######## design 1 ########
==> design_1/pdn.png <==
Scale bar: 20 um. Pins as bars on the die edge. Tap cells in grey.
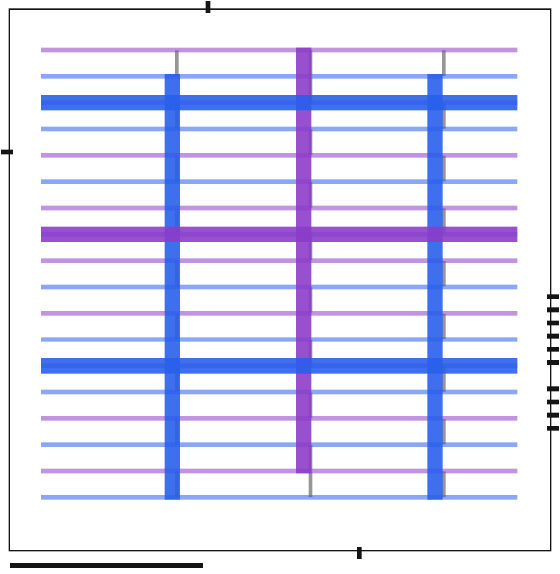
`src/rtl/rr_arbiter4_if.sv`:
```
// rr_arbiter4_if: request/grant bundle between four requesters and the arbiter.
interface rr_arbiter4_if;
    logic [3:0] req;
    logic [3:0] gnt;
    logic [1:0] gnt_idx;
    logic       gnt_valid;
    modport master (output req, input gnt, gnt_idx, gnt_valid);
    modport slave  (input req, output gnt, gnt_idx, gnt_valid);
endinterface

```
`src/rtl/rr_arbiter4.sv`:
```
// rr_arbiter4: four-way round-robin arbiter with bounded hold under contention.
module dec2to4 (
    input  logic [1:0] in,
    output logic [3:0] out
);
    assign out = 4'b0001 << in;
endmodule

module rr_arbiter4 #(
    parameter int MAX_HOLD = 8
) (
    input logic          clk,
    input logic          rst,
    rr_arbiter4_if.slave bus
);
    typedef enum logic {IDLE, GRANT} state_t;
    state_t     state, state_nx;
    logic [1:0] ptr, ptr_nx, idx, idx_nx, win;
    logic [7:0] cnt, cnt_nx;
    logic [3:0] own, elig;
    logic       found, load, at_max;

    // first set bit of m in the order p, p+1, p+2, p+3; msb flags a hit
    function automatic logic [2:0] pick(input logic [3:0] m, input logic [1:0] p);
        pick = 3'b000;
        for (int k = 3; k >= 0; k--)
            if (m[p + 2'(k)]) pick = {1'b1, p + 2'(k)};
    endfunction

    dec2to4 u_dec (.in(idx), .out(own));

    assign at_max = (cnt == 8'(MAX_HOLD - 1));

    always_comb begin
        state_nx = state;
        idx_nx = idx;
        ptr_nx = ptr;
        cnt_nx = cnt;
        load = 1'b0;
        elig = (state == GRANT) ? (bus.req & ~own) : bus.req;
        {found, win} = pick(elig, ptr);
        if (state == IDLE)
            load = found;
        else if (!bus.req[idx]) begin
            load = found;
            state_nx = found ? GRANT : IDLE;
        end else if (at_max && found)
            load = 1'b1;
        else
            cnt_nx = at_max ? cnt : cnt + 8'd1;
        if (load) begin
            state_nx = GRANT;
            idx_nx = win;
            ptr_nx = win + 2'd1;
            cnt_nx = 8'd0;
        end
    end

    always_ff @(posedge clk or posedge rst) begin
        if (rst) begin
            state <= IDLE;
            ptr <= 2'd0;
            idx <= 2'd0;
            cnt <= 8'd0;
        end else begin
            state <= state_nx;
            ptr <= ptr_nx;
            idx <= idx_nx;
            cnt <= cnt_nx;
        end
    end

    assign bus.gnt_idx = idx;
    assign bus.gnt_valid = (state == GRANT);
    assign bus.gnt = own & {4{state == GRANT}};
endmodule

```
`src/flat_wrapper.sv`:
```
// flat-port wrapper written by rule: the top's interface ports become plain ports
module rr_arbiter4_flat 
#(
    parameter int MAX_HOLD = 8
)
  (clk, rst, bus_req, bus_gnt, bus_gnt_idx, bus_gnt_valid);
  rr_arbiter4_if bus_i ();
  input logic clk;
  input logic rst;
  input wire logic [$bits(bus_i.req)-1:0] bus_req;
  output wire logic [$bits(bus_i.gnt)-1:0] bus_gnt;
  output wire logic [$bits(bus_i.gnt_idx)-1:0] bus_gnt_idx;
  output wire logic [$bits(bus_i.gnt_valid)-1:0] bus_gnt_valid;
  assign bus_i.req = bus_req;
  assign bus_gnt = bus_i.gnt;
  assign bus_gnt_idx = bus_i.gnt_idx;
  assign bus_gnt_valid = bus_i.gnt_valid;
  rr_arbiter4 #(.MAX_HOLD(MAX_HOLD)) u_core (.clk(clk), .rst(rst), .bus(bus_i));
endmodule
```
`config.mk`:
```
export PLATFORM = sky130hd
export DESIGN_NAME = rr_arbiter4_flat
export DESIGN_NICKNAME = d
export VERILOG_FILES = /design/src/rtl/rr_arbiter4_if.sv /design/src/rtl/rr_arbiter4.sv /design/src/flat_wrapper.sv
export SDC_FILE = /design/constraint.sdc
export NUM_CORES = 1
export LEC_CHECK = 0
export ABC_AREA = 1
export CAP_MARGIN = 20
export CELL_PAD_IN_SITES_DETAIL_PLACEMENT = 0
export CELL_PAD_IN_SITES_GLOBAL_PLACEMENT = 1
export CORE_MARGIN = 3
export CORE_UTILIZATION = 37
export DETAILED_ROUTE_END_ITERATION = 16
export PLACE_DENSITY_LB_ADDON = 0.25
export SYNTH_ARGS = -nofsm -noshare
export SYNTH_HDL_FRONTEND = slang
export SYNTH_SLANG_ARGS = --single-unit
```
`constraint.sdc`:
```
create_clock -name clk -period 1.7 [get_ports clk]
set_input_delay 0.34 -clock clk [delete_from_list [all_inputs] [get_ports clk]]
set_output_delay 0.34 -clock clk [all_outputs]
set_load 0.03 [all_outputs]
```
==> flow_summary.json <==
{
  "clk_pin_slew_ns": 0.08,
  "fmax_ghz": 0.609,
  "post_drt_via_cell_ratio": 4.89,
  "antenna_found_initial": 0,
  "ys_sh_adder_pct": 1.36,
  "cts-root-buf": "clkbuf_4",
  "netlist.area_leader.share_pct": 35.4,
  "stdcell_count": 187,
  "path_max_fanout": 8,
  "wl_met3_um": 97,
  "status": "complete, no violations",
  "die_area_sq_um": 3120,
  "fp_nets": 142,
  "dr.pass1.iters": 4,
  "final_cell_mix": "nand2_1, inv_1, nand3_1"
}
## Picture notes: design_1/pdn.png
net	colour
VSS	blue
VDD	purple
rows	17
tap cells	28
DIE WIDTH: 55.8 um
worst vdd ir: 0.929 mV
die height: 55.8 um
total core area: 2280 sq um


######## design 2 ########
==> design_2/pdn.png <==
Scale bar: 20 um. Pins as bars on the die edge. Tap cells in grey.
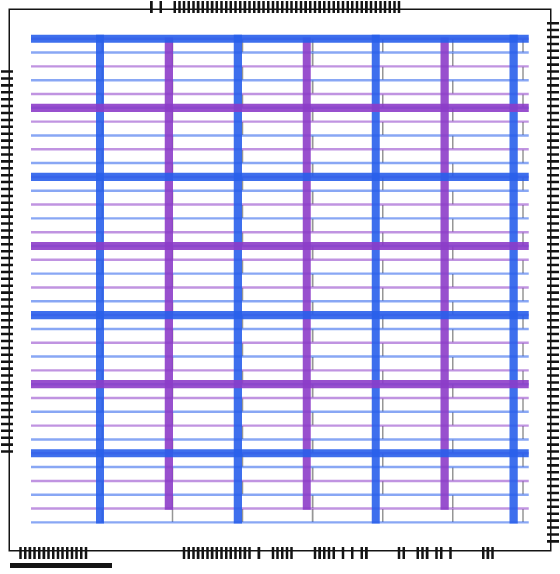
File: src/rtl/alu_issue_pkg.sv
// ---------------------------------------------------------------
// alu_issue_pkg : shared ALU codes, RV32I opcodes, decode types
// Revision 1.0
// ---------------------------------------------------------------
`default_nettype none

package alu_issue_pkg;

  localparam int ALU_DATA_WIDTH    = 32;
  localparam int ALU_CONTROL_WIDTH = 4;

  localparam logic [ALU_CONTROL_WIDTH-1:0] ALU_AND = 4'b0000;
  localparam logic [ALU_CONTROL_WIDTH-1:0] ALU_OR  = 4'b0001;
  localparam logic [ALU_CONTROL_WIDTH-1:0] ALU_ADD = 4'b0010;
  localparam logic [ALU_CONTROL_WIDTH-1:0] ALU_XOR = 4'b0011;
  localparam logic [ALU_CONTROL_WIDTH-1:0] ALU_SUB = 4'b0110;
  localparam logic [ALU_CONTROL_WIDTH-1:0] ALU_LT  = 4'b0111;
  localparam logic [ALU_CONTROL_WIDTH-1:0] ALU_SLL = 4'b1000;
  localparam logic [ALU_CONTROL_WIDTH-1:0] ALU_SRL = 4'b1001;

  localparam logic [6:0] OPC_OP     = 7'b0110011;
  localparam logic [6:0] OPC_OP_IMM = 7'b0010011;
  localparam logic [6:0] OPC_LOAD   = 7'b0000011;
  localparam logic [6:0] OPC_STORE  = 7'b0100011;
  localparam logic [6:0] OPC_LUI    = 7'b0110111;
  localparam logic [6:0] OPC_AUIPC  = 7'b0010111;
  localparam logic [6:0] OPC_BRANCH = 7'b1100011;

  typedef enum logic [2:0] {
    BR_NONE = 3'd0,
    BR_EQ   = 3'd1,
    BR_NE   = 3'd2,
    BR_LT   = 3'd3,
    BR_GE   = 3'd4,
    BR_LTU  = 3'd5,
    BR_GEU  = 3'd6
  } br_type_t;

  typedef enum logic [1:0] {SRC1_ZERO, SRC1_RS1, SRC1_PC} src1_t;
  typedef enum logic [1:0] {SRC2_ZERO, SRC2_RS2, SRC2_IMM, SRC2_SHAMT} src2_t;

  typedef struct packed {
    logic [ALU_CONTROL_WIDTH-1:0] alu_control;
    src1_t                        src1;
    src2_t                        src2;
    logic                         flip_sign;
    br_type_t                     br;
    logic                         illegal;
  } dec_t;

  // funct3 -> ALU op for the shared R/I-type arithmetic group
  function automatic logic [ALU_CONTROL_WIDTH-1:0] alu_op_of(input logic [2:0] funct3);
    case (funct3)
      3'b001:  alu_op_of = ALU_SLL;
      3'b100:  alu_op_of = ALU_XOR;
      3'b101:  alu_op_of = ALU_SRL;
      3'b110:  alu_op_of = ALU_OR;
      3'b111:  alu_op_of = ALU_AND;
      default: alu_op_of = ALU_ADD;
    endcase
  endfunction

endpackage

`default_nettype wire

File: src/rtl/alu_issue_decode.sv
// ---------------------------------------------------------------
// alu_issue_decode : combinational RV32I -> ALU control decoder
// Revision 1.0
// ---------------------------------------------------------------
`default_nettype none

module alu_issue_decode
  import alu_issue_pkg::*;
(
  input  logic [31:0] instr,
  output dec_t        dec
);

  logic [6:0] w_opcode;
  logic [2:0] w_funct3;
  logic [6:0] w_funct7;
  logic       w_f3_ok;
  logic       w_is_shift;
  logic       w_unused_fields;

  assign w_opcode        = instr[6:0];
  assign w_funct3        = instr[14:12];
  assign w_funct7        = instr[31:25];
  assign w_f3_ok         = (w_funct3 != 3'b010) && (w_funct3 != 3'b011);
  assign w_is_shift      = (w_funct3[1:0] == 2'b01);
  assign w_unused_fields = ^{instr[24:15], instr[11:7]};

  always_comb begin
    dec.alu_control = ALU_ADD;
    dec.src1        = SRC1_ZERO;
    dec.src2        = SRC2_ZERO;
    dec.flip_sign   = 1'b0;
    dec.br          = BR_NONE;
    dec.illegal     = 1'b1;
    case (w_opcode)
      OPC_OP: begin
        if (w_funct7 == 7'b0000000 && w_f3_ok) begin
          dec.alu_control = alu_op_of(w_funct3);
          dec.src1        = SRC1_RS1;
          dec.src2        = SRC2_RS2;
          dec.illegal     = 1'b0;
        end else if (w_funct7 == 7'b0100000 && w_funct3 == 3'b000) begin
          dec.alu_control = ALU_SUB;
          dec.src1        = SRC1_RS1;
          dec.src2        = SRC2_RS2;
          dec.illegal     = 1'b0;
        end
      end
      OPC_OP_IMM: begin
        // SRAI shares funct3 with SRLI and is rejected by the funct7 test
        if (w_f3_ok && (!w_is_shift || w_funct7 == 7'b0000000)) begin
          dec.alu_control = alu_op_of(w_funct3);
          dec.src1        = SRC1_RS1;
          dec.src2        = w_is_shift ? SRC2_SHAMT : SRC2_IMM;
          dec.illegal     = 1'b0;
        end
      end
      OPC_LOAD: begin
        if (w_funct3 inside {3'b000, 3'b001, 3'b010, 3'b100, 3'b101}) begin
          dec.src1    = SRC1_RS1;
          dec.src2    = SRC2_IMM;
          dec.illegal = 1'b0;
        end
      end
      OPC_STORE: begin
        if (w_funct3 inside {3'b000, 3'b001, 3'b010}) begin
          dec.src1    = SRC1_RS1;
          dec.src2    = SRC2_IMM;
          dec.illegal = 1'b0;
        end
      end
      OPC_LUI: begin
        dec.src2    = SRC2_IMM;
        dec.illegal = 1'b0;
      end
      OPC_AUIPC: begin
        dec.src1    = SRC1_PC;
        dec.src2    = SRC2_IMM;
        dec.illegal = 1'b0;
      end
      OPC_BRANCH: begin
        if (w_f3_ok) begin
          dec.src1    = SRC1_RS1;
          dec.src2    = SRC2_RS2;
          dec.illegal = 1'b0;
          case (w_funct3)
            3'b000:  begin dec.alu_control = ALU_SUB; dec.br = BR_EQ;  end
            3'b001:  begin dec.alu_control = ALU_SUB; dec.br = BR_NE;  end
            3'b100:  begin dec.alu_control = ALU_LT;  dec.br = BR_LT;  dec.flip_sign = 1'b1; end
            3'b101:  begin dec.alu_control = ALU_LT;  dec.br = BR_GE;  dec.flip_sign = 1'b1; end
            3'b110:  begin dec.alu_control = ALU_LT;  dec.br = BR_LTU; end
            default: begin dec.alu_control = ALU_LT;  dec.br = BR_GEU; end
          endcase
        end
      end
      default: ;
    endcase
  end

endmodule

`default_nettype wire

File: src/rtl/alu_issue.sv
// ---------------------------------------------------------------
// alu_issue : one-entry valid/ready issue register feeding the ALU
// Revision 1.0
// ---------------------------------------------------------------
`default_nettype none

module alu_issue
  import alu_issue_pkg::*;
#(
  parameter int DATA_W = ALU_DATA_WIDTH
) (
  input  logic                         clk,
  input  logic                         rst,
  input  logic                         in_valid,
  output logic                         in_ready,
  input  logic [31:0]                  instr,
  input  logic [DATA_W-1:0]            pc,
  input  logic [DATA_W-1:0]            rs1_data,
  input  logic [DATA_W-1:0]            rs2_data,
  input  logic [DATA_W-1:0]            imm,
  input  logic                         flush,
  output logic                         out_valid,
  input  logic                         out_ready,
  output logic [ALU_CONTROL_WIDTH-1:0] out_alu_control,
  output logic [DATA_W-1:0]            out_data_1,
  output logic [DATA_W-1:0]            out_data_2,
  output logic                         out_is_branch,
  output logic                         out_illegal,
  input  logic                         alu_zero,
  output logic                         branch_taken
);

  localparam logic [DATA_W-1:0] SIGN_BIT = {1'b1, {(DATA_W-1){1'b0}}};

  dec_t                         w_dec;
  logic [DATA_W-1:0]            w_op1;
  logic [DATA_W-1:0]            w_op2;
  logic                         w_taken;

  logic                         r_valid;
  logic [ALU_CONTROL_WIDTH-1:0] r_ctrl;
  logic [DATA_W-1:0]            r_d1;
  logic [DATA_W-1:0]            r_d2;
  br_type_t                     r_br;
  logic                         r_illegal;

  alu_issue_decode u_decode (
    .instr (instr),
    .dec   (w_dec)
  );

  // Signed compares reuse the unsigned ALU_LT by flipping both sign bits
  always_comb begin
    case (w_dec.src1)
      SRC1_RS1: w_op1 = rs1_data;
      SRC1_PC:  w_op1 = pc;
      default:  w_op1 = '0;
    endcase
    case (w_dec.src2)
      SRC2_RS2:   w_op2 = rs2_data;
      SRC2_IMM:   w_op2 = imm;
      SRC2_SHAMT: w_op2 = {{(DATA_W-5){1'b0}}, imm[4:0]};
      default:    w_op2 = '0;
    endcase
    if (w_dec.flip_sign) begin
      w_op1 = w_op1 ^ SIGN_BIT;
      w_op2 = w_op2 ^ SIGN_BIT;
    end
  end

  assign in_ready = ~rst & (~r_valid | out_ready);

  always_ff @(posedge clk) begin
    if (rst) begin
      r_valid   <= 1'b0;
      r_ctrl    <= ALU_AND;
      r_d1      <= '0;
      r_d2      <= '0;
      r_br      <= BR_NONE;
      r_illegal <= 1'b0;
    end else if (flush) begin
      r_valid <= 1'b0;
    end else if (in_valid && in_ready) begin
      r_valid   <= 1'b1;
      r_ctrl    <= w_dec.alu_control;
      r_d1      <= w_op1;
      r_d2      <= w_op2;
      r_br      <= w_dec.br;
      r_illegal <= w_dec.illegal;
    end else if (out_ready) begin
      r_valid <= 1'b0;
    end
  end

  // ALU_LT reports "less" as a zero result, hence LT uses alu_zero directly
  always_comb begin
    w_taken = 1'b0;
    case (r_br)
      BR_EQ, BR_LT, BR_LTU: w_taken = alu_zero;
      BR_NE, BR_GE, BR_GEU: w_taken = ~alu_zero;
      default:              w_taken = 1'b0;
    endcase
  end

  assign out_valid       = r_valid;
  assign out_alu_control = r_ctrl;
  assign out_data_1      = r_d1;
  assign out_data_2      = r_d2;
  assign out_is_branch   = (r_br != BR_NONE);
  assign out_illegal     = r_illegal;
  assign branch_taken    = r_valid & out_is_branch & w_taken;

endmodule

`default_nettype wire

File: config.mk
export PLATFORM = sky130hd
export DESIGN_NAME = alu_issue
export DESIGN_NICKNAME = d
export VERILOG_FILES = /design/src/rtl/alu_issue_pkg.sv /design/src/rtl/alu_issue_decode.sv /design/src/rtl/alu_issue.sv
export SDC_FILE = /design/constraint.sdc
export NUM_CORES = 1
export LEC_CHECK = 0
export ABC_CLOCK_PERIOD_IN_PS = 5200
export CORE_MARGIN = 4
export CORE_UTILIZATION = 36
export DETAILED_ROUTE_END_ITERATION = 12
export PLACE_DENSITY = 0.93
export SYNTH_ARGS = -nofsm -noshare
export SYNTH_HDL_FRONTEND = slang
export SYNTH_SLANG_ARGS = --single-unit
File: constraint.sdc
create_clock -name clk -period 5.2 [get_ports clk]
set_input_delay 1.04 -clock clk [delete_from_list [all_inputs] [get_ports clk]]
set_output_delay 1.04 -clock clk [all_outputs]
set_load 0.005 [all_outputs]
==> flow_summary.json <==
{
  "setup_tns_ns": 0,
  "comb_cells": 309,
  "cts.path.max_buffers": 2,
  "final_cell_mix": "clkdlybuf4s50_1, dfxtp_1, a22oi_1",
  "ff_latch_area_sq_um": 1460,
  "avgSynthCellArea_sq_um": 8.28,
  "clock_buffers": 10,
  "grt_use_total_pct": 21.3,
  "globalRoute.totalOverflow": 0,
  "clock_latency_ns": 0.34,
  "hold_viol": 0,
  "antenna_found_initial": 0,
  "hp-class": "flip-flop to flip-flop",
  "cp_top_family": "AND-OR/OR-AND gates",
  "status": "complete, no violations",
  "top_usage_layer": "met2",
  "final_common_cell": "clkdlybuf4s50_1",
  "seqPwrFrac_pct": 48.1,
  "nNetsFinal": 794,
  "drtIter0Drc": 192,
  "ir_drop_mv": 0.106,
  "period_used_pct": 75.5,
  "synth_dominant_cell_count": "dfxtp_1",
  "numCtsBuffers": 9,
  "arrival_ns": 4.16,
  "synth_area_leader_cell": "dfxtp_1",
  "crit_path_start_kind": "input port",
  "setup_ws_ns": 1.28,
  "fmax_ghz": 0.255,
  "critPathMaxStageDelay_ns": 0.66
}
## Picture notes: design_2/pdn.png
net	colour
VDD	purple
VSS	blue
met1 rails	36
met5 straps	7
tap cells	129
rows	35
total core area: 9330 sq um
DIE WIDTH: 106 um
die height: 106 um


######## design 3 ########
==> design_3/pdn.png <==
Scale bar: 50 um. Pins as bars on the die edge. Tap cells in grey.
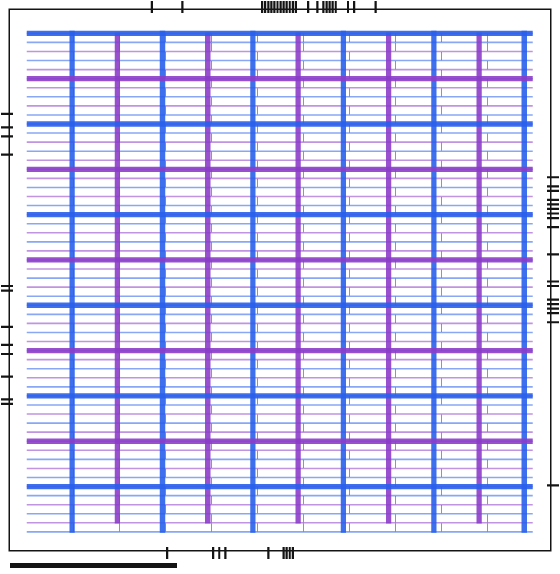
==> design_3/clock_map.png <==
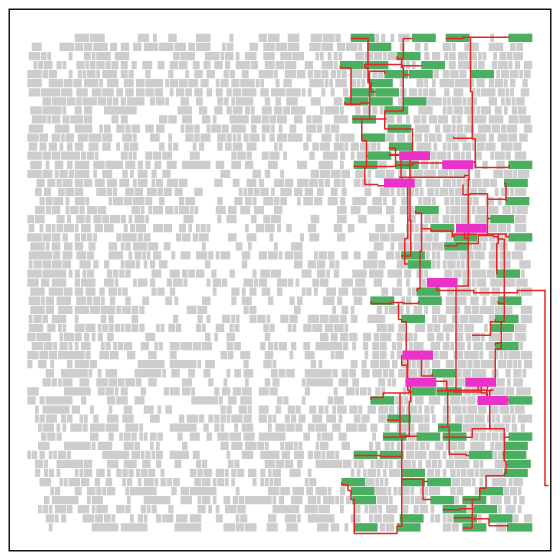
==> design_3/metal_stack.png <==
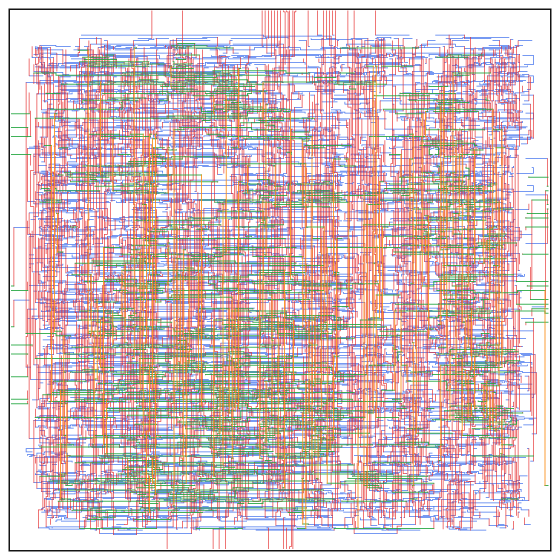
==> src/rtl/alu_seq_pkg.sv <==
// rtl/alu_seq_pkg.sv - shared opcodes, flag positions and FSM states for the sequential ALU
package alu_seq_pkg;

  typedef enum logic [4:0] {
    OP_ADD = 5'd0,
    OP_SUB = 5'd1,
    OP_NEG = 5'd2,
    OP_INC = 5'd3,
    OP_DEC = 5'd4,
    OP_MOV = 5'd5,
    OP_AND = 5'd6,
    OP_OR  = 5'd7,
    OP_XOR = 5'd8,
    OP_NOT = 5'd9,
    OP_ASR = 5'd10,
    OP_ASL = 5'd11,
    OP_LSR = 5'd12,
    OP_LSL = 5'd13,
    OP_CSR = 5'd14,
    OP_CSL = 5'd15,
    OP_ADC = 5'd16,
    OP_SBC = 5'd17,
    OP_MUL = 5'd18,
    OP_DIV = 5'd19,
    OP_MOD = 5'd20
  } opcode_e;

  localparam int FLAG_C = 0;
  localparam int FLAG_Z = 1;
  localparam int FLAG_N = 2;
  localparam int FLAG_V = 3;
  localparam int FLAG_P = 4;

  typedef enum logic {
    ST_IDLE = 1'b0,
    ST_ITER = 1'b1
  } state_e;

  function automatic logic is_iter_op(input logic [4:0] op);
    return (op == OP_MUL) || (op == OP_DIV) || (op == OP_MOD);
  endfunction

  // Opcodes above MOD are reserved and behave as NOPs.
  function automatic logic is_nop_op(input logic [4:0] op);
    return op > OP_MOD;
  endfunction

endpackage

==> src/rtl/alu_seq_iter.sv <==
// rtl/alu_seq_iter.sv - shift-add multiplier and restoring divider on one shared accumulator
module alu_seq_iter
  import alu_seq_pkg::*;
#(
  parameter int WIDTH = 16
) (
  input  logic             clk,
  input  logic             rst,
  input  logic             start,
  input  logic             div_mode,
  input  logic [WIDTH-1:0] a,
  input  logic [WIDTH-1:0] b,
  output logic             done,
  output logic [WIDTH-1:0] hi,
  output logic [WIDTH-1:0] lo
);

  localparam int CW = $clog2(WIDTH);
  localparam int M  = WIDTH - 1;

  logic             run_q;
  logic             div_q;
  logic [CW-1:0]    cnt_q;
  logic [WIDTH-1:0] acc_q;
  logic [WIDTH-1:0] lo_q;
  logic [WIDTH-1:0] opd_q;

  logic [WIDTH:0]   sum;
  logic [WIDTH:0]   shifted;
  logic [WIDTH:0]   diff;
  logic [WIDTH-1:0] acc_n;
  logic [WIDTH-1:0] lo_n;

  // acc holds the product high half or the partial remainder; lo holds the
  // multiplier being consumed or the dividend being replaced by quotient bits.
  always_comb begin
    sum     = {1'b0, acc_q} + (lo_q[0] ? {1'b0, opd_q} : '0);
    shifted = {acc_q, lo_q[M]};
    diff    = shifted - {1'b0, opd_q};
    if (div_q) begin
      if (diff[WIDTH]) begin
        acc_n = shifted[M:0];
        lo_n  = {lo_q[M-1:0], 1'b0};
      end else begin
        acc_n = diff[M:0];
        lo_n  = {lo_q[M-1:0], 1'b1};
      end
    end else begin
      acc_n = sum[WIDTH:1];
      lo_n  = {sum[0], lo_q[M:1]};
    end
  end

  // The final step result is offered combinationally so the caller can
  // register it on the same edge that finishes the last iteration.
  assign done = run_q && (cnt_q == CW'(WIDTH - 1));
  assign hi   = acc_n;
  assign lo   = lo_n;

  always_ff @(posedge clk) begin
    if (rst) begin
      run_q <= 1'b0;
      div_q <= 1'b0;
      cnt_q <= '0;
      acc_q <= '0;
      lo_q  <= '0;
      opd_q <= '0;
    end else if (start) begin
      run_q <= 1'b1;
      div_q <= div_mode;
      cnt_q <= '0;
      acc_q <= '0;
      lo_q  <= a;
      opd_q <= b;
    end else if (run_q) begin
      acc_q <= acc_n;
      lo_q  <= lo_n;
      cnt_q <= cnt_q + 1'b1;
      if (done) begin
        run_q <= 1'b0;
      end
    end
  end

endmodule

==> src/rtl/alu_seq.sv <==
// rtl/alu_seq.sv - registered ALU with carry-chained add/sub and iterative mul/div/mod
module alu_seq
  import alu_seq_pkg::*;
#(
  parameter int WIDTH = 16
) (
  input  logic             clk,
  input  logic             rst,
  input  logic             start,
  input  logic [4:0]       opcode,
  input  logic [WIDTH-1:0] a,
  input  logic [WIDTH-1:0] b,
  output logic             busy,
  output logic             done,
  output logic [WIDTH-1:0] y,
  output logic [4:0]       status
);

  localparam int SHW = $clog2(WIDTH);
  localparam int M   = WIDTH - 1;
  localparam logic [WIDTH:0]   ONE_EXT = (WIDTH + 1)'(1);
  localparam logic [WIDTH-1:0] MIN_NEG = {1'b1, {(WIDTH - 1){1'b0}}};
  localparam logic [SHW:0]     W_SH    = (SHW + 1)'(WIDTH);

  state_e           state;
  state_e           state_n;
  opcode_e          op_e;
  opcode_e          op_q;
  logic             bz_q;
  logic             carry_q;

  logic             accept;
  logic             iter_go;
  logic             wr_en;
  logic             done_n;

  logic             it_done;
  logic [WIDTH-1:0] it_hi;
  logic [WIDTH-1:0] it_lo;

  logic [SHW-1:0]   sh;
  logic [WIDTH:0]   sum_ext;
  logic [WIDTH:0]   shl;
  logic [WIDTH-1:0] r_s;
  logic             c_s;
  logic             v_s;
  logic [WIDTH-1:0] r_i;
  logic             c_i;
  logic             v_i;
  logic [WIDTH-1:0] r_w;
  logic             c_w;
  logic             v_w;
  logic [4:0]       flags_w;

  assign op_e = opcode_e'(opcode);
  assign sh   = b[SHW-1:0];

  always_ff @(posedge clk) begin
    if (rst) begin
      state <= ST_IDLE;
    end else begin
      state <= state_n;
    end
  end

  always_comb begin
    state_n = state;
    case (state)
      ST_IDLE: if (iter_go) state_n = ST_ITER;
      ST_ITER: if (it_done) state_n = ST_IDLE;
      default: state_n = ST_IDLE;
    endcase
  end

  always_comb begin
    busy    = (state == ST_ITER);
    accept  = (state == ST_IDLE) && start;
    iter_go = accept && is_iter_op(opcode);
    wr_en   = (accept && !is_iter_op(opcode) && !is_nop_op(opcode)) ||
              (busy && it_done);
    done_n  = (accept && !is_iter_op(opcode)) || (busy && it_done);
  end

  alu_seq_iter #(
    .WIDTH (WIDTH)
  ) u_iter (
    .clk      (clk),
    .rst      (rst),
    .start    (iter_go),
    .div_mode (op_e != OP_MUL),
    .a        (a),
    .b        (b),
    .done     (it_done),
    .hi       (it_hi),
    .lo       (it_lo)
  );

  // Single-cycle results; C is carry-out for adds and borrow for subtracts.
  always_comb begin
    sum_ext = '0;
    shl     = {1'b0, a} << sh;
    r_s     = '0;
    c_s     = 1'b0;
    v_s     = 1'b0;
    case (op_e)
      OP_ADD: begin
        sum_ext = {1'b0, a} + {1'b0, b};
        r_s     = sum_ext[M:0];
        c_s     = sum_ext[WIDTH];
        v_s     = (a[M] == b[M]) && (r_s[M] != a[M]);
      end
      OP_ADC: begin
        sum_ext = {1'b0, a} + {1'b0, b} + {{WIDTH{1'b0}}, carry_q};
        r_s     = sum_ext[M:0];
        c_s     = sum_ext[WIDTH];
        v_s     = (a[M] == b[M]) && (r_s[M] != a[M]);
      end
      OP_SUB: begin
        sum_ext = {1'b0, a} - {1'b0, b};
        r_s     = sum_ext[M:0];
        c_s     = sum_ext[WIDTH];
        v_s     = (a[M] != b[M]) && (r_s[M] != a[M]);
      end
      OP_SBC: begin
        sum_ext = {1'b0, a} - {1'b0, b} - {{WIDTH{1'b0}}, carry_q};
        r_s     = sum_ext[M:0];
        c_s     = sum_ext[WIDTH];
        v_s     = (a[M] != b[M]) && (r_s[M] != a[M]);
      end
      OP_NEG: begin
        r_s = '0 - a;
        v_s = (a == MIN_NEG);
      end
      OP_INC: begin
        sum_ext = {1'b0, a} + ONE_EXT;
        r_s     = sum_ext[M:0];
        c_s     = sum_ext[WIDTH];
        v_s     = !a[M] && r_s[M];
      end
      OP_DEC: begin
        sum_ext = {1'b0, a} - ONE_EXT;
        r_s     = sum_ext[M:0];
        c_s     = sum_ext[WIDTH];
        v_s     = a[M] && !r_s[M];
      end
      OP_MOV: r_s = a;
      OP_AND: r_s = a & b;
      OP_OR:  r_s = a | b;
      OP_XOR: r_s = a ^ b;
      OP_NOT: r_s = ~a;
      OP_ASR: r_s = $signed(a) >>> sh;
      OP_LSR: r_s = a >> sh;
      OP_ASL, OP_LSL: begin
        r_s = shl[M:0];
        c_s = shl[WIDTH];
      end
      OP_CSR: r_s = (a >> sh) | (a << (W_SH - {1'b0, sh}));
      OP_CSL: r_s = (a << sh) | (a >> (W_SH - {1'b0, sh}));
      default: r_s = '0;
    endcase
  end

  // A zero divisor falls out of the restoring divider as quotient all ones
  // and remainder equal to the dividend; only V needs flagging here.
  always_comb begin
    r_i = it_lo;
    c_i = 1'b0;
    v_i = 1'b0;
    case (op_q)
      OP_MUL: begin
        c_i = |it_hi;
        v_i = |it_hi;
      end
      OP_MOD: begin
        r_i = it_hi;
        v_i = bz_q;
      end
      default: v_i = bz_q;
    endcase
  end

  always_comb begin
    r_w              = busy ? r_i : r_s;
    c_w              = busy ? c_i : c_s;
    v_w              = busy ? v_i : v_s;
    flags_w          = '0;
    flags_w[FLAG_C]  = c_w;
    flags_w[FLAG_Z]  = (r_w == '0);
    flags_w[FLAG_N]  = r_w[M];
    flags_w[FLAG_V]  = v_w;
    flags_w[FLAG_P]  = ~^r_w;
  end

  always_ff @(posedge clk) begin
    if (rst) begin
      y       <= '0;
      status  <= '0;
      done    <= 1'b0;
      carry_q <= 1'b0;
      op_q    <= OP_MUL;
      bz_q    <= 1'b0;
    end else begin
      done <= done_n;
      if (iter_go) begin
        op_q <= op_e;
        bz_q <= (b == '0);
      end
      if (wr_en) begin
        y       <= r_w;
        status  <= flags_w;
        carry_q <= c_w;
      end
    end
  end

endmodule

==> config.mk <==
export PLATFORM = sky130hd
export DESIGN_NAME = alu_seq
export DESIGN_NICKNAME = d
export VERILOG_FILES = /design/src/rtl/alu_seq_pkg.sv /design/src/rtl/alu_seq_iter.sv /design/src/rtl/alu_seq.sv
export SDC_FILE = /design/constraint.sdc
export NUM_CORES = 1
export LEC_CHECK = 0
export CAP_MARGIN = 20
export CORE_MARGIN = 5
export CORE_UTILIZATION = 60
export DETAILED_ROUTE_END_ITERATION = 7
export PLACE_DENSITY = 0.79
export SYNTH_ARGS = -nofsm -noshare
export SYNTH_HDL_FRONTEND = slang
export SYNTH_SLANG_ARGS = --single-unit
==> constraint.sdc <==
create_clock -name clk -period 5.9 [get_ports clk]
set_input_delay 1.18 -clock clk [delete_from_list [all_inputs] [get_ports clk]]
set_output_delay 1.18 -clock clk [all_outputs]
set_load 0.01 [all_outputs]
==> flow_summary.json <==
{
  "synthCells": 1967,
  "critPathCaptureType": "flip-flop",
  "async_flop_share_pct": 0,
  "netlist.area_leader.share_pct": 11.8,
  "comb_cells": 1649,
  "grt_use_met2_pct": 68.8,
  "dr.pass1.iters": 8,
  "use_met1_pct": 56.6,
  "violations": "DRC",
  "setup_ws_ns": 0.313,
  "critPathMaxStageDelay_ns": 0.56,
  "holdPathEnd": "op_q[3]",
  "crit_path_start_kind": "input port",
  "yosys_area_sq_um": 13900,
  "top_power_group": "combinational cells",
  "yosys.area_share.xor_xnor_pct": 6.06,
  "drc": 1,
  "mi_logic_area_sq_um": 11300,
  "status": "complete, but fails checks",
  "fin_crit_ns": 5.59,
  "drive_above_1_share_pct": 13.2
}
Notes on design_3/pdn.png above:
net	colour
VDD	purple
VSS	blue
tap cells	285
met4 straps	11
met5 straps	11
met1 rails	56
signal pins	63
DIE WIDTH: 162 um
total core area: 22,700 sq um
die height: 162 um
worst vdd ir: 0.142 mV

Notes on design_3/clock_map.png above:
[clock wires] red | length: 1,240 um
[flip-flops] green | count: 82
[cells driving clock nets] magenta | count: 9
routed clock nets	10
clock share of power: 21.8%
clock network power: 546 uW

Notes on design_3/metal_stack.png above:
layer	colour	wire length
met1	blue	22.1 mm
met3	green	7,750 um
met4	orange	4,710 um
met2	red	26.1 mm
per-cell routed wire length: 25.8 um
drt total wl: 60,600 um


######## design 4 ########
==> design_4/pdn.png <==
Scale bar: 50 um. Pins as bars on the die edge. Tap cells in grey.
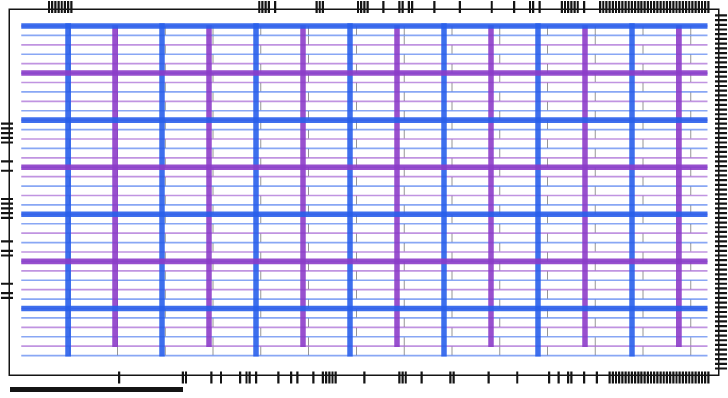
==> design_4/cell_classes.png <==
Scale bar: 50 um.
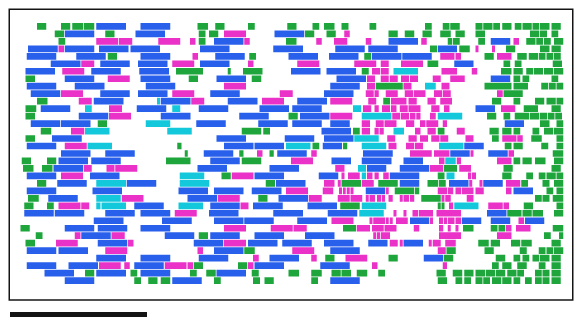
==> design_4/clock_map.png <==
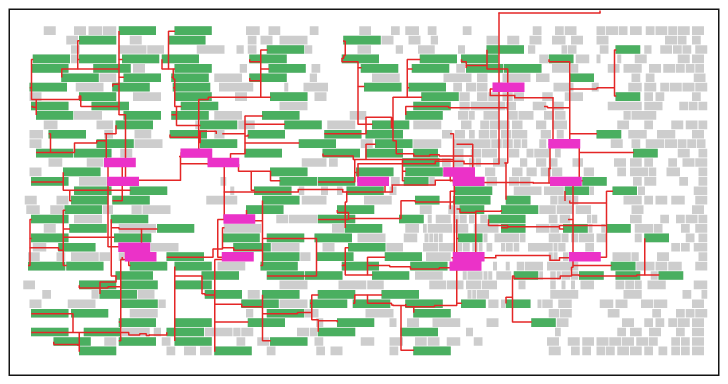
===== src/rtl/regfile_arb_pkg.sv =====
// Shared types for the register-file arbiter: buffered write entries and per-cycle actions.
package regfile_arb_pkg;

  localparam int ADDR_W = 5;
  localparam int DATA_W = 32;

  typedef struct packed {
    logic [ADDR_W-1:0] addr;
    logic [DATA_W-1:0] data;
  } wb_entry_t;

  typedef enum logic [1:0] {
    ACT_IDLE,
    ACT_READ,
    ACT_DRAIN
  } action_t;

endpackage


===== src/rtl/regfile_wr_fifo.sv =====
// Write buffer for the register-file arbiter; exposes per-entry valid/address for hazard compare.
module regfile_wr_fifo
  import regfile_arb_pkg::*;
#(
  parameter int WB_DEPTH = 4,
  localparam int PTR_W   = $clog2(WB_DEPTH),
  localparam int CNT_W   = PTR_W + 1
) (
  input  logic                             clk,
  input  logic                             rst,
  input  logic                             push,
  input  logic                             pop,
  input  wb_entry_t                        push_entry,
  output wb_entry_t                        head,
  output logic [CNT_W-1:0]                 count,
  output logic [WB_DEPTH-1:0]              entry_valid,
  output logic [WB_DEPTH-1:0][ADDR_W-1:0]  entry_addr
);

  wb_entry_t        mem [WB_DEPTH];
  logic [PTR_W-1:0] wr_ptr;
  logic [PTR_W-1:0] rd_ptr;

  // NOTE: the storage array has no reset; entry_valid alone decides which slots are live.
  always_ff @(posedge clk) begin
    if (push) mem[wr_ptr] <= push_entry;
  end

  // NOTE: sequential state uses non-blocking assignments so every register samples pre-edge values.
  always_ff @(posedge clk) begin
    if (rst) begin
      wr_ptr      <= '0;
      rd_ptr      <= '0;
      count       <= '0;
      entry_valid <= '0;
    end else begin
      if (push) wr_ptr <= wr_ptr + 1'b1;
      if (pop)  rd_ptr <= rd_ptr + 1'b1;
      count <= count + CNT_W'(push) - CNT_W'(pop);
      // When full, push and pop hit the same slot, so the push must win.
      for (int i = 0; i < WB_DEPTH; i++) begin
        if (push && PTR_W'(i) == wr_ptr)      entry_valid[i] <= 1'b1;
        else if (pop && PTR_W'(i) == rd_ptr)  entry_valid[i] <= 1'b0;
      end
    end
  end

  always_comb begin
    for (int i = 0; i < WB_DEPTH; i++) entry_addr[i] = mem[i].addr;
  end

  assign head = mem[rd_ptr];

endmodule


===== src/rtl/regfile_arbiter.sv =====
// Sequences reads and buffered writes onto the 2R/1W register file, one action per cycle.
// Optional build macro RFA_ZERO_REG_EN makes register 0 read as zero and ignore writes.
module regfile_arbiter
  import regfile_arb_pkg::*;
#(
  parameter int WB_DEPTH      = 4,
  parameter int MAX_RD_STREAK = 8
) (
  input  logic                       RFA_clk,
  input  logic                       RFA_rst,
  input  logic                       RFA_rd_valid,
  output logic                       RFA_rd_ready,
  input  logic [4:0]                 RFA_rd_addr1,
  input  logic [4:0]                 RFA_rd_addr2,
  output logic                       RFA_rd_data_valid,
  output logic [31:0]                RFA_rd_data1,
  output logic [31:0]                RFA_rd_data2,
  input  logic                       RFA_wr_valid,
  output logic                       RFA_wr_ready,
  input  logic [4:0]                 RFA_wr_addr,
  input  logic [31:0]                RFA_wr_data,
  output logic [$clog2(WB_DEPTH):0]  RFA_wb_count,
  output logic [4:0]                 REG_address1,
  output logic [4:0]                 REG_address2,
  output logic [4:0]                 REG_address_wr,
  output logic                       REG_write_1,
  output logic [31:0]                REG_data_wr_in1,
  input  logic [31:0]                REG_data_out1,
  input  logic [31:0]                REG_data_out2
);

  localparam int CNT_W = $clog2(WB_DEPTH) + 1;
  localparam int STK_W = $clog2(MAX_RD_STREAK + 1);

  logic [CNT_W-1:0]               count;
  logic [WB_DEPTH-1:0]            entry_valid;
  logic [WB_DEPTH-1:0][ADDR_W-1:0] entry_addr;
  wb_entry_t                      head;
  wb_entry_t                      push_entry;
  logic                           push;
  logic                           pop;
  logic                           full;
  logic                           nonempty;
  logic                           hazard;
  logic                           chk1;
  logic                           chk2;
  logic [STK_W-1:0]               streak;
  logic [ADDR_W-1:0]              addr1_q;
  logic [ADDR_W-1:0]              addr2_q;
  action_t                        action;

  regfile_wr_fifo #(.WB_DEPTH(WB_DEPTH)) u_wr_fifo (
    .clk         (RFA_clk),
    .rst         (RFA_rst),
    .push        (push),
    .pop         (pop),
    .push_entry  (push_entry),
    .head        (head),
    .count       (count),
    .entry_valid (entry_valid),
    .entry_addr  (entry_addr)
  );

  assign full       = (count == CNT_W'(WB_DEPTH));
  assign nonempty   = (count != '0);
  assign push_entry = '{addr: RFA_wr_addr, data: RFA_wr_data};

`ifdef RFA_ZERO_REG_EN
  assign chk1 = (RFA_rd_addr1 != '0);
  assign chk2 = (RFA_rd_addr2 != '0);
`else
  assign chk1 = 1'b1;
  assign chk2 = 1'b1;
`endif

  // NOTE: combinational outputs get a default first so no path leaves them unassigned (no latch).
  always_comb begin
    hazard = 1'b0;
    for (int i = 0; i < WB_DEPTH; i++) begin
      if (entry_valid[i] && ((chk1 && entry_addr[i] == RFA_rd_addr1) ||
                             (chk2 && entry_addr[i] == RFA_rd_addr2)))
        hazard = 1'b1;
    end
  end

  always_comb begin
    action = ACT_IDLE;
    if (RFA_rst)                                                action = ACT_IDLE;
    else if (full)                                              action = ACT_DRAIN;
    else if (nonempty && streak == STK_W'(MAX_RD_STREAK))       action = ACT_DRAIN;
    else if (RFA_rd_valid && !hazard)                           action = ACT_READ;
    else if (nonempty)                                          action = ACT_DRAIN;
  end

  assign pop          = (action == ACT_DRAIN);
  assign RFA_rd_ready = (action == ACT_READ);
  // A drain frees a slot this cycle, so a full buffer can still take a write.
  assign RFA_wr_ready = !RFA_rst && (!full || pop);

`ifdef RFA_ZERO_REG_EN
  assign push = RFA_wr_valid && RFA_wr_ready && (RFA_wr_addr != '0);
`else
  assign push = RFA_wr_valid && RFA_wr_ready;
`endif

  assign RFA_wb_count    = count;
  assign REG_write_1     = pop;
  assign REG_address_wr  = pop ? head.addr : '0;
  assign REG_data_wr_in1 = pop ? head.data : '0;
  assign REG_address1    = RFA_rst ? '0 : (action == ACT_READ ? RFA_rd_addr1 : addr1_q);
  assign REG_address2    = RFA_rst ? '0 : (action == ACT_READ ? RFA_rd_addr2 : addr2_q);

  always_ff @(posedge RFA_clk) begin
    if (RFA_rst) begin
      streak            <= '0;
      addr1_q           <= '0;
      addr2_q           <= '0;
      RFA_rd_data_valid <= 1'b0;
    end else begin
      RFA_rd_data_valid <= (action == ACT_READ);
      if (action == ACT_READ) begin
        addr1_q <= RFA_rd_addr1;
        addr2_q <= RFA_rd_addr2;
      end
      if (pop || !nonempty)
        streak <= '0;
      else if (action == ACT_READ && streak != STK_W'(MAX_RD_STREAK))
        streak <= streak + 1'b1;
    end
  end

`ifdef RFA_ZERO_REG_EN
  logic zero1_q;
  logic zero2_q;

  always_ff @(posedge RFA_clk) begin
    if (RFA_rst) begin
      zero1_q <= 1'b0;
      zero2_q <= 1'b0;
    end else if (action == ACT_READ) begin
      zero1_q <= (RFA_rd_addr1 == '0);
      zero2_q <= (RFA_rd_addr2 == '0);
    end
  end

  assign RFA_rd_data1 = zero1_q ? '0 : REG_data_out1;
  assign RFA_rd_data2 = zero2_q ? '0 : REG_data_out2;
`else
  assign RFA_rd_data1 = REG_data_out1;
  assign RFA_rd_data2 = REG_data_out2;
`endif

endmodule

===== config.mk =====
export PLATFORM = sky130hd
export DESIGN_NAME = regfile_arbiter
export DESIGN_NICKNAME = d
export VERILOG_FILES = /design/src/rtl/regfile_arb_pkg.sv /design/src/rtl/regfile_wr_fifo.sv /design/src/rtl/regfile_arbiter.sv
export SDC_FILE = /design/constraint.sdc
export NUM_CORES = 1
export LEC_CHECK = 0
export ABC_CLOCK_PERIOD_IN_PS = 3200
export CAP_MARGIN = 20
export CORE_ASPECT_RATIO = 0.5
export CORE_MARGIN = 3
export CORE_UTILIZATION = 40
export CTS_CLUSTER_DIAMETER = 40
export DETAILED_ROUTE_END_ITERATION = 6
export GPL_ROUTABILITY_DRIVEN = 1
export GPL_TIMING_DRIVEN = 0
export MAX_ROUTING_LAYER = met4
export PLACE_DENSITY_LB_ADDON = 0.12
export SYNTH_ARGS = -nofsm -noshare
export SYNTH_HDL_FRONTEND = slang
export SYNTH_SLANG_ARGS = --single-unit

===== constraint.sdc =====
create_clock -name RFA_clk -period 3.2 [get_ports RFA_clk]
set_clock_uncertainty 0.2 [all_clocks]
set_input_delay 0.64 -clock RFA_clk [delete_from_list [all_inputs] [get_ports RFA_clk]]
set_output_delay 0.64 -clock RFA_clk [all_outputs]
set_load 0.03 [all_outputs]

==> flow_summary.json <==
{
  "num_io_pins": 233,
  "final_common_cell": "edfxtp_1",
  "p_leak_uw": 0.00407,
  "yosys.area_share.xor_xnor_pct": 5.00,
  "top_usage_layer": "met2",
  "crit_slowest_cell": "edfxtp_1",
  "yosysCellCount": 497,
  "route.antenna.remaining_nets": 0,
  "yosysSeqAreaShare_pct": 63.5,
  "n_tap_cell": 259,
  "inv_count": 18,
  "async_flop_share_pct": 0,
  "violations": "setup timing",
  "grt_use_total_pct": 18.9,
  "port_buffers": 158,
  "required_ns": 2.36,
  "setup_ws_ns": -0.294,
  "status": "complete, but fails checks",
  "postCtsHoldBufs": 0,
  "netlist.area_leader.share_pct": 56.4,
  "die_area_sq_um": 21500,
  "setup_viol": 50,
  "maxCapViolations": 0,
  "drc": 0,
  "critPathMaxStageDelay_ns": 0.44
}
About design_4/pdn.png:
net	colour
VSS	blue
VDD	purple
met1 rails	36
signal pins	233
rows	35
tap cells	259
total core area: 18,900 sq um
worst vdd ir: 0.425 mV
DIE WIDTH: 204 um
die height: 105 um

About design_4/cell_classes.png:
class	colour	cells
clock drivers and dummy loads	cyan	31
all other logic	magenta	231
other buffers and delay cells	green	268
flip-flops	blue	176
Final Util: 58.2%
proportion of cell area occupied by registers: 45.5%
Cell Rows: 35

About design_4/clock_map.png:
[clock wires] red | length: 2,220 um
[flip-flops] green | count: 176
[cells driving clock nets] magenta | count: 17
routed clock nets	18
clock share of power: 28.3%
clock network power: 2160 uW


######## design 5 ########
## src/rtl/dev_uart_tx_pkg.sv

```systemverilog
// dev_uart_tx shared definitions: FSM state encodings, idle line level,
// default FIFO size and the stop-period limit helper.
package dev_uart_tx_pkg;

    typedef enum logic [2:0] {
        DUTX_IDLE   = 3'd0,
        DUTX_START  = 3'd1,
        DUTX_DATA   = 3'd2,
        DUTX_PARITY = 3'd3,
        DUTX_STOP   = 3'd4
    } dutx_state_e;

    localparam logic DUTX_LINE_IDLE = 1'b1;
    localparam int   DUTX_FIFO_AW   = 4;

    // A stop_bit setting of zero still sends one stop period.
    function automatic logic [4:0] dutx_stop_lim(input logic [3:0] sb);
        return (sb == 4'd0) ? 5'd1 : {1'b0, sb};
    endfunction

endpackage

```

## src/rtl/dev_uart_tx_fifo.sv

```systemverilog
// Synchronous first-word-fall-through byte FIFO for dev_uart_tx.
// Full is judged on the registered level, before any same-cycle pop.
module dev_uart_tx_fifo
    import dev_uart_tx_pkg::*;
#(
    parameter int AW = DUTX_FIFO_AW
) (
    input  logic        clk,
    input  logic        reset_n,
    input  logic        wr_en,
    input  logic [7:0]  wr_data,
    input  logic        rd_en,
    output logic [7:0]  rd_data,
    output logic        full,
    output logic        empty,
    output logic [AW:0] level
);

    localparam logic [AW:0] DEPTH = (AW+1)'(2**AW);

    logic [7:0]    mem_q [2**AW];
    logic [AW-1:0] wptr_q;
    logic [AW-1:0] rptr_q;
    logic [AW:0]   level_q;
    logic          push;
    logic          pop;

    assign full    = (level_q == DEPTH);
    assign empty   = (level_q == '0);
    assign push    = wr_en && !full;
    assign pop     = rd_en && !empty;
    assign rd_data = mem_q[rptr_q];
    assign level   = level_q;

    always_ff @(posedge clk) begin
        if (push) begin
            mem_q[wptr_q] <= wr_data;
        end
    end

    always_ff @(posedge clk) begin
        if (!reset_n) begin
            wptr_q  <= '0;
            rptr_q  <= '0;
            level_q <= '0;
        end else begin
            if (push) begin
                wptr_q <= wptr_q + AW'(1);
            end
            if (pop) begin
                rptr_q <= rptr_q + AW'(1);
            end
            if (push && !pop) begin
                level_q <= level_q + (AW+1)'(1);
            end else if (pop && !push) begin
                level_q <= level_q - (AW+1)'(1);
            end
        end
    end

endmodule

```

## src/rtl/dev_uart_tx.sv

```systemverilog
// Device-side UART transmitter: FIFO-fed 8N frames at an NCO baud with
// RTS/CTS gating. Define DEV_UART_TX_PARITY_EN to add the parity bit.
module dev_uart_tx
    import dev_uart_tx_pkg::*;
#(
    parameter int FIFO_AW = DUTX_FIFO_AW
) (
    input  logic             clk,
    input  logic             reset_n,
    input  logic [31:0]      baud_nco,
    input  logic [3:0]       stop_bit,
    input  logic             flow_control,
    input  logic             cts,
`ifdef DEV_UART_TX_PARITY_EN
    input  logic             parity_en,
    input  logic             parity_odd,
`endif
    output logic             txd,
    input  logic             wr_en,
    input  logic [7:0]       wr_data,
    output logic             fifo_full,
    output logic [FIFO_AW:0] fifo_level,
    output logic             overflow,
    output logic             tx_busy
);

    dutx_state_e state_q;
    logic        cts_m_q;
    logic        cts_s_q;
    logic [31:0] acc_q;
    logic [32:0] acc_d;
    logic [7:0]  shift_q;
    logic [2:0]  bit_cnt_q;
    logic [3:0]  stop_cnt_q;
    logic        txd_q;
    logic        busy_q;
    logic        tick;
    logic        send_ok;
    logic        stop_done;
    logic        pop;
    logic        fifo_empty;
    logic [7:0]  fifo_rd_data;
`ifdef DEV_UART_TX_PARITY_EN
    logic        par_en_q;
    logic        par_bit_q;
`endif

    dev_uart_tx_fifo #(
        .AW(FIFO_AW)
    ) u_fifo (
        .clk     (clk),
        .reset_n (reset_n),
        .wr_en   (wr_en),
        .wr_data (wr_data),
        .rd_en   (pop),
        .rd_data (fifo_rd_data),
        .full    (fifo_full),
        .empty   (fifo_empty),
        .level   (fifo_level)
    );

    assign acc_d     = {1'b0, acc_q} + {1'b0, baud_nco};
    assign tick      = acc_d[32];
    assign send_ok   = !flow_control || !cts_s_q;
    assign stop_done = (state_q == DUTX_STOP) && tick &&
                       (({1'b0, stop_cnt_q} + 5'd1) >= dutx_stop_lim(stop_bit));
    // Pop from IDLE, or straight out of the last stop period for back-to-back frames.
    assign pop       = !fifo_empty && send_ok &&
                       ((state_q == DUTX_IDLE) || stop_done);
    assign overflow  = wr_en && fifo_full;
    assign txd       = txd_q;
    assign tx_busy   = busy_q;

    always_ff @(posedge clk) begin
        if (!reset_n) begin
            state_q    <= DUTX_IDLE;
            cts_m_q    <= 1'b1;
            cts_s_q    <= 1'b1;
            acc_q      <= '0;
            shift_q    <= '0;
            bit_cnt_q  <= '0;
            stop_cnt_q <= '0;
            txd_q      <= DUTX_LINE_IDLE;
            busy_q     <= 1'b0;
`ifdef DEV_UART_TX_PARITY_EN
            par_en_q   <= 1'b0;
            par_bit_q  <= 1'b0;
`endif
        end else begin
            cts_m_q <= cts;
            cts_s_q <= cts_m_q;
            acc_q   <= acc_d[31:0];
            if (pop) begin
                state_q <= DUTX_START;
                shift_q <= fifo_rd_data;
                acc_q   <= '0;
                txd_q   <= 1'b0;
                busy_q  <= 1'b1;
`ifdef DEV_UART_TX_PARITY_EN
                par_en_q  <= parity_en;
                par_bit_q <= parity_odd ? ~^fifo_rd_data : ^fifo_rd_data;
`endif
            end else begin
                unique case (state_q)
                    DUTX_IDLE: begin
                        acc_q <= '0;
                    end
                    DUTX_START: begin
                        if (tick) begin
                            state_q   <= DUTX_DATA;
                            bit_cnt_q <= '0;
                            txd_q     <= shift_q[0];
                        end
                    end
                    DUTX_DATA: begin
                        if (tick) begin
                            shift_q    <= {1'b0, shift_q[7:1]};
                            bit_cnt_q  <= bit_cnt_q + 3'd1;
                            stop_cnt_q <= '0;
                            if (bit_cnt_q == 3'd7) begin
`ifdef DEV_UART_TX_PARITY_EN
                                state_q <= par_en_q ? DUTX_PARITY : DUTX_STOP;
                                txd_q   <= par_en_q ? par_bit_q : DUTX_LINE_IDLE;
`else
                                state_q <= DUTX_STOP;
                                txd_q   <= DUTX_LINE_IDLE;
`endif
                            end else begin
                                txd_q <= shift_q[1];
                            end
                        end
                    end
`ifdef DEV_UART_TX_PARITY_EN
                    DUTX_PARITY: begin
                        if (tick) begin
                            state_q <= DUTX_STOP;
                            txd_q   <= DUTX_LINE_IDLE;
                        end
                    end
`endif
                    DUTX_STOP: begin
                        if (stop_done) begin
                            state_q <= DUTX_IDLE;
                            busy_q  <= 1'b0;
                            txd_q   <= DUTX_LINE_IDLE;
                            acc_q   <= '0;
                        end else if (tick) begin
                            stop_cnt_q <= stop_cnt_q + 4'd1;
                        end
                    end
                    default: begin
                        state_q <= DUTX_IDLE;
                        busy_q  <= 1'b0;
                        txd_q   <= DUTX_LINE_IDLE;
                    end
                endcase
            end
        end
    end

endmodule

```

## config.mk

```make
export PLATFORM = sky130hd
export DESIGN_NAME = dev_uart_tx
export DESIGN_NICKNAME = d
export VERILOG_FILES = /design/src/rtl/dev_uart_tx_pkg.sv /design/src/rtl/dev_uart_tx_fifo.sv /design/src/rtl/dev_uart_tx.sv
export SDC_FILE = /design/constraint.sdc
export NUM_CORES = 1
export LEC_CHECK = 0
export CORE_ASPECT_RATIO = 0.9
export CORE_UTILIZATION = 50
export CTS_CLUSTER_SIZE = 28
export DETAILED_ROUTE_END_ITERATION = 16
export PLACE_DENSITY = 0.69
export SYNTH_ARGS = -nofsm -noshare
export SYNTH_HDL_FRONTEND = slang
export SYNTH_SLANG_ARGS = --single-unit
```

## constraint.sdc

```tcl
create_clock -name clk -period 6.7 [get_ports clk]
set_input_delay 0.67 -clock clk [delete_from_list [all_inputs] [get_ports clk]]
set_output_delay 0.67 -clock clk [all_outputs]
set_load 0.01 [all_outputs]
```

==> design_5/pdn.png <==
Scale bar: 50 um. Pins as bars on the die edge. Tap cells in grey.
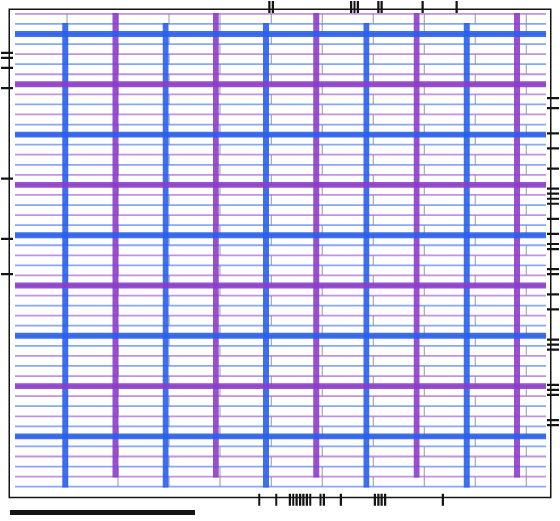
net	colour
VDD	purple
VSS	blue
met1 rails	48
signal pins	58
met4 straps	10
rows	47
met5 straps	9
worst vdd ir: 0.240 mV
die height: 132 um

==> design_5/cell_classes.png <==
Scale bar: 50 um.
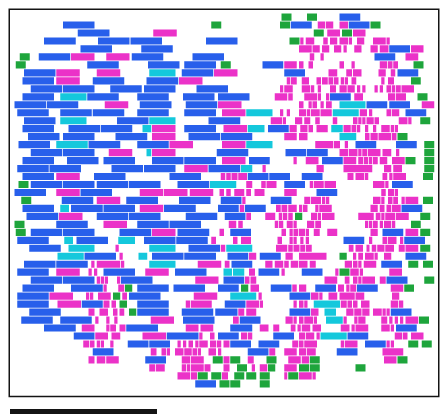
class	colour	cells
other buffers and delay cells	green	65
clock drivers and dummy loads	cyan	32
all other logic	magenta	496
flip-flops	blue	199
Design Area, Final: 10,800 sq um
Final Util: 58.9%
total core area: 18,300 sq um
proportion of cell area occupied by registers: 48.8%

==> flow_summary.json <==
{
  "skew_ns": 0.0114,
  "cpMostUsedCell": "ha_1",
  "hp-class": "flip-flop to flip-flop",
  "ff_latch_area_sq_um": 5270,
  "final_cell_mix": "edfxtp_1, dfxtp_1, nor2_1",
  "tightest_slew_ns": 0.898,
  "top_layer_used": "met4",
  "critPathMaxStageDelay_ns": 0.60,
  "inv_count": 26,
  "status": "complete, no violations",
  "vias": 5891,
  "synth.logic.top_family": "AND-OR/OR-AND gates",
  "period_used_pct": 71.3,
  "p_comb_share_pct": 27.4,
  "grt_pass1_vias": 5913,
  "num_io_pins": 58
}

######## design 6 ########
### src/rtl/transciever_pkg.sv
// Shared types and line levels for the transceiver serial datapath.
// Pure declarations: no logic, no latency, no flow control.
package transciever_pkg;

  typedef enum logic [1:0] {
    IDLE  = 2'd0,
    START = 2'd1,
    DATA  = 2'd2,
    STOP  = 2'd3
  } tx_state_t;

  localparam int TX_DATA_BITS = 8;
  localparam int FRAME_BITS   = TX_DATA_BITS + 2;

  localparam logic START_LEVEL = 1'b0;
  localparam logic STOP_LEVEL  = 1'b1;
  localparam logic IDLE_LEVEL  = 1'b1;

endpackage

### src/rtl/transciever_serial_transmitter_if.sv
// Bus-interface/FIFO side of the serial transmitter: control, FIFO head and line status.
// Wires only; fifo_read is the sole flow-control strobe (pop when asserted).
interface transciever_serial_transmitter_if #(
  parameter int DATA_BITS      = 8,
  parameter int BIT_TIME_WIDTH = 32
);
  logic [BIT_TIME_WIDTH-1:0] bit_time;
  logic                      start_transmission;
  logic                      line_invert;
  logic [DATA_BITS-1:0]      fifo_data;
  logic                      fifo_has_data;
  logic                      fifo_read;
  logic                      tx_line;
  logic                      transmission_in_progress;
  logic                      bit_tick;

  modport master (
    output bit_time, start_transmission, line_invert, fifo_data, fifo_has_data,
    input  fifo_read, tx_line, transmission_in_progress, bit_tick
  );

  modport slave (
    input  bit_time, start_transmission, line_invert, fifo_data, fifo_has_data,
    output fifo_read, tx_line, transmission_in_progress, bit_tick
  );
endinterface

### src/rtl/transciever_bit_timer.sv
// Bit-period down-counter: latches bit_time on launch, expires after max(bit_time,1) clocks per bit.
// expire is combinational on the last clock of a bit; bit_tick is the registered copy; no backpressure.
module transciever_bit_timer #(
  parameter int BIT_TIME_WIDTH = 32
) (
  input  logic                      clk,
  input  logic                      rst_n,
  input  logic [BIT_TIME_WIDTH-1:0] bit_time,
  input  logic                      launch,
  input  logic                      reload,
  input  logic                      enable,
  output logic                      expire,
  output logic                      bit_tick
);
  localparam logic [BIT_TIME_WIDTH-1:0] ONE = BIT_TIME_WIDTH'(1);

  logic [BIT_TIME_WIDTH-1:0] bit_time_q;
  logic [BIT_TIME_WIDTH-1:0] cnt;
  logic [BIT_TIME_WIDTH-1:0] in_clamped;
  logic [BIT_TIME_WIDTH-1:0] q_clamped;

  // Zero would underflow the counter, so it behaves like one clock per bit.
  assign in_clamped = (bit_time   == '0) ? ONE : bit_time;
  assign q_clamped  = (bit_time_q == '0) ? ONE : bit_time_q;
  assign expire     = enable && (cnt == '0);

  always_ff @(posedge clk or negedge rst_n) begin
    if (!rst_n) begin
      bit_time_q <= '0;
      cnt        <= '0;
      bit_tick   <= 1'b0;
    end else begin
      bit_tick <= expire;
      if (launch) begin
        bit_time_q <= bit_time;
        cnt        <= in_clamped - ONE;
      end else if (reload) begin
        cnt <= q_clamped - ONE;
      end else if (cnt != '0) begin
        cnt <= cnt - ONE;
      end
    end
  end
endmodule

### src/rtl/transciever_serial_transmitter.sv
// 8N1 serial transmitter draining a FWFT FIFO; tx_line lags the state register by one clock.
// Pops one byte per frame only when the FIFO is non-empty; starts while busy are ignored.
module transciever_serial_transmitter
  import transciever_pkg::*;
#(
  parameter int DATA_BITS      = 8,
  parameter int BIT_TIME_WIDTH = 32
) (
  input  logic                            clk,
  input  logic                            rst_n,
  transciever_serial_transmitter_if.slave bus
);
  localparam int IDX_W = (DATA_BITS > 1) ? $clog2(DATA_BITS) : 1;
  localparam logic [IDX_W-1:0] LAST_IDX = IDX_W'(DATA_BITS - 1);

  tx_state_t            state;
  logic [DATA_BITS-1:0] shreg;
  logic [IDX_W-1:0]     bit_idx;
  logic                 tx_line_q;
  logic                 in_prog_q;
  logic                 line_level;
  logic                 expire;
  logic                 tick;
  logic                 launch;

  // A stop bit that ends with data waiting launches the next frame with no idle gap.
  assign launch = bus.fifo_has_data &&
                  (((state == IDLE) && bus.start_transmission) ||
                   ((state == STOP) && expire));

  assign bus.fifo_read                = launch;
  assign bus.tx_line                  = tx_line_q;
  assign bus.transmission_in_progress = in_prog_q;
  assign bus.bit_tick                 = tick;

  transciever_bit_timer #(
    .BIT_TIME_WIDTH(BIT_TIME_WIDTH)
  ) u_bit_timer (
    .clk      (clk),
    .rst_n    (rst_n),
    .bit_time (bus.bit_time),
    .launch   (launch),
    .reload   (expire && !launch),
    .enable   (state != IDLE),
    .expire   (expire),
    .bit_tick (tick)
  );

  always_comb begin
    line_level = IDLE_LEVEL;
    case (state)
      START:   line_level = START_LEVEL;
      DATA:    line_level = shreg[0];
      STOP:    line_level = STOP_LEVEL;
      default: line_level = IDLE_LEVEL;
    endcase
  end

  always_ff @(posedge clk or negedge rst_n) begin
    if (!rst_n) begin
      state     <= IDLE;
      shreg     <= '0;
      bit_idx   <= '0;
      tx_line_q <= IDLE_LEVEL;
      in_prog_q <= 1'b0;
    end else begin
      // Polarity is applied at the output register so an invert change lands on the next clock.
      tx_line_q <= line_level ^ bus.line_invert;
      case (state)
        IDLE: begin
          if (launch) begin
            shreg     <= bus.fifo_data;
            state     <= START;
            in_prog_q <= 1'b1;
          end
        end
        START: begin
          if (expire) begin
            state   <= DATA;
            bit_idx <= '0;
          end
        end
        DATA: begin
          if (expire) begin
            shreg <= shreg >> 1;
            if (bit_idx == LAST_IDX) begin
              state <= STOP;
            end else begin
              bit_idx <= bit_idx + 1'b1;
            end
          end
        end
        STOP: begin
          if (expire) begin
            if (launch) begin
              shreg <= bus.fifo_data;
              state <= START;
            end else begin
              state     <= IDLE;
              in_prog_q <= 1'b0;
            end
          end
        end
        default: state <= IDLE;
      endcase
    end
  end
endmodule

### src/flat_wrapper.sv
// flat-port wrapper written by rule: the top's interface ports become plain ports
module transciever_serial_transmitter_flat import transciever_pkg::*;
#(
  parameter int DATA_BITS      = 8,
  parameter int BIT_TIME_WIDTH = 32
)
  (clk, rst_n, bus_bit_time, bus_start_transmission, bus_line_invert, bus_fifo_data, bus_fifo_has_data, bus_fifo_read, bus_tx_line, bus_transmission_in_progress, bus_bit_tick);
  transciever_serial_transmitter_if #(.DATA_BITS(DATA_BITS), .BIT_TIME_WIDTH(BIT_TIME_WIDTH)) bus_i ();
  input  logic clk;
  input  logic rst_n;
  input wire logic [$bits(bus_i.bit_time)-1:0] bus_bit_time;
  input wire logic [$bits(bus_i.start_transmission)-1:0] bus_start_transmission;
  input wire logic [$bits(bus_i.line_invert)-1:0] bus_line_invert;
  input wire logic [$bits(bus_i.fifo_data)-1:0] bus_fifo_data;
  input wire logic [$bits(bus_i.fifo_has_data)-1:0] bus_fifo_has_data;
  output wire logic [$bits(bus_i.fifo_read)-1:0] bus_fifo_read;
  output wire logic [$bits(bus_i.tx_line)-1:0] bus_tx_line;
  output wire logic [$bits(bus_i.transmission_in_progress)-1:0] bus_transmission_in_progress;
  output wire logic [$bits(bus_i.bit_tick)-1:0] bus_bit_tick;
  assign bus_i.bit_time = bus_bit_time;
  assign bus_i.start_transmission = bus_start_transmission;
  assign bus_i.line_invert = bus_line_invert;
  assign bus_i.fifo_data = bus_fifo_data;
  assign bus_i.fifo_has_data = bus_fifo_has_data;
  assign bus_fifo_read = bus_i.fifo_read;
  assign bus_tx_line = bus_i.tx_line;
  assign bus_transmission_in_progress = bus_i.transmission_in_progress;
  assign bus_bit_tick = bus_i.bit_tick;
  transciever_serial_transmitter #(.DATA_BITS(DATA_BITS), .BIT_TIME_WIDTH(BIT_TIME_WIDTH)) u_core (.clk(clk), .rst_n(rst_n), .bus(bus_i));
endmodule
### config.mk
export PLATFORM = sky130hd
export DESIGN_NAME = transciever_serial_transmitter_flat
export DESIGN_NICKNAME = d
export VERILOG_FILES = /design/src/rtl/transciever_pkg.sv /design/src/rtl/transciever_serial_transmitter_if.sv /design/src/rtl/transciever_bit_timer.sv /design/src/rtl/transciever_serial_transmitter.sv /design/src/flat_wrapper.sv
export SDC_FILE = /design/constraint.sdc
export NUM_CORES = 1
export LEC_CHECK = 0
export CAP_MARGIN = 25
export CORE_ASPECT_RATIO = 1.25
export CORE_UTILIZATION = 40
export DETAILED_ROUTE_END_ITERATION = 12
export GPL_ROUTABILITY_DRIVEN = 0
export PLACE_DENSITY = 0.6
export SYNTH_ARGS = -nofsm -noshare
export SYNTH_HDL_FRONTEND = slang
export SYNTH_SLANG_ARGS = --single-unit
export TNS_END_PERCENT = 5
### constraint.sdc
create_clock -name clk -period 7.2 [get_ports clk]
set_clock_uncertainty 0.15 [all_clocks]
set_input_delay 1.44 -clock clk [delete_from_list [all_inputs] [get_ports clk]]
set_output_delay 1.44 -clock clk [all_outputs]
set_load 0.005 [all_outputs]
==> design_6/pdn.png <==
Scale bar: 20 um. Pins as bars on the die edge. Tap cells in grey.
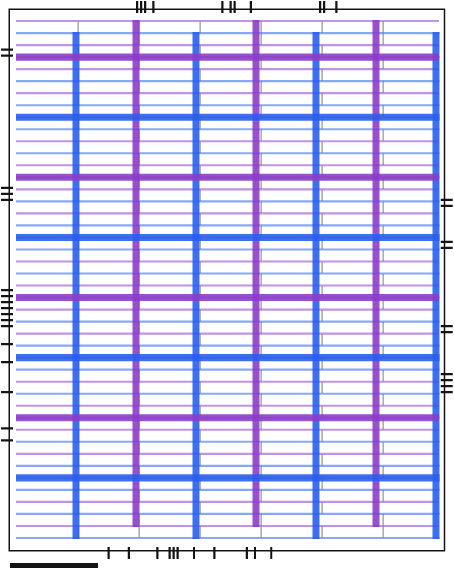
net	colour
VSS	blue
VDD	purple
met1 rails	44
signal pins	49
rows	43
met4 straps	7
tap cells	135
worst vdd ir: 0.116 mV
total core area: 11,200 sq um
DIE WIDTH: 98.1 um
die height: 122 um

==> design_6/cell_classes.png <==
Scale bar: 20 um.
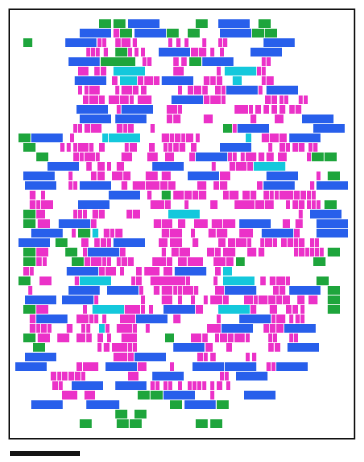
class	colour	cells
all other logic	magenta	445
clock drivers and dummy loads	cyan	16
other buffers and delay cells	green	53
flip-flops	blue	80
proportion of cell area occupied by registers: 36.6%
Final Util: 48.9%
Design Area, Final: 5470 sq um
Cell Rows: 43

==> flow_summary.json <==
{
  "status": "complete, but fails checks",
  "violations": "DRC",
  "setup_viol": 0,
  "stdcell_count": 729,
  "maxCapViolations": 0,
  "hp-class": "flip-flop to flip-flop",
  "cp-endpoint": "bus_fifo_read",
  "design.seq.count": 80,
  "num_io_pins": 49,
  "inv_count": 11,
  "seqPwrFrac_pct": 43.2,
  "switchingPower_uw": 467,
  "crit_slowest_cell": "o41ai_4",
  "setup_ws_ns": 1.96,
  "clkCellAreaFrac_pct": 5.01,
  "cellPowerDensity_nw_per_um2": 256,
  "wirelength_um": 12500,
  "top_layer_used": "met4",
  "grt_pass1_vias": 4282,
  "p_clk_share_pct": 30.5,
  "drc": 1,
  "buffer_area_share_pct": 9.79,
  "post_drt_via_cell_ratio": 5.75,
  "path_max_fanout": 41,
  "p_leak_uw": 0.00230,
  "p_comb_share_pct": 26.3,
  "p_comb_uw": 368,
  "critPathMaxStageDelay_ns": 0.72
}

######## design 7 ########
==> design_7/pdn.png <==
Scale bar: 20 um. Pins as bars on the die edge. Tap cells in grey.
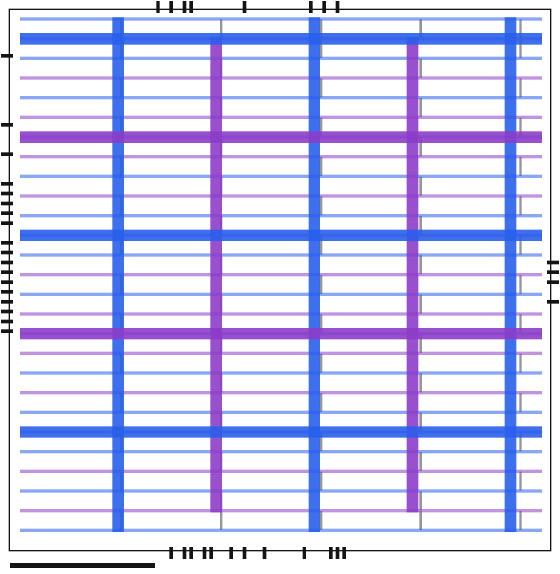
File: config.mk
export PLATFORM = sky130hd
export DESIGN_NAME = sigdiv_flat
export DESIGN_NICKNAME = d
export VERILOG_FILES = /design/src/rtl/sig_pkg.sv /design/src/rtl/sigdiv_if.sv /design/src/rtl/sigdiv_step.sv /design/src/rtl/sigdiv.sv /design/src/flat_wrapper.sv
export SDC_FILE = /design/constraint.sdc
export NUM_CORES = 1
export LEC_CHECK = 0
export ABC_AREA = 1
export ABC_CLOCK_PERIOD_IN_PS = 3000
export CAP_MARGIN = 20
export CORE_UTILIZATION = 51
export DETAILED_ROUTE_END_ITERATION = 6
export GPL_ROUTABILITY_DRIVEN = 0
export GPL_TIMING_DRIVEN = 1
export PLACE_DENSITY = 0.79
export REMOVE_ABC_BUFFERS = 1
export SETUP_SLACK_MARGIN = 0.2
export SLEW_MARGIN = 20
export SYNTH_ARGS = -nofsm -noshare
export SYNTH_HDL_FRONTEND = slang
export SYNTH_SLANG_ARGS = --single-unit
File: constraint.sdc
create_clock -name clk -period 3 [get_ports clk]
set_input_delay 0.3 -clock clk [delete_from_list [all_inputs] [get_ports clk]]
set_output_delay 0.3 -clock clk [all_outputs]
set_load 0.01 [all_outputs]
File: src/rtl/sig_pkg.sv
// rtl/sig_pkg.sv - shared significand widths and sequencer state encoding
package sig_pkg;

    localparam int NSIG_DEF = 10;
    localparam int SIGW     = NSIG_DEF + 1;
    localparam int QW       = NSIG_DEF + 2;

    typedef enum logic [1:0] {
        IDLE = 2'd0,
        RUN  = 2'd1,
        DONE = 2'd2
    } state_t;

endpackage

File: src/rtl/sigdiv_if.sv
// rtl/sigdiv_if.sv - operand/result handshake bundle for the significand divider
interface sigdiv_if
    import sig_pkg::*;
#(
    parameter int NSIG = NSIG_DEF
);
    logic              in_valid;
    logic              in_ready;
    logic [NSIG:0]     a;
    logic [NSIG:0]     b;
    logic              out_valid;
    logic              out_ready;
    logic [NSIG+1:0]   q;
    logic              sticky;
    logic              dz;

    modport slave (
        input  in_valid, a, b, out_ready,
        output in_ready, out_valid, q, sticky, dz
    );

    modport master (
        output in_valid, a, b, out_ready,
        input  in_ready, out_valid, q, sticky, dz
    );
endinterface

File: src/rtl/sigdiv_step.sv
// rtl/sigdiv_step.sv - one restoring-division iteration: compare, subtract, shift
module sigdiv_step #(
    parameter int W = 12
) (
    input  logic [W-1:0] rem,
    input  logic [W-1:0] div,
    output logic         q_bit,
    output logic [W-1:0] rem_next
);
    logic [W-1:0] diff;

    // rem < 2*div keeps the shifted result inside W bits
    always_comb begin
        diff     = rem - div;
        q_bit    = (rem >= div);
        rem_next = q_bit ? {diff[W-2:0], 1'b0} : {rem[W-2:0], 1'b0};
    end
endmodule

File: src/rtl/sigdiv.sv
// rtl/sigdiv.sv - iterative restoring significand divider, one quotient bit per clock
module sigdiv
    import sig_pkg::*;
#(
    parameter int NSIG = NSIG_DEF
) (
    input  logic     clk,
    input  logic     rst,
    sigdiv_if.slave  bus
);
    localparam int SW  = NSIG + 1;
    localparam int QWL = NSIG + 2;
    localparam int CW  = $clog2(QWL + 1);

    state_t           state_q, state_d;
    logic [QWL-1:0]   rem_q, rem_d;
    logic [QWL-1:0]   q_q, q_d;
    logic [SW-1:0]    div_q, div_d;
    logic [CW-1:0]    cnt_q, cnt_d;
    logic             sticky_q, sticky_d;
    logic             dz_q, dz_d;
    logic             step_bit;
    logic [QWL-1:0]   step_rem;

    sigdiv_step #(.W(QWL)) u_step (
        .rem      (rem_q),
        .div      ({1'b0, div_q}),
        .q_bit    (step_bit),
        .rem_next (step_rem)
    );

    always_comb begin
        state_d  = state_q;
        rem_d    = rem_q;
        q_d      = q_q;
        div_d    = div_q;
        cnt_d    = cnt_q;
        sticky_d = sticky_q;
        dz_d     = dz_q;
        case (state_q)
            IDLE: begin
                if (bus.in_valid) begin
                    rem_d    = {1'b0, bus.a};
                    div_d    = bus.b;
                    q_d      = '0;
                    cnt_d    = CW'(QWL);
                    dz_d     = (bus.b == '0);
                    sticky_d = 1'b0;
                    state_d  = RUN;
                end
            end
            RUN: begin
                rem_d = step_rem;
                q_d   = {q_q[QWL-2:0], step_bit};
                cnt_d = cnt_q - CW'(1);
                if (cnt_q == CW'(1)) begin
                    state_d  = DONE;
                    sticky_d = !dz_q && (step_rem != '0);
                    // divide-by-zero still runs full length so latency stays fixed
                    if (dz_q) q_d = '1;
                end
            end
            DONE: begin
                if (bus.out_ready) state_d = IDLE;
            end
            default: state_d = IDLE;
        endcase
    end

    always_ff @(posedge clk or posedge rst) begin
        if (rst) begin
            state_q  <= IDLE;
            rem_q    <= '0;
            q_q      <= '0;
            div_q    <= '0;
            cnt_q    <= '0;
            sticky_q <= 1'b0;
            dz_q     <= 1'b0;
        end else begin
            state_q  <= state_d;
            rem_q    <= rem_d;
            q_q      <= q_d;
            div_q    <= div_d;
            cnt_q    <= cnt_d;
            sticky_q <= sticky_d;
            dz_q     <= dz_d;
        end
    end

    assign bus.in_ready  = (state_q == IDLE);
    assign bus.out_valid = (state_q == DONE);
    assign bus.q         = q_q;
    assign bus.sticky    = sticky_q;
    assign bus.dz        = dz_q;
endmodule

File: src/flat_wrapper.sv
// flat-port wrapper written by rule: the top's interface ports become plain ports
module sigdiv_flat import sig_pkg::*;
#(
    parameter int NSIG = NSIG_DEF
)
  (clk, rst, bus_in_valid, bus_a, bus_b, bus_out_ready, bus_in_ready, bus_out_valid, bus_q, bus_sticky, bus_dz);
  sigdiv_if #(.NSIG(NSIG)) bus_i ();
  input  logic clk;
  input  logic rst;
  input wire logic [$bits(bus_i.in_valid)-1:0] bus_in_valid;
  input wire logic [$bits(bus_i.a)-1:0] bus_a;
  input wire logic [$bits(bus_i.b)-1:0] bus_b;
  input wire logic [$bits(bus_i.out_ready)-1:0] bus_out_ready;
  output wire logic [$bits(bus_i.in_ready)-1:0] bus_in_ready;
  output wire logic [$bits(bus_i.out_valid)-1:0] bus_out_valid;
  output wire logic [$bits(bus_i.q)-1:0] bus_q;
  output wire logic [$bits(bus_i.sticky)-1:0] bus_sticky;
  output wire logic [$bits(bus_i.dz)-1:0] bus_dz;
  assign bus_i.in_valid = bus_in_valid;
  assign bus_i.a = bus_a;
  assign bus_i.b = bus_b;
  assign bus_i.out_ready = bus_out_ready;
  assign bus_in_ready = bus_i.in_ready;
  assign bus_out_valid = bus_i.out_valid;
  assign bus_q = bus_i.q;
  assign bus_sticky = bus_i.sticky;
  assign bus_dz = bus_i.dz;
  sigdiv #(.NSIG(NSIG)) u_core (.clk(clk), .rst(rst), .bus(bus_i));
endmodule
==> flow_summary.json <==
{
  "status": "complete, no violations",
  "setup_viol": 0,
  "yosys_area_sq_um": 2700,
  "top_usage_layer": "met2",
  "ff_latch_area_sq_um": 1080,
  "final_common_cell": "nand2_1",
  "nNetsFinal": 454,
  "drc": 0,
  "hp-class": "input port to async pin",
  "diodes": 0,
  "hold_viol": 0,
  "use_met1_pct": 32.9,
  "crit_path_start_kind": "flip-flop",
  "critPathCaptureType": "flip-flop",
  "crit_buf_inv": 3,
  "setup_ws_ns": 0.741,
  "yosysSeqAreaShare_pct": 39.9,
  "route.antenna.remaining_nets": 0,
  "utilization_pct": 64.6,
  "placed_cells": 477,
  "seq_power_uw": 1040,
  "relSlewSlack_pct": 53.7,
  "required_ns": 3.19,
  "mux_share_pct": 0,
  "skew_ns": 0.00625,
  "dp_hpwl_um": 4720,
  "startpoint": "u_core.rem_q[0]",
  "drive_above_1_share_pct": 6.51,
  "clk_pin_slew_ns": 0.08,
  "top_layer_used": "met4"
}
About design_7/pdn.png:
net	colour
VDD	purple
VSS	blue
signal pins	42
met4 straps	5
rows	26
worst vdd ir: 0.629 mV
die height: 74.7 um
DIE WIDTH: 74.7 um
total core area: 5110 sq um


######## design 8 ########
## src/rtl/mac_accum.sv

```systemverilog
// mac_accum: adds LANES signed 4-bit products per beat, accumulates beat sums
// with saturation across a frame, and delivers each frame result on a valid/ready register.
module mac_accum #(
    parameter int LANES = 4,
    parameter int ACC_W = 12,
    parameter int CNT_W = 8
) (
    input  logic                    clk,
    input  logic                    rst,
    input  logic                    in_valid,
    output logic                    in_ready,
    input  logic [4*LANES-1:0]      in_prod,
    input  logic                    in_last,
    output logic                    out_valid,
    input  logic                    out_ready,
    output logic signed [ACC_W-1:0] out_sum,
    output logic [CNT_W-1:0]        out_cnt,
    output logic                    out_ovf
);
    localparam int LSW = 4 + $clog2(LANES);
    localparam logic signed [ACC_W-1:0] SAT_MAX = {1'b0, {(ACC_W-1){1'b1}}};
    localparam logic signed [ACC_W-1:0] SAT_MIN = {1'b1, {(ACC_W-1){1'b0}}};

    typedef enum logic [0:0] {ACCUM = 1'b0, HOLD = 1'b1} state_e;

    state_e                  state_q, state_d;
    logic signed [ACC_W-1:0] acc_q, acc_d;
    logic [CNT_W-1:0]        cnt_q, cnt_d;
    logic                    ovf_q, ovf_d;
    logic signed [ACC_W-1:0] out_sum_q, out_sum_d;
    logic [CNT_W-1:0]        out_cnt_q, out_cnt_d;
    logic                    out_ovf_q, out_ovf_d;

    logic signed [LSW-1:0]   lane_sum_s;
    logic signed [ACC_W:0]   lane_ext_s;
    logic signed [ACC_W:0]   acc_ext_s;
    logic signed [ACC_W:0]   nxt_s;
    logic signed [ACC_W-1:0] sat_nxt_s;
    logic                    sat_s;
    logic [CNT_W-1:0]        cnt_inc_s;
    logic                    accept_s;
    logic                    take_s;

    assign out_valid = (state_q == HOLD);
    assign in_ready  = !out_valid || out_ready;
    assign accept_s  = in_valid && in_ready;
    assign take_s    = out_valid && out_ready;
    assign out_sum   = out_sum_q;
    assign out_cnt   = out_cnt_q;
    assign out_ovf   = out_ovf_q;

    // Adder tree: sign-extend every lane to the lane-sum width and add.
    always_comb begin
        lane_sum_s = '0;
        for (int i = 0; i < LANES; i++) begin
            lane_sum_s = lane_sum_s + LSW'($signed(in_prod[4*i +: 4]));
        end
    end

    // Saturating add at one guard bit; the top two bits disagree only on overflow.
    always_comb begin
        lane_ext_s = (ACC_W+1)'(lane_sum_s);
        acc_ext_s  = {acc_q[ACC_W-1], acc_q};
        nxt_s      = acc_ext_s + lane_ext_s;
        if (nxt_s[ACC_W] != nxt_s[ACC_W-1]) begin
            sat_s     = 1'b1;
            sat_nxt_s = nxt_s[ACC_W] ? SAT_MIN : SAT_MAX;
        end else begin
            sat_s     = 1'b0;
            sat_nxt_s = nxt_s[ACC_W-1:0];
        end
        if (cnt_q == {CNT_W{1'b1}}) begin
            cnt_inc_s = cnt_q;
        end else begin
            cnt_inc_s = cnt_q + CNT_W'(1);
        end
    end

    // Next-state: accumulate, close a frame into the output register, or release it.
    always_comb begin
        acc_d     = acc_q;
        cnt_d     = cnt_q;
        ovf_d     = ovf_q;
        out_sum_d = out_sum_q;
        out_cnt_d = out_cnt_q;
        out_ovf_d = out_ovf_q;
        state_d   = state_q;
        if (accept_s && in_last) begin
            out_sum_d = sat_nxt_s;
            out_cnt_d = cnt_inc_s;
            out_ovf_d = ovf_q | sat_s;
            acc_d     = '0;
            cnt_d     = '0;
            ovf_d     = 1'b0;
            state_d   = HOLD;
        end else if (accept_s) begin
            acc_d = sat_nxt_s;
            cnt_d = cnt_inc_s;
            ovf_d = ovf_q | sat_s;
            case (take_s)
                1'b1:    state_d = ACCUM;
                default: state_d = state_q;
            endcase
        end else if (take_s) begin
            state_d = ACCUM;
        end else begin
            state_d = state_q;
        end
    end

    // State registers with immediate reset discarding any partial or held frame.
    always_ff @(posedge clk or posedge rst) begin
        if (rst) begin
            state_q   <= ACCUM;
            acc_q     <= '0;
            cnt_q     <= '0;
            ovf_q     <= 1'b0;
            out_sum_q <= '0;
            out_cnt_q <= '0;
            out_ovf_q <= 1'b0;
        end else begin
            state_q   <= state_d;
            acc_q     <= acc_d;
            cnt_q     <= cnt_d;
            ovf_q     <= ovf_d;
            out_sum_q <= out_sum_d;
            out_cnt_q <= out_cnt_d;
            out_ovf_q <= out_ovf_d;
        end
    end
endmodule

```

## config.mk

```make
export PLATFORM = sky130hd
export DESIGN_NAME = mac_accum
export DESIGN_NICKNAME = d
export VERILOG_FILES = /design/src/rtl/mac_accum.sv
export SDC_FILE = /design/constraint.sdc
export NUM_CORES = 1
export LEC_CHECK = 0
export CAP_MARGIN = 20
export CORE_ASPECT_RATIO = 1.75
export CORE_MARGIN = 2
export CORE_UTILIZATION = 60
export CTS_CLUSTER_DIAMETER = 40
export DETAILED_ROUTE_END_ITERATION = 8
export PLACE_DENSITY = 0.95
export SYNTH_ARGS = -nofsm -noshare
export SYNTH_HDL_FRONTEND = slang
export SYNTH_SLANG_ARGS = --single-unit
```

## constraint.sdc

```tcl
create_clock -name clk -period 8.2 [get_ports clk]
set_input_delay 1.23 -clock clk [delete_from_list [all_inputs] [get_ports clk]]
set_output_delay 1.23 -clock clk [all_outputs]
set_load 0.05 [all_outputs]
```

==> design_8/pdn.png <==
Scale bar: 20 um. Pins as bars on the die edge. Tap cells in grey.
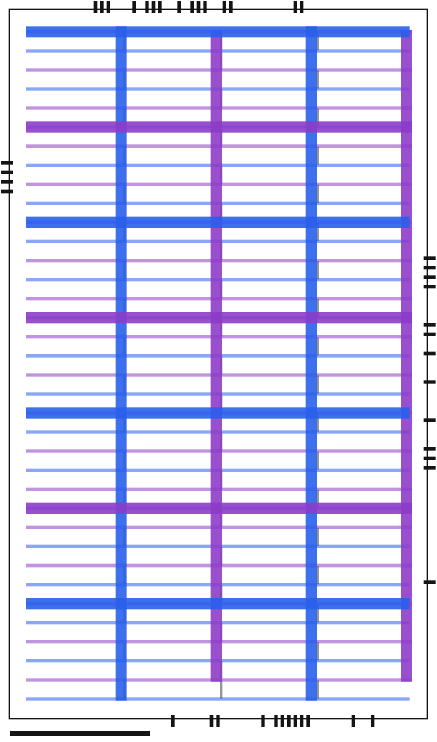
net	colour
VSS	blue
VDD	purple
tap cells	55
met4 straps	4
met5 straps	7
die height: 101 um
total core area: 5210 sq um

==> flow_summary.json <==
{
  "status": "complete, no violations",
  "netlist_area_sq_um": 3230,
  "postCtsHoldBufs": 0,
  "fillCellCount": 352,
  "top_usage_layer": "met2",
  "grt_pass1_vias": 2696,
  "synth_area_leader_cell": "dfrtp_1",
  "design.seq.count": 43,
  "warnings": 26,
  "synth_dominant_cell_count": "inv_1",
  "post_drt_via_cell_ratio": 5.92,
  "comb_cells": 235,
  "yosys.area_share.simple_pct": 9.69,
  "dp_hpwl_um": 5520,
  "num_io_pins": 44,
  "fp_nets": 409,
  "cts.htree.levels": 2,
  "skew_ns": 0.0102,
  "top_layer_used": "met4",
  "die_area_sq_um": 6010,
  "drtIter0Drc": 129,
  "pre_cts_ws_ns": 1.98,
  "nNetsFinal": 449,
  "ys_sh_adder_pct": 19.8
}
==> design_8/cell_classes.png <==
Scale bar: 20 um.
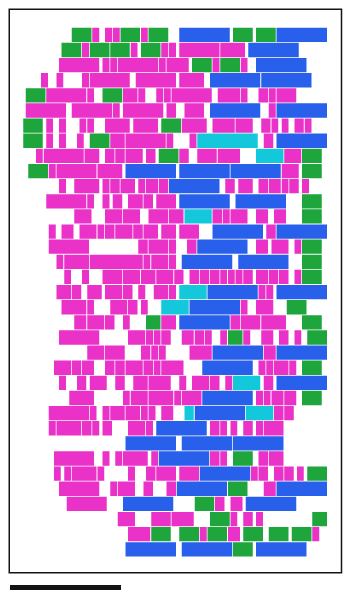
class	colour	cells
other buffers and delay cells	green	46
flip-flops	blue	43
all other logic	magenta	298
clock drivers and dummy loads	cyan	8
Cell Rows: 35
proportion of cell area occupied by registers: 28.3%


######## design 9 ########
==> design_9/pdn.png <==
Scale bar: 20 um. Pins as bars on the die edge. Tap cells in grey.
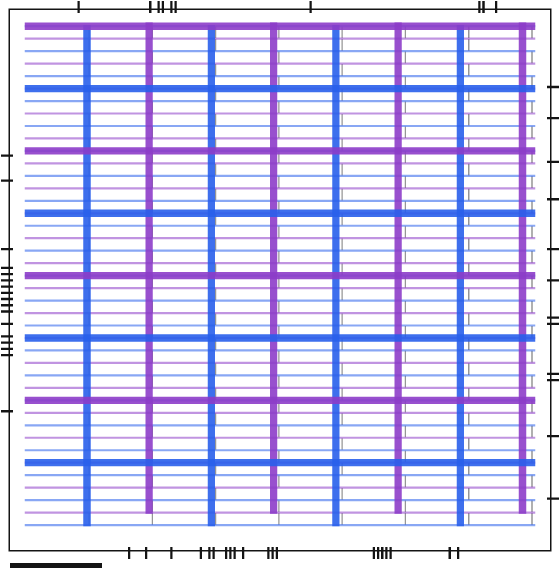
===== src/rtl/imem_loader.sv =====
// Boot loader: byte stream -> instruction memory writes.
// Holds the core in reset until the whole image is written.
module imem_loader #(
    parameter int ADDR_WIDTH = 10,
    parameter int DATA_WIDTH = 32
) (
    input  logic                  clk,
    input  logic                  rst_n,
    input  logic [7:0]            byte_i,
    input  logic                  byte_valid_i,
    output logic                  byte_ready_o,
    input  logic                  start_i,
    output logic                  wr_en_o,
    output logic [ADDR_WIDTH-1:0] wr_addr_o,
    output logic [DATA_WIDTH-1:0] wr_data_o,
    output logic                  load_done_o,
    output logic                  error_o,
    output logic                  cpu_reset_n_o
);

    // One extra bit so a count of exactly capacity is representable.
    localparam int WI_W = ADDR_WIDTH - 1;
    localparam logic [16:0] CAP = 17'(1 << (ADDR_WIDTH - 2));

    typedef enum logic [2:0] {
        LEN_LO,
        LEN_HI,
        DATA,
        WRITE,
        DONE,
        ERR
    } state_t;

    state_t                  state_q;
    state_t                  state_d;
    logic [15:0]             count_q;
    logic [WI_W-1:0]         word_idx_q;
    logic [1:0]              byte_idx_q;
    logic [23:0]             shift_q;
    logic [ADDR_WIDTH-1:0]   wr_addr_q;
    logic [DATA_WIDTH-1:0]   wr_data_q;

    logic                    accept;
    logic [15:0]             full_count;
    logic                    last_word;

    assign byte_ready_o  = (state_q == LEN_LO) ||
                           (state_q == LEN_HI) ||
                           (state_q == DATA);
    assign accept        = byte_valid_i && byte_ready_o;
    assign full_count    = {byte_i, count_q[7:0]};
    assign last_word     = (17'(word_idx_q) + 17'd1) ==
                           {1'b0, count_q};

    assign wr_en_o       = (state_q == WRITE);
    assign wr_addr_o     = wr_addr_q;
    assign wr_data_o     = wr_data_q;
    assign load_done_o   = (state_q == DONE);
    assign error_o       = (state_q == ERR);
    assign cpu_reset_n_o = (state_q == DONE);

    // State register.
    always_ff @(posedge clk or negedge rst_n) begin
        if (!rst_n) begin
            state_q <= LEN_LO;
        end else begin
            state_q <= state_d;
        end
    end

    // Next-state decode; bytes only advance the FSM when accepted.
    always_comb begin
        state_d = state_q;
        unique case (state_q)
            LEN_LO: begin
                if (accept) state_d = LEN_HI;
            end
            LEN_HI: begin
                if (accept) begin
                    if (full_count == 16'd0)
                        state_d = DONE;
                    else if ({1'b0, full_count} > CAP)
                        state_d = ERR;
                    else
                        state_d = DATA;
                end
            end
            DATA: begin
                if (accept && byte_idx_q == 2'd3)
                    state_d = WRITE;
            end
            WRITE: begin
                state_d = last_word ? DONE : DATA;
            end
            DONE, ERR: begin
                if (start_i) state_d = LEN_LO;
            end
            default: state_d = LEN_LO;
        endcase
    end

    // Count capture, little-endian word assembly and write staging.
    always_ff @(posedge clk or negedge rst_n) begin
        if (!rst_n) begin
            count_q    <= '0;
            word_idx_q <= '0;
            byte_idx_q <= '0;
            shift_q    <= '0;
            wr_addr_q  <= '0;
            wr_data_q  <= '0;
        end else begin
            unique case (state_q)
                LEN_LO: begin
                    if (accept) count_q[7:0] <= byte_i;
                end
                LEN_HI: begin
                    if (accept) begin
                        count_q[15:8] <= byte_i;
                        word_idx_q    <= '0;
                        byte_idx_q    <= '0;
                    end
                end
                DATA: begin
                    if (accept) begin
                        byte_idx_q <= byte_idx_q + 2'd1;
                        unique case (byte_idx_q)
                            2'd0: shift_q[7:0]   <= byte_i;
                            2'd1: shift_q[15:8]  <= byte_i;
                            2'd2: shift_q[23:16] <= byte_i;
                            default: begin
                                wr_data_q <= DATA_WIDTH'(
                                    {byte_i, shift_q});
                                wr_addr_q <= {
                                    word_idx_q[ADDR_WIDTH-3:0],
                                    2'b00};
                            end
                        endcase
                    end
                end
                WRITE: begin
                    word_idx_q <= word_idx_q + WI_W'(1);
                end
                DONE, ERR: begin
                    if (start_i) begin
                        count_q    <= '0;
                        word_idx_q <= '0;
                        byte_idx_q <= '0;
                        shift_q    <= '0;
                    end
                end
                default: ;
            endcase
        end
    end

endmodule

===== config.mk =====
export PLATFORM = sky130hd
export DESIGN_NAME = imem_loader
export DESIGN_NICKNAME = d
export VERILOG_FILES = /design/src/rtl/imem_loader.sv
export SDC_FILE = /design/constraint.sdc
export NUM_CORES = 1
export LEC_CHECK = 0
export ABC_AREA = 1
export ABC_CLOCK_PERIOD_IN_PS = 2500
export CAP_MARGIN = 25
export CELL_PAD_IN_SITES_DETAIL_PLACEMENT = 0
export CELL_PAD_IN_SITES_GLOBAL_PLACEMENT = 2
export CORE_MARGIN = 3
export CORE_UTILIZATION = 34
export CTS_BUF_LIST = sky130_fd_sc_hd__clkbuf_8
export CTS_CLUSTER_SIZE = 20
export DETAILED_ROUTE_END_ITERATION = 8
export GPL_TIMING_DRIVEN = 0
export PLACE_DENSITY = 0.81
export SLEW_MARGIN = 10
export SYNTH_ARGS = -nofsm -noshare
export SYNTH_HDL_FRONTEND = slang
export SYNTH_SLANG_ARGS = --single-unit

===== constraint.sdc =====
create_clock -name clk -period 2.5 [get_ports clk]
set_clock_uncertainty 0.15 [all_clocks]
set_input_delay 0.5 -clock clk [delete_from_list [all_inputs] [get_ports clk]]
set_output_delay 0.5 -clock clk [all_outputs]
set_load 0.03 [all_outputs]

==> flow_summary.json <==
{
  "clkCellAreaFrac_pct": 3.78,
  "required_ns": 1.85,
  "diodes": 0,
  "placed_cells": 735,
  "p_comb_share_pct": 33.0,
  "top_layer_used": "met4",
  "crit_chain": "inv_1, nor2_2, inv_1, nor2_1, buf_4, dlygate4sd2_1",
  "status": "complete, no violations",
  "port_buffers": 56,
  "avgSynthCellArea_sq_um": 8.35,
  "netlist.area_leader.share_pct": 55.4,
  "use_met1_pct": 21.4,
  "post_cts_resized": 7,
  "ys_sh_adder_pct": 1.77,
  "yosysCellCount": 509,
  "grt_use_total_pct": 15.8,
  "relSlewSlack_pct": 64.2,
  "grt_pass1_vias": 3468,
  "period_used_pct": 95.4,
  "clock_latency_ns": 0.37,
  "tightest_slew_ns": 0.538,
  "seqPwrFrac_pct": 44.0,
  "synth_warnings": 0,
  "drtIter0Drc": 155,
  "largest_class": "registers",
  "criticalPathCategory": "flip-flop to primary output",
  "fin_crit_ns": 2.38
}
Notes on design_9/pdn.png above:
net	colour
VDD	purple
VSS	blue
met4 straps	8
rows	40
tap cells	168
die height: 118 um
DIE WIDTH: 118 um
worst vdd ir: 0.467 mV
total core area: 12,100 sq um


######## design 10 ########
**config.mk**
```make
export PLATFORM = sky130hd
export DESIGN_NAME = switch_conditioner_flat
export DESIGN_NICKNAME = d
export VERILOG_FILES = /design/src/rtl/switch_conditioner_if.sv /design/src/rtl/switch_conditioner.sv /design/src/flat_wrapper.sv
export SDC_FILE = /design/constraint.sdc
export NUM_CORES = 1
export LEC_CHECK = 0
export ABC_AREA = 1
export CORE_MARGIN = 5
export CORE_UTILIZATION = 54
export DETAILED_ROUTE_END_ITERATION = 12
export HOLD_SLACK_MARGIN = 0.06
export PLACE_DENSITY = 0.8
export SYNTH_ARGS = -nofsm -noshare
export SYNTH_HDL_FRONTEND = slang
export SYNTH_SLANG_ARGS = --single-unit
```
**constraint.sdc**
```tcl
create_clock -name boardCLK -period 1.7 [get_ports boardCLK]
set_input_delay 0.34 -clock boardCLK [delete_from_list [all_inputs] [get_ports boardCLK]]
set_output_delay 0.34 -clock boardCLK [all_outputs]
set_load 0.01 [all_outputs]
```
**src/rtl/switch_conditioner_if.sv**
```systemverilog
// Board-side switch/button signals and their conditioned, CPU-facing
// counterparts, bundled so the conditioner and its consumers share one bundle.
//
// Signalling: there is no valid/ready handshake on this bundle. switchUpdate
// and stepPulse are single-cycle strobes that need no acknowledge.
// switchUpdate is high for exactly the one cycle in which cpuSwitches holds a
// newly accepted word. stepPulse is high for exactly one cycle per accepted
// button press.
`timescale 1ns/1ps
interface switch_conditioner_if;
   logic [7:0] switchesRaw;
   logic       stepRaw;
   logic [7:0] cpuSwitches;
   logic       switchUpdate;
   logic       stepPulse;

   // Board / CPU side: drives the raw inputs and consumes the conditioned outputs.
   modport master (
      output switchesRaw,
      output stepRaw,
      input  cpuSwitches,
      input  switchUpdate,
      input  stepPulse
   );

   // Conditioner side: consumes the raw inputs and produces the conditioned outputs.
   modport slave (
      input  switchesRaw,
      input  stepRaw,
      output cpuSwitches,
      output switchUpdate,
      output stepPulse
   );
endinterface

```
**src/rtl/switch_conditioner.sv**
```systemverilog
// Synchronizes and debounces the 8 board slide switches and the step
// push-button. The switch word is accepted as a whole once it has been stable
// for DEBOUNCE_CYCLES synchronized cycles. The button produces one pulse per
// accepted press. Every output is registered.
`timescale 1ns/1ps
module switch_conditioner #(
   parameter int DEBOUNCE_CYCLES = 16
) (
   input  logic                 boardCLK,
   input  logic                 reset,
   switch_conditioner_if.slave  bus
);

   localparam int               CNT_W   = (DEBOUNCE_CYCLES > 2) ? $clog2(DEBOUNCE_CYCLES) : 1;
   localparam logic [CNT_W-1:0] CNT_MAX = CNT_W'(DEBOUNCE_CYCLES - 1);

   // Synchronizer stages
   logic [7:0] sw_s1;
   logic [7:0] sw_s2;
   logic       st_s1;
   logic       st_s2;

   // Switch path state
   logic [7:0]       sw_cand;
   logic [CNT_W-1:0] sw_cnt;
   logic [7:0]       sw_out;
   logic             sw_upd;

   // Button path state
   logic             st_cand;
   logic [CNT_W-1:0] st_cnt;
   logic             st_level;
   logic             st_pulse;

   // Acceptance conditions: the candidate has been held long enough and still matches
   logic sw_accept;
   logic st_accept;

   assign sw_accept = (sw_cnt == CNT_MAX) && (sw_s2 == sw_cand) && (sw_cand != sw_out);
   assign st_accept = (st_cnt == CNT_MAX) && (st_s2 == st_cand) && (st_cand != st_level);

   // Two-flop synchronizers bring the asynchronous board inputs into boardCLK
   always_ff @(posedge boardCLK or negedge reset) begin
      if (!reset) begin
         sw_s1 <= '0;
         sw_s2 <= '0;
         st_s1 <= 1'b0;
         st_s2 <= 1'b0;
      end else begin
         sw_s1 <= bus.switchesRaw;
         sw_s2 <= sw_s1;
         st_s1 <= bus.stepRaw;
         st_s2 <= st_s1;
      end
   end

   // Switch candidate tracking: any bit change reloads the whole word and restarts the count
   always_ff @(posedge boardCLK or negedge reset) begin
      if (!reset) begin
         sw_cand <= '0;
         sw_cnt  <= '0;
      end else if (sw_s2 != sw_cand) begin
         sw_cand <= sw_s2;
         sw_cnt  <= '0;
      end else if (sw_cnt < CNT_MAX) begin
         sw_cnt  <= sw_cnt + 1'b1;
      end
   end

   // Switch output register: the stable word is accepted once, with a one-cycle strobe
   always_ff @(posedge boardCLK or negedge reset) begin
      if (!reset) begin
         sw_out <= '0;
         sw_upd <= 1'b0;
      end else begin
         sw_upd <= 1'b0;
         if (sw_accept) begin
            sw_out <= sw_cand;
            sw_upd <= 1'b1;
         end
      end
   end

   // Button candidate tracking: independent counter, same scheme as the switch word
   always_ff @(posedge boardCLK or negedge reset) begin
      if (!reset) begin
         st_cand <= 1'b0;
         st_cnt  <= '0;
      end else if (st_s2 != st_cand) begin
         st_cand <= st_s2;
         st_cnt  <= '0;
      end else if (st_cnt < CNT_MAX) begin
         st_cnt  <= st_cnt + 1'b1;
      end
   end

   // Debounced button level; pulse only on the accepted rising transition
   always_ff @(posedge boardCLK or negedge reset) begin
      if (!reset) begin
         st_level <= 1'b0;
         st_pulse <= 1'b0;
      end else begin
         st_pulse <= 1'b0;
         if (st_accept) begin
            st_level <= st_cand;
            st_pulse <= st_cand;
         end
      end
   end

   assign bus.cpuSwitches  = sw_out;
   assign bus.switchUpdate = sw_upd;
   assign bus.stepPulse    = st_pulse;

   // Strobes never last longer than one cycle: once a value is accepted, the candidate equals the output
   a_upd_one_cycle : assert property (@(posedge boardCLK) disable iff (!reset) sw_upd |=> !sw_upd);
   a_pulse_one_cycle : assert property (@(posedge boardCLK) disable iff (!reset) st_pulse |=> !st_pulse);

endmodule

```
**src/flat_wrapper.sv**
```systemverilog
// flat-port wrapper written by rule: the top's interface ports become plain ports
module switch_conditioner_flat 
#(
   parameter int DEBOUNCE_CYCLES = 16
)
  (boardCLK, reset, bus_switchesRaw, bus_stepRaw, bus_cpuSwitches, bus_switchUpdate, bus_stepPulse);
  switch_conditioner_if bus_i ();
  input  logic boardCLK;
  input  logic reset;
  input wire logic [$bits(bus_i.switchesRaw)-1:0] bus_switchesRaw;
  input wire logic [$bits(bus_i.stepRaw)-1:0] bus_stepRaw;
  output wire logic [$bits(bus_i.cpuSwitches)-1:0] bus_cpuSwitches;
  output wire logic [$bits(bus_i.switchUpdate)-1:0] bus_switchUpdate;
  output wire logic [$bits(bus_i.stepPulse)-1:0] bus_stepPulse;
  assign bus_i.switchesRaw = bus_switchesRaw;
  assign bus_i.stepRaw = bus_stepRaw;
  assign bus_cpuSwitches = bus_i.cpuSwitches;
  assign bus_switchUpdate = bus_i.switchUpdate;
  assign bus_stepPulse = bus_i.stepPulse;
  switch_conditioner #(.DEBOUNCE_CYCLES(DEBOUNCE_CYCLES)) u_core (.boardCLK(boardCLK), .reset(reset), .bus(bus_i));
endmodule
```
==> design_10/pdn.png <==
Scale bar: 20 um. Pins as bars on the die edge. Tap cells in grey.
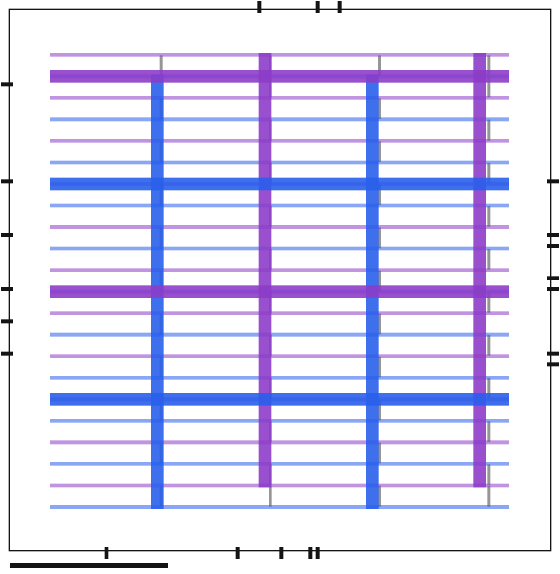
net	colour
VSS	blue
VDD	purple
tap cells	46
met1 rails	22
die height: 68.2 um
total core area: 3310 sq um
DIE WIDTH: 68.2 um
worst vdd ir: 0.591 mV

==> flow_summary.json <==
{
  "comb_cells": 108,
  "numSynthFlops": 46,
  "drtIter0Drc": 75,
  "netlist_area_sq_um": 1830,
  "criticalPathCategory": "flip-flop to primary output",
  "cp_top_family": "buffers and inverters",
  "tightest_slew_ns": 0.547,
  "skew_ns": 0.0143,
  "report.final.slew_viol_count": 0,
  "status": "complete, no violations",
  "design.seq.count": 46,
  "antenna_found_initial": 0,
  "num_io_pins": 21,
  "wl_per_cell_um": 12.0,
  "grt_pass1_vias": 1309,
  "grt_use_total_pct": 16.1,
  "p_leak_uw": 0.00111,
  "fillCellCount": 280,
  "buffers": 26,
  "drive_above_1_share_pct": 12.4,
  "top_usage_layer": "met2",
  "r2r_slack_ns": 0.15
}
==> design_10/cell_classes.png <==
Scale bar: 20 um.
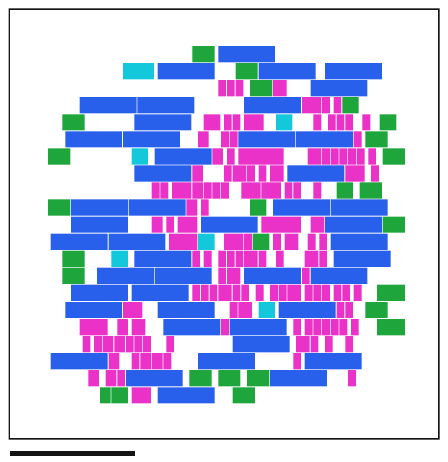
class	colour	cells
flip-flops	blue	46
clock drivers and dummy loads	cyan	6
all other logic	magenta	132
other buffers and delay cells	green	26
proportion of cell area occupied by registers: 53.4%
Design Area, Final: 2150 sq um


######## design 11 ########
**config.mk**
```make
export PLATFORM = sky130hd
export DESIGN_NAME = multicycle_controller
export DESIGN_NICKNAME = d
export VERILOG_FILES = /design/src/rtl/multicycle_controller.sv
export SDC_FILE = /design/constraint.sdc
export NUM_CORES = 1
export LEC_CHECK = 0
export CAP_MARGIN = 20
export CORE_MARGIN = 2
export CORE_UTILIZATION = 30
export CTS_CLUSTER_DIAMETER = 200
export DETAILED_ROUTE_END_ITERATION = 16
export SYNTH_ARGS = -nofsm -noshare
export SYNTH_HDL_FRONTEND = slang
export SYNTH_SLANG_ARGS = --single-unit
```
**constraint.sdc**
```tcl
create_clock -name clk -period 4.2 [get_ports clk]
set_input_delay 1.26 -clock clk [delete_from_list [all_inputs] [get_ports clk]]
set_output_delay 1.26 -clock clk [all_outputs]
set_load 0.05 [all_outputs]
```
**src/rtl/multicycle_controller.sv**
```systemverilog
// Multicycle RV32 subset control unit: registered state, combinational decode of
// datapath selects and write strobes, with a sticky TRAP state for unknown opcodes.
module multicycle_controller (
   input  logic       clk,
   input  logic       reset,
   input  logic [6:0] op,
   input  logic [2:0] funct3,
   input  logic       funct7b5,
   input  logic       Zero,
   input  logic       MemReady,
   output logic       PCWrite,
   output logic       AdrSrc,
   output logic       MemWrite,
   output logic       IRWrite,
   output logic       RegWrite,
   output logic       Illegal,
   output logic       Retire,
   output logic [1:0] ResultSrc,
   output logic [1:0] ALUSrcA,
   output logic [1:0] ALUSrcB,
   output logic [1:0] ImmSrc,
   output logic [3:0] ALUControl
);

   typedef enum logic [3:0] {
      S_FETCH    = 4'd0,
      S_DECODE   = 4'd1,
      S_MEMADR   = 4'd2,
      S_MEMREAD  = 4'd3,
      S_MEMWB    = 4'd4,
      S_MEMWRITE = 4'd5,
      S_EXECUTER = 4'd6,
      S_EXECUTEI = 4'd7,
      S_ALUWB    = 4'd8,
      S_BEQ      = 4'd9,
      S_JAL      = 4'd10,
      S_TRAP     = 4'd11
   } state_t;

   localparam logic [6:0] OP_LOAD   = 7'b0000011;
   localparam logic [6:0] OP_STORE  = 7'b0100011;
   localparam logic [6:0] OP_RTYPE  = 7'b0110011;
   localparam logic [6:0] OP_ITYPE  = 7'b0010011;
   localparam logic [6:0] OP_BRANCH = 7'b1100011;
   localparam logic [6:0] OP_JAL    = 7'b1101111;

   localparam logic [3:0] ALU_ADD = 4'b0000;
   localparam logic [3:0] ALU_SUB = 4'b1000;
   localparam logic [3:0] ALU_SLT = 4'b0010;
   localparam logic [3:0] ALU_OR  = 4'b0110;
   localparam logic [3:0] ALU_AND = 4'b0111;

   state_t state_q, state_d;

   // funct7b5 only selects subtract for register-register ops (op[5]=1); addi ignores it
   function automatic logic [3:0] funct_decode(input logic [2:0] f3, input logic f7b5,
                                               input logic op5);
      case (f3)
         3'b000:  funct_decode = (f7b5 && op5) ? ALU_SUB : ALU_ADD;
         3'b010:  funct_decode = ALU_SLT;
         3'b110:  funct_decode = ALU_OR;
         3'b111:  funct_decode = ALU_AND;
         default: funct_decode = ALU_ADD;
      endcase
   endfunction

   // State register
   always_ff @(posedge clk or posedge reset) begin
      if (reset) begin
         state_q <= S_FETCH;
      end else begin
         state_q <= state_d;
      end
   end

   // Next-state logic
   always_comb begin
      state_d = state_q;
      case (state_q)
         S_FETCH:    state_d = MemReady ? S_DECODE : S_FETCH;
         S_DECODE: begin
            case (op)
               OP_LOAD, OP_STORE: state_d = S_MEMADR;
               OP_RTYPE:          state_d = S_EXECUTER;
               OP_ITYPE:          state_d = S_EXECUTEI;
               OP_BRANCH:         state_d = S_BEQ;
               OP_JAL:            state_d = S_JAL;
               default:           state_d = S_TRAP;
            endcase
         end
         S_MEMADR:   state_d = (op == OP_LOAD) ? S_MEMREAD : S_MEMWRITE;
         S_MEMREAD:  state_d = MemReady ? S_MEMWB : S_MEMREAD;
         S_MEMWRITE: state_d = MemReady ? S_FETCH : S_MEMWRITE;
         S_EXECUTER, S_EXECUTEI, S_JAL: state_d = S_ALUWB;
         S_MEMWB, S_ALUWB, S_BEQ:       state_d = S_FETCH;
         S_TRAP:     state_d = S_TRAP;
         default:    state_d = S_TRAP;
      endcase
   end

   // Per-state datapath selects and strobes; strobes are suppressed while reset is held
   always_comb begin
      PCWrite    = 1'b0;
      AdrSrc     = 1'b0;
      MemWrite   = 1'b0;
      IRWrite    = 1'b0;
      RegWrite   = 1'b0;
      Illegal    = 1'b0;
      Retire     = 1'b0;
      ResultSrc  = 2'b00;
      ALUSrcA    = 2'b00;
      ALUSrcB    = 2'b00;
      ALUControl = ALU_ADD;
      case (state_q)
         S_FETCH: begin
            ALUSrcB   = 2'b10;
            ResultSrc = 2'b10;
            IRWrite   = MemReady;
            PCWrite   = MemReady;
         end
         S_DECODE: begin
            ALUSrcA = 2'b01;
            ALUSrcB = 2'b01;
         end
         S_MEMADR: begin
            ALUSrcA = 2'b10;
            ALUSrcB = 2'b01;
         end
         S_MEMREAD:  AdrSrc = 1'b1;
         S_MEMWRITE: begin
            AdrSrc   = 1'b1;
            MemWrite = 1'b1;
            Retire   = MemReady;
         end
         S_MEMWB: begin
            ResultSrc = 2'b01;
            RegWrite  = 1'b1;
            Retire    = 1'b1;
         end
         S_EXECUTER: begin
            ALUSrcA    = 2'b10;
            ALUControl = funct_decode(funct3, funct7b5, op[5]);
         end
         S_EXECUTEI: begin
            ALUSrcA    = 2'b10;
            ALUSrcB    = 2'b01;
            ALUControl = funct_decode(funct3, funct7b5, op[5]);
         end
         S_ALUWB: begin
            RegWrite = 1'b1;
            Retire   = 1'b1;
         end
         S_BEQ: begin
            ALUSrcA    = 2'b10;
            ALUControl = ALU_SUB;
            PCWrite    = Zero;
            Retire     = 1'b1;
         end
         S_JAL: begin
            ALUSrcA = 2'b01;
            ALUSrcB = 2'b10;
            PCWrite = 1'b1;
         end
         S_TRAP:     Illegal = 1'b1;
         default:    Illegal = 1'b1;
      endcase
      if (reset) begin
         PCWrite  = 1'b0;
         MemWrite = 1'b0;
         IRWrite  = 1'b0;
         RegWrite = 1'b0;
         Illegal  = 1'b0;
         Retire   = 1'b0;
      end else begin
         AdrSrc = AdrSrc;
      end
   end

   // Immediate format follows the opcode directly, forced to zero in TRAP
   always_comb begin
      ImmSrc = 2'b00;
      if (state_q == S_TRAP) begin
         ImmSrc = 2'b00;
      end else begin
         case (op)
            OP_LOAD, OP_ITYPE: ImmSrc = 2'b00;
            OP_STORE:          ImmSrc = 2'b01;
            OP_BRANCH:         ImmSrc = 2'b10;
            OP_JAL:            ImmSrc = 2'b11;
            default:           ImmSrc = 2'b00;
         endcase
      end
   end

endmodule

```
==> flow_summary.json <==
{
  "status": "complete, no violations",
  "avgSynthCellArea_sq_um": 6.58,
  "top_usage_layer": "met2",
  "mi_logic_area_sq_um": 497,
  "gr-usage-met3_pct": 3.94,
  "min-delay-start": "state_q[3]",
  "fp_util_pct": 32.2,
  "postCtsHoldBufs": 0,
  "hp-class": "flip-flop to flip-flop",
  "setup_ws_ns": 0.218,
  "netlist.area_leader.share_pct": 15.7,
  "fp_nets": 112,
  "synth_cell_type_count": 33,
  "holdPathEnd": "state_q[2]",
  "timing.rr.end": "state_q[0]",
  "grt_use_total_pct": 15.8,
  "top_regs": "state_q: 4 flops",
  "yosys_area_sq_um": 638,
  "synth.logic.top_family": "simple AND/OR/NAND/NOR gates",
  "startpoint": "op[0]",
  "p_comb_uw": 698,
  "cts-root-buf": "clkbuf_4",
  "area_growth_pct": 76.7
}
==> design_11/pdn.png <==
Scale bar: 20 um. Pins as bars on the die edge. Tap cells in grey.
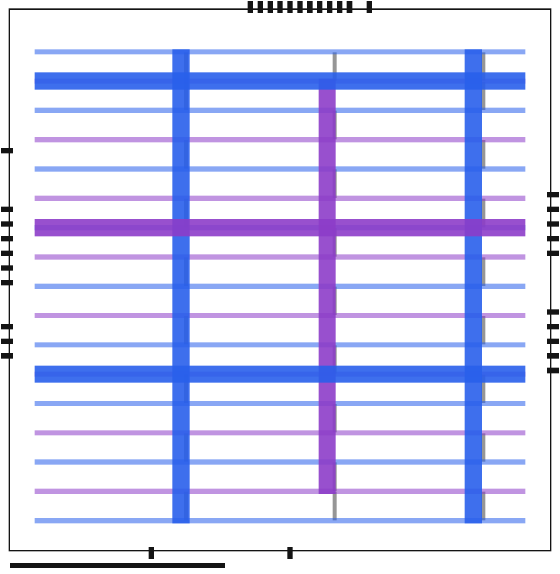
net	colour
VSS	blue
VDD	purple
tap cells	27
rows	16
signal pins	34
die height: 50.1 um
DIE WIDTH: 50.1 um
total core area: 1980 sq um

==> design_11/cell_classes.png <==
Scale bar: 20 um.
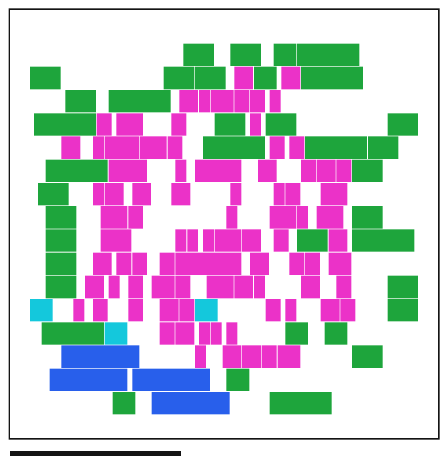
class	colour	cells
all other logic	magenta	86
cells driving clock nets	cyan	3
flip-flops	blue	4
other buffers and delay cells	green	37
proportion of cell area occupied by registers: 8.88%
Cell Rows: 16
Final Util: 56.9%
Design Area, Final: 1130 sq um

==> design_11/clock_map.png <==
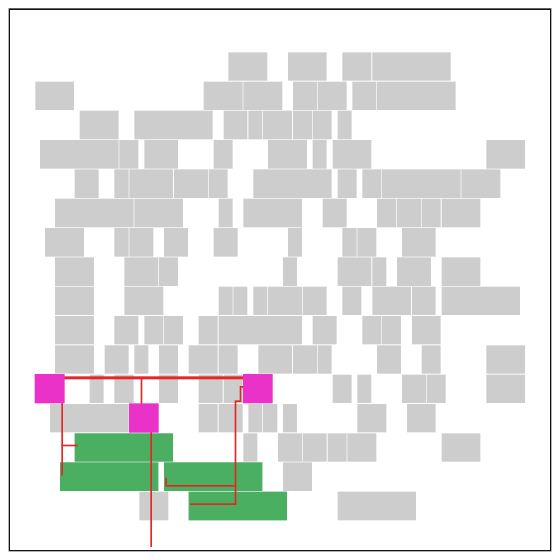
[cells driving clock nets] magenta | count: 3
[clock wires] red | length: 76.9 um
[flip-flops] green | count: 4
routed clock nets	4
clock share of power: 5.7%
Clock Skew: 0.00739 ns


######## design 12 ########
[config.mk]
export PLATFORM = sky130hd
export DESIGN_NAME = shot_board_reg
export DESIGN_NICKNAME = d
export VERILOG_FILES = /design/src/rtl/shot_board_pkg.sv /design/src/rtl/shot_board_reg.sv
export SDC_FILE = /design/constraint.sdc
export NUM_CORES = 1
export LEC_CHECK = 0
export ABC_CLOCK_PERIOD_IN_PS = 3200
export CAP_MARGIN = 10
export CORE_MARGIN = 4
export CORE_UTILIZATION = 60
export DETAILED_ROUTE_END_ITERATION = 8
export PLACE_DENSITY_LB_ADDON = 0.25
export SYNTH_ARGS = -nofsm -noshare
export SYNTH_HDL_FRONTEND = slang
export SYNTH_SLANG_ARGS = --single-unit
[constraint.sdc]
create_clock -name clk -period 3.2 [get_ports clk]
set_input_delay 0.48 -clock clk [delete_from_list [all_inputs] [get_ports clk]]
set_output_delay 0.48 -clock clk [all_outputs]
set_load 0.01 [all_outputs]
[src/rtl/shot_board_pkg.sv]
// Shared state type and width helpers for the shot-history board register.
package shot_board_pkg;

  typedef enum logic {IDLE, CLEAR} state_t;

  // Bits needed to index n distinct values, never less than one.
  function automatic int width_of(input int n);
    return (n <= 2) ? 1 : $clog2(n);
  endfunction

endpackage

[src/rtl/shot_board_reg.sv]
// Per-player "already fired" matrices with a valid/ready shot port, one-cycle
// fresh/repeat/error response, read port, shot counters and a row-sweeping clear.
//
//   state | meaning
//   IDLE  | accepting shots unless a clear is being requested
//   CLEAR | zeroing one row of the latched board per cycle
module shot_board_reg
  import shot_board_pkg::*;
#(
  parameter int ROWS    = 5,
  parameter int COLS    = 5,
  parameter int PLAYERS = 2,
  localparam int PW = width_of(PLAYERS),
  localparam int RW = width_of(ROWS),
  localparam int CW = width_of(COLS),
  localparam int NW = width_of(ROWS * COLS + 1)
) (
  input  logic                  clk,
  input  logic                  reset,
  input  logic                  shot_valid,
  output logic                  shot_ready,
  input  logic [PW-1:0]         shot_player,
  input  logic [RW-1:0]         shot_row,
  input  logic [CW-1:0]         shot_col,
  output logic                  resp_valid,
  output logic                  resp_fresh,
  output logic                  resp_err,
  input  logic [PW-1:0]         rd_player,
  input  logic [RW-1:0]         rd_row,
  input  logic [CW-1:0]         rd_col,
  output logic                  rd_shot,
  input  logic                  clr_req,
  input  logic [PW-1:0]         clr_player,
  output logic                  clr_done,
  output logic [PLAYERS*NW-1:0] shot_count,
  output logic [PLAYERS-1:0]    board_full
);

  state_t        state;
  logic [RW-1:0] row_ptr;
  logic [PW-1:0] clr_sel;
  logic          board [PLAYERS][ROWS][COLS];
  logic [NW-1:0] cnt [PLAYERS];

  logic shot_acc;
  logic shot_in_range;
  logic rd_in_range;

  // A pending clear request wins over a shot offered in the same cycle.
  assign shot_ready    = reset && (state == IDLE) && !clr_req;
  assign shot_acc      = shot_valid && shot_ready;
  assign shot_in_range = (int'(shot_player) < PLAYERS) && (int'(shot_row) < ROWS) &&
                         (int'(shot_col) < COLS);
  assign rd_in_range   = (int'(rd_player) < PLAYERS) && (int'(rd_row) < ROWS) &&
                         (int'(rd_col) < COLS);

  always_comb begin
    shot_count = '0;
    board_full = '0;
    for (int p = 0; p < PLAYERS; p++) begin
      shot_count[p*NW +: NW] = cnt[p];
      board_full[p]          = (int'(cnt[p]) == ROWS * COLS);
    end
  end

  always_ff @(posedge clk or negedge reset) begin
    if (!reset) begin
      state      <= IDLE;
      row_ptr    <= '0;
      clr_sel    <= '0;
      clr_done   <= 1'b0;
      resp_valid <= 1'b0;
      resp_fresh <= 1'b0;
      resp_err   <= 1'b0;
      rd_shot    <= 1'b0;
      for (int p = 0; p < PLAYERS; p++) begin
        cnt[p] <= '0;
        for (int r = 0; r < ROWS; r++)
          for (int c = 0; c < COLS; c++)
            board[p][r][c] <= 1'b0;
      end
    end else begin
      resp_valid <= shot_acc;
      resp_fresh <= 1'b0;
      resp_err   <= 1'b0;
      clr_done   <= 1'b0;
      rd_shot    <= rd_in_range ? board[rd_player][rd_row][rd_col] : 1'b0;

      if (shot_acc) begin
        if (!shot_in_range) begin
          resp_err <= 1'b1;
        end else if (!board[shot_player][shot_row][shot_col]) begin
          board[shot_player][shot_row][shot_col] <= 1'b1;
          cnt[shot_player]                       <= cnt[shot_player] + 1'b1;
          resp_fresh                             <= 1'b1;
        end
      end

      case (state)
        IDLE: begin
          if (clr_req) begin
            state   <= CLEAR;
            clr_sel <= clr_player;
            row_ptr <= '0;
            if (int'(clr_player) < PLAYERS)
              cnt[clr_player] <= '0;
          end
        end
        CLEAR: begin
          if (int'(clr_sel) < PLAYERS)
            for (int c = 0; c < COLS; c++)
              board[clr_sel][row_ptr][c] <= 1'b0;
          // Registered so the pulse lands in the cycle that clears the last row.
          clr_done <= (int'(row_ptr) == ROWS - 2);
          if (int'(row_ptr) == ROWS - 1)
            state <= IDLE;
          else
            row_ptr <= row_ptr + 1'b1;
        end
        default: state <= IDLE;
      endcase
    end
  end

endmodule

==> flow_summary.json <==
{
  "warnings": 27,
  "dr.pass1.iters": 7,
  "p_total_uw": 2960,
  "clock_latency_ns": 0.36,
  "crit_slowest_cell": "clkdlybuf4s50_1",
  "comb-cell-share_pct": 45.5,
  "comb_cells": 278,
  "fp_util_pct": 61.5,
  "netlist.area_leader.share_pct": 42.0,
  "cts.path.max_buffers": 2,
  "arrival_ns": 3.03,
  "ff_latch_area_sq_um": 1750,
  "synth_cell_type_count": 50,
  "crit_chain": "clkdlybuf4s50_1, or3b_1, o22ai_1, or4_4, a32oi_4, nand2_2, buf_4, o41ai_1",
  "critPathMaxStageDelay_ns": 0.67,
  "holdWs_ns": 0.336,
  "async_flop_share_pct": 100,
  "fillCellCount": 493,
  "num_io_pins": 37,
  "diodes": 0,
  "skew_ns": 0.00996,
  "gr-usage-met3_pct": 6.79,
  "switching_share_pct": 34.6,
  "status": "complete, no violations",
  "cts.htree.levels": 3,
  "port_buffers": 36
}
==> design_12/pdn.png <==
Scale bar: 20 um. Pins as bars on the die edge. Tap cells in grey.
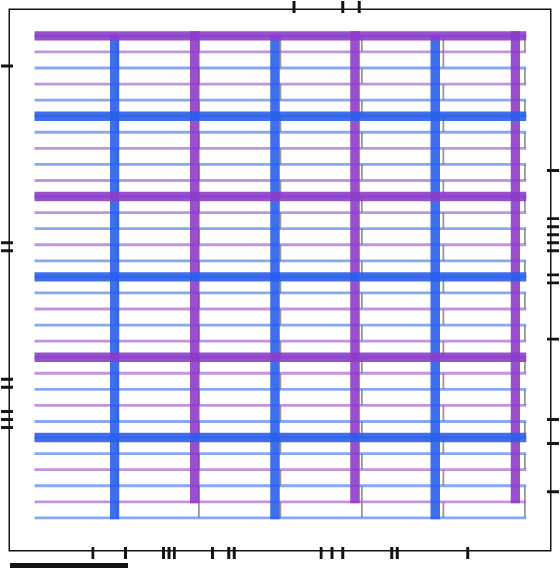
net	colour
VSS	blue
VDD	purple
met4 straps	6
met5 straps	6
signal pins	37
rows	30
die height: 91.4 um
total core area: 6790 sq um
worst vdd ir: 0.417 mV

==> design_12/cell_classes.png <==
Scale bar: 20 um.
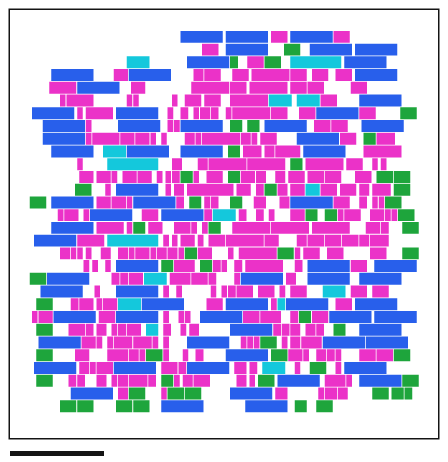
class	colour	cells
clock drivers and dummy loads	cyan	15
other buffers and delay cells	green	58
flip-flops	blue	70
all other logic	magenta	289
Cell Rows: 30
Design Area, Final: 4890 sq um
proportion of cell area occupied by registers: 35.8%


######## design 13 ########
==> design_13/pdn.png <==
Scale bar: 20 um. Pins as bars on the die edge. Tap cells in grey.
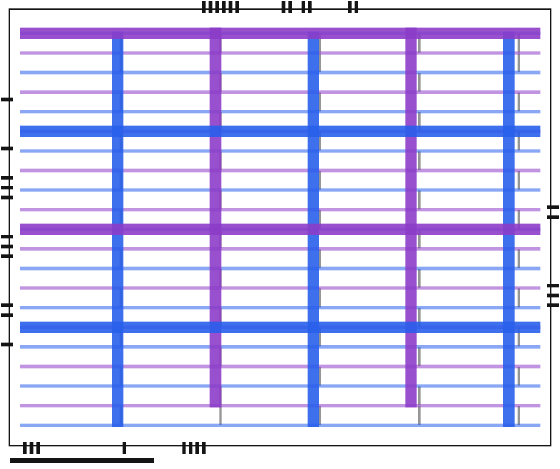
## src/rtl/hazard_ctrl.sv

```systemverilog
// Hazard controller for the five-stage MIPS core: shadows each destination register and its Tnew through E/M/W,
// and from those produces the stall and the D/E/M forwarding selects. Define MDU_HAZARD_EN to add multiply/divide busy stalls.
module hazard_ctrl (
    input  logic       clk,
    input  logic       reset,
    input  logic [4:0] rs_d,
    input  logic [4:0] rt_d,
    input  logic [1:0] tuse_rs_d,
    input  logic [1:0] tuse_rt_d,
    input  logic [4:0] a3_d,
    input  logic [1:0] tnew_d,
    input  logic       md_use_d,
    input  logic       md_start_d,
    input  logic       md_div_d,
    output logic       stall,
    output logic [1:0] fwd_d_rs,
    output logic [1:0] fwd_d_rt,
    output logic [1:0] fwd_e_rs,
    output logic [1:0] fwd_e_rt,
    output logic       fwd_m_rt
);

    logic [4:0] e_rs_q, e_rt_q, e_a3_q, e_rs_d, e_rt_d, e_a3_d;
    logic [1:0] e_tnew_q, e_tnew_d;
    logic [4:0] m_rt_q, m_a3_q, m_rt_d, m_a3_d;
    logic [1:0] m_tnew_q, m_tnew_d;
    logic [4:0] w_a3_q, w_a3_d;
    logic       stall_reg;
    logic       stall_md;

    // $0 is hard-wired, so a producer writing it never satisfies a reader.
    function automatic logic hits(input logic [4:0] a3, input logic [4:0] src);
        return (a3 != 5'd0) && (a3 == src);
    endfunction

    function automatic logic src_stall(input logic [4:0] src, input logic [1:0] tuse,
                                       input logic [4:0] ea3, input logic [1:0] etn,
                                       input logic [4:0] ma3, input logic [1:0] mtn);
        return (hits(ea3, src) && (tuse < etn)) || (hits(ma3, src) && (tuse < mtn));
    endfunction

    function automatic logic [1:0] fwd_d_sel(input logic [4:0] src,
                                             input logic [4:0] ea3, input logic [1:0] etn,
                                             input logic [4:0] ma3, input logic [1:0] mtn,
                                             input logic [4:0] wa3);
        if (hits(ea3, src) && (etn == 2'd0)) return 2'd1;
        if (hits(ma3, src) && (mtn == 2'd0)) return 2'd2;
        if (hits(wa3, src))                  return 2'd3;
        return 2'd0;
    endfunction

    function automatic logic [1:0] fwd_e_sel(input logic [4:0] src,
                                             input logic [4:0] ma3, input logic [1:0] mtn,
                                             input logic [4:0] wa3);
        if (hits(ma3, src) && (mtn == 2'd0)) return 2'd1;
        if (hits(wa3, src))                  return 2'd2;
        return 2'd0;
    endfunction

`ifdef MDU_HAZARD_EN
    logic       e_md_start_q, e_md_div_q, e_md_start_d, e_md_div_d;
    logic [3:0] busy_q, busy_d;

    // The counter loads as the start leaves E, so the start's own E cycle stalls on top of the busy window.
    always_comb begin
        busy_d = (busy_q != 4'd0) ? busy_q - 4'd1 : 4'd0;
        if (e_md_start_q) busy_d = e_md_div_q ? 4'd10 : 4'd5;
        e_md_start_d = stall ? 1'b0 : md_start_d;
        e_md_div_d   = stall ? 1'b0 : md_div_d;
        stall_md     = md_use_d && ((busy_q != 4'd0) || e_md_start_q);
    end

    always_ff @(posedge clk or posedge reset) begin
        if (reset) begin
            e_md_start_q <= 1'b0;
            e_md_div_q   <= 1'b0;
            busy_q       <= 4'd0;
        end else begin
            e_md_start_q <= e_md_start_d;
            e_md_div_q   <= e_md_div_d;
            busy_q       <= busy_d;
        end
    end
`else
    logic unused_md;
    assign unused_md = ^{md_use_d, md_start_d, md_div_d};
    assign stall_md  = 1'b0;
`endif

    always_comb begin
        stall_reg = src_stall(rs_d, tuse_rs_d, e_a3_q, e_tnew_q, m_a3_q, m_tnew_q)
                  | src_stall(rt_d, tuse_rt_d, e_a3_q, e_tnew_q, m_a3_q, m_tnew_q);
        stall     = stall_reg | stall_md;
        fwd_d_rs  = fwd_d_sel(rs_d, e_a3_q, e_tnew_q, m_a3_q, m_tnew_q, w_a3_q);
        fwd_d_rt  = fwd_d_sel(rt_d, e_a3_q, e_tnew_q, m_a3_q, m_tnew_q, w_a3_q);
        fwd_e_rs  = fwd_e_sel(e_rs_q, m_a3_q, m_tnew_q, w_a3_q);
        fwd_e_rt  = fwd_e_sel(e_rt_q, m_a3_q, m_tnew_q, w_a3_q);
        fwd_m_rt  = hits(w_a3_q, m_rt_q);
    end

    // M stores Tnew already decremented, so its compare needs no further adjustment.
    always_comb begin
        e_rs_d   = stall ? 5'd0 : rs_d;
        e_rt_d   = stall ? 5'd0 : rt_d;
        e_a3_d   = stall ? 5'd0 : a3_d;
        e_tnew_d = stall ? 2'd0 : tnew_d;
        m_rt_d   = e_rt_q;
        m_a3_d   = e_a3_q;
        m_tnew_d = (e_tnew_q != 2'd0) ? e_tnew_q - 2'd1 : 2'd0;
        w_a3_d   = m_a3_q;
    end

    always_ff @(posedge clk or posedge reset) begin
        if (reset) begin
            e_rs_q   <= 5'd0;
            e_rt_q   <= 5'd0;
            e_a3_q   <= 5'd0;
            e_tnew_q <= 2'd0;
            m_rt_q   <= 5'd0;
            m_a3_q   <= 5'd0;
            m_tnew_q <= 2'd0;
            w_a3_q   <= 5'd0;
        end else begin
            e_rs_q   <= e_rs_d;
            e_rt_q   <= e_rt_d;
            e_a3_q   <= e_a3_d;
            e_tnew_q <= e_tnew_d;
            m_rt_q   <= m_rt_d;
            m_a3_q   <= m_a3_d;
            m_tnew_q <= m_tnew_d;
            w_a3_q   <= w_a3_d;
        end
    end

endmodule

```

## config.mk

```make
export PLATFORM = sky130hd
export DESIGN_NAME = hazard_ctrl
export DESIGN_NICKNAME = d
export VERILOG_FILES = /design/src/rtl/hazard_ctrl.sv
export SDC_FILE = /design/constraint.sdc
export NUM_CORES = 1
export LEC_CHECK = 0
export ABC_CLOCK_PERIOD_IN_PS = 3200
export CAP_MARGIN = 0
export CORE_ASPECT_RATIO = 0.8
export CORE_UTILIZATION = 45
export DETAILED_ROUTE_END_ITERATION = 12
export PLACE_DENSITY = 0.71
export SLEW_MARGIN = 0
export SYNTH_ARGS = -nofsm -noshare
export SYNTH_HDL_FRONTEND = slang
export SYNTH_SLANG_ARGS = --single-unit
```

## constraint.sdc

```tcl
create_clock -name clk -period 3.2 [get_ports clk]
set_input_delay 0.64 -clock clk [delete_from_list [all_inputs] [get_ports clk]]
set_output_delay 0.64 -clock clk [all_outputs]
set_load 0.03 [all_outputs]
```

==> flow_summary.json <==
{
  "status": "complete, no violations",
  "synth_area_leader_cell": "dfrtp_1",
  "yosysSeqAreaShare_pct": 44.4,
  "crit_buf_inv": 1,
  "min-delay-start": "e_rt_q[4]",
  "clock_net_power_uw": 294,
  "wl_met1_um": 1660,
  "p_total_uw": 1080,
  "startpoint": "w_a3_q[3]",
  "rsz0062_at_grt": "no",
  "warnings": 30,
  "post_cts_resized": 4,
  "numSynthFlops": 34,
  "p_comb_share_pct": 25.8,
  "cts_tree": "done",
  "area_growth_pct": 31.5,
  "wl_per_cell_um": 13.7,
  "route.antenna.remaining_nets": 0,
  "hold_viol": 0,
  "avgSynthCellArea_sq_um": 10.4,
  "numCtsBuffers": 5,
  "setup_tns_ns": 0,
  "buffer_area_share_pct": 19.7
}
## Picture notes: design_13/pdn.png
net	colour
VDD	purple
VSS	blue
met1 rails	21
met5 straps	4
tap cells	55
rows	20
worst vdd ir: 0.298 mV
die height: 60.4 um
DIE WIDTH: 74.9 um
total core area: 3930 sq um


######## design 14 ########
==> design_14/pdn.png <==
Scale bar: 50 um. Pins as bars on the die edge. Tap cells in grey.
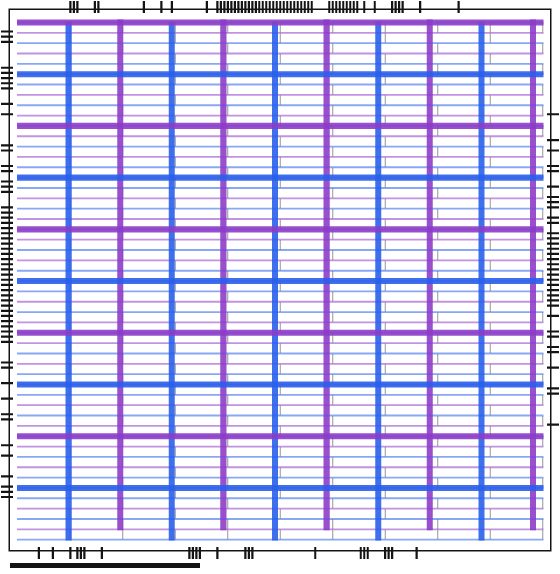
==> design_14/cell_classes.png <==
Scale bar: 50 um.
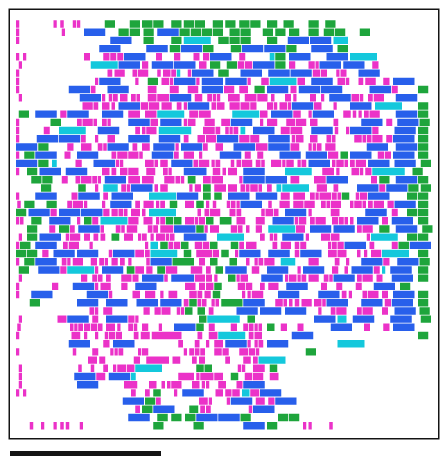
==> design_14/clock_map.png <==
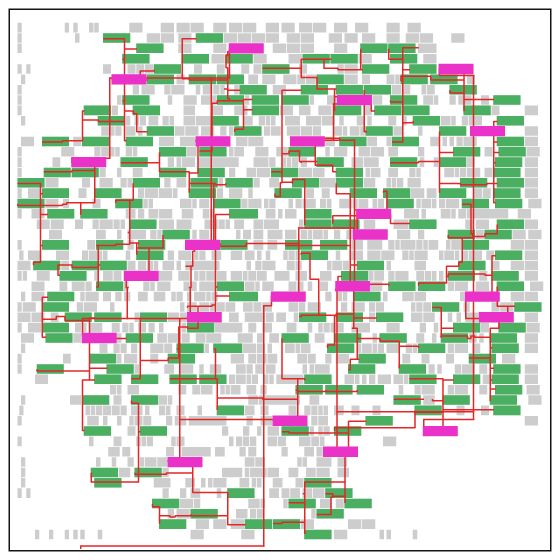
[src/rtl/rah_tx_pkg.sv]
// rah_tx_pkg: shared widths, fill word and frame state encoding for the RAH TX packer
package rah_tx_pkg;
  localparam int DATA_WIDTH = 48;
  localparam int MIPI_WIDTH = 64;
  localparam int ACC_WIDTH  = 112;
  localparam logic [MIPI_WIDTH-1:0] FILL_WORD = 64'h0;
  typedef enum logic [2:0] {
    IDLE,
    VSYNC,
    VBLANK_PRE,
    HSYNC,
    HBACK,
    ACTIVE,
    HFRONT,
    VBLANK_POST
  } state_t;
  // upstream may push data only while a frame is running and not in the closing blank
  function automatic logic accepts(input state_t s);
    return s inside {VSYNC, VBLANK_PRE, HSYNC, HBACK, ACTIVE, HFRONT};
  endfunction
endpackage

[src/rtl/rah_gearbox_48to64.sv]
// rah_gearbox_48to64: 112-bit accumulator packing 48-bit packets LSB-first into 64-bit words
module rah_gearbox_48to64
  import rah_tx_pkg::*;
(
  input  logic                  clk_i,
  input  logic                  rst_ni,
  input  logic [DATA_WIDTH-1:0] data_i,
  input  logic                  valid_i,
  input  logic                  open_i,
  input  logic                  emit_i,
  output logic                  ready_o,
  output logic [MIPI_WIDTH-1:0] word_o,
  output logic                  pad_o
);
  logic [ACC_WIDTH-1:0] acc_q, acc_d, base;
  logic [6:0]           fill_q, fill_d, base_fill;
  logic                 take, pop;
  // emit frees the low word first, so a same-cycle accept lands at the post-shift offset
  always_comb begin
    ready_o   = open_i && fill_q <= 7'd64;
    take      = valid_i && ready_o;
    pop       = emit_i && fill_q >= 7'd64;
    pad_o     = emit_i && !pop;
    base      = pop ? acc_q >> MIPI_WIDTH : acc_q;
    base_fill = pop ? fill_q - 7'd64 : fill_q;
    acc_d     = take ? base | (ACC_WIDTH'(data_i) << base_fill) : base;
    fill_d    = take ? base_fill + 7'd48 : base_fill;
  end
  assign word_o = acc_q[MIPI_WIDTH-1:0];
  // accumulator and bit count; bits at or above fill are always zero
  always_ff @(posedge clk_i)
    if (!rst_ni) begin
      acc_q  <= '0;
      fill_q <= '0;
    end else begin
      acc_q  <= acc_d;
      fill_q <= fill_d;
    end
endmodule

[src/rtl/rah_tx_packer.sv]
// rah_tx_packer: 48->64 gearbox plus VSYNC/HSYNC/VALID frame generator; stats counters under RAH_TX_STATS_EN
module rah_tx_packer
  import rah_tx_pkg::*;
#(
  parameter int LINE_WORDS = 480,
  parameter int LINES      = 1024,
  parameter int HSYNC_W    = 2,
  parameter int H_BLANK    = 16,
  parameter int V_BLANK    = 64
) (
  input  logic                  clk,
  input  logic                  rst_n,
  input  logic [DATA_WIDTH-1:0] in_data,
  input  logic                  in_valid,
  output logic                  in_ready,
  output logic                  mipi_valid,
  output logic                  mipi_hsync,
  output logic                  mipi_vsync,
  output logic [MIPI_WIDTH-1:0] mipi_data,
  output logic                  busy,
  output logic [31:0]           pad_count,
  output logic [15:0]           frame_count
);
  localparam int HMAX = H_BLANK > HSYNC_W ? H_BLANK : HSYNC_W;
  localparam int VMAX = V_BLANK > HMAX ? V_BLANK : HMAX;
  localparam int CMAX = LINE_WORDS > VMAX ? LINE_WORDS : VMAX;
  localparam int CW   = $clog2(CMAX + 1);
  localparam int LW   = LINES > 1 ? $clog2(LINES) : 1;
  localparam logic [CW-1:0] C_VB = CW'(V_BLANK - 1);
  localparam logic [CW-1:0] C_HS = CW'(HSYNC_W - 1);
  localparam logic [CW-1:0] C_HB = CW'(H_BLANK - 1);
  localparam logic [CW-1:0] C_LW = CW'(LINE_WORDS - 1);
  state_t                  state_q;
  logic [CW-1:0]           cnt_q;
  logic [LW-1:0]           line_q;
  logic                    valid_q, hsync_q, vsync_q, busy_q;
  logic [MIPI_WIDTH-1:0]   data_q, word;
  logic                    active, pad, last_line;
  assign active    = state_q == ACTIVE;
  assign last_line = line_q == LW'(LINES - 1);
  rah_gearbox_48to64 u_gearbox (
    .clk_i  (clk),
    .rst_ni (rst_n),
    .data_i (in_data),
    .valid_i(in_valid),
    .open_i (accepts(state_q)),
    .emit_i (active),
    .ready_o(in_ready),
    .word_o (word),
    .pad_o  (pad)
  );
  // frame sequencer: shared down-counter reloaded on every state entry, outputs registered from current state
  always_ff @(posedge clk)
    if (!rst_n) begin
      state_q <= IDLE;
      cnt_q   <= '0;
      line_q  <= '0;
      valid_q <= 1'b0;
      hsync_q <= 1'b0;
      vsync_q <= 1'b0;
      busy_q  <= 1'b0;
      data_q  <= '0;
    end else begin
      valid_q <= active;
      hsync_q <= state_q == HSYNC;
      vsync_q <= state_q == VSYNC;
      busy_q  <= state_q != IDLE;
      data_q  <= active && !pad ? word : FILL_WORD;
      if (state_q == IDLE) begin
        if (in_valid) begin
          state_q <= VSYNC;
          cnt_q   <= '0;
        end
      end else if (cnt_q != '0) begin
        cnt_q <= cnt_q - CW'(1);
      end else begin
        case (state_q)
          VSYNC:       begin state_q <= VBLANK_PRE; cnt_q <= C_VB; end
          VBLANK_PRE:  begin state_q <= HSYNC;      cnt_q <= C_HS; end
          HSYNC:       begin state_q <= HBACK;      cnt_q <= C_HB; end
          HBACK:       begin state_q <= ACTIVE;     cnt_q <= C_LW; end
          ACTIVE:      begin state_q <= HFRONT;     cnt_q <= C_HB; end
          HFRONT: begin
            state_q <= last_line ? VBLANK_POST : HSYNC;
            cnt_q   <= last_line ? C_VB : C_HS;
            line_q  <= last_line ? '0 : line_q + LW'(1);
          end
          default:     state_q <= IDLE;
        endcase
      end
    end
  assign mipi_valid = valid_q;
  assign mipi_hsync = hsync_q;
  assign mipi_vsync = vsync_q;
  assign mipi_data  = data_q;
  assign busy       = busy_q;
`ifdef RAH_TX_STATS_EN
  logic [31:0] pad_q;
  logic [15:0] frame_q;
  // saturating pad counter and wrapping frame counter; a reset-aborted frame is never counted
  always_ff @(posedge clk)
    if (!rst_n) begin
      pad_q   <= '0;
      frame_q <= '0;
    end else begin
      if (pad && pad_q != '1) pad_q <= pad_q + 32'd1;
      if (state_q == VBLANK_POST && cnt_q == '0) frame_q <= frame_q + 16'd1;
    end
  assign pad_count   = pad_q;
  assign frame_count = frame_q;
`else
  assign pad_count   = '0;
  assign frame_count = '0;
`endif
endmodule

[config.mk]
export PLATFORM = sky130hd
export DESIGN_NAME = rah_tx_packer
export DESIGN_NICKNAME = d
export VERILOG_FILES = /design/src/rtl/rah_tx_pkg.sv /design/src/rtl/rah_gearbox_48to64.sv /design/src/rtl/rah_tx_packer.sv
export SDC_FILE = /design/constraint.sdc
export NUM_CORES = 1
export LEC_CHECK = 0
export CAP_MARGIN = 25
export CORE_MARGIN = 1.5
export CORE_UTILIZATION = 45
export DETAILED_ROUTE_END_ITERATION = 8
export PLACE_DENSITY = 0.74
export SYNTH_ARGS = -nofsm -noshare
export SYNTH_HDL_FRONTEND = slang
export SYNTH_SLANG_ARGS = --single-unit
[constraint.sdc]
create_clock -name clk -period 2.3 [get_ports clk]
set_input_delay 0.46 -clock clk [delete_from_list [all_inputs] [get_ports clk]]
set_output_delay 0.46 -clock clk [all_outputs]
set_load 0.01 [all_outputs]
==> flow_summary.json <==
{
  "largest_class": "combinational gates",
  "crit_slowest_cell": "dfxtp_2",
  "design.seq.count": 205,
  "holdWs_ns": 0.453,
  "buffers": 163,
  "yosys.area_share.xor_xnor_pct": 1.01,
  "stdcell_count": 1345,
  "netlist_area_sq_um": 8690,
  "reg2reg_depth": 7,
  "synthCells": 950,
  "yosysSeqAreaShare_pct": 47.2,
  "holdPathEnd": "mipi_data[28]",
  "buffer_area_share_pct": 14.2,
  "grt_pass1_wl_um": 35600,
  "top_register": "u_gearbox.acc_q",
  "top_usage_layer": "met2",
  "required_ns": 1.84,
  "wl_per_cell_um": 17.1,
  "status": "complete, no violations",
  "placed_cells": 1305
}
About design_14/pdn.png:
net	colour
VDD	purple
VSS	blue
met1 rails	51
rows	50
met5 straps	10
DIE WIDTH: 142 um
die height: 142 um
total core area: 18,800 sq um
worst vdd ir: 0.543 mV

About design_14/cell_classes.png:
class	colour	cells
all other logic	magenta	678
other buffers and delay cells	green	163
clock drivers and dummy loads	cyan	39
flip-flops	blue	205
Cell Rows: 50
Final Util: 57.9%
proportion of cell area occupied by registers: 37.7%

About design_14/clock_map.png:
[flip-flops] green | count: 205
[cells driving clock nets] magenta | count: 22
[clock wires] red | length: 2,400 um
routed clock nets	23
Clock Skew: 0.00601 ns
clk latency of the worst-skew pair: 0.50 ns
clock network power: 3680 uW
clock share of power: 32.4%


######## design 15 ########
==> design_15/pdn.png <==
Scale bar: 20 um. Pins as bars on the die edge. Tap cells in grey.
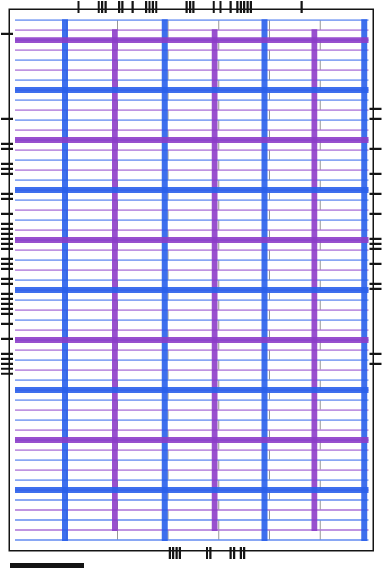
==> src/rtl/sseg_mux_ctrl.sv <==
// Time-multiplexed seven-segment controller: per-slot dead time, PWM brightness,
// blank/blink masks, leading-zero suppression and strobe-loaded shadow registers.
module sseg_mux_ctrl #(
    parameter int N_DIG     = 8,
    parameter int SLOT_CYC  = 6250,
    parameter int DEAD_CYC  = 64,
    parameter int BRIGHT_W  = 4,
    parameter int BLINK_CYC = 12500000
) (
    input  logic                  clk,
    input  logic                  reset,
    input  logic                  load,
    input  logic [4*N_DIG-1:0]    hex_flat,
    input  logic [N_DIG-1:0]      dp_in,
    input  logic [N_DIG-1:0]      blank_in,
    input  logic [N_DIG-1:0]      blink_en,
    input  logic                  lz_en,
    input  logic [BRIGHT_W-1:0]   bright,
    output logic [N_DIG-1:0]      an,
    output logic [7:0]            sseg
);

    localparam int SLOT_W  = $clog2(SLOT_CYC);
    localparam int DIG_W   = $clog2(N_DIG);
    localparam int BLINK_W = $clog2(BLINK_CYC);

    localparam logic [SLOT_W-1:0]  SLOT_LAST  = SLOT_W'(SLOT_CYC - 1);
    localparam logic [SLOT_W-1:0]  DEAD_V     = SLOT_W'(DEAD_CYC);
    localparam logic [DIG_W-1:0]   DIG_LAST   = DIG_W'(N_DIG - 1);
    localparam logic [BLINK_W-1:0] BLINK_LAST = BLINK_W'(BLINK_CYC - 1);

    logic [SLOT_W-1:0]   slotCnt_q, slotCnt_d;
    logic [DIG_W-1:0]    digIdx_q, digIdx_d;
    logic [BLINK_W-1:0]  blinkCnt_q, blinkCnt_d;
    logic                blinkPhase_q, blinkPhase_d;

    logic [4*N_DIG-1:0]  hex_q;
    logic [N_DIG-1:0]    dp_q;
    logic [N_DIG-1:0]    blank_q;
    logic [N_DIG-1:0]    blink_q;

    logic [N_DIG-1:0]    an_q, an_d;
    logic [7:0]          sseg_q, sseg_d;

    logic [N_DIG-1:0]    nonZeroAbove;
    logic [N_DIG-1:0]    lzSuppress;
    logic [SLOT_W-1:0]   slotOff;
    logic [BRIGHT_W-1:0] pwm;
    logic                pwmOn;
    logic                inWindow;
    logic                drive;
    logic [3:0]          hexCur;
    logic [6:0]          segCur;

    function automatic logic [6:0] segDecode(input logic [3:0] h);
        case (h)
            4'h0: return 7'h40;
            4'h1: return 7'h79;
            4'h2: return 7'h24;
            4'h3: return 7'h30;
            4'h4: return 7'h19;
            4'h5: return 7'h12;
            4'h6: return 7'h02;
            4'h7: return 7'h78;
            4'h8: return 7'h00;
            4'h9: return 7'h10;
            4'hA: return 7'h08;
            4'hB: return 7'h03;
            4'hC: return 7'h46;
            4'hD: return 7'h21;
            4'hE: return 7'h06;
            default: return 7'h0E;
        endcase
    endfunction

    // A digit is blank-suppressed when it and every more significant digit are zero.
    always_comb begin
        nonZeroAbove = '0;
        nonZeroAbove[N_DIG-1] = |hex_q[4*N_DIG-1 -: 4];
        for (int k = N_DIG - 2; k >= 0; k--) begin
            nonZeroAbove[k] = (|hex_q[4*k +: 4]) | nonZeroAbove[k+1];
        end
        lzSuppress    = ~nonZeroAbove;
        lzSuppress[0] = 1'b0;
        if (!lz_en) begin
            lzSuppress = '0;
        end
    end

    always_comb begin
        inWindow = (slotCnt_q >= DEAD_V);
        slotOff  = slotCnt_q - DEAD_V;
        pwm      = slotOff[BRIGHT_W-1:0];
        pwmOn    = (&bright) || (pwm < bright);
        drive    = inWindow && pwmOn && !blank_q[digIdx_q]
                   && !(blink_q[digIdx_q] && blinkPhase_q);
        hexCur   = hex_q[{digIdx_q, 2'b00} +: 4];
        segCur   = lzSuppress[digIdx_q] ? 7'h7F : segDecode(hexCur);

        an_d   = {N_DIG{1'b1}};
        sseg_d = 8'hFF;
        if (drive) begin
            an_d   = ~(N_DIG'(1) << digIdx_q);
            sseg_d = {dp_q[digIdx_q], segCur};
        end
    end

    always_comb begin
        slotCnt_d    = slotCnt_q + 1'b1;
        digIdx_d     = digIdx_q;
        blinkCnt_d   = blinkCnt_q + 1'b1;
        blinkPhase_d = blinkPhase_q;
        if (slotCnt_q == SLOT_LAST) begin
            slotCnt_d = '0;
            digIdx_d  = (digIdx_q == DIG_LAST) ? '0 : digIdx_q + 1'b1;
        end
        if (blinkCnt_q == BLINK_LAST) begin
            blinkCnt_d   = '0;
            blinkPhase_d = ~blinkPhase_q;
        end
    end

    // Reset leaves the display dark until software issues its first load.
    always_ff @(posedge clk) begin
        if (reset) begin
            slotCnt_q    <= '0;
            digIdx_q     <= '0;
            blinkCnt_q   <= '0;
            blinkPhase_q <= 1'b0;
            hex_q        <= '0;
            dp_q         <= '1;
            blank_q      <= '1;
            blink_q      <= '0;
            an_q         <= '1;
            sseg_q       <= 8'hFF;
        end else begin
            slotCnt_q    <= slotCnt_d;
            digIdx_q     <= digIdx_d;
            blinkCnt_q   <= blinkCnt_d;
            blinkPhase_q <= blinkPhase_d;
            an_q         <= an_d;
            sseg_q       <= sseg_d;
            if (load) begin
                hex_q   <= hex_flat;
                dp_q    <= dp_in;
                blank_q <= blank_in;
                blink_q <= blink_en;
            end
        end
    end

    assign an   = an_q;
    assign sseg = sseg_q;

endmodule

==> config.mk <==
export PLATFORM = sky130hd
export DESIGN_NAME = sseg_mux_ctrl
export DESIGN_NICKNAME = d
export VERILOG_FILES = /design/src/rtl/sseg_mux_ctrl.sv
export SDC_FILE = /design/constraint.sdc
export NUM_CORES = 1
export LEC_CHECK = 0
export ABC_AREA = 1
export ABC_CLOCK_PERIOD_IN_PS = 3500
export CAP_MARGIN = 20
export CORE_ASPECT_RATIO = 1.5
export CORE_UTILIZATION = 40
export DETAILED_ROUTE_END_ITERATION = 10
export HOLD_SLACK_MARGIN = 0.12
export SETUP_SLACK_MARGIN = 0.1
export SYNTH_ARGS = -nofsm -noshare
export SYNTH_HDL_FRONTEND = slang
export SYNTH_SLANG_ARGS = --single-unit
==> constraint.sdc <==
create_clock -name clk -period 3.5 [get_ports clk]
set_clock_uncertainty 0.2 [all_clocks]
set_input_delay 0.35 -clock clk [delete_from_list [all_inputs] [get_ports clk]]
set_output_delay 0.35 -clock clk [all_outputs]
set_load 0.01 [all_outputs]
==> flow_summary.json <==
{
  "ff_latch_area_sq_um": 2260,
  "buffers": 86,
  "setup_ws_ns": 0.956,
  "switchingPower_uw": 758,
  "fin_area_sq_um": 7080,
  "final_common_cell": "nand2_1",
  "report.final.slew_viol_count": 0,
  "comb_cells": 562,
  "synth.logic.top_family": "simple AND/OR/NAND/NOR gates",
  "crit_path_start_kind": "flip-flop",
  "clock_latency_ns": 0.41,
  "design.seq.count": 113,
  "antenna_found_initial": 0,
  "utilization_pct": 52.0,
  "clkCellAreaFrac_pct": 8.66,
  "synth_area_leader_cell": "dfxtp_1",
  "grt_use_total_pct": 19.9,
  "r2r-start": "digIdx_q[0]",
  "netlist.area_leader.share_pct": 40.4,
  "use_met1_pct": 23.7,
  "pre_cts_ws_ns": 0.980,
  "postCtsHoldBufs": 0,
  "rsz0062_at_grt": "no",
  "p_leak_uw": 0.00292,
  "hp-class": "flip-flop to flip-flop",
  "drive_above_1_share_pct": 6.76,
  "status": "complete, no violations",
  "synth_cell_type_count": 35
}
Notes on design_15/pdn.png above:
net	colour
VDD	purple
VSS	blue
met1 rails	53
signal pins	80
DIE WIDTH: 98.6 um
die height: 147 um


######## design 16 ########
==> src/rtl/mul12_seq_ctrl_pkg.sv <==
// Shared types and constants for the 12x12 sequential multiplier controller.
// Covers state/step encodings, widths, and per-step operand and shift selection.
package mul12_seq_ctrl_pkg;

   localparam int HALF_W = 6;
   localparam int OP_W   = 2 * HALF_W;
   localparam int PROD_W = 2 * OP_W;

   typedef enum logic [1:0] {
      ST_IDLE = 2'd0,
      ST_MUL  = 2'd1,
      ST_DONE = 2'd2
   } state_e;

   // Step names give the half of x and the half of y fed to the core.
   typedef enum logic [1:0] {
      STEP_LL = 2'd0,
      STEP_LH = 2'd1,
      STEP_HL = 2'd2,
      STEP_HH = 2'd3
   } step_e;

   typedef struct packed {
      logic [HALF_W-1:0] a;
      logic [HALF_W-1:0] b;
   } core_ops_t;

   function automatic logic [4:0] step_shift(step_e s);
      case (s)
         STEP_LL: return 5'd0;
         STEP_LH: return 5'd6;
         STEP_HL: return 5'd6;
         default: return 5'd12;
      endcase
   endfunction

   function automatic core_ops_t step_ops(step_e s, logic [OP_W-1:0] x, logic [OP_W-1:0] y);
      core_ops_t ops;
      ops.a = (s inside {STEP_LL, STEP_LH}) ? x[HALF_W-1:0] : x[OP_W-1:HALF_W];
      ops.b = (s inside {STEP_LL, STEP_HL}) ? y[HALF_W-1:0] : y[OP_W-1:HALF_W];
      return ops;
   endfunction

endpackage

==> src/rtl/mul12_seq_ctrl_if.sv <==
// Operand, result and shared-core signals of the sequential multiplier controller.
// master is the controller side; slave is the surrounding source, sink and core.
interface mul12_seq_ctrl_if;
   import mul12_seq_ctrl_pkg::*;

   logic              in_valid;
   logic              in_ready;
   logic [OP_W-1:0]   x;
   logic [OP_W-1:0]   y;
   logic [HALF_W-1:0] mul_a;
   logic [HALF_W-1:0] mul_b;
   logic [OP_W-1:0]   mul_p;
   logic              mul_en;
   logic              out_valid;
   logic              out_ready;
   logic [PROD_W-1:0] prod;

   modport master (
      input  in_valid, x, y, mul_p, out_ready,
      output in_ready, mul_a, mul_b, mul_en, out_valid, prod
   );

   modport slave (
      output in_valid, x, y, mul_p, out_ready,
      input  in_ready, mul_a, mul_b, mul_en, out_valid, prod
   );

endinterface

==> src/rtl/mul12_seq_ctrl.sv <==
// Sequences a 12x12 unsigned multiply over an external combinational 6x6 core,
// accumulating up to four shifted partial products into a 24-bit result.
module mul12_seq_ctrl
   import mul12_seq_ctrl_pkg::*;
#(
   parameter bit EARLY_EXIT = 1'b1,
   parameter int HALF_W     = 6
) (
   input  logic clk,
   input  logic rst_n,
   mul12_seq_ctrl_if.master bus
);

   state_e            state_q;
   step_e             step_q;
   logic [OP_W-1:0]   x_q;
   logic [OP_W-1:0]   y_q;
   logic [PROD_W-1:0] acc_q;
   logic [PROD_W-1:0] prod_q;
   logic [HALF_W-1:0] mul_a_q;
   logic [HALF_W-1:0] mul_b_q;
   logic              mul_en_q;
   logic              out_valid_q;
   logic              in_ready_q;

   logic [PROD_W-1:0] acc_d;
   step_e             step_d;
   core_ops_t         ops_first;
   core_ops_t         ops_next;
   logic              last_step;

   // NOTE: every signal written here gets a default at the top so no path leaves it unassigned (no latch).
   always_comb begin
      acc_d     = acc_q + (PROD_W'(bus.mul_p) << step_shift(step_q));
      step_d    = step_e'(step_q + 2'd1);
      ops_first = step_ops(STEP_LL, bus.x, bus.y);
      ops_next  = step_ops(step_d, x_q, y_q);
      last_step = (step_q == STEP_HH);
      // With a zero upper half of x the two remaining partial products are zero.
      if (EARLY_EXIT && step_q == STEP_LH && x_q[2*HALF_W-1:HALF_W] == '0) begin
         last_step = 1'b1;
      end
   end

   // NOTE: state registers use non-blocking assignments so every register samples pre-edge values.
   always_ff @(posedge clk or negedge rst_n) begin
      if (!rst_n) begin
         state_q     <= ST_IDLE;
         step_q      <= STEP_LL;
         x_q         <= '0;
         y_q         <= '0;
         acc_q       <= '0;
         prod_q      <= '0;
         mul_a_q     <= '0;
         mul_b_q     <= '0;
         mul_en_q    <= 1'b0;
         out_valid_q <= 1'b0;
         in_ready_q  <= 1'b1;
      end else begin
         case (state_q)
            ST_IDLE: begin
               if (bus.in_valid) begin
                  x_q        <= bus.x;
                  y_q        <= bus.y;
                  acc_q      <= '0;
                  step_q     <= STEP_LL;
                  mul_a_q    <= ops_first.a;
                  mul_b_q    <= ops_first.b;
                  mul_en_q   <= 1'b1;
                  in_ready_q <= 1'b0;
                  state_q    <= ST_MUL;
               end
            end

            ST_MUL: begin
               acc_q <= acc_d;
               if (last_step) begin
                  prod_q      <= acc_d;
                  out_valid_q <= 1'b1;
                  mul_a_q     <= '0;
                  mul_b_q     <= '0;
                  mul_en_q    <= 1'b0;
                  state_q     <= ST_DONE;
               end else begin
                  step_q  <= step_d;
                  mul_a_q <= ops_next.a;
                  mul_b_q <= ops_next.b;
               end
            end

            ST_DONE: begin
               // New operands are only taken in the following IDLE cycle.
               if (bus.out_ready) begin
                  out_valid_q <= 1'b0;
                  in_ready_q  <= 1'b1;
                  state_q     <= ST_IDLE;
               end
            end

            default: begin
               state_q <= ST_IDLE;
            end
         endcase
      end
   end

   assign bus.in_ready  = in_ready_q;
   assign bus.mul_a     = mul_a_q;
   assign bus.mul_b     = mul_b_q;
   assign bus.mul_en    = mul_en_q;
   assign bus.out_valid = out_valid_q;
   assign bus.prod      = prod_q;

endmodule

==> src/flat_wrapper.sv <==
// flat-port wrapper written by rule: the top's interface ports become plain ports
module mul12_seq_ctrl_flat import mul12_seq_ctrl_pkg::*;
#(
   parameter bit EARLY_EXIT = 1'b1,
   parameter int HALF_W     = 6
)
  (clk, rst_n, bus_in_valid, bus_x, bus_y, bus_mul_p, bus_out_ready, bus_in_ready, bus_mul_a, bus_mul_b, bus_mul_en, bus_out_valid, bus_prod);
  mul12_seq_ctrl_if bus_i ();
  input  logic clk;
  input  logic rst_n;
  input wire logic [$bits(bus_i.in_valid)-1:0] bus_in_valid;
  input wire logic [$bits(bus_i.x)-1:0] bus_x;
  input wire logic [$bits(bus_i.y)-1:0] bus_y;
  input wire logic [$bits(bus_i.mul_p)-1:0] bus_mul_p;
  input wire logic [$bits(bus_i.out_ready)-1:0] bus_out_ready;
  output wire logic [$bits(bus_i.in_ready)-1:0] bus_in_ready;
  output wire logic [$bits(bus_i.mul_a)-1:0] bus_mul_a;
  output wire logic [$bits(bus_i.mul_b)-1:0] bus_mul_b;
  output wire logic [$bits(bus_i.mul_en)-1:0] bus_mul_en;
  output wire logic [$bits(bus_i.out_valid)-1:0] bus_out_valid;
  output wire logic [$bits(bus_i.prod)-1:0] bus_prod;
  assign bus_i.in_valid = bus_in_valid;
  assign bus_i.x = bus_x;
  assign bus_i.y = bus_y;
  assign bus_i.mul_p = bus_mul_p;
  assign bus_i.out_ready = bus_out_ready;
  assign bus_in_ready = bus_i.in_ready;
  assign bus_mul_a = bus_i.mul_a;
  assign bus_mul_b = bus_i.mul_b;
  assign bus_mul_en = bus_i.mul_en;
  assign bus_out_valid = bus_i.out_valid;
  assign bus_prod = bus_i.prod;
  mul12_seq_ctrl #(.EARLY_EXIT(EARLY_EXIT), .HALF_W(HALF_W)) u_core (.clk(clk), .rst_n(rst_n), .bus(bus_i));
endmodule
==> config.mk <==
export PLATFORM = sky130hd
export DESIGN_NAME = mul12_seq_ctrl_flat
export DESIGN_NICKNAME = d
export VERILOG_FILES = /design/src/rtl/mul12_seq_ctrl_pkg.sv /design/src/rtl/mul12_seq_ctrl_if.sv /design/src/rtl/mul12_seq_ctrl.sv /design/src/flat_wrapper.sv
export SDC_FILE = /design/constraint.sdc
export NUM_CORES = 1
export LEC_CHECK = 0
export CORE_ASPECT_RATIO = 0.75
export CORE_MARGIN = 4
export CORE_UTILIZATION = 40
export DETAILED_ROUTE_END_ITERATION = 12
export GPL_ROUTABILITY_DRIVEN = 0
export SETUP_SLACK_MARGIN = 0.2
export SYNTH_ARGS = -nofsm -noshare
export SYNTH_HDL_FRONTEND = slang
export SYNTH_SLANG_ARGS = --single-unit
==> constraint.sdc <==
create_clock -name clk -period 4.1 [get_ports clk]
set_input_delay 0.82 -clock clk [delete_from_list [all_inputs] [get_ports clk]]
set_output_delay 0.82 -clock clk [all_outputs]
set_load 0.02 [all_outputs]
==> design_16/pdn.png <==
Scale bar: 50 um. Pins as bars on the die edge. Tap cells in grey.
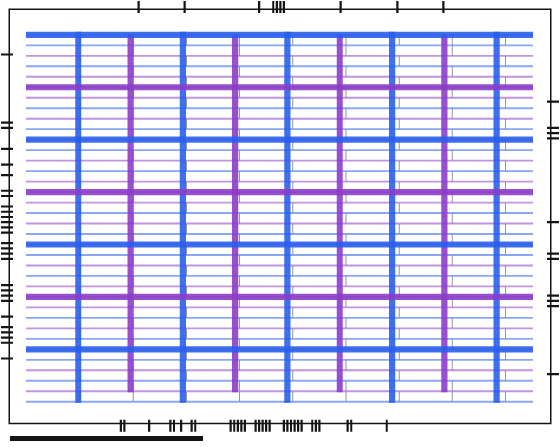
net	colour
VDD	purple
VSS	blue
tap cells	166
met1 rails	36
met4 straps	9
worst vdd ir: 0.348 mV
die height: 107 um
DIE WIDTH: 140 um
total core area: 12,500 sq um

==> design_16/cell_classes.png <==
Scale bar: 50 um.
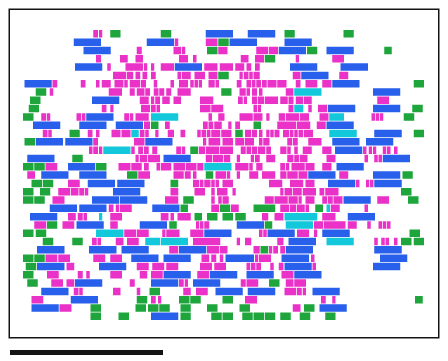
class	colour	cells
other buffers and delay cells	green	92
flip-flops	blue	91
all other logic	magenta	416
clock drivers and dummy loads	cyan	16
Cell Rows: 35
proportion of cell area occupied by registers: 34.7%

==> flow_summary.json <==
{
  "crit_chain": "inv_1, ha_4, buf_4, mux2i_1, nor2_1, a31oi_1, nor2_1, ha_1, a21oi_2, nand2_1, a221o_1, a211o_4, a21oi_1, xor2_1, o21ai_0",
  "yosys.area_share.simple_pct": 12.9,
  "arrival_ns": 3.92,
  "crit_path_start_kind": "flip-flop",
  "ys_sh_aoi_pct": 17.5,
  "synth_dominant_cell_count": "dfrtp_1",
  "cts.path.max_buffers": 2,
  "status": "complete, no violations",
  "numCtsBuffers": 9,
  "postCtsHoldBufs": 0,
  "switching_share_pct": 44.7,
  "hold_viol": 0,
  "final_common_cell": "dfrtp_1",
  "grt_pass1_vias": 4397,
  "async_flop_share_pct": 100,
  "internal-power_uw": 3650
}

######## design 17 ########
==> design_17/clock_map.png <==
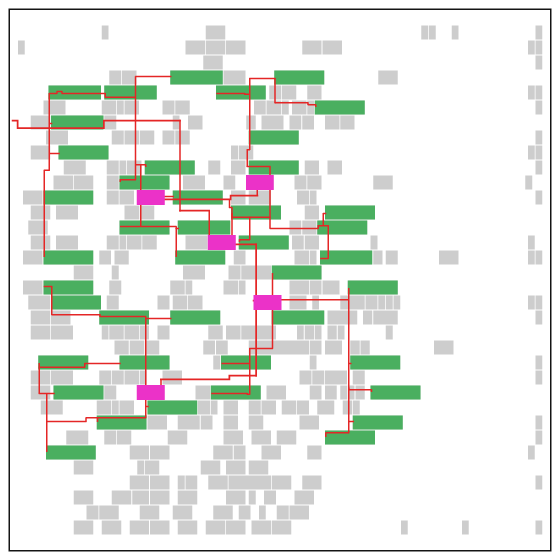
==> design_17/final_congestion.png <==
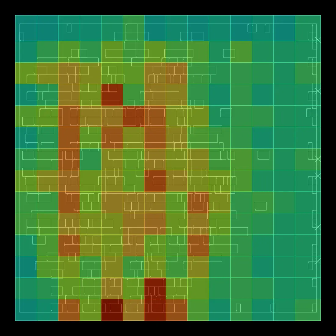
==> design_17/pdn.png <==
Scale bar: 20 um. Pins as bars on the die edge. Tap cells in grey.
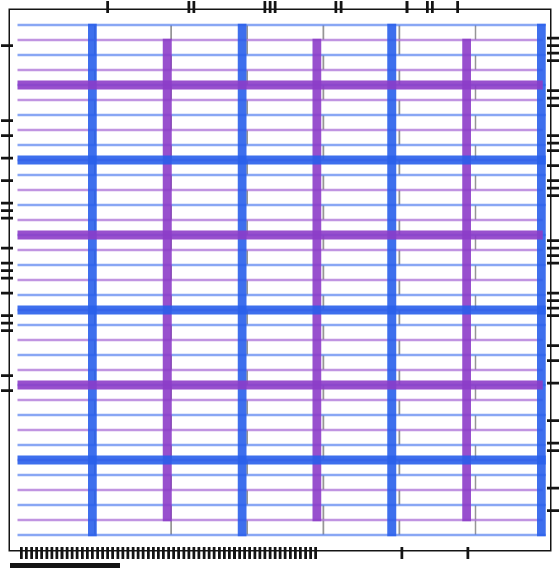
**src/rtl/jailbreak_dip_loader.sv**
```systemverilog
// jailbreak_dip_loader: stages DIP-switch writes from the APF bridge and
// applies them atomically to the Jailbreak core while holding it in reset.
// Optional macro JAILBREAK_DIP_READBACK_EN adds a registered bridge readback
// of the staged word, status and active word; without it bridge_rd_data is 0.
//
// Bridge handshake: bridge_wr / bridge_rd are single-cycle strobes qualified
// by an exact bridge_addr match; there is no back-pressure, every strobe is
// accepted in the cycle it is seen, and read data appears one cycle later.
module jailbreak_dip_loader #(
    parameter logic [31:0] DIP_ADDR          = 32'hF000_0000,
    parameter int          RESET_HOLD_CYCLES = 16,
    parameter logic [17:0] DIP_DEFAULT       = 18'h01600
) (
    input  logic        clk_74a,
    input  logic        reset_n,
    input  logic        bridge_wr,
    input  logic        bridge_rd,
    input  logic [31:0] bridge_addr,
    input  logic [31:0] bridge_wr_data,
    output logic [31:0] bridge_rd_data,
    output logic [17:0] dip,
    output logic        game_reset_n,
    output logic        apply_pending,
    output logic        apply_done
);

    localparam int              CW        = $clog2(RESET_HOLD_CYCLES + 1);
    localparam logic [CW-1:0]   HOLD_LOAD = CW'(RESET_HOLD_CYCLES);
    localparam logic [CW-1:0]   CNT_LAST  = CW'(1);

    // S_HOLD keeps the core in reset; S_RUN lets it execute.
    typedef enum logic {
        S_HOLD = 1'b0,
        S_RUN  = 1'b1
    } state_e;

    state_e        state_q, state_d;
    logic [CW-1:0] count_q, count_d;
    logic [17:0]   staged_q, staged_d;
    logic [17:0]   dip_q, dip_d;
    logic          pending_q, pending_d;
    logic          done_q, done_d;

    logic wr_stage;
    logic wr_apply;

    // Only exact byte-address matches decode; everything else is dropped.
    assign wr_stage = bridge_wr && (bridge_addr == DIP_ADDR);
    assign wr_apply = bridge_wr && (bridge_addr == (DIP_ADDR + 32'd4));

    // Bits above the DIP word and the unused bit 14 never reach state.
    logic unused_wr_bits;
    assign unused_wr_bits = ^{bridge_wr_data[31:18], bridge_wr_data[14]};

    // State registers; reset boots into a full hold with the default DIP word.
    always_ff @(posedge clk_74a or negedge reset_n) begin
        if (!reset_n) begin
            state_q   <= S_HOLD;
            count_q   <= HOLD_LOAD;
            staged_q  <= DIP_DEFAULT;
            dip_q     <= DIP_DEFAULT;
            pending_q <= 1'b0;
            done_q    <= 1'b0;
        end else begin
            state_q   <= state_d;
            count_q   <= count_d;
            staged_q  <= staged_d;
            dip_q     <= dip_d;
            pending_q <= pending_d;
            done_q    <= done_d;
        end
    end

    // Next-state logic: staging, apply/queue handling and the hold countdown.
    always_comb begin
        state_d   = state_q;
        count_d   = count_q;
        staged_d  = staged_q;
        dip_d     = dip_q;
        pending_d = pending_q;
        done_d    = 1'b0;

        if (wr_stage) begin
            staged_d = {bridge_wr_data[17:15], 1'b0, bridge_wr_data[13:0]};
        end

        case (state_q)
            S_RUN: begin
                if (wr_apply) begin
                    dip_d   = staged_q;
                    count_d = HOLD_LOAD;
                    state_d = S_HOLD;
                end
            end
            S_HOLD: begin
                if (wr_apply) begin
                    pending_d = 1'b1;
                end
                if (count_q == CNT_LAST) begin
                    // Last hold cycle: either chain the queued apply into a
                    // fresh hold, or release the core.
                    if (pending_q || wr_apply) begin
                        dip_d     = staged_q;
                        count_d   = HOLD_LOAD;
                        pending_d = 1'b0;
                    end else begin
                        count_d = '0;
                        state_d = S_RUN;
                        done_d  = 1'b1;
                    end
                end else begin
                    count_d = count_q - CNT_LAST;
                end
            end
            default: begin
                state_d = S_HOLD;
                count_d = HOLD_LOAD;
            end
        endcase
    end

    assign dip           = dip_q;
    assign game_reset_n  = (state_q == S_RUN);
    assign apply_pending = pending_q;
    assign apply_done    = done_q;

`ifdef JAILBREAK_DIP_READBACK_EN
    logic [31:0] rd_data_q, rd_data_d;

    // Read mux; the result is captured only on a read strobe.
    always_comb begin
        rd_data_d = rd_data_q;
        if (bridge_rd) begin
            if (bridge_addr == DIP_ADDR) begin
                rd_data_d = {14'b0, staged_q};
            end else if (bridge_addr == (DIP_ADDR + 32'd4)) begin
                rd_data_d = {30'b0, pending_q, ~game_reset_n};
            end else if (bridge_addr == (DIP_ADDR + 32'd8)) begin
                rd_data_d = {14'b0, dip_q};
            end else begin
                rd_data_d = 32'h0;
            end
        end
    end

    // Registered read data.
    always_ff @(posedge clk_74a or negedge reset_n) begin
        if (!reset_n) begin
            rd_data_q <= 32'h0;
        end else begin
            rd_data_q <= rd_data_d;
        end
    end

    assign bridge_rd_data = rd_data_q;
`else
    logic unused_rd;
    assign unused_rd      = bridge_rd;
    assign bridge_rd_data = 32'h0;
`endif

endmodule
```
**config.mk**
```make
export PLATFORM = sky130hd
export DESIGN_NAME = jailbreak_dip_loader
export DESIGN_NICKNAME = d
export VERILOG_FILES = /design/src/rtl/jailbreak_dip_loader.sv
export SDC_FILE = /design/constraint.sdc
export NUM_CORES = 1
export LEC_CHECK = 0
export CAP_MARGIN = 20
export CORE_MARGIN = 1
export CORE_UTILIZATION = 28
export CTS_CLUSTER_SIZE = 14
export DETAILED_ROUTE_END_ITERATION = 10
export SKIP_LAST_GASP = 1
export SLEW_MARGIN = 40
export SYNTH_ARGS = -nofsm -noshare
export SYNTH_HDL_FRONTEND = slang
export SYNTH_SLANG_ARGS = --single-unit
```
**constraint.sdc**
```tcl
create_clock -name clk_74a -period 4.1 [get_ports clk_74a]
set_clock_uncertainty 0.1 [all_clocks]
set_input_delay 1.23 -clock clk_74a [delete_from_list [all_inputs] [get_ports clk_74a]]
set_output_delay 1.23 -clock clk_74a [all_outputs]
set_load 0.01 [all_outputs]
```
==> flow_summary.json <==
{
  "crit_buf_inv": 2,
  "fillCellCount": 855,
  "antenna_found_initial": 0,
  "area_growth_pct": 30.1,
  "switchingPower_uw": 183,
  "crit_path_start_kind": "input port",
  "drc": 6,
  "fin_crit_ns": 3.42,
  "comb-cell-share_pct": 38.6,
  "dp_hpwl_um": 4140,
  "yosys-top-cells-count": "dfrtp_1, buf_4, nand2_1",
  "status": "complete, but fails checks",
  "numCtsBuffers": 5,
  "design.seq.count": 42,
  "p_comb_uw": 89.7,
  "avgSynthCellArea_sq_um": 9.58,
  "arrival_ns": 3.48,
  "wl_met1_um": 2760,
  "synth_warnings": 0,
  "yosys.area_share.xor_xnor_pct": 0.340,
  "inv_count": 4,
  "switching_share_pct": 22.2,
  "r2r-start": "count_q[1]",
  "port_buffers": 71,
  "yosysCellCount": 269,
  "violations": "DRC",
  "yosys-top-cells-area": "dfrtp_1, buf_4, dfstp_2, a211oi_1, nor3b_1",
  "wl_per_cell_um": 14.0,
  "numSynthFlops": 42,
  "maxCapViolations": 0
}
About design_17/clock_map.png:
[cells driving clock nets] magenta | count: 5
[flip-flops] green | count: 42
[clock wires] red | length: 544 um
routed clock nets	6
clk latency of the worst-skew pair: 0.29 ns
clock network power: 324 uW
clock share of power: 39.1%

About design_17/final_congestion.png:
Final Util: 38.1%
grt met3 use: 2.79%

About design_17/pdn.png:
net	colour
VDD	purple
VSS	blue
met4 straps	7
tap cells	108
met5 straps	6
rows	34
die height: 97.9 um
worst vdd ir: 0.177 mV
DIE WIDTH: 97.9 um
total core area: 8810 sq um


######## design 18 ########
==> design_18/pdn.png <==
Scale bar: 20 um. Pins as bars on the die edge. Tap cells in grey.
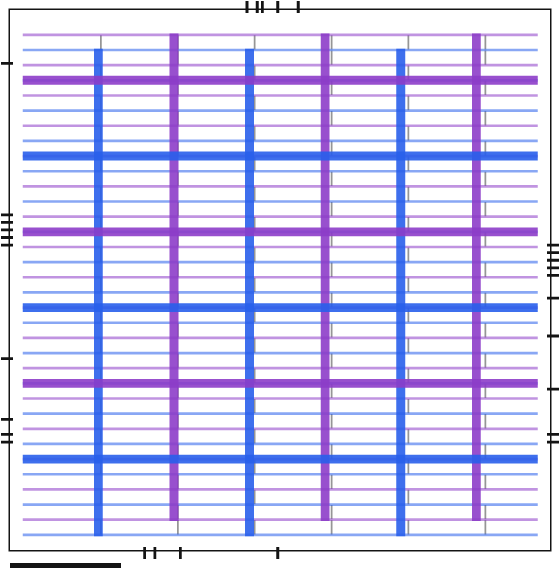
==> design_18/cell_classes.png <==
Scale bar: 20 um.
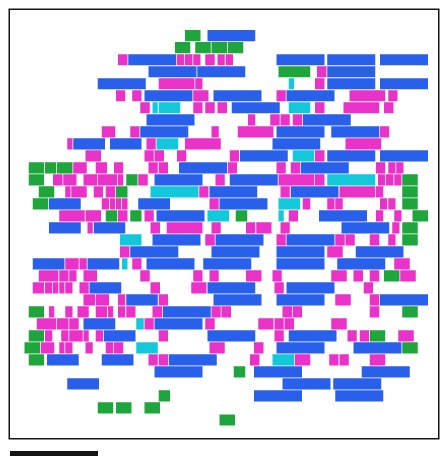
==> design_18/clock_map.png <==
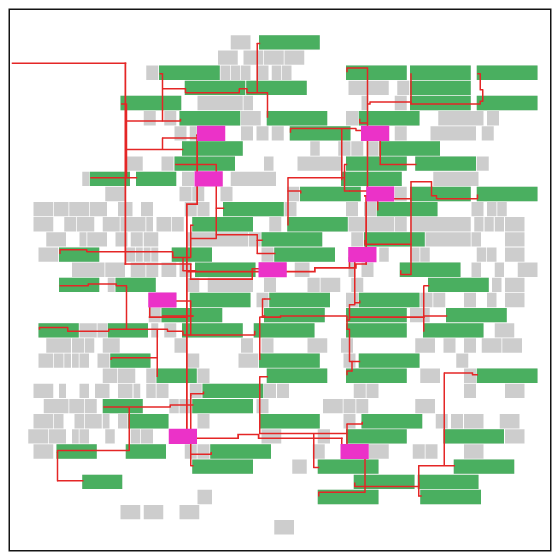
**config.mk**
```make
export PLATFORM = sky130hd
export DESIGN_NAME = controlador_memoria_flat
export DESIGN_NICKNAME = d
export VERILOG_FILES = /design/src/rtl/controlador_memoria_if.sv /design/src/rtl/controlador_memoria.sv /design/src/flat_wrapper.sv
export SDC_FILE = /design/constraint.sdc
export NUM_CORES = 1
export LEC_CHECK = 0
export CAP_MARGIN = 20
export CORE_MARGIN = 2
export CORE_UTILIZATION = 42
export CTS_CLUSTER_DIAMETER = 60
export DETAILED_ROUTE_END_ITERATION = 10
export PLACE_DENSITY = 0.69
export SYNTH_ARGS = -nofsm -noshare
export SYNTH_HDL_FRONTEND = slang
export SYNTH_SLANG_ARGS = --single-unit
```
**constraint.sdc**
```tcl
create_clock -name clock -period 3.1 [get_ports clock]
set_input_delay 0.31 -clock clock [delete_from_list [all_inputs] [get_ports clock]]
set_output_delay 0.31 -clock clock [all_outputs]
set_load 0.02 [all_outputs]
```
**src/rtl/controlador_memoria_if.sv**
```systemverilog
// Snooping-bus interface between the caches and the memory controller.
// Carries miss requests, write-backs and aborts in, and response/status signals out.
// No flow control of its own; the controller reports busy and rejected requests.
interface controlador_memoria_if #(
    parameter int LARGURA_DADO = 8
);
    logic                    req;
    logic [1:0]              mensagem;
    logic [2:0]              endereco;
    logic                    writeBack;
    logic [LARGURA_DADO-1:0] dadoWriteBack;
    logic                    abortAccessMemory;
    logic                    ocupado;
    logic [LARGURA_DADO-1:0] dadoSaida;
    logic                    dadoValido;
    logic                    rejeitado;

    modport master (
        output req, mensagem, endereco, writeBack, dadoWriteBack, abortAccessMemory,
        input  ocupado, dadoSaida, dadoValido, rejeitado
    );

    modport slave (
        input  req, mensagem, endereco, writeBack, dadoWriteBack, abortAccessMemory,
        output ocupado, dadoSaida, dadoValido, rejeitado
    );
endinterface

```
**src/rtl/controlador_memoria.sv**
```systemverilog
// Purpose: 8-word shared memory answering snooping-bus read/write misses, with write-backs.
// Latency: response strobe LATENCIA+1 cycles after the accepting edge; abort takes 1 busy cycle.
// Backpressure: none; misses arriving while busy are dropped and flagged by a rejeitado pulse.
module controlador_memoria #(
    parameter int LATENCIA     = 3,
    parameter int LARGURA_DADO = 8
) (
    input logic                  clock,
    input logic                  reset,
    controlador_memoria_if.slave bus
);

    typedef enum logic [1:0] {
        OCIOSO   = 2'd0,
        ACESSO   = 2'd1,
        RESPOSTA = 2'd2,
        ABORTO   = 2'd3
    } estado_t;

    localparam logic [3:0] CONTADOR_INICIAL = 4'(LATENCIA - 1);

    estado_t                 estado_q;
    logic [3:0]              contador_q;
    logic [2:0]              endereco_q;
    logic                    ocupado_q;
    logic                    valido_q;
    logic                    rejeitado_q;
    logic [LARGURA_DADO-1:0] mem_q [0:7];
    logic [LARGURA_DADO-1:0] dado_lido;
    logic                    pedido_miss;

    // Only read and write misses start a transaction; the other two codes are inert.
    assign pedido_miss = bus.req && ((bus.mensagem == 2'b01) || (bus.mensagem == 2'b10));

    // Transaction FSM with registered status outputs; abort is only looked at on acceptance.
    always_ff @(posedge clock) begin
        if (reset) begin
            estado_q    <= OCIOSO;
            contador_q  <= '0;
            endereco_q  <= '0;
            ocupado_q   <= 1'b0;
            valido_q    <= 1'b0;
            rejeitado_q <= 1'b0;
        end else begin
            rejeitado_q <= pedido_miss && (estado_q != OCIOSO);
            case (estado_q)
                OCIOSO: begin
                    if (pedido_miss) begin
                        endereco_q <= bus.endereco;
                        ocupado_q  <= 1'b1;
                        if (bus.abortAccessMemory) begin
                            estado_q <= ABORTO;
                        end else begin
                            estado_q   <= ACESSO;
                            contador_q <= CONTADOR_INICIAL;
                        end
                    end
                end
                ACESSO: begin
                    if (contador_q == 4'd0) begin
                        estado_q <= RESPOSTA;
                        valido_q <= 1'b1;
                    end else begin
                        contador_q <= contador_q - 4'd1;
                    end
                end
                RESPOSTA: begin
                    estado_q  <= OCIOSO;
                    valido_q  <= 1'b0;
                    ocupado_q <= 1'b0;
                end
                ABORTO: begin
                    estado_q  <= OCIOSO;
                    ocupado_q <= 1'b0;
                end
                default: begin
                    estado_q  <= OCIOSO;
                    ocupado_q <= 1'b0;
                    valido_q  <= 1'b0;
                end
            endcase
        end
    end

    // Memory array: write-backs land in any state; reset wipes every word first.
    always_ff @(posedge clock) begin
        if (reset) begin
            for (int i = 0; i < 8; i++) begin
                mem_q[i] <= '0;
            end
        end else if (bus.writeBack) begin
            mem_q[bus.endereco] <= bus.dadoWriteBack;
        end
    end

    // Read of the pending word, forwarding a same-cycle write-back so the response is never stale.
    always_comb begin
        dado_lido = mem_q[endereco_q];
        if (bus.writeBack && (bus.endereco == endereco_q)) begin
            dado_lido = bus.dadoWriteBack;
        end
    end

    assign bus.ocupado    = ocupado_q;
    assign bus.dadoValido = valido_q;
    assign bus.rejeitado  = rejeitado_q;
    assign bus.dadoSaida  = valido_q ? dado_lido : '0;

endmodule

```
**src/flat_wrapper.sv**
```systemverilog
// flat-port wrapper written by rule: the top's interface ports become plain ports
module controlador_memoria_flat 
#(
    parameter int LATENCIA     = 3,
    parameter int LARGURA_DADO = 8
)
  (clock, reset, bus_req, bus_mensagem, bus_endereco, bus_writeBack, bus_dadoWriteBack, bus_abortAccessMemory, bus_ocupado, bus_dadoSaida, bus_dadoValido, bus_rejeitado);
  controlador_memoria_if #(.LARGURA_DADO(LARGURA_DADO)) bus_i ();
  input logic clock;
  input logic reset;
  input wire logic [$bits(bus_i.req)-1:0] bus_req;
  input wire logic [$bits(bus_i.mensagem)-1:0] bus_mensagem;
  input wire logic [$bits(bus_i.endereco)-1:0] bus_endereco;
  input wire logic [$bits(bus_i.writeBack)-1:0] bus_writeBack;
  input wire logic [$bits(bus_i.dadoWriteBack)-1:0] bus_dadoWriteBack;
  input wire logic [$bits(bus_i.abortAccessMemory)-1:0] bus_abortAccessMemory;
  output wire logic [$bits(bus_i.ocupado)-1:0] bus_ocupado;
  output wire logic [$bits(bus_i.dadoSaida)-1:0] bus_dadoSaida;
  output wire logic [$bits(bus_i.dadoValido)-1:0] bus_dadoValido;
  output wire logic [$bits(bus_i.rejeitado)-1:0] bus_rejeitado;
  assign bus_i.req = bus_req;
  assign bus_i.mensagem = bus_mensagem;
  assign bus_i.endereco = bus_endereco;
  assign bus_i.writeBack = bus_writeBack;
  assign bus_i.dadoWriteBack = bus_dadoWriteBack;
  assign bus_i.abortAccessMemory = bus_abortAccessMemory;
  assign bus_ocupado = bus_i.ocupado;
  assign bus_dadoSaida = bus_i.dadoSaida;
  assign bus_dadoValido = bus_i.dadoValido;
  assign bus_rejeitado = bus_i.rejeitado;
  controlador_memoria #(.LATENCIA(LATENCIA), .LARGURA_DADO(LARGURA_DADO)) u_core (.clock(clock), .reset(reset), .bus(bus_i));
endmodule
```
==> flow_summary.json <==
{
  "drive_above_1_share_pct": 13.5,
  "cts.sinks": 79,
  "die_area_sq_um": 9400,
  "synth_area_leader_cell": "edfxtp_1",
  "route.antenna.remaining_nets": 0,
  "gp_congestion": 0.808,
  "period_used_pct": 91.3,
  "synth_cell_type_count": 34,
  "r2r_slack_ns": 1.41,
  "cts.path.max_buffers": 2,
  "switching_share_pct": 22.8,
  "design.seq.count": 79,
  "status": "complete, no violations",
  "switchingPower_uw": 524,
  "vias": 2251,
  "r2r-start": "u_core.contador_q[0]",
  "yosys-top-cells-area": "edfxtp_1, and2_1, dfxtp_1, mux4_2, mux2i_1"
}
Notes on design_18/pdn.png above:
net	colour
VSS	blue
VDD	purple
met4 straps	6
signal pins	29
met1 rails	34
total core area: 8300 sq um
worst vdd ir: 0.192 mV
DIE WIDTH: 96.9 um
die height: 96.9 um

Notes on design_18/cell_classes.png above:
class	colour	cells
all other logic	magenta	187
flip-flops	blue	79
clock drivers and dummy loads	cyan	16
other buffers and delay cells	green	37
Cell Rows: 33
Final Util: 51.6%

Notes on design_18/clock_map.png above:
[flip-flops] green | count: 79
[clock wires] red | length: 962 um
[cells driving clock nets] magenta | count: 9
flops lie	spread over the die
routed clock nets	10
Clock Skew: 0.00721 ns
clock share of power: 35.1%
clock network power: 807 uW
clk latency of the worst-skew pair: 0.35 ns


######## design 19 ########
--- src/rtl/router_pkg.sv ---
// router_pkg: shared router sizes, index/vector types and arbiter state encoding
package router_pkg;
  localparam int N_PORTS = 16;
  localparam int IDX_W = $clog2(N_PORTS);
  typedef logic [IDX_W-1:0] port_idx_t;
  typedef logic [N_PORTS-1:0] port_vec_t;
  typedef enum logic [1:0] {ARB_IDLE = 2'd0, ARB_OWNED = 2'd1} arb_state_t;
endpackage

--- src/rtl/output_port_arbiter_rr_priority_picker.sv ---
// rr_priority_picker: combinational round-robin winner, first request after rr_ptr
//   req     in   N_PORTS  request vector
//   rr_ptr  in   IDX_W    last winner; it becomes lowest priority
//   winner  out  IDX_W    first set bit scanning rr_ptr+1, rr_ptr+2, ... (mod N_PORTS)
//   any_req out  1        at least one request set
module rr_priority_picker
  import router_pkg::*;
(
  input  port_vec_t req,
  input  port_idx_t rr_ptr,
  output port_idx_t winner,
  output logic      any_req
);
  logic [IDX_W:0] sh;
  logic [2*N_PORTS-1:0] dbl;
  port_vec_t rot;
  port_idx_t first;
  // Rotate so rr_ptr+1 lands on bit 0, find the lowest set bit, rotate the index back.
  always_comb begin
    sh = {1'b0, rr_ptr} + (IDX_W+1)'(1);
    dbl = {req, req} >> sh;
    rot = dbl[N_PORTS-1:0];
    first = '0;
    for (int i = N_PORTS-1; i >= 0; i--)
      if (rot[i]) first = IDX_W'(i);
    winner = first + rr_ptr + IDX_W'(1);
    any_req = |req;
  end
endmodule

--- src/rtl/output_port_arbiter.sv ---
// output_port_arbiter: round-robin owner selection and data switching for one router output
//   clk, reset_n        clock; synchronous active-low reset
//   request_in          per-input requests for this output
//   din16_in            per-input serial data
//   data_enable16_in    per-input payload-state flags
//   grant_out           one-hot registered grant, zero when idle
//   busy_out            an owner holds the output
//   owner_out           owner index, valid while busy_out
//   dout, frame_n_out   registered serial data and active-low frame
module output_port_arbiter
  import router_pkg::*;
(
  input  logic      clk,
  input  logic      reset_n,
  input  port_vec_t request_in,
  input  port_vec_t din16_in,
  input  port_vec_t data_enable16_in,
  output port_vec_t grant_out,
  output logic      busy_out,
  output port_idx_t owner_out,
  output logic      dout,
  output logic      frame_n_out
);
  localparam logic [1:0] S_IDLE = ARB_IDLE;
  localparam logic [1:0] S_OWNED = ARB_OWNED;
  logic [1:0] state;
  port_idx_t rr_ptr, winner;
  logic any_req;
  rr_priority_picker u_picker (
    .req(request_in),
    .rr_ptr(rr_ptr),
    .winner(winner),
    .any_req(any_req)
  );
  // The final branch covers idle-without-request, owner release and illegal
  // encodings alike; rr_ptr is kept so fairness survives a release.
  always_ff @(posedge clk) begin
    if (!reset_n) begin
      state <= S_IDLE;
      grant_out <= '0;
      busy_out <= 1'b0;
      owner_out <= '0;
      dout <= 1'b0;
      frame_n_out <= 1'b1;
      rr_ptr <= IDX_W'(N_PORTS-1);
    end else if (state == S_OWNED && request_in[owner_out]) begin
      dout <= din16_in[owner_out];
      frame_n_out <= ~data_enable16_in[owner_out];
    end else if (state == S_IDLE && any_req) begin
      state <= S_OWNED;
      grant_out <= port_vec_t'(1) << winner;
      busy_out <= 1'b1;
      owner_out <= winner;
      rr_ptr <= winner;
      dout <= 1'b0;
      frame_n_out <= 1'b1;
    end else begin
      state <= S_IDLE;
      grant_out <= '0;
      busy_out <= 1'b0;
      owner_out <= '0;
      dout <= 1'b0;
      frame_n_out <= 1'b1;
    end
  end
endmodule

--- config.mk ---
export PLATFORM = sky130hd
export DESIGN_NAME = output_port_arbiter
export DESIGN_NICKNAME = d
export VERILOG_FILES = /design/src/rtl/router_pkg.sv /design/src/rtl/output_port_arbiter_rr_priority_picker.sv /design/src/rtl/output_port_arbiter.sv
export SDC_FILE = /design/constraint.sdc
export NUM_CORES = 1
export LEC_CHECK = 0
export CAP_MARGIN = 25
export CORE_ASPECT_RATIO = 2
export CORE_UTILIZATION = 54
export DETAILED_ROUTE_END_ITERATION = 10
export GPL_TIMING_DRIVEN = 0
export PLACE_DENSITY = 0.87
export SLEW_MARGIN = 0
export SYNTH_ARGS = -nofsm -noshare
export SYNTH_HDL_FRONTEND = slang
export SYNTH_HIERARCHICAL = 1
export SYNTH_SLANG_ARGS = --single-unit
--- constraint.sdc ---
create_clock -name clk -period 10.65 [get_ports clk]
set_input_delay 3.195 -clock clk [delete_from_list [all_inputs] [get_ports clk]]
set_output_delay 3.195 -clock clk [all_outputs]
set_load 0.005 [all_outputs]
==> design_19/pdn.png <==
Scale bar: 20 um. Pins as bars on the die edge. Tap cells in grey.
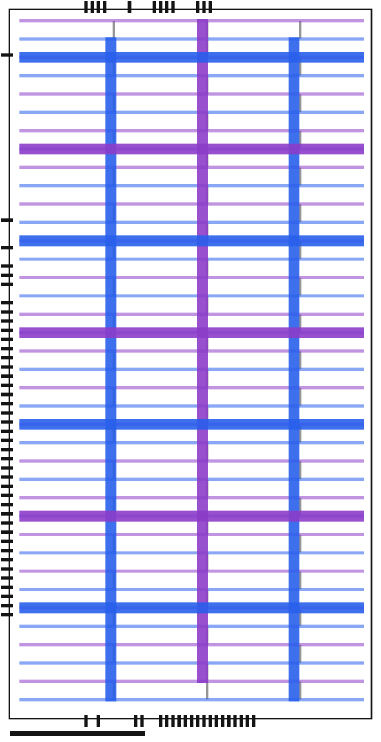
net	colour
VSS	blue
VDD	purple
tap cells	58
met1 rails	38
met4 straps	3
met5 straps	7
worst vdd ir: 0.273 mV
total core area: 5140 sq um
DIE WIDTH: 53.5 um
die height: 105 um

==> design_19/cell_classes.png <==
Scale bar: 20 um.
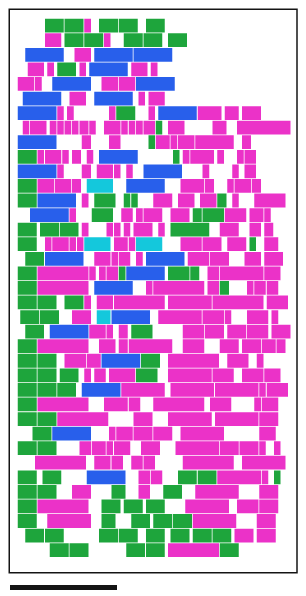
class	colour	cells
clock drivers and dummy loads	cyan	4
all other logic	magenta	226
other buffers and delay cells	green	93
flip-flops	blue	27
Cell Rows: 37
proportion of cell area occupied by registers: 14.6%

==> flow_summary.json <==
{
  "cp-endpoint": "grant_out[15]",
  "clock_buffers": 3,
  "fin_area_sq_um": 3700,
  "cts-root-buf": "clkbuf_8",
  "wl_per_cell_um": 20.0,
  "hp-class": "flip-flop to flip-flop",
  "switchingPower_uw": 502,
  "critPathCaptureType": "flip-flop",
  "placed_cells": 404,
  "wl_met3_um": 600,
  "seq_power_uw": 158,
  "fmax_ghz": 0.130,
  "p_clk_share_pct": 5.8,
  "clock_latency_ns": 0.27,
  "cpMostUsedCell": "xnor2_1",
  "cts.htree.levels": 1,
  "required_ns": 10.86,
  "grt_use_met2_pct": 55.4,
  "status": "complete, no violations",
  "top_regs": "grant_out: 16 flops, owner_out: 4 flops, rr_ptr: 4 flops",
  "drtIter0Drc": 119,
  "top_register": "grant_out",
  "hold_viol": 0,
  "yosys-top-cells-area": "dfxtp_1, mux4_2, mux4_1, mux2i_1, o21ai_2",
  "drive_above_1_share_pct": 22.6,
  "gr-usage-met3_pct": 10.9
}

######## design 20 ########
==> design_20/pdn.png <==
Scale bar: 20 um. Pins as bars on the die edge. Tap cells in grey.
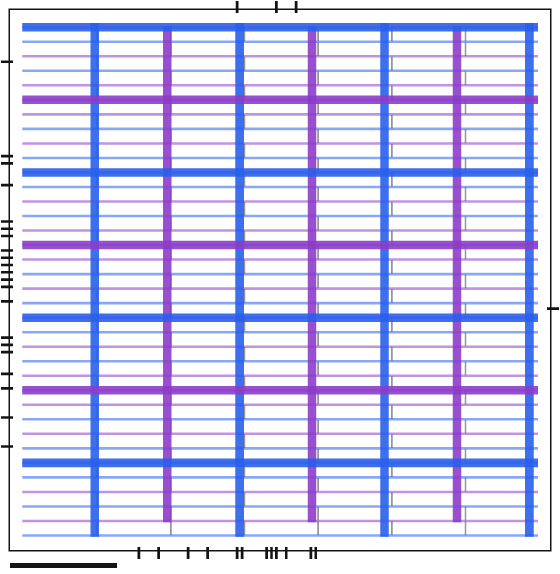
[src/rtl/watch_pkg.sv]
// Shared definitions for the watch timekeeping path: time-value width,
// field-select encoding, field limits and a load-range helper.
package watch_pkg;

  // Width of every time field. The digit splitter uses the same width.
  localparam int TIME_W = 7;

  typedef logic [TIME_W-1:0] time_val_t;
  typedef logic [1:0]        field_sel_t;

  // Field-select encoding used by the set-mode logic. Code 3 is reserved.
  localparam field_sel_t SEL_SEC  = 2'd0;
  localparam field_sel_t SEL_MIN  = 2'd1;
  localparam field_sel_t SEL_HOUR = 2'd2;

  // Highest legal value of the seconds and minutes fields.
  localparam time_val_t SEC_MAX = 7'd59;
  localparam time_val_t MIN_MAX = 7'd59;

  // True when a load of 'val' into field 'sel' keeps that field in range.
  // The comparison uses all 7 bits, so values up to 127 are rejected
  // correctly. The reserved select code is always illegal.
  function automatic logic load_is_legal(input field_sel_t sel,
                                         input time_val_t  val,
                                         input time_val_t  hour_max);
    logic ok;
    ok = 1'b0;
    case (sel)
      SEL_SEC:  ok = (val <= SEC_MAX);
      SEL_MIN:  ok = (val <= MIN_MAX);
      SEL_HOUR: ok = (val <= hour_max);
      default:  ok = 1'b0;
    endcase
    return ok;
  endfunction

endpackage : watch_pkg

[src/rtl/tick_divider.sv]
// Prescaler that divides the system clock down to a one-per-second tick.
// The count advances only while 'en' is high and is forced to zero by
// 'clr'. The tick is decoded combinationally from the count so the parent
// can register the field update on the same edge that wraps the count.
module tick_divider #(
  parameter int CLK_HZ = 50_000_000
) (
  input  logic clk,
  input  logic rst,
  input  logic en,
  input  logic clr,
  output logic tick
);

  // At least one bit even for the smallest legal divider.
  localparam int W = (CLK_HZ > 2) ? $clog2(CLK_HZ) : 1;
  localparam logic [W-1:0] LAST = W'(CLK_HZ - 1);

  logic [W-1:0] r_count;
  logic         w_at_last;

  assign w_at_last = (r_count == LAST);

  // Tick fires on the last count of the period while enabled, unless a
  // load is clearing the prescaler in the same cycle.
  assign tick = en && !clr && w_at_last;

  // Count 0..CLK_HZ-1 while enabled; hold while disabled; clear on rst/clr.
  always_ff @(posedge clk) begin
    if (rst) begin
      r_count <= '0;
    end else if (clr) begin
      r_count <= '0;
    end else if (en) begin
      if (w_at_last) begin
        r_count <= '0;
      end else begin
        r_count <= r_count + W'(1);
      end
    end
  end

endmodule : tick_divider

[src/rtl/watch_time_counter.sv]
// Timekeeping core: hours/minutes/seconds registers with cascaded carry,
// validated per-field loading and registered status pulses. All outputs
// come straight from flops; priority is reset, then load, then tick.
module watch_time_counter
  import watch_pkg::*;
#(
  parameter int CLK_HZ = 50_000_000,
  parameter int HOURS  = 24
) (
  input  logic              clk,
  input  logic              rst,
  input  logic              run,
  input  logic              set_en,
  input  logic [1:0]        set_sel,
  input  logic [TIME_W-1:0] set_val,
  output logic [TIME_W-1:0] sec,
  output logic [TIME_W-1:0] min,
  output logic [TIME_W-1:0] hour,
  output logic              sec_tick,
  output logic              day_wrap,
  output logic              set_err
);

  localparam time_val_t HOUR_MAX = TIME_W'(HOURS - 1);

  // Field and pulse registers.
  time_val_t r_sec;
  time_val_t r_min;
  time_val_t r_hour;
  logic      r_sec_tick;
  logic      r_day_wrap;
  logic      r_set_err;

  // Next-state values and decoded conditions.
  logic      w_tick;
  logic      w_load_ok;
  time_val_t w_sec_nxt;
  time_val_t w_min_nxt;
  time_val_t w_hour_nxt;
  logic      w_sec_tick_nxt;
  logic      w_day_wrap_nxt;
  logic      w_set_err_nxt;

  // A load always clears the prescaler, so a load cycle never ticks.
  tick_divider #(
    .CLK_HZ (CLK_HZ)
  ) u_tick_divider (
    .clk  (clk),
    .rst  (rst),
    .en   (run),
    .clr  (set_en),
    .tick (w_tick)
  );

  assign w_load_ok = load_is_legal(set_sel, set_val, HOUR_MAX);

  // Next field values: a load replaces one field, a tick ripples the carry
  // through seconds, minutes and hours within a single cycle.
  always_comb begin
    w_sec_nxt      = r_sec;
    w_min_nxt      = r_min;
    w_hour_nxt     = r_hour;
    w_sec_tick_nxt = 1'b0;
    w_day_wrap_nxt = 1'b0;
    w_set_err_nxt  = 1'b0;
    if (set_en) begin
      if (w_load_ok) begin
        case (set_sel)
          SEL_SEC:  w_sec_nxt  = set_val;
          SEL_MIN:  w_min_nxt  = set_val;
          SEL_HOUR: w_hour_nxt = set_val;
          default:  w_sec_nxt  = r_sec;
        endcase
      end else begin
        w_set_err_nxt = 1'b1;
      end
    end else if (w_tick) begin
      w_sec_tick_nxt = 1'b1;
      if (r_sec == SEC_MAX) begin
        w_sec_nxt = '0;
        if (r_min == MIN_MAX) begin
          w_min_nxt = '0;
          if (r_hour == HOUR_MAX) begin
            w_hour_nxt     = '0;
            w_day_wrap_nxt = 1'b1;
          end else begin
            w_hour_nxt = r_hour + TIME_W'(1);
          end
        end else begin
          w_min_nxt = r_min + TIME_W'(1);
        end
      end else begin
        w_sec_nxt = r_sec + TIME_W'(1);
      end
    end
  end

  // Register fields and one-cycle pulses; reset clears everything.
  always_ff @(posedge clk) begin
    if (rst) begin
      r_sec      <= '0;
      r_min      <= '0;
      r_hour     <= '0;
      r_sec_tick <= 1'b0;
      r_day_wrap <= 1'b0;
      r_set_err  <= 1'b0;
    end else begin
      r_sec      <= w_sec_nxt;
      r_min      <= w_min_nxt;
      r_hour     <= w_hour_nxt;
      r_sec_tick <= w_sec_tick_nxt;
      r_day_wrap <= w_day_wrap_nxt;
      r_set_err  <= w_set_err_nxt;
    end
  end

  assign sec      = r_sec;
  assign min      = r_min;
  assign hour     = r_hour;
  assign sec_tick = r_sec_tick;
  assign day_wrap = r_day_wrap;
  assign set_err  = r_set_err;

endmodule : watch_time_counter

[config.mk]
export PLATFORM = sky130hd
export DESIGN_NAME = watch_time_counter
export DESIGN_NICKNAME = d
export VERILOG_FILES = /design/src/rtl/watch_pkg.sv /design/src/rtl/tick_divider.sv /design/src/rtl/watch_time_counter.sv
export SDC_FILE = /design/constraint.sdc
export NUM_CORES = 1
export LEC_CHECK = 0
export ABC_AREA = 1
export CAP_MARGIN = 40
export CELL_PAD_IN_SITES_DETAIL_PLACEMENT = 1
export CELL_PAD_IN_SITES_GLOBAL_PLACEMENT = 1
export CORE_MARGIN = 2
export CORE_UTILIZATION = 30
export CTS_CLUSTER_DIAMETER = 60
export DETAILED_ROUTE_END_ITERATION = 16
export GPL_ROUTABILITY_DRIVEN = 0
export PLACE_DENSITY = 0.7
export SYNTH_ARGS = -nofsm -noshare
export SYNTH_HDL_FRONTEND = slang
export SYNTH_SLANG_ARGS = --single-unit
[constraint.sdc]
create_clock -name clk -period 1.85 [get_ports clk]
set_input_delay 0.37 -clock clk [delete_from_list [all_inputs] [get_ports clk]]
set_output_delay 0.37 -clock clk [all_outputs]
set_load 0.05 [all_outputs]
==> flow_summary.json <==
{
  "placed_cells": 600,
  "yosys-top-cells-area": "dfxtp_1, nand2_1, nor2_1, inv_1, nand3_1",
  "mux_share_pct": 0,
  "design.seq.count": 50,
  "synth_cell_type_count": 36,
  "p_comb_uw": 313,
  "seq_share_pct": 27.6,
  "critPathCaptureType": "primary output",
  "gr-usage-met3_pct": 2.35,
  "fin_area_sq_um": 3640,
  "status": "complete, no violations",
  "die_area_sq_um": 10200,
  "r2r_slack_ns": 0.16,
  "relSlewSlack_pct": 66.7,
  "criticalPathCategory": "flip-flop to primary output",
  "postCtsHoldBufs": 0,
  "flop_cell": "dfxtp_1",
  "maxCapViolations": 0,
  "placed_area_sq_um": 3490,
  "cp_top_family": "buffers and inverters",
  "wl_per_cell_um": 13.6,
  "fillCellCount": 1217,
  "top_register": "u_tick_divider.r_count",
  "fp_nets": 443,
  "wirelength_um": 8300,
  "num_rows": 35,
  "fp_util_pct": 30.8,
  "post_cts_resized": 0
}
About design_20/pdn.png:
net	colour
VDD	purple
VSS	blue
met1 rails	36
rows	35
signal pins	37
met5 straps	7
tap cells	111
worst vdd ir: 0.347 mV
DIE WIDTH: 101 um


######## design 21 ########
==> design_21/pdn.png <==
Scale bar: 20 um. Pins as bars on the die edge. Tap cells in grey.
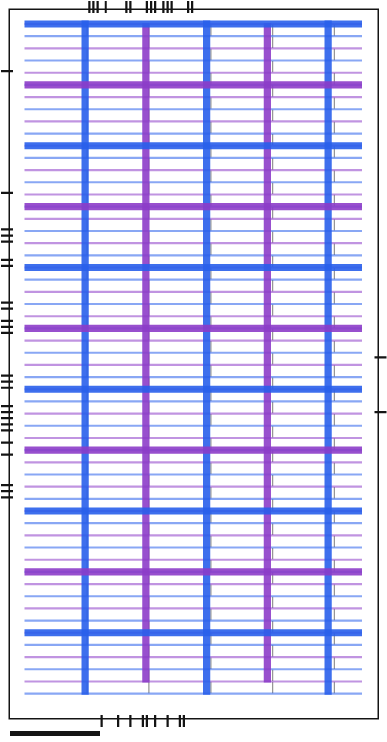
==> design_21/cell_classes.png <==
Scale bar: 20 um.
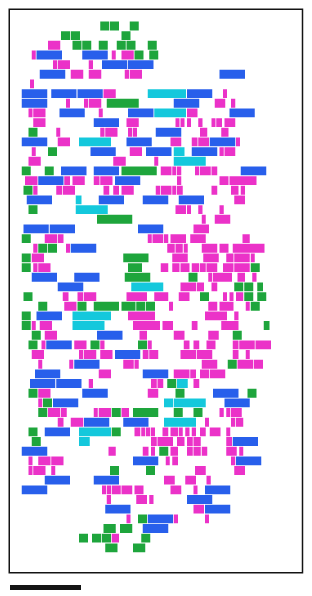
==> src/rtl/cc_lane_shifter.sv <==
// rtl/cc_lane_shifter.sv - five obstacle lanes, seeded on load and rotated at a level-dependent rate
// Optional LANESHIFTER_PARALLEL_LOAD_EN replaces the parameter seeds with a run-time seed bus.
module cc_lane_shifter #(
   parameter int LANESHIFTER_DATAWIDTH   = 8,
   parameter int LANESHIFTER_CNTWIDTH    = 24,
   parameter int LANESHIFTER_BASE_PERIOD = 12500000,
   parameter logic [LANESHIFTER_DATAWIDTH-1:0] LANESHIFTER_SEED4 = 8'h03,
   parameter logic [LANESHIFTER_DATAWIDTH-1:0] LANESHIFTER_SEED3 = 8'h18,
   parameter logic [LANESHIFTER_DATAWIDTH-1:0] LANESHIFTER_SEED2 = 8'hC0,
   parameter logic [LANESHIFTER_DATAWIDTH-1:0] LANESHIFTER_SEED1 = 8'h06,
   parameter logic [LANESHIFTER_DATAWIDTH-1:0] LANESHIFTER_SEED0 = 8'h81
) (
   input  logic                               CC_LANESHIFTER_CLOCK_50,
   input  logic                               CC_LANESHIFTER_RESET_InLow,
   input  logic                               CC_LANESHIFTER_clear_InHigh,
   input  logic                               CC_LANESHIFTER_load_InHigh,
   input  logic                               CC_LANESHIFTER_enable_InHigh,
   input  logic [1:0]                         CC_LANESHIFTER_level_InBUS,
`ifdef LANESHIFTER_PARALLEL_LOAD_EN
   input  logic [5*LANESHIFTER_DATAWIDTH-1:0] CC_LANESHIFTER_seed_InBUS,
`endif
   output logic [LANESHIFTER_DATAWIDTH-1:0]   CC_LANESHIFTER_registro4_OutBUS,
   output logic [LANESHIFTER_DATAWIDTH-1:0]   CC_LANESHIFTER_registro3_OutBUS,
   output logic [LANESHIFTER_DATAWIDTH-1:0]   CC_LANESHIFTER_registro2_OutBUS,
   output logic [LANESHIFTER_DATAWIDTH-1:0]   CC_LANESHIFTER_registro1_OutBUS,
   output logic [LANESHIFTER_DATAWIDTH-1:0]   CC_LANESHIFTER_registro0_OutBUS,
   output logic                               CC_LANESHIFTER_tick_OutHigh,
   output logic [1:0]                         CC_LANESHIFTER_state_OutBUS
);

   localparam int DW = LANESHIFTER_DATAWIDTH;
   localparam int CW = LANESHIFTER_CNTWIDTH;
   localparam logic [CW-1:0] BASE = CW'(LANESHIFTER_BASE_PERIOD);

   typedef enum logic [1:0] {
      IDLE  = 2'b00,
      RUN   = 2'b01,
      PAUSE = 2'b10
   } state_t;

   state_t                state_q, state_d;
   logic [4:0][DW-1:0]    lanes_q, lanes_d;
   logic [4:0][DW-1:0]    seeds;
   logic [CW-1:0]         presc_q, presc_d;
   logic                  phase_q, phase_d;
   logic                  tick_q, tick_d;
   logic [CW-1:0]         limit_m1;
   logic                  wrap;

`ifdef LANESHIFTER_PARALLEL_LOAD_EN
   assign seeds = CC_LANESHIFTER_seed_InBUS;
`else
   assign seeds = {LANESHIFTER_SEED4, LANESHIFTER_SEED3, LANESHIFTER_SEED2,
                   LANESHIFTER_SEED1, LANESHIFTER_SEED0};
`endif

   // >= rather than == so that raising the level mid-count wraps immediately
   assign limit_m1 = (BASE >> CC_LANESHIFTER_level_InBUS) - CW'(1);
   assign wrap     = (presc_q >= limit_m1);

   function automatic logic [DW-1:0] rotl(input logic [DW-1:0] x);
      return {x[DW-2:0], x[DW-1]};
   endfunction

   function automatic logic [DW-1:0] rotr(input logic [DW-1:0] x);
      return {x[0], x[DW-1:1]};
   endfunction

   always_comb begin
      state_d = state_q;
      lanes_d = lanes_q;
      presc_d = presc_q;
      phase_d = phase_q;
      tick_d  = 1'b0;
      if (CC_LANESHIFTER_clear_InHigh) begin
         state_d = IDLE;
         lanes_d = '0;
         presc_d = '0;
         phase_d = 1'b0;
      end else if (CC_LANESHIFTER_load_InHigh) begin
         lanes_d = seeds;
         presc_d = '0;
         phase_d = 1'b0;
         state_d = CC_LANESHIFTER_enable_InHigh ? RUN : PAUSE;
      end else begin
         case (state_q)
            IDLE: ;
            RUN: begin
               if (!CC_LANESHIFTER_enable_InHigh) begin
                  state_d = PAUSE;
               end else if (wrap) begin
                  presc_d    = '0;
                  tick_d     = 1'b1;
                  phase_d    = ~phase_q;
                  lanes_d[4] = rotl(lanes_q[4]);
                  lanes_d[2] = rotl(lanes_q[2]);
                  lanes_d[0] = rotl(lanes_q[0]);
                  // odd lanes move at half rate: every second tick since load
                  if (phase_q) begin
                     lanes_d[3] = rotr(lanes_q[3]);
                     lanes_d[1] = rotr(lanes_q[1]);
                  end
               end else begin
                  presc_d = presc_q + CW'(1);
               end
            end
            PAUSE: begin
               if (CC_LANESHIFTER_enable_InHigh) state_d = RUN;
            end
            default: state_d = IDLE;
         endcase
      end
   end

   always_ff @(posedge CC_LANESHIFTER_CLOCK_50) begin
      if (!CC_LANESHIFTER_RESET_InLow) begin
         state_q <= IDLE;
         lanes_q <= '0;
         presc_q <= '0;
         phase_q <= 1'b0;
         tick_q  <= 1'b0;
      end else begin
         state_q <= state_d;
         lanes_q <= lanes_d;
         presc_q <= presc_d;
         phase_q <= phase_d;
         tick_q  <= tick_d;
      end
   end

   assign CC_LANESHIFTER_registro4_OutBUS = lanes_q[4];
   assign CC_LANESHIFTER_registro3_OutBUS = lanes_q[3];
   assign CC_LANESHIFTER_registro2_OutBUS = lanes_q[2];
   assign CC_LANESHIFTER_registro1_OutBUS = lanes_q[1];
   assign CC_LANESHIFTER_registro0_OutBUS = lanes_q[0];
   assign CC_LANESHIFTER_tick_OutHigh     = tick_q;
   assign CC_LANESHIFTER_state_OutBUS     = state_q;

endmodule

==> config.mk <==
export PLATFORM = sky130hd
export DESIGN_NAME = cc_lane_shifter
export DESIGN_NICKNAME = d
export VERILOG_FILES = /design/src/rtl/cc_lane_shifter.sv
export SDC_FILE = /design/constraint.sdc
export NUM_CORES = 1
export LEC_CHECK = 0
export CAP_MARGIN = 20
export CORE_ASPECT_RATIO = 2
export CORE_MARGIN = 3
export CORE_UTILIZATION = 28
export DETAILED_ROUTE_END_ITERATION = 16
export MAX_ROUTING_LAYER = met4
export PLACE_DENSITY_LB_ADDON = 0.15
export SLEW_MARGIN = 20
export SYNTH_ARGS = -nofsm -noshare
export SYNTH_HDL_FRONTEND = slang
export SYNTH_SLANG_ARGS = --single-unit
==> constraint.sdc <==
create_clock -name CC_LANESHIFTER_CLOCK_50 -period 2.6 [get_ports CC_LANESHIFTER_CLOCK_50]
set_input_delay 0.52 -clock CC_LANESHIFTER_CLOCK_50 [delete_from_list [all_inputs] [get_ports CC_LANESHIFTER_CLOCK_50]]
set_output_delay 0.52 -clock CC_LANESHIFTER_CLOCK_50 [all_outputs]
set_load 0.1 [all_outputs]
==> flow_summary.json <==
{
  "yosys-top-cells-count": "dfxtp_1, nor2_1, mux2i_1",
  "crit_slowest_cell": "a211o_1",
  "crit_path_start_kind": "input port",
  "yosys_area_sq_um": 3240,
  "top_register": "presc_q",
  "buffers": 81,
  "p_comb_uw": 164,
  "critPathCaptureType": "flip-flop",
  "p_leak_uw": 0.00210,
  "synth_area_leader_cell": "dfxtp_1",
  "top_usage_layer": "met2",
  "stdcell_count": 567,
  "synth.logic.top_family": "simple AND/OR/NAND/NOR gates",
  "wl_met3_um": 227,
  "netlist_area_sq_um": 3240,
  "critical_path_depth": 14,
  "status": "complete, no violations",
  "buffer_area_share_pct": 16.5,
  "dp_hpwl_um": 6410
}
About design_21/pdn.png:
net	colour
VSS	blue
VDD	purple
rows	55
met4 straps	5
die height: 158 um
worst vdd ir: 0.334 mV
DIE WIDTH: 82.1 um
total core area: 11,300 sq um

About design_21/cell_classes.png:
class	colour	cells
clock drivers and dummy loads	cyan	16
all other logic	magenta	260
other buffers and delay cells	green	81
flip-flops	blue	68
Final Util: 39.1%
Cell Rows: 55


######## design 22 ########
==> design_22/pdn.png <==
Scale bar: 20 um. Pins as bars on the die edge. Tap cells in grey.
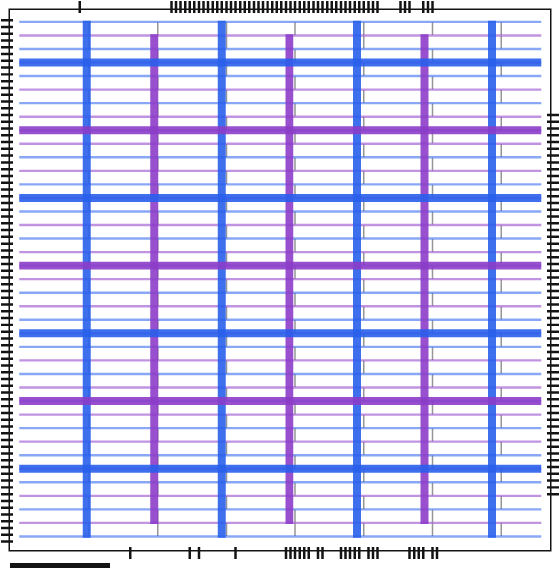
==> design_22/cell_classes.png <==
Scale bar: 20 um.
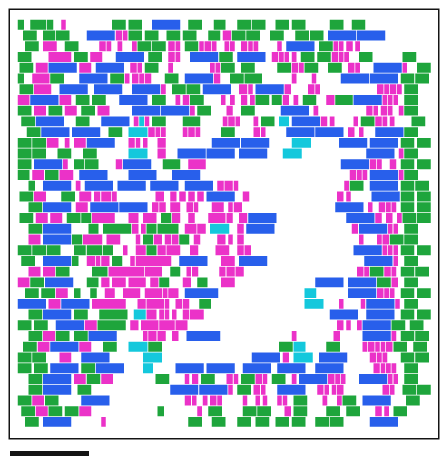
==> design_22/clock_map.png <==
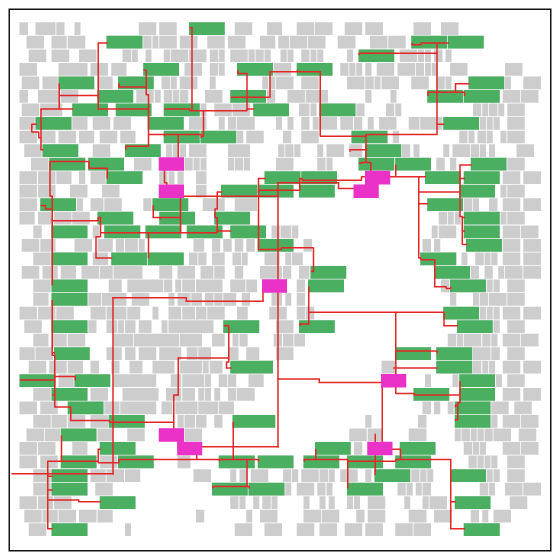
`src/rtl/dmem_bus_bridge_pkg.sv`:
```
// Shared types and constants for the MEM-stage data-memory bus bridge.
// Also carries the access-size codes and trap cause codes for the load/store path.
package dmem_bus_bridge_pkg;

  localparam int unsigned XLEN   = 32;
  localparam int unsigned STRB_W = 4;

  typedef enum logic [1:0] {
    ST_IDLE = 2'd0,
    ST_REQ  = 2'd1,
    ST_WAIT = 2'd2,
    ST_DONE = 2'd3
  } dmem_state_e;

  // Funct3 access-size codes
  localparam logic [2:0] F3_BYTE  = 3'b000;
  localparam logic [2:0] F3_HALF  = 3'b001;
  localparam logic [2:0] F3_WORD  = 3'b010;
  localparam logic [2:0] F3_BYTEU = 3'b100;
  localparam logic [2:0] F3_HALFU = 3'b101;

  // Exception cause codes handed to the trap logic
  localparam logic [3:0] CAUSE_LOAD_MISALIGNED   = 4'd4;
  localparam logic [3:0] CAUSE_LOAD_ACCESS_FAULT = 4'd5;
  localparam logic [3:0] CAUSE_STORE_MISALIGNED  = 4'd6;
  localparam logic [3:0] CAUSE_STORE_ACCESS_FAULT = 4'd7;

  typedef struct packed {
    logic [XLEN-1:0]   addr;
    logic [STRB_W-1:0] wstrb;
    logic [XLEN-1:0]   wdata;
    logic              read;
  } dmem_req_t;

  function automatic logic [XLEN-1:0] word_addr(input logic [XLEN-1:0] byte_addr);
    return {byte_addr[XLEN-1:2], 2'b00};
  endfunction

endpackage

```
`src/rtl/dmem_align_check.sv`:
```
// Combinational size/offset misalignment detector for data-memory accesses.
module dmem_align_check
  import dmem_bus_bridge_pkg::*;
(
  input  logic       access_i,
  input  logic [2:0] funct3_i,
  input  logic [1:0] addr_lo_i,
  output logic       misaligned_o
);

  logic size_mis;

  always_comb begin
    size_mis = 1'b0;
    case (funct3_i)
      F3_HALF, F3_HALFU: size_mis = addr_lo_i[0];
      F3_WORD:           size_mis = |addr_lo_i;
      default:           size_mis = 1'b0;
    endcase
  end

  assign misaligned_o = access_i & size_mis;

endmodule

```
`src/rtl/dmem_bus_bridge.sv`:
```
// MEM-stage bridge: one valid/ready bus transaction per load/store, pipeline stall
// until the response, misalignment and timeout detection.
module dmem_bus_bridge
  import dmem_bus_bridge_pkg::*;
#(
  parameter int unsigned TIMEOUT_CYCLES = 255,
  parameter int unsigned CNT_W          = 8
) (
  input  logic        CLK,
  input  logic        RESET,
  input  logic        MemReadM,
  input  logic [3:0]  MemWriteMaskM,
  input  logic [2:0]  Funct3M,
  input  logic [31:0] AddrM,
  input  logic [31:0] WriteDataAlignedM,
  input  logic        FlushM,
  output logic        StallMem,
  output logic [31:0] ReadDataRaw,
  output logic        LoadValidM,
  output logic        MisalignedM,
  output logic        BusErrorM,
  output logic        bus_req_valid,
  input  logic        bus_req_ready,
  output logic [31:0] bus_addr,
  output logic [3:0]  bus_wstrb,
  output logic [31:0] bus_wdata,
  input  logic        bus_rsp_valid,
  input  logic [31:0] bus_rsp_rdata
);

  localparam logic [CNT_W-1:0] TO_LAST = CNT_W'(TIMEOUT_CYCLES - 1);

  dmem_state_e      state_q, state_d;
  dmem_req_t        req_q, req_d;
  logic [CNT_W-1:0] cnt_q, cnt_d;
  logic             kill_q, kill_d;
  logic             err_q, err_d;
  logic [31:0]      rdata_q, rdata_d;

  logic access;
  logic misaligned;
  logic kill_now;
  logic timeout_hit;
  logic stall_c, req_valid_c, load_valid_c, misaligned_c, bus_error_c;

  assign access      = MemReadM | (|MemWriteMaskM);
  assign kill_now    = kill_q | FlushM;
  assign timeout_hit = (cnt_q >= TO_LAST);

  dmem_align_check u_align (
    .access_i     (access),
    .funct3_i     (Funct3M),
    .addr_lo_i    (AddrM[1:0]),
    .misaligned_o (misaligned)
  );

  // State and request registers
  always_ff @(posedge CLK) begin
    if (RESET) begin
      state_q <= ST_IDLE;
      req_q   <= '0;
      cnt_q   <= '0;
      kill_q  <= 1'b0;
      err_q   <= 1'b0;
      rdata_q <= '0;
    end else begin
      state_q <= state_d;
      req_q   <= req_d;
      cnt_q   <= cnt_d;
      kill_q  <= kill_d;
      err_q   <= err_d;
      rdata_q <= rdata_d;
    end
  end

  // Next state and handshake outputs
  always_comb begin
    state_d      = state_q;
    req_d        = req_q;
    cnt_d        = cnt_q;
    kill_d       = kill_q;
    err_d        = err_q;
    rdata_d      = rdata_q;
    stall_c      = 1'b0;
    req_valid_c  = 1'b0;
    load_valid_c = 1'b0;
    misaligned_c = 1'b0;
    bus_error_c  = 1'b0;

    case (state_q)
      ST_IDLE: begin
        kill_d = 1'b0;
        err_d  = 1'b0;
        if (access && !FlushM) begin
          if (misaligned) begin
            misaligned_c = 1'b1;
          end else begin
            req_d.addr  = word_addr(AddrM);
            req_d.wstrb = MemWriteMaskM;
            req_d.wdata = WriteDataAlignedM;
            req_d.read  = MemReadM;
            cnt_d       = '0;
            stall_c     = 1'b1;
            state_d     = ST_REQ;
          end
        end
      end

      ST_REQ: begin
        stall_c     = 1'b1;
        req_valid_c = 1'b1;
        cnt_d       = cnt_q + CNT_W'(1);
        kill_d      = kill_now;
        // An accepted request must be followed through, even on the last allowed cycle
        if (bus_req_ready) begin
          state_d = ST_WAIT;
        end else if (timeout_hit) begin
          if (kill_now) begin
            state_d = ST_IDLE;
          end else begin
            err_d   = 1'b1;
            rdata_d = '0;
            state_d = ST_DONE;
          end
        end
      end

      ST_WAIT: begin
        stall_c = 1'b1;
        cnt_d   = cnt_q + CNT_W'(1);
        kill_d  = kill_now;
        if (bus_rsp_valid) begin
          if (req_q.read && !kill_now) begin
            rdata_d = bus_rsp_rdata;
          end
          state_d = kill_now ? ST_IDLE : ST_DONE;
        end else if (timeout_hit) begin
          if (kill_now) begin
            state_d = ST_IDLE;
          end else begin
            err_d   = 1'b1;
            rdata_d = '0;
            state_d = ST_DONE;
          end
        end
      end

      ST_DONE: begin
        load_valid_c = req_q.read & ~err_q;
        bus_error_c  = err_q;
        state_d      = ST_IDLE;
      end

      default: state_d = ST_IDLE;
    endcase
  end

  // Reset masks every control output, including the combinational IDLE stall
  assign StallMem      = stall_c & ~RESET;
  assign LoadValidM    = load_valid_c & ~RESET;
  assign MisalignedM   = misaligned_c & ~RESET;
  assign BusErrorM     = bus_error_c & ~RESET;
  assign bus_req_valid = req_valid_c & ~RESET;
  assign bus_wstrb     = RESET ? 4'h0 : req_q.wstrb;
  assign bus_addr      = req_q.addr;
  assign bus_wdata     = req_q.wdata;
  assign ReadDataRaw   = rdata_q;

endmodule

```
`config.mk`:
```
export PLATFORM = sky130hd
export DESIGN_NAME = dmem_bus_bridge
export DESIGN_NICKNAME = d
export VERILOG_FILES = /design/src/rtl/dmem_bus_bridge_pkg.sv /design/src/rtl/dmem_align_check.sv /design/src/rtl/dmem_bus_bridge.sv
export SDC_FILE = /design/constraint.sdc
export NUM_CORES = 1
export LEC_CHECK = 0
export CAP_MARGIN = 20
export CORE_MARGIN = 1.5
export CORE_UTILIZATION = 42
export DETAILED_ROUTE_END_ITERATION = 8
export HOLD_SLACK_MARGIN = 0.06
export MAX_ROUTING_LAYER = met4
export PLACE_DENSITY = 0.81
export SETUP_SLACK_MARGIN = 0.5
export SYNTH_ARGS = -nofsm -noshare
export SYNTH_HDL_FRONTEND = slang
export SYNTH_SLANG_ARGS = --single-unit
```
`constraint.sdc`:
```
create_clock -name CLK -period 2.85 [get_ports CLK]
set_clock_uncertainty 0.2 [all_clocks]
set_input_delay 0.57 -clock CLK [delete_from_list [all_inputs] [get_ports CLK]]
set_output_delay 0.57 -clock CLK [all_outputs]
set_load 0.005 [all_outputs]
```
==> flow_summary.json <==
{
  "mux_share_pct": 0.455,
  "rsz0062_at_grt": "yes",
  "dr_wl_met2_um": 6030,
  "port_buffers": 211,
  "ir_drop_mv": 0.305,
  "buffers": 232,
  "critical_path_depth": 6,
  "hp-class": "flip-flop to flip-flop",
  "fin_crit_ns": 2.43,
  "warnings": 34,
  "globalRoute.totalOverflow": 0,
  "tightest_slew_ns": 0.745,
  "status": "complete, no violations",
  "cts.path.max_buffers": 2,
  "area_growth_pct": 44.9,
  "async_flop_share_pct": 0,
  "r2r-start": "state_q[0]",
  "fin_area_sq_um": 6770,
  "r2r_slack_ns": 0.64,
  "yosys-top-cells-count": "nand2_1, dfxtp_1, a21oi_1"
}
Notes on design_22/pdn.png above:
net	colour
VSS	blue
VDD	purple
met1 rails	39
met5 straps	7
met4 straps	7
die height: 108 um
total core area: 10,800 sq um
DIE WIDTH: 108 um

Notes on design_22/cell_classes.png above:
class	colour	cells
other buffers and delay cells	green	232
all other logic	magenta	339
clock drivers and dummy loads	cyan	15
flip-flops	blue	111
Cell Rows: 38
proportion of cell area occupied by registers: 32.9%

Notes on design_22/clock_map.png above:
[flip-flops] green | count: 111
[clock wires] red | length: 1,180 um
[cells driving clock nets] magenta | count: 9
flops lie	spread over the die
routed clock nets	10
clock network power: 839 uW
clock share of power: 20.3%
clk latency of the worst-skew pair: 0.35 ns


######## design 23 ########
==> design_23/pdn.png <==
Scale bar: 20 um. Pins as bars on the die edge. Tap cells in grey.
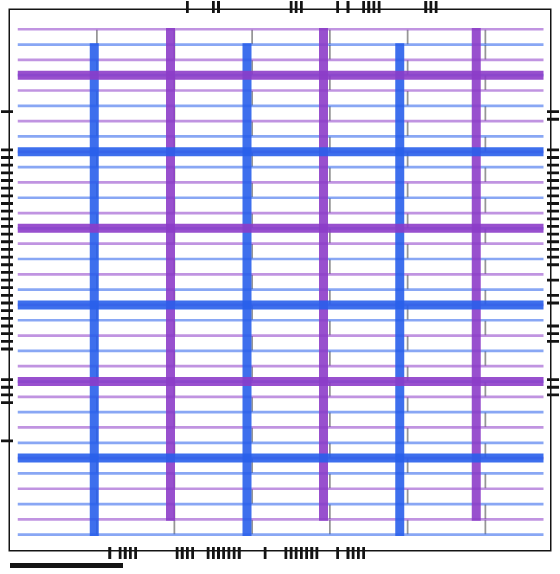
### src/rtl/serial_slice_adder_if.sv
// Operand request / result bundle for the serial slice adder.
// The master side drives the request and operands; the slave side returns
// status and the registered result.
interface serial_slice_adder_if #(
   parameter int WIDTH = 32
);
   logic             start;
   logic [WIDTH-1:0] a;
   logic [WIDTH-1:0] b;
   logic             cin;
   logic             busy;
   logic             done;
   logic [WIDTH-1:0] sum;
   logic             cout;
   logic             ovf;

   modport master (
      output start, a, b, cin,
      input  busy, done, sum, cout, ovf
   );

   modport slave (
      input  start, a, b, cin,
      output busy, done, sum, cout, ovf
   );
endinterface

### src/rtl/serial_slice_adder.sv
// Multi-cycle wide adder: streams WIDTH-bit operands SLICE bits per cycle
// through a single carry-select slice, least significant slice first.
// {cout, sum} = a + b + cin once done pulses; ovf is the signed overflow.
module serial_slice_adder #(
   parameter int WIDTH = 32,
   parameter int SLICE = 8
) (
   input  logic                 clk,
   input  logic                 rst_n,
   serial_slice_adder_if.slave  io
);

   localparam int NSLICE = WIDTH / SLICE;
   localparam int IDX_W  = (NSLICE > 1) ? $clog2(NSLICE) : 1;
   localparam logic [IDX_W-1:0] LAST_IDX = IDX_W'(NSLICE - 1);

   typedef enum logic [1:0] {
      ST_IDLE,
      ST_RUN,
      ST_DONE
   } state_t;

   state_t             state_reg;
   logic [WIDTH-1:0]   a_reg;
   logic [WIDTH-1:0]   b_reg;
   logic [WIDTH-1:0]   sum_reg;
   logic [IDX_W-1:0]   idx_reg;
   logic               carry_reg;
   logic               cout_reg;
   logic               ovf_reg;
   logic               busy_reg;
   logic               done_reg;

   // Current slice of each operand, selected by the slice index.
   logic [31:0]        slice_base;
   logic [SLICE-1:0]   slice_a;
   logic [SLICE-1:0]   slice_b;

   assign slice_base = 32'(idx_reg) * 32'(SLICE);
   assign slice_a    = a_reg[slice_base +: SLICE];
   assign slice_b    = b_reg[slice_base +: SLICE];

   // Two speculative ripple chains: one assuming carry-in 0, one carry-in 1.
   logic [SLICE:0]     c0_chain;
   logic [SLICE:0]     c1_chain;
   logic [SLICE-1:0]   s0;
   logic [SLICE-1:0]   s1;

   assign c0_chain[0] = 1'b0;
   assign c1_chain[0] = 1'b1;

   generate
      for (genvar gi = 0; gi < SLICE; gi++) begin : g_ripple
         assign s0[gi]          = slice_a[gi] ^ slice_b[gi] ^ c0_chain[gi];
         assign c0_chain[gi+1]  = (slice_a[gi] & slice_b[gi]) |
                                  (slice_a[gi] & c0_chain[gi]) |
                                  (slice_b[gi] & c0_chain[gi]);
         assign s1[gi]          = slice_a[gi] ^ slice_b[gi] ^ c1_chain[gi];
         assign c1_chain[gi+1]  = (slice_a[gi] & slice_b[gi]) |
                                  (slice_a[gi] & c1_chain[gi]) |
                                  (slice_b[gi] & c1_chain[gi]);
      end
   endgenerate

   // The registered carry picks the real sum, carry-out and MSB carry-in.
   logic [SLICE-1:0]   slice_sum;
   logic               slice_cout;
   logic               slice_cmsb;

   assign slice_sum  = carry_reg ? s1 : s0;
   assign slice_cout = carry_reg ? c1_chain[SLICE]   : c0_chain[SLICE];
   assign slice_cmsb = carry_reg ? c1_chain[SLICE-1] : c0_chain[SLICE-1];

   // Control FSM and datapath registers; all outputs come straight from flops.
   always_ff @(posedge clk) begin
      if (!rst_n) begin
         state_reg <= ST_IDLE;
         a_reg     <= '0;
         b_reg     <= '0;
         sum_reg   <= '0;
         idx_reg   <= '0;
         carry_reg <= 1'b0;
         cout_reg  <= 1'b0;
         ovf_reg   <= 1'b0;
         busy_reg  <= 1'b0;
         done_reg  <= 1'b0;
      end else begin
         case (state_reg)
            ST_IDLE, ST_DONE: begin
               done_reg <= 1'b0;
               if (io.start) begin
                  a_reg     <= io.a;
                  b_reg     <= io.b;
                  carry_reg <= io.cin;
                  idx_reg   <= '0;
                  sum_reg   <= '0;
                  busy_reg  <= 1'b1;
                  state_reg <= ST_RUN;
               end else begin
                  busy_reg  <= 1'b0;
                  state_reg <= ST_IDLE;
               end
            end
            ST_RUN: begin
               sum_reg[slice_base +: SLICE] <= slice_sum;
               carry_reg <= slice_cout;
               idx_reg   <= idx_reg + IDX_W'(1);
               if (idx_reg == LAST_IDX) begin
                  cout_reg  <= slice_cout;
                  ovf_reg   <= slice_cmsb ^ slice_cout;
                  busy_reg  <= 1'b0;
                  done_reg  <= 1'b1;
                  state_reg <= ST_DONE;
               end
            end
            default: begin
               busy_reg  <= 1'b0;
               done_reg  <= 1'b0;
               state_reg <= ST_IDLE;
            end
         endcase
      end
   end

   assign io.busy = busy_reg;
   assign io.done = done_reg;
   assign io.sum  = sum_reg;
   assign io.cout = cout_reg;
   assign io.ovf  = ovf_reg;

endmodule

### src/flat_wrapper.sv
// flat-port wrapper written by rule: the top's interface ports become plain ports
module serial_slice_adder_flat 
#(
   parameter int WIDTH = 32,
   parameter int SLICE = 8
)
  (clk, rst_n, io_start, io_a, io_b, io_cin, io_busy, io_done, io_sum, io_cout, io_ovf);
  serial_slice_adder_if #(.WIDTH(WIDTH)) io_i ();
  input  logic clk;
  input  logic rst_n;
  input wire logic [$bits(io_i.start)-1:0] io_start;
  input wire logic [$bits(io_i.a)-1:0] io_a;
  input wire logic [$bits(io_i.b)-1:0] io_b;
  input wire logic [$bits(io_i.cin)-1:0] io_cin;
  output wire logic [$bits(io_i.busy)-1:0] io_busy;
  output wire logic [$bits(io_i.done)-1:0] io_done;
  output wire logic [$bits(io_i.sum)-1:0] io_sum;
  output wire logic [$bits(io_i.cout)-1:0] io_cout;
  output wire logic [$bits(io_i.ovf)-1:0] io_ovf;
  assign io_i.start = io_start;
  assign io_i.a = io_a;
  assign io_i.b = io_b;
  assign io_i.cin = io_cin;
  assign io_busy = io_i.busy;
  assign io_done = io_i.done;
  assign io_sum = io_i.sum;
  assign io_cout = io_i.cout;
  assign io_ovf = io_i.ovf;
  serial_slice_adder #(.WIDTH(WIDTH), .SLICE(SLICE)) u_core (.clk(clk), .rst_n(rst_n), .io(io_i));
endmodule
### config.mk
export PLATFORM = sky130hd
export DESIGN_NAME = serial_slice_adder_flat
export DESIGN_NICKNAME = d
export VERILOG_FILES = /design/src/rtl/serial_slice_adder_if.sv /design/src/rtl/serial_slice_adder.sv /design/src/flat_wrapper.sv
export SDC_FILE = /design/constraint.sdc
export NUM_CORES = 1
export LEC_CHECK = 0
export CAP_MARGIN = 20
export CORE_UTILIZATION = 55
export DETAILED_ROUTE_END_ITERATION = 16
export GPL_ROUTABILITY_DRIVEN = 1
export PLACE_DENSITY = 0.95
export SYNTH_ARGS = -nofsm -noshare
export SYNTH_HDL_FRONTEND = slang
export SYNTH_SLANG_ARGS = --single-unit
### constraint.sdc
create_clock -name clk -period 7.3 [get_ports clk]
set_input_delay 2.19 -clock clk [delete_from_list [all_inputs] [get_ports clk]]
set_output_delay 2.19 -clock clk [all_outputs]
set_load 0.01 [all_outputs]
==> flow_summary.json <==
{
  "wl_met1_um": 5220,
  "holdWs_ns": 0.470,
  "diodes": 0,
  "final_cell_mix": "nand2_1, dfxtp_1, clkdlybuf4s50_1",
  "fp_nets": 606,
  "internal-power_uw": 888,
  "min-delay-start": "u_core.a_reg[27]",
  "top_layer_used": "met4",
  "relSlewSlack_pct": 34.9,
  "clock_latency_ns": 0.38,
  "crit_path_start_kind": "input port",
  "top_usage_layer": "met2",
  "critPathMaxStageDelay_ns": 0.53,
  "synth_area_leader_cell": "dfxtp_1",
  "synthCells": 525,
  "p_comb_share_pct": 16.2,
  "p_clk_share_pct": 33.4,
  "status": "complete, no violations",
  "largest_class": "combinational gates",
  "switchingPower_uw": 332,
  "grt_pass1_vias": 4101,
  "synth_dominant_cell_count": "nand2_1"
}
About design_23/pdn.png:
net	colour
VDD	purple
VSS	blue
met1 rails	34
rows	33
die height: 95.9 um
DIE WIDTH: 95.9 um


######## design 24 ########
==> design_24/pdn.png <==
Scale bar: 20 um. Pins as bars on the die edge. Tap cells in grey.
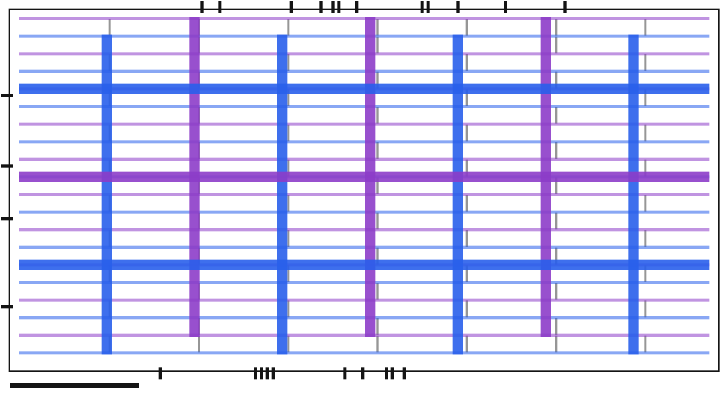
--- config.mk ---
export PLATFORM = sky130hd
export DESIGN_NAME = bcd_display_scanner
export DESIGN_NICKNAME = d
export VERILOG_FILES = /design/src/rtl/bcd_display_scanner.sv
export SDC_FILE = /design/constraint.sdc
export NUM_CORES = 1
export LEC_CHECK = 0
export CELL_PAD_IN_SITES_DETAIL_PLACEMENT = 1
export CELL_PAD_IN_SITES_GLOBAL_PLACEMENT = 1
export CORE_ASPECT_RATIO = 0.5
export CORE_UTILIZATION = 40
export DETAILED_ROUTE_END_ITERATION = 8
export HOLD_SLACK_MARGIN = 0.15
export PLACE_DENSITY = 0.78
export SYNTH_ARGS = -nofsm -noshare
export SYNTH_HDL_FRONTEND = slang
export SYNTH_SLANG_ARGS = --single-unit
--- constraint.sdc ---
create_clock -name clk -period 1.9 [get_ports clk]
set_input_delay 0.57 -clock clk [delete_from_list [all_inputs] [get_ports clk]]
set_output_delay 0.57 -clock clk [all_outputs]
set_load 0.03 [all_outputs]
--- src/rtl/bcd_display_scanner.sv ---
// Time-multiplexed 3-digit 7-segment scanner for BCD digits, with frame-aligned digit commit.
// Optional leading-zero blanking is enabled by defining LEADING_ZERO_BLANK_EN.
module bcd_display_scanner #(
  parameter int unsigned REFRESH_DIV = 50000
) (
  input  logic       clk,
  input  logic       rst,
  input  logic       load,
  input  logic [3:0] hundreds_in,
  input  logic [3:0] tens_in,
  input  logic [3:0] ones_in,
  output logic [6:0] seg,
  output logic [2:0] an,
  output logic       frame_tick
);

  localparam int unsigned DIV_W = (REFRESH_DIV > 1) ? $clog2(REFRESH_DIV) : 1;
  localparam logic [DIV_W-1:0] DIV_LAST = DIV_W'(REFRESH_DIV - 1);

  typedef enum logic [1:0] {
    ST_HUND = 2'd0,
    ST_TENS = 2'd1,
    ST_ONES = 2'd2
  } state_e;

  state_e           state_q, state_d;
  logic [DIV_W-1:0] div_q, div_d;
  logic [3:0]       pend_h_q, pend_t_q, pend_o_q;
  logic [3:0]       pend_h_d, pend_t_d, pend_o_d;
  logic [3:0]       disp_h_q, disp_t_q, disp_o_q;
  logic [3:0]       disp_h_d, disp_t_d, disp_o_d;
  logic [6:0]       seg_q, seg_d;
  logic [2:0]       an_q, an_d;
  logic             tick_q, tick_d;

  logic             adv;
  logic             commit;
  logic             blank_h;
  logic             blank_t;
  logic             blank;
  logic [3:0]       digit;

  // Active-low {g,f,e,d,c,b,a}; anything outside 0..9 shows a dash.
  function automatic logic [6:0] seg_decode(input logic [3:0] d);
    logic [6:0] s;
    case (d)
      4'd0:    s = 7'b1000000;
      4'd1:    s = 7'b1111001;
      4'd2:    s = 7'b0100100;
      4'd3:    s = 7'b0110000;
      4'd4:    s = 7'b0011001;
      4'd5:    s = 7'b0010010;
      4'd6:    s = 7'b0000010;
      4'd7:    s = 7'b1111000;
      4'd8:    s = 7'b0000000;
      4'd9:    s = 7'b0010000;
      default: s = 7'b0111111;
    endcase
    return s;
  endfunction

  always_comb begin
    state_d  = state_q;
    div_d    = div_q;
    pend_h_d = pend_h_q;
    pend_t_d = pend_t_q;
    pend_o_d = pend_o_q;
    disp_h_d = disp_h_q;
    disp_t_d = disp_t_q;
    disp_o_d = disp_o_q;
    an_d     = 3'b111;
    digit    = 4'd0;
    blank    = 1'b0;

    adv    = (div_q == DIV_LAST);
    commit = adv && (state_q == ST_ONES);
    div_d  = adv ? '0 : div_q + DIV_W'(1);

    if (adv) begin
      case (state_q)
        ST_HUND: state_d = ST_TENS;
        ST_TENS: state_d = ST_ONES;
        default: state_d = ST_HUND;
      endcase
    end

    if (load) begin
      pend_h_d = hundreds_in;
      pend_t_d = tens_in;
      pend_o_d = ones_in;
    end

    // A load on the commit edge bypasses pending so it shows in the frame now starting.
    if (commit) begin
      disp_h_d = load ? hundreds_in : pend_h_q;
      disp_t_d = load ? tens_in     : pend_t_q;
      disp_o_d = load ? ones_in     : pend_o_q;
    end

`ifdef LEADING_ZERO_BLANK_EN
    blank_h = (disp_h_q == 4'd0);
    blank_t = blank_h && (disp_t_q == 4'd0);
`else
    blank_h = 1'b0;
    blank_t = 1'b0;
`endif

    case (state_q)
      ST_HUND: begin
        an_d  = 3'b011;
        digit = disp_h_q;
        blank = blank_h;
      end
      ST_TENS: begin
        an_d  = 3'b101;
        digit = disp_t_q;
        blank = blank_t;
      end
      default: begin
        an_d  = 3'b110;
        digit = disp_o_q;
        blank = 1'b0;
      end
    endcase

    seg_d  = blank ? 7'h7F : seg_decode(digit);
    tick_d = (state_q == ST_HUND) && (div_q == '0);
  end

  always_ff @(posedge clk or posedge rst) begin
    if (rst) begin
      state_q  <= ST_HUND;
      div_q    <= '0;
      pend_h_q <= 4'd0;
      pend_t_q <= 4'd0;
      pend_o_q <= 4'd0;
      disp_h_q <= 4'd0;
      disp_t_q <= 4'd0;
      disp_o_q <= 4'd0;
      seg_q    <= 7'h7F;
      an_q     <= 3'b111;
      tick_q   <= 1'b0;
    end else begin
      state_q  <= state_d;
      div_q    <= div_d;
      pend_h_q <= pend_h_d;
      pend_t_q <= pend_t_d;
      pend_o_q <= pend_o_d;
      disp_h_q <= disp_h_d;
      disp_t_q <= disp_t_d;
      disp_o_q <= disp_o_d;
      seg_q    <= seg_d;
      an_q     <= an_d;
      tick_q   <= tick_d;
    end
  end

  assign seg        = seg_q;
  assign an         = an_q;
  assign frame_tick = tick_q;

endmodule

==> flow_summary.json <==
{
  "gr-usage-met3_pct": 3.86,
  "status": "complete, no violations",
  "criticalPathCategory": "flip-flop to flip-flop",
  "route.antenna.remaining_nets": 0,
  "synth_dominant_cell_count": "dfrtp_1",
  "relSlewSlack_pct": 70.8,
  "ys_sh_adder_pct": 2.71,
  "report.final.slew_viol_count": 0,
  "drc": 0,
  "fp_util_pct": 41.9,
  "cellPowerDensity_nw_per_um2": 744,
  "internal-power_uw": 1700,
  "design.seq.count": 53,
  "ys_sh_aoi_pct": 4.55,
  "p_total_uw": 2160,
  "stdcell_count": 306,
  "p_clk_share_pct": 41.4,
  "clk_pin_slew_ns": 0.07,
  "post_cts_buffers": 0,
  "fin_area_sq_um": 2900,
  "min-delay-start": "pend_t_q[0]",
  "dr.pass1.iters": 4,
  "seq_share_pct": 46.1,
  "largest_class": "registers",
  "utilization_pct": 52.6,
  "yosysSeqAreaShare_pct": 58.0
}
## Picture notes: design_24/pdn.png
net	colour
VDD	purple
VSS	blue
met5 straps	3
signal pins	26
met1 rails	20
met4 straps	7
tap cells	73
die height: 55.7 um
total core area: 5520 sq um
DIE WIDTH: 109 um
worst vdd ir: 0.377 mV


######## design 25 ########
==> design_25/pdn.png <==
Scale bar: 20 um. Pins as bars on the die edge. Tap cells in grey.
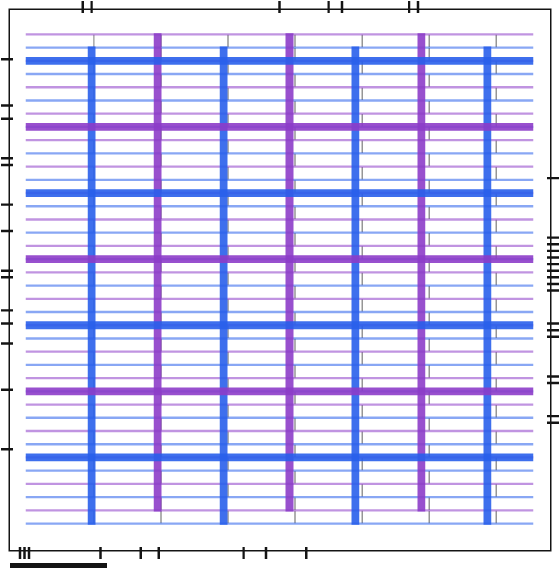
==> design_25/cell_classes.png <==
Scale bar: 20 um.
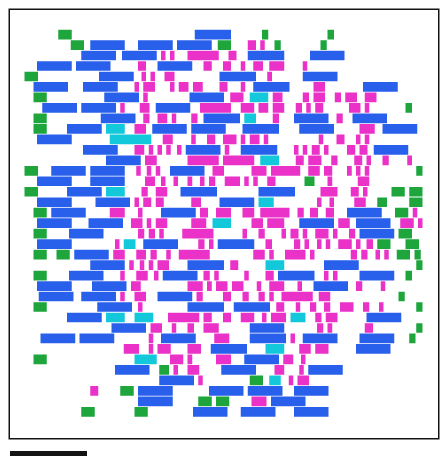
$ cat src/rtl/serdesphy_status_irq_if.sv
// Byte-wide CSR bus shared by the SerDes PHY register blocks.
// The I2C slave is the master; each register window is a slave.
interface serdesphy_status_irq_if;
  logic [7:0] reg_addr;
  logic [7:0] reg_wdata;
  logic       reg_write_en;
  logic       reg_read_en;
  logic [7:0] reg_rdata;
  logic       reg_hit;

  modport master (
    output reg_addr,
    output reg_wdata,
    output reg_write_en,
    output reg_read_en,
    input  reg_rdata,
    input  reg_hit
  );

  modport slave (
    input  reg_addr,
    input  reg_wdata,
    input  reg_write_en,
    input  reg_read_en,
    output reg_rdata,
    output reg_hit
  );
endinterface

$ cat src/rtl/serdesphy_status_irq.sv
// Status/event aggregator: synchronised raw levels, W1C sticky bits,
// per-source mask, level + pulse interrupt, one saturating edge counter.
module serdesphy_status_irq #(
  parameter int unsigned NUM_SRC     = 16,
  parameter int unsigned CNT_W       = 8,
  parameter logic [7:0]  BASE_ADDR   = 8'h40,
  parameter int unsigned SYNC_STAGES = 2
) (
  input  logic               clk,
  input  logic               rst,
  input  logic [NUM_SRC-1:0] evt_in,
  serdesphy_status_irq_if.slave bus,
  output logic               irq,
  output logic               irq_pulse
);

  logic [NUM_SRC-1:0] sync_q [SYNC_STAGES];
  logic [NUM_SRC-1:0] evt;
  logic [NUM_SRC-1:0] dly_q;
  logic [NUM_SRC-1:0] rise;
  logic [NUM_SRC-1:0] cap;

  logic [NUM_SRC-1:0] sticky_q, sticky_d;
  logic [NUM_SRC-1:0] mask_q, mask_d;
  logic               irq_en_q, irq_en_d;
  logic               edge_q, edge_d;
  logic [4:0]         sel_q, sel_d;
  logic [CNT_W-1:0]   cnt_q, cnt_d;
  logic [7:0]         shadow_q, shadow_d;
  logic [7:0]         rdata_q, rdata_d;
  logic               irq_q, irq_d;
  logic               pulse_q, pulse_d;

  logic [3:0]         off;
  logic [1:0]         lane;
  logic               hit, rd, wr;
  logic               wr_stk, wr_msk, wr_ctl, wr_sel;
  logic [NUM_SRC-1:0] wsrc, ben;
  logic [31:0]        raw32, stk32, msk32, rise32;
  logic [15:0]        cnt16;
  logic               sel_ok, cnt_clr;

  function automatic logic [7:0] bsel(
    input logic [31:0] v,
    input logic [1:0]  b
  );
    logic [7:0] r;
    unique case (b)
      2'd0: r = v[7:0];
      2'd1: r = v[15:8];
      2'd2: r = v[23:16];
      default: r = v[31:24];
    endcase
    return r;
  endfunction

  assign evt  = sync_q[SYNC_STAGES-1];
  assign rise = evt & ~dly_q;
  assign cap  = edge_q ? rise : evt;

  always_ff @(posedge clk or posedge rst) begin
    if (rst) begin
      for (int i = 0; i < SYNC_STAGES; i++) begin
        sync_q[i] <= '0;
      end
      dly_q <= '0;
    end else begin
      sync_q[0] <= evt_in;
      for (int i = 1; i < SYNC_STAGES; i++) begin
        sync_q[i] <= sync_q[i-1];
      end
      dly_q <= evt;
    end
  end

  assign off  = bus.reg_addr[3:0];
  assign lane = off[1:0];
  assign hit  = (bus.reg_addr[7:4] == BASE_ADDR[7:4]);
  assign rd   = bus.reg_read_en & hit;
  assign wr   = bus.reg_write_en & hit;

  assign wr_stk = wr && (off[3:2] == 2'd1);
  assign wr_msk = wr && (off[3:2] == 2'd2);
  assign wr_ctl = wr && (off == 4'hC);
  assign wr_sel = wr && (off == 4'hD);

  // Per-source view of the write byte and its lane enable.
  always_comb begin
    wsrc = '0;
    ben  = '0;
    for (int i = 0; i < NUM_SRC; i++) begin
      wsrc[i] = bus.reg_wdata[3'(i % 8)];
      ben[i]  = (lane == 2'(i / 8));
    end
  end

  assign raw32  = 32'(evt);
  assign stk32  = 32'(sticky_q);
  assign msk32  = 32'(mask_q);
  assign rise32 = 32'(rise);
  assign cnt16  = 16'(cnt_q);
  assign sel_ok = ({1'b0, sel_q} < 6'(NUM_SRC));

  assign cnt_clr = (wr_ctl & bus.reg_wdata[2]) | wr_sel | ~sel_ok;

  always_comb begin
    sticky_d = sticky_q;
    mask_d   = mask_q;
    irq_en_d = irq_en_q;
    edge_d   = edge_q;
    sel_d    = sel_q;
    cnt_d    = cnt_q;
    // Capture is ORed in last so a new event beats a W1C.
    if (wr_stk) begin
      sticky_d = sticky_q & ~(wsrc & ben);
    end
    sticky_d = sticky_d | cap;
    if (wr_msk) begin
      mask_d = (mask_q & ~ben) | (wsrc & ben);
    end
    if (wr_ctl) begin
      irq_en_d = bus.reg_wdata[0];
      edge_d   = bus.reg_wdata[1];
    end
    if (wr_sel) begin
      sel_d = bus.reg_wdata[4:0];
    end
    if (cnt_clr) begin
      cnt_d = '0;
    end else if (rise32[sel_q] && (cnt_q != '1)) begin
      cnt_d = cnt_q + 1'b1;
    end
  end

  assign irq_d   = irq_en_q & |(sticky_q & ~mask_q);
  assign pulse_d = irq_d & ~irq_q;

  // Reads sample pre-write state, so a same-cycle write is not visible.
  always_comb begin
    rdata_d  = rdata_q;
    shadow_d = shadow_q;
    if (rd) begin
      unique case (1'b1)
        (off[3:2] == 2'd0): rdata_d = bsel(raw32, lane);
        (off[3:2] == 2'd1): rdata_d = bsel(stk32, lane);
        (off[3:2] == 2'd2): rdata_d = bsel(msk32, lane);
        (off == 4'hC): rdata_d = {6'b0, edge_q, irq_en_q};
        (off == 4'hD): rdata_d = {3'b0, sel_q};
        (off == 4'hE): begin
          rdata_d  = cnt16[7:0];
          shadow_d = cnt16[15:8];
        end
        default: rdata_d = shadow_q;
      endcase
    end
  end

  always_ff @(posedge clk or posedge rst) begin
    if (rst) begin
      sticky_q <= '0;
      mask_q   <= '1;
      irq_en_q <= 1'b0;
      edge_q   <= 1'b0;
      sel_q    <= '0;
      cnt_q    <= '0;
      shadow_q <= '0;
      rdata_q  <= '0;
      irq_q    <= 1'b0;
      pulse_q  <= 1'b0;
    end else begin
      sticky_q <= sticky_d;
      mask_q   <= mask_d;
      irq_en_q <= irq_en_d;
      edge_q   <= edge_d;
      sel_q    <= sel_d;
      cnt_q    <= cnt_d;
      shadow_q <= shadow_d;
      rdata_q  <= rdata_d;
      irq_q    <= irq_d;
      pulse_q  <= pulse_d;
    end
  end

  assign bus.reg_hit   = hit;
  assign bus.reg_rdata = rdata_q;
  assign irq           = irq_q;
  assign irq_pulse     = pulse_q;

endmodule
$ cat src/flat_wrapper.sv
// flat-port wrapper written by rule: the top's interface ports become plain ports
module serdesphy_status_irq_flat 
#(
  parameter int unsigned NUM_SRC     = 16,
  parameter int unsigned CNT_W       = 8,
  parameter logic [7:0]  BASE_ADDR   = 8'h40,
  parameter int unsigned SYNC_STAGES = 2
)
  (clk, rst, evt_in, irq, irq_pulse, bus_reg_addr, bus_reg_wdata, bus_reg_write_en, bus_reg_read_en, bus_reg_rdata, bus_reg_hit);
  serdesphy_status_irq_if bus_i ();
  input  logic clk;
  input  logic rst;
  input  logic [NUM_SRC-1:0] evt_in;
  output logic irq;
  output logic irq_pulse;
  input wire logic [$bits(bus_i.reg_addr)-1:0] bus_reg_addr;
  input wire logic [$bits(bus_i.reg_wdata)-1:0] bus_reg_wdata;
  input wire logic [$bits(bus_i.reg_write_en)-1:0] bus_reg_write_en;
  input wire logic [$bits(bus_i.reg_read_en)-1:0] bus_reg_read_en;
  output wire logic [$bits(bus_i.reg_rdata)-1:0] bus_reg_rdata;
  output wire logic [$bits(bus_i.reg_hit)-1:0] bus_reg_hit;
  assign bus_i.reg_addr = bus_reg_addr;
  assign bus_i.reg_wdata = bus_reg_wdata;
  assign bus_i.reg_write_en = bus_reg_write_en;
  assign bus_i.reg_read_en = bus_reg_read_en;
  assign bus_reg_rdata = bus_i.reg_rdata;
  assign bus_reg_hit = bus_i.reg_hit;
  serdesphy_status_irq #(.NUM_SRC(NUM_SRC), .CNT_W(CNT_W), .BASE_ADDR(BASE_ADDR), .SYNC_STAGES(SYNC_STAGES)) u_core (.clk(clk), .rst(rst), .evt_in(evt_in), .bus(bus_i), .irq(irq), .irq_pulse(irq_pulse));
endmodule
$ cat config.mk
export PLATFORM = sky130hd
export DESIGN_NAME = serdesphy_status_irq_flat
export DESIGN_NICKNAME = d
export VERILOG_FILES = /design/src/rtl/serdesphy_status_irq_if.sv /design/src/rtl/serdesphy_status_irq.sv /design/src/flat_wrapper.sv
export SDC_FILE = /design/constraint.sdc
export NUM_CORES = 1
export LEC_CHECK = 0
export CELL_PAD_IN_SITES_DETAIL_PLACEMENT = 1
export CELL_PAD_IN_SITES_GLOBAL_PLACEMENT = 1
export CORE_MARGIN = 3
export CORE_UTILIZATION = 40
export DETAILED_ROUTE_END_ITERATION = 12
export HOLD_SLACK_MARGIN = 0.12
export PLACE_DENSITY = 0.75
export SKIP_LAST_GASP = 1
export SLEW_MARGIN = 40
export SYNTH_ARGS = -nofsm -noshare
export SYNTH_HDL_FRONTEND = slang
export SYNTH_SLANG_ARGS = --single-unit
export TNS_END_PERCENT = 30
$ cat constraint.sdc
create_clock -name clk -period 8.9 [get_ports clk]
set_clock_uncertainty 0.05 [all_clocks]
set_input_delay 1.78 -clock clk [delete_from_list [all_inputs] [get_ports clk]]
set_output_delay 1.78 -clock clk [all_outputs]
set_load 0.1 [all_outputs]
==> flow_summary.json <==
{
  "status": "complete, no violations",
  "netlist_area_sq_um": 4420,
  "yosysCellCount": 375,
  "diodes": 0,
  "nNetsFinal": 453,
  "clock_net_power_uw": 322,
  "placed_area_sq_um": 4920,
  "seq_power_uw": 556,
  "critical_path_depth": 4,
  "switchingPower_uw": 346,
  "num_io_pins": 47,
  "placed_cells": 541,
  "clk_pin_slew_ns": 0.10,
  "ff_latch_area_sq_um": 2650,
  "setup_ws_ns": 3.61,
  "timing.rr.end": "u_core.cnt_q[5]",
  "mux_share_pct": 9.94
}
Notes on design_25/pdn.png above:
net	colour
VDD	purple
VSS	blue
met1 rails	38
tap cells	136
met5 straps	7
met4 straps	7
die height: 111 um
total core area: 10,500 sq um

Notes on design_25/cell_classes.png above:
class	colour	cells
flip-flops	blue	105
clock drivers and dummy loads	cyan	16
all other logic	magenta	254
other buffers and delay cells	green	46
proportion of cell area occupied by registers: 51.6%
Final Util: 48.8%
Design Area, Final: 5130 sq um
Cell Rows: 37


######## design 26 ########
==> design_26/pdn.png <==
Scale bar: 50 um. Pins as bars on the die edge. Tap cells in grey.
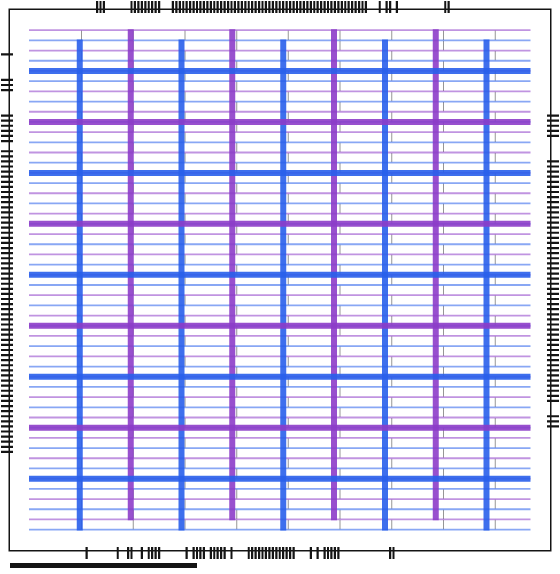
==> design_26/cell_classes.png <==
Scale bar: 50 um.
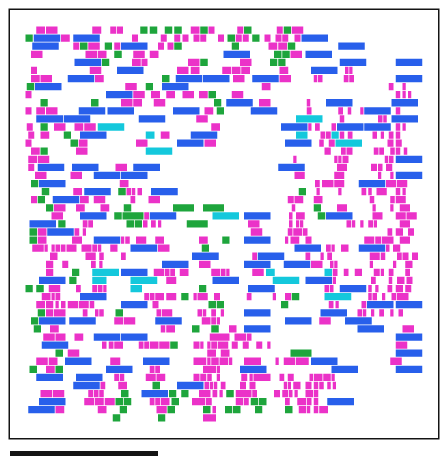
### config.mk
export PLATFORM = sky130hd
export DESIGN_NAME = mem_access_unit
export DESIGN_NICKNAME = d
export VERILOG_FILES = /design/src/rtl/mem_access_unit.sv
export SDC_FILE = /design/constraint.sdc
export NUM_CORES = 1
export LEC_CHECK = 0
export CAP_MARGIN = 15
export CORE_MARGIN = 5
export CORE_UTILIZATION = 35
export DETAILED_ROUTE_END_ITERATION = 10
export DONT_BUFFER_PORTS = 1
export PLACE_DENSITY_LB_ADDON = 0.08
export SLEW_MARGIN = 5
export SYNTH_ARGS = -nofsm -noshare
export SYNTH_HDL_FRONTEND = slang
export SYNTH_SLANG_ARGS = --single-unit
export TNS_END_PERCENT = 1
### constraint.sdc
create_clock -name clk -period 3.4 [get_ports clk]
set_input_delay 0.68 -clock clk [delete_from_list [all_inputs] [get_ports clk]]
set_output_delay 0.68 -clock clk [all_outputs]
set_load 0.03 [all_outputs]
### src/rtl/mem_access_unit.sv
// mem_access_unit: MEM-stage data-bus access FSM with alignment checks and load extension; MEM_LWLR_EN enables LWL/LWR/SWL/SWR.
package mem_access_pkg;
  typedef enum logic [3:0] {
    ALU_NOP, ALU_LB, ALU_LBU, ALU_LH, ALU_LHU, ALU_LW, ALU_LWL, ALU_LWR,
    ALU_SB, ALU_SH, ALU_SW, ALU_SWL, ALU_SWR
  } alu_op_t;
endpackage

module mem_access_unit
  import mem_access_pkg::*;
#(
  parameter int DATA_W = 32,
  parameter int ADDR_W = 32
) (
  input  logic                clk,
  input  logic                rst,
  input  alu_op_t             aluop_i,
  input  logic [ADDR_W-1:0]   ramaddr_i,
  input  logic [31:0]         opr2_i,
  input  logic                excp_in_i,
  input  logic                flush_i,
  output logic [31:0]         ramdata_o,
  output logic                mtor_o,
  output logic                stallreq_o,
  output logic                exc_adel_o,
  output logic                exc_ades_o,
  output logic [ADDR_W-1:0]   badvaddr_o,
  output logic                data_req_o,
  output logic                data_wr_o,
  output logic [ADDR_W-1:0]   data_addr_o,
  output logic [DATA_W/8-1:0] data_wstrb_o,
  output logic [DATA_W-1:0]   data_wdata_o,
  input  logic                data_addr_ok_i,
  input  logic                data_data_ok_i,
  input  logic [DATA_W-1:0]   data_rdata_i
);
  localparam int B = DATA_W / 8;
  localparam int LB_W = $clog2(B);
  typedef enum logic [2:0] {IDLE, REQ, WAIT, DONE, DRAIN} state_e;
  state_e              state_q;
  alu_op_t             op_q;
  logic [LB_W-1:0]     lane_q, lane;
  logic [ADDR_W-1:0]   addr_q, addr_d;
  logic [B-1:0]        strb_q, strb_d;
  logic [DATA_W-1:0]   wdata_q, wdata_d;
  logic                wr_q, lwlr, is_ld, is_st, mis, valid, issue;
  logic [31:0]         res_q, res_d, w32, sh;
`ifdef MEM_LWLR_EN
  logic [3:0]          m4;
  logic [LB_W-1:0]     wo;
  logic [1:0]          k, kq;
  logic [31:0]         word;
`endif
  always_comb begin
    lane = ramaddr_i[LB_W-1:0];
    sh = 32'(data_rdata_i >> {lane_q, 3'b000});
    res_d = op_q == ALU_LB  ? {{24{sh[7]}}, sh[7:0]} :
            op_q == ALU_LBU ? {24'b0, sh[7:0]} :
            op_q == ALU_LH  ? {{16{sh[15]}}, sh[15:0]} :
            op_q == ALU_LHU ? {16'b0, sh[15:0]} : sh;
`ifdef MEM_LWLR_EN
    lwlr = aluop_i inside {ALU_LWL, ALU_LWR, ALU_SWL, ALU_SWR};
    k = ramaddr_i[1:0];
    wo = lane & ~LB_W'(3);
    m4 = aluop_i == ALU_SWL ? 4'hF >> (2'd3 - k) : 4'hF << k;
    w32 = aluop_i == ALU_SWL ? opr2_i >> {2'd3 - k, 3'b000} :
          aluop_i == ALU_SWR ? opr2_i << {k, 3'b000} : opr2_i;
    kq = lane_q[1:0];
    word = 32'(data_rdata_i >> {lane_q & ~LB_W'(3), 3'b000});
    if (op_q == ALU_LWL)
      res_d = (word << {2'd3 - kq, 3'b000}) | (opr2_i & ~(32'hFFFF_FFFF << {2'd3 - kq, 3'b000}));
    if (op_q == ALU_LWR)
      res_d = (word >> {kq, 3'b000}) | (opr2_i & ~(32'hFFFF_FFFF >> {kq, 3'b000}));
`else
    lwlr = 1'b0;
    w32 = opr2_i;
`endif
    is_ld = aluop_i inside {ALU_LB, ALU_LBU, ALU_LH, ALU_LHU, ALU_LW} ||
            (lwlr && aluop_i inside {ALU_LWL, ALU_LWR});
    is_st = aluop_i inside {ALU_SB, ALU_SH, ALU_SW} ||
            (lwlr && aluop_i inside {ALU_SWL, ALU_SWR});
    mis = (aluop_i inside {ALU_LH, ALU_LHU, ALU_SH} && ramaddr_i[0]) ||
          (aluop_i inside {ALU_LW, ALU_SW} && ramaddr_i[1:0] != 2'b00);
    exc_adel_o = is_ld && mis;
    exc_ades_o = is_st && mis;
    badvaddr_o = mis ? ramaddr_i : '0;
    valid = (is_ld || is_st) && !mis && !excp_in_i && !flush_i;
    addr_d = lwlr ? {ramaddr_i[ADDR_W-1:2], 2'b00} : ramaddr_i;
    strb_d = aluop_i == ALU_SB ? B'(1) << lane :
             aluop_i == ALU_SH ? B'(3) << lane :
             aluop_i == ALU_SW ? B'(15) << lane : '0;
`ifdef MEM_LWLR_EN
    if (aluop_i inside {ALU_SWL, ALU_SWR}) strb_d = B'(m4) << wo;
`endif
    wdata_d = aluop_i == ALU_SB ? {B{opr2_i[7:0]}} :
              aluop_i == ALU_SH ? {(B/2){opr2_i[15:0]}} : {(B/4){w32}};
    issue = state_q == IDLE && valid;
    data_req_o = issue || state_q == REQ;
    data_wr_o = issue ? is_st : state_q == REQ && wr_q;
    data_addr_o = issue ? addr_d : state_q == REQ ? addr_q : '0;
    data_wstrb_o = issue ? strb_d : state_q == REQ ? strb_q : '0;
    data_wdata_o = issue ? wdata_d : state_q == REQ ? wdata_q : '0;
    stallreq_o = data_req_o || state_q == WAIT || (state_q == DRAIN && valid);
    mtor_o = state_q == DONE && !wr_q;
    ramdata_o = res_q;
  end
  // Fields are latched at issue so REQ keeps them stable until the bus accepts.
  always_ff @(posedge clk or posedge rst) begin
    if (rst) begin
      state_q <= IDLE;
      op_q <= ALU_NOP;
      lane_q <= '0;
      addr_q <= '0;
      strb_q <= '0;
      wdata_q <= '0;
      wr_q <= 1'b0;
      res_q <= '0;
    end else begin
      case (state_q)
        IDLE: if (valid) begin
          op_q <= aluop_i;
          lane_q <= lane;
          addr_q <= addr_d;
          strb_q <= strb_d;
          wdata_q <= wdata_d;
          wr_q <= is_st;
          state_q <= data_addr_ok_i ? WAIT : REQ;
        end
        REQ: if (flush_i) state_q <= data_addr_ok_i ? DRAIN : IDLE;
             else if (data_addr_ok_i) state_q <= WAIT;
        WAIT: if (data_data_ok_i) begin
          if (!wr_q && !flush_i) res_q <= res_d;
          state_q <= flush_i ? IDLE : DONE;
        end else if (flush_i) state_q <= DRAIN;
        DONE: state_q <= IDLE;
        default: if (data_data_ok_i) state_q <= IDLE;
      endcase
    end
  end
endmodule
==> flow_summary.json <==
{
  "status": "complete, no violations",
  "final_cell_mix": "dfrtp_1, buf_4, a21oi_1",
  "period_used_pct": 92.5,
  "cts_tree": "done",
  "critPathCaptureType": "primary output",
  "route.antenna.remaining_nets": 0,
  "avgSynthCellArea_sq_um": 9.79,
  "cellPowerDensity_nw_per_um2": 854,
  "synth_cell_type_count": 48,
  "synth_area_leader_cell": "dfrtp_1",
  "r2r-start": "state_q[0]",
  "yosysCellCount": 643,
  "criticalPathCategory": "flip-flop to primary output",
  "dr_wl_met2_um": 9630,
  "switching_share_pct": 44.8,
  "wl_per_cell_um": 21.3,
  "post_cts_buffers": 0
}
## Picture notes: design_26/pdn.png
net	colour
VSS	blue
VDD	purple
met4 straps	9
tap cells	229
DIE WIDTH: 144 um
total core area: 17,800 sq um

## Picture notes: design_26/cell_classes.png
class	colour	cells
all other logic	magenta	480
clock drivers and dummy loads	cyan	16
flip-flops	blue	108
other buffers and delay cells	green	95
proportion of cell area occupied by registers: 36.6%
Final Util: 41.4%



==> layout pictures side by side <==
Congestion heat map.
(a)
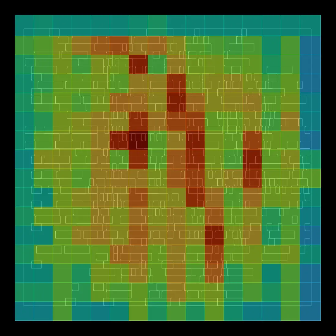
(b)
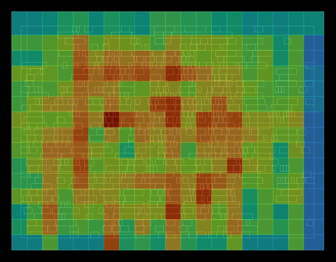
(c)
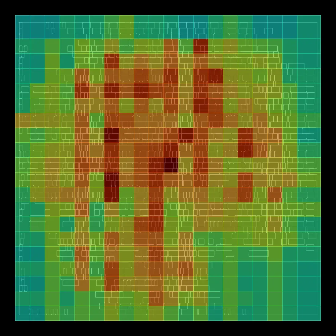
(d)
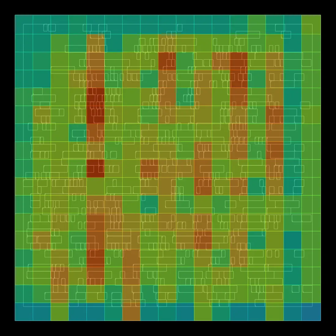
(e)
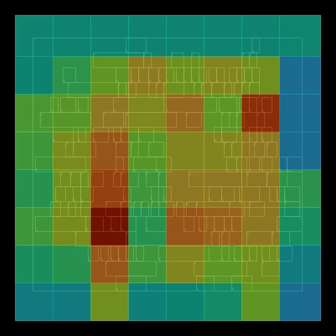
(f)
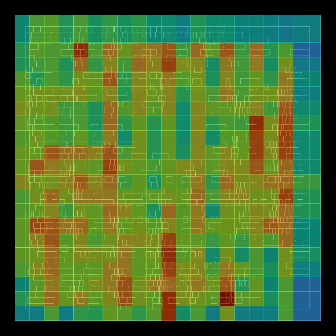
(a) is design 25.
(b) is design 16.
(d) is design 9.
(e) is design 1.
(f) is design 26.
(c) is design 14.
- least wire per cell: (e)


==> layout pictures side by side <==
Clock network drawn from the DEF.
panel A
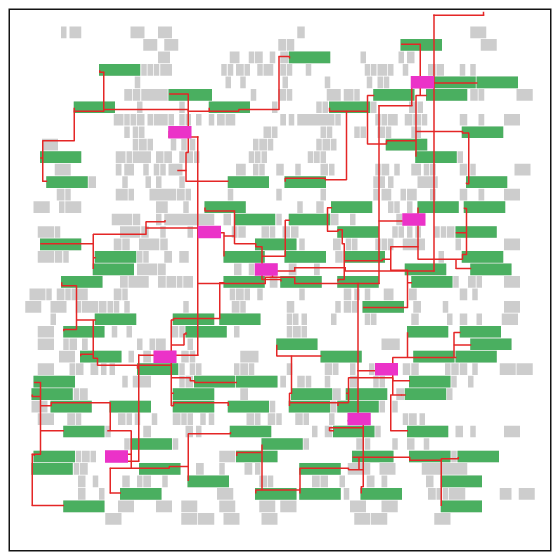
panel B
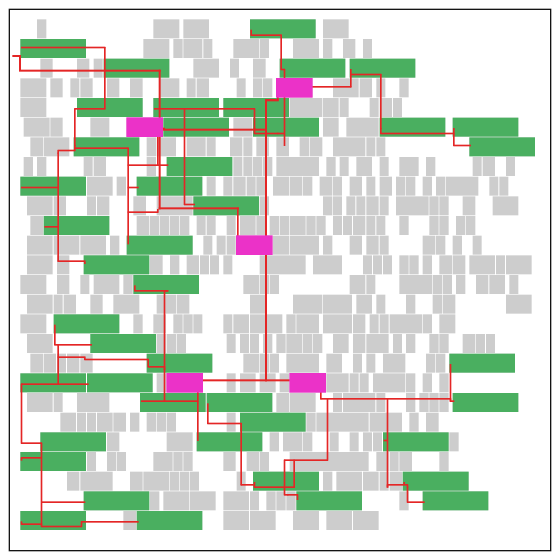
panel C
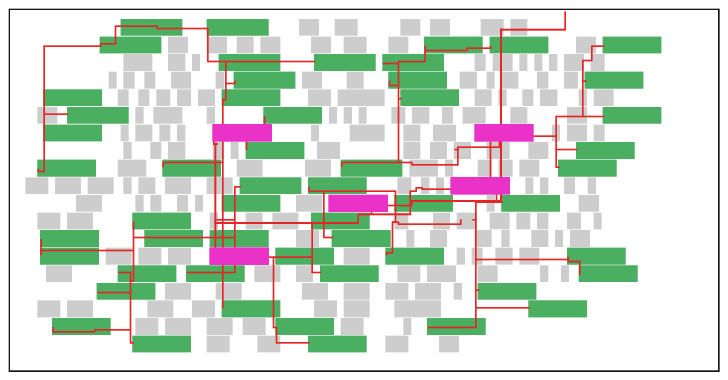
panel D
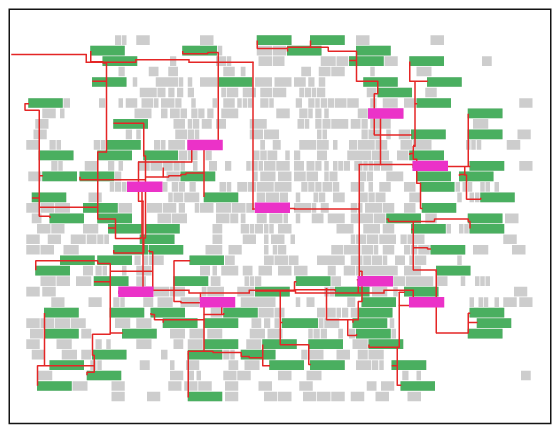
panel E
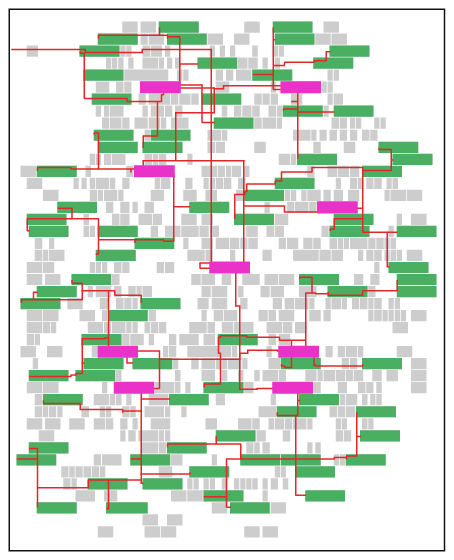
panel F
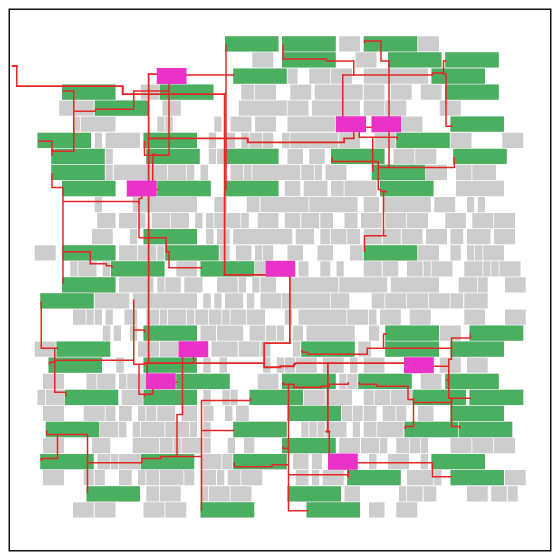
| from | picture |
|---|---|
| design 7 | panel B |
| design 9 | panel A |
| design 24 | panel C |
| design 12 | panel F |
| design 6 | panel E |
| design 16 | panel D |
- fewest sequential cells: panel B

Key to panel D:
[clock wires] red | length: 1,220 um
[flip-flops] green | count: 91
[cells driving clock nets] magenta | count: 9
routed clock nets	10

No activity file was given, so power comes from the tool's default toggle rates.
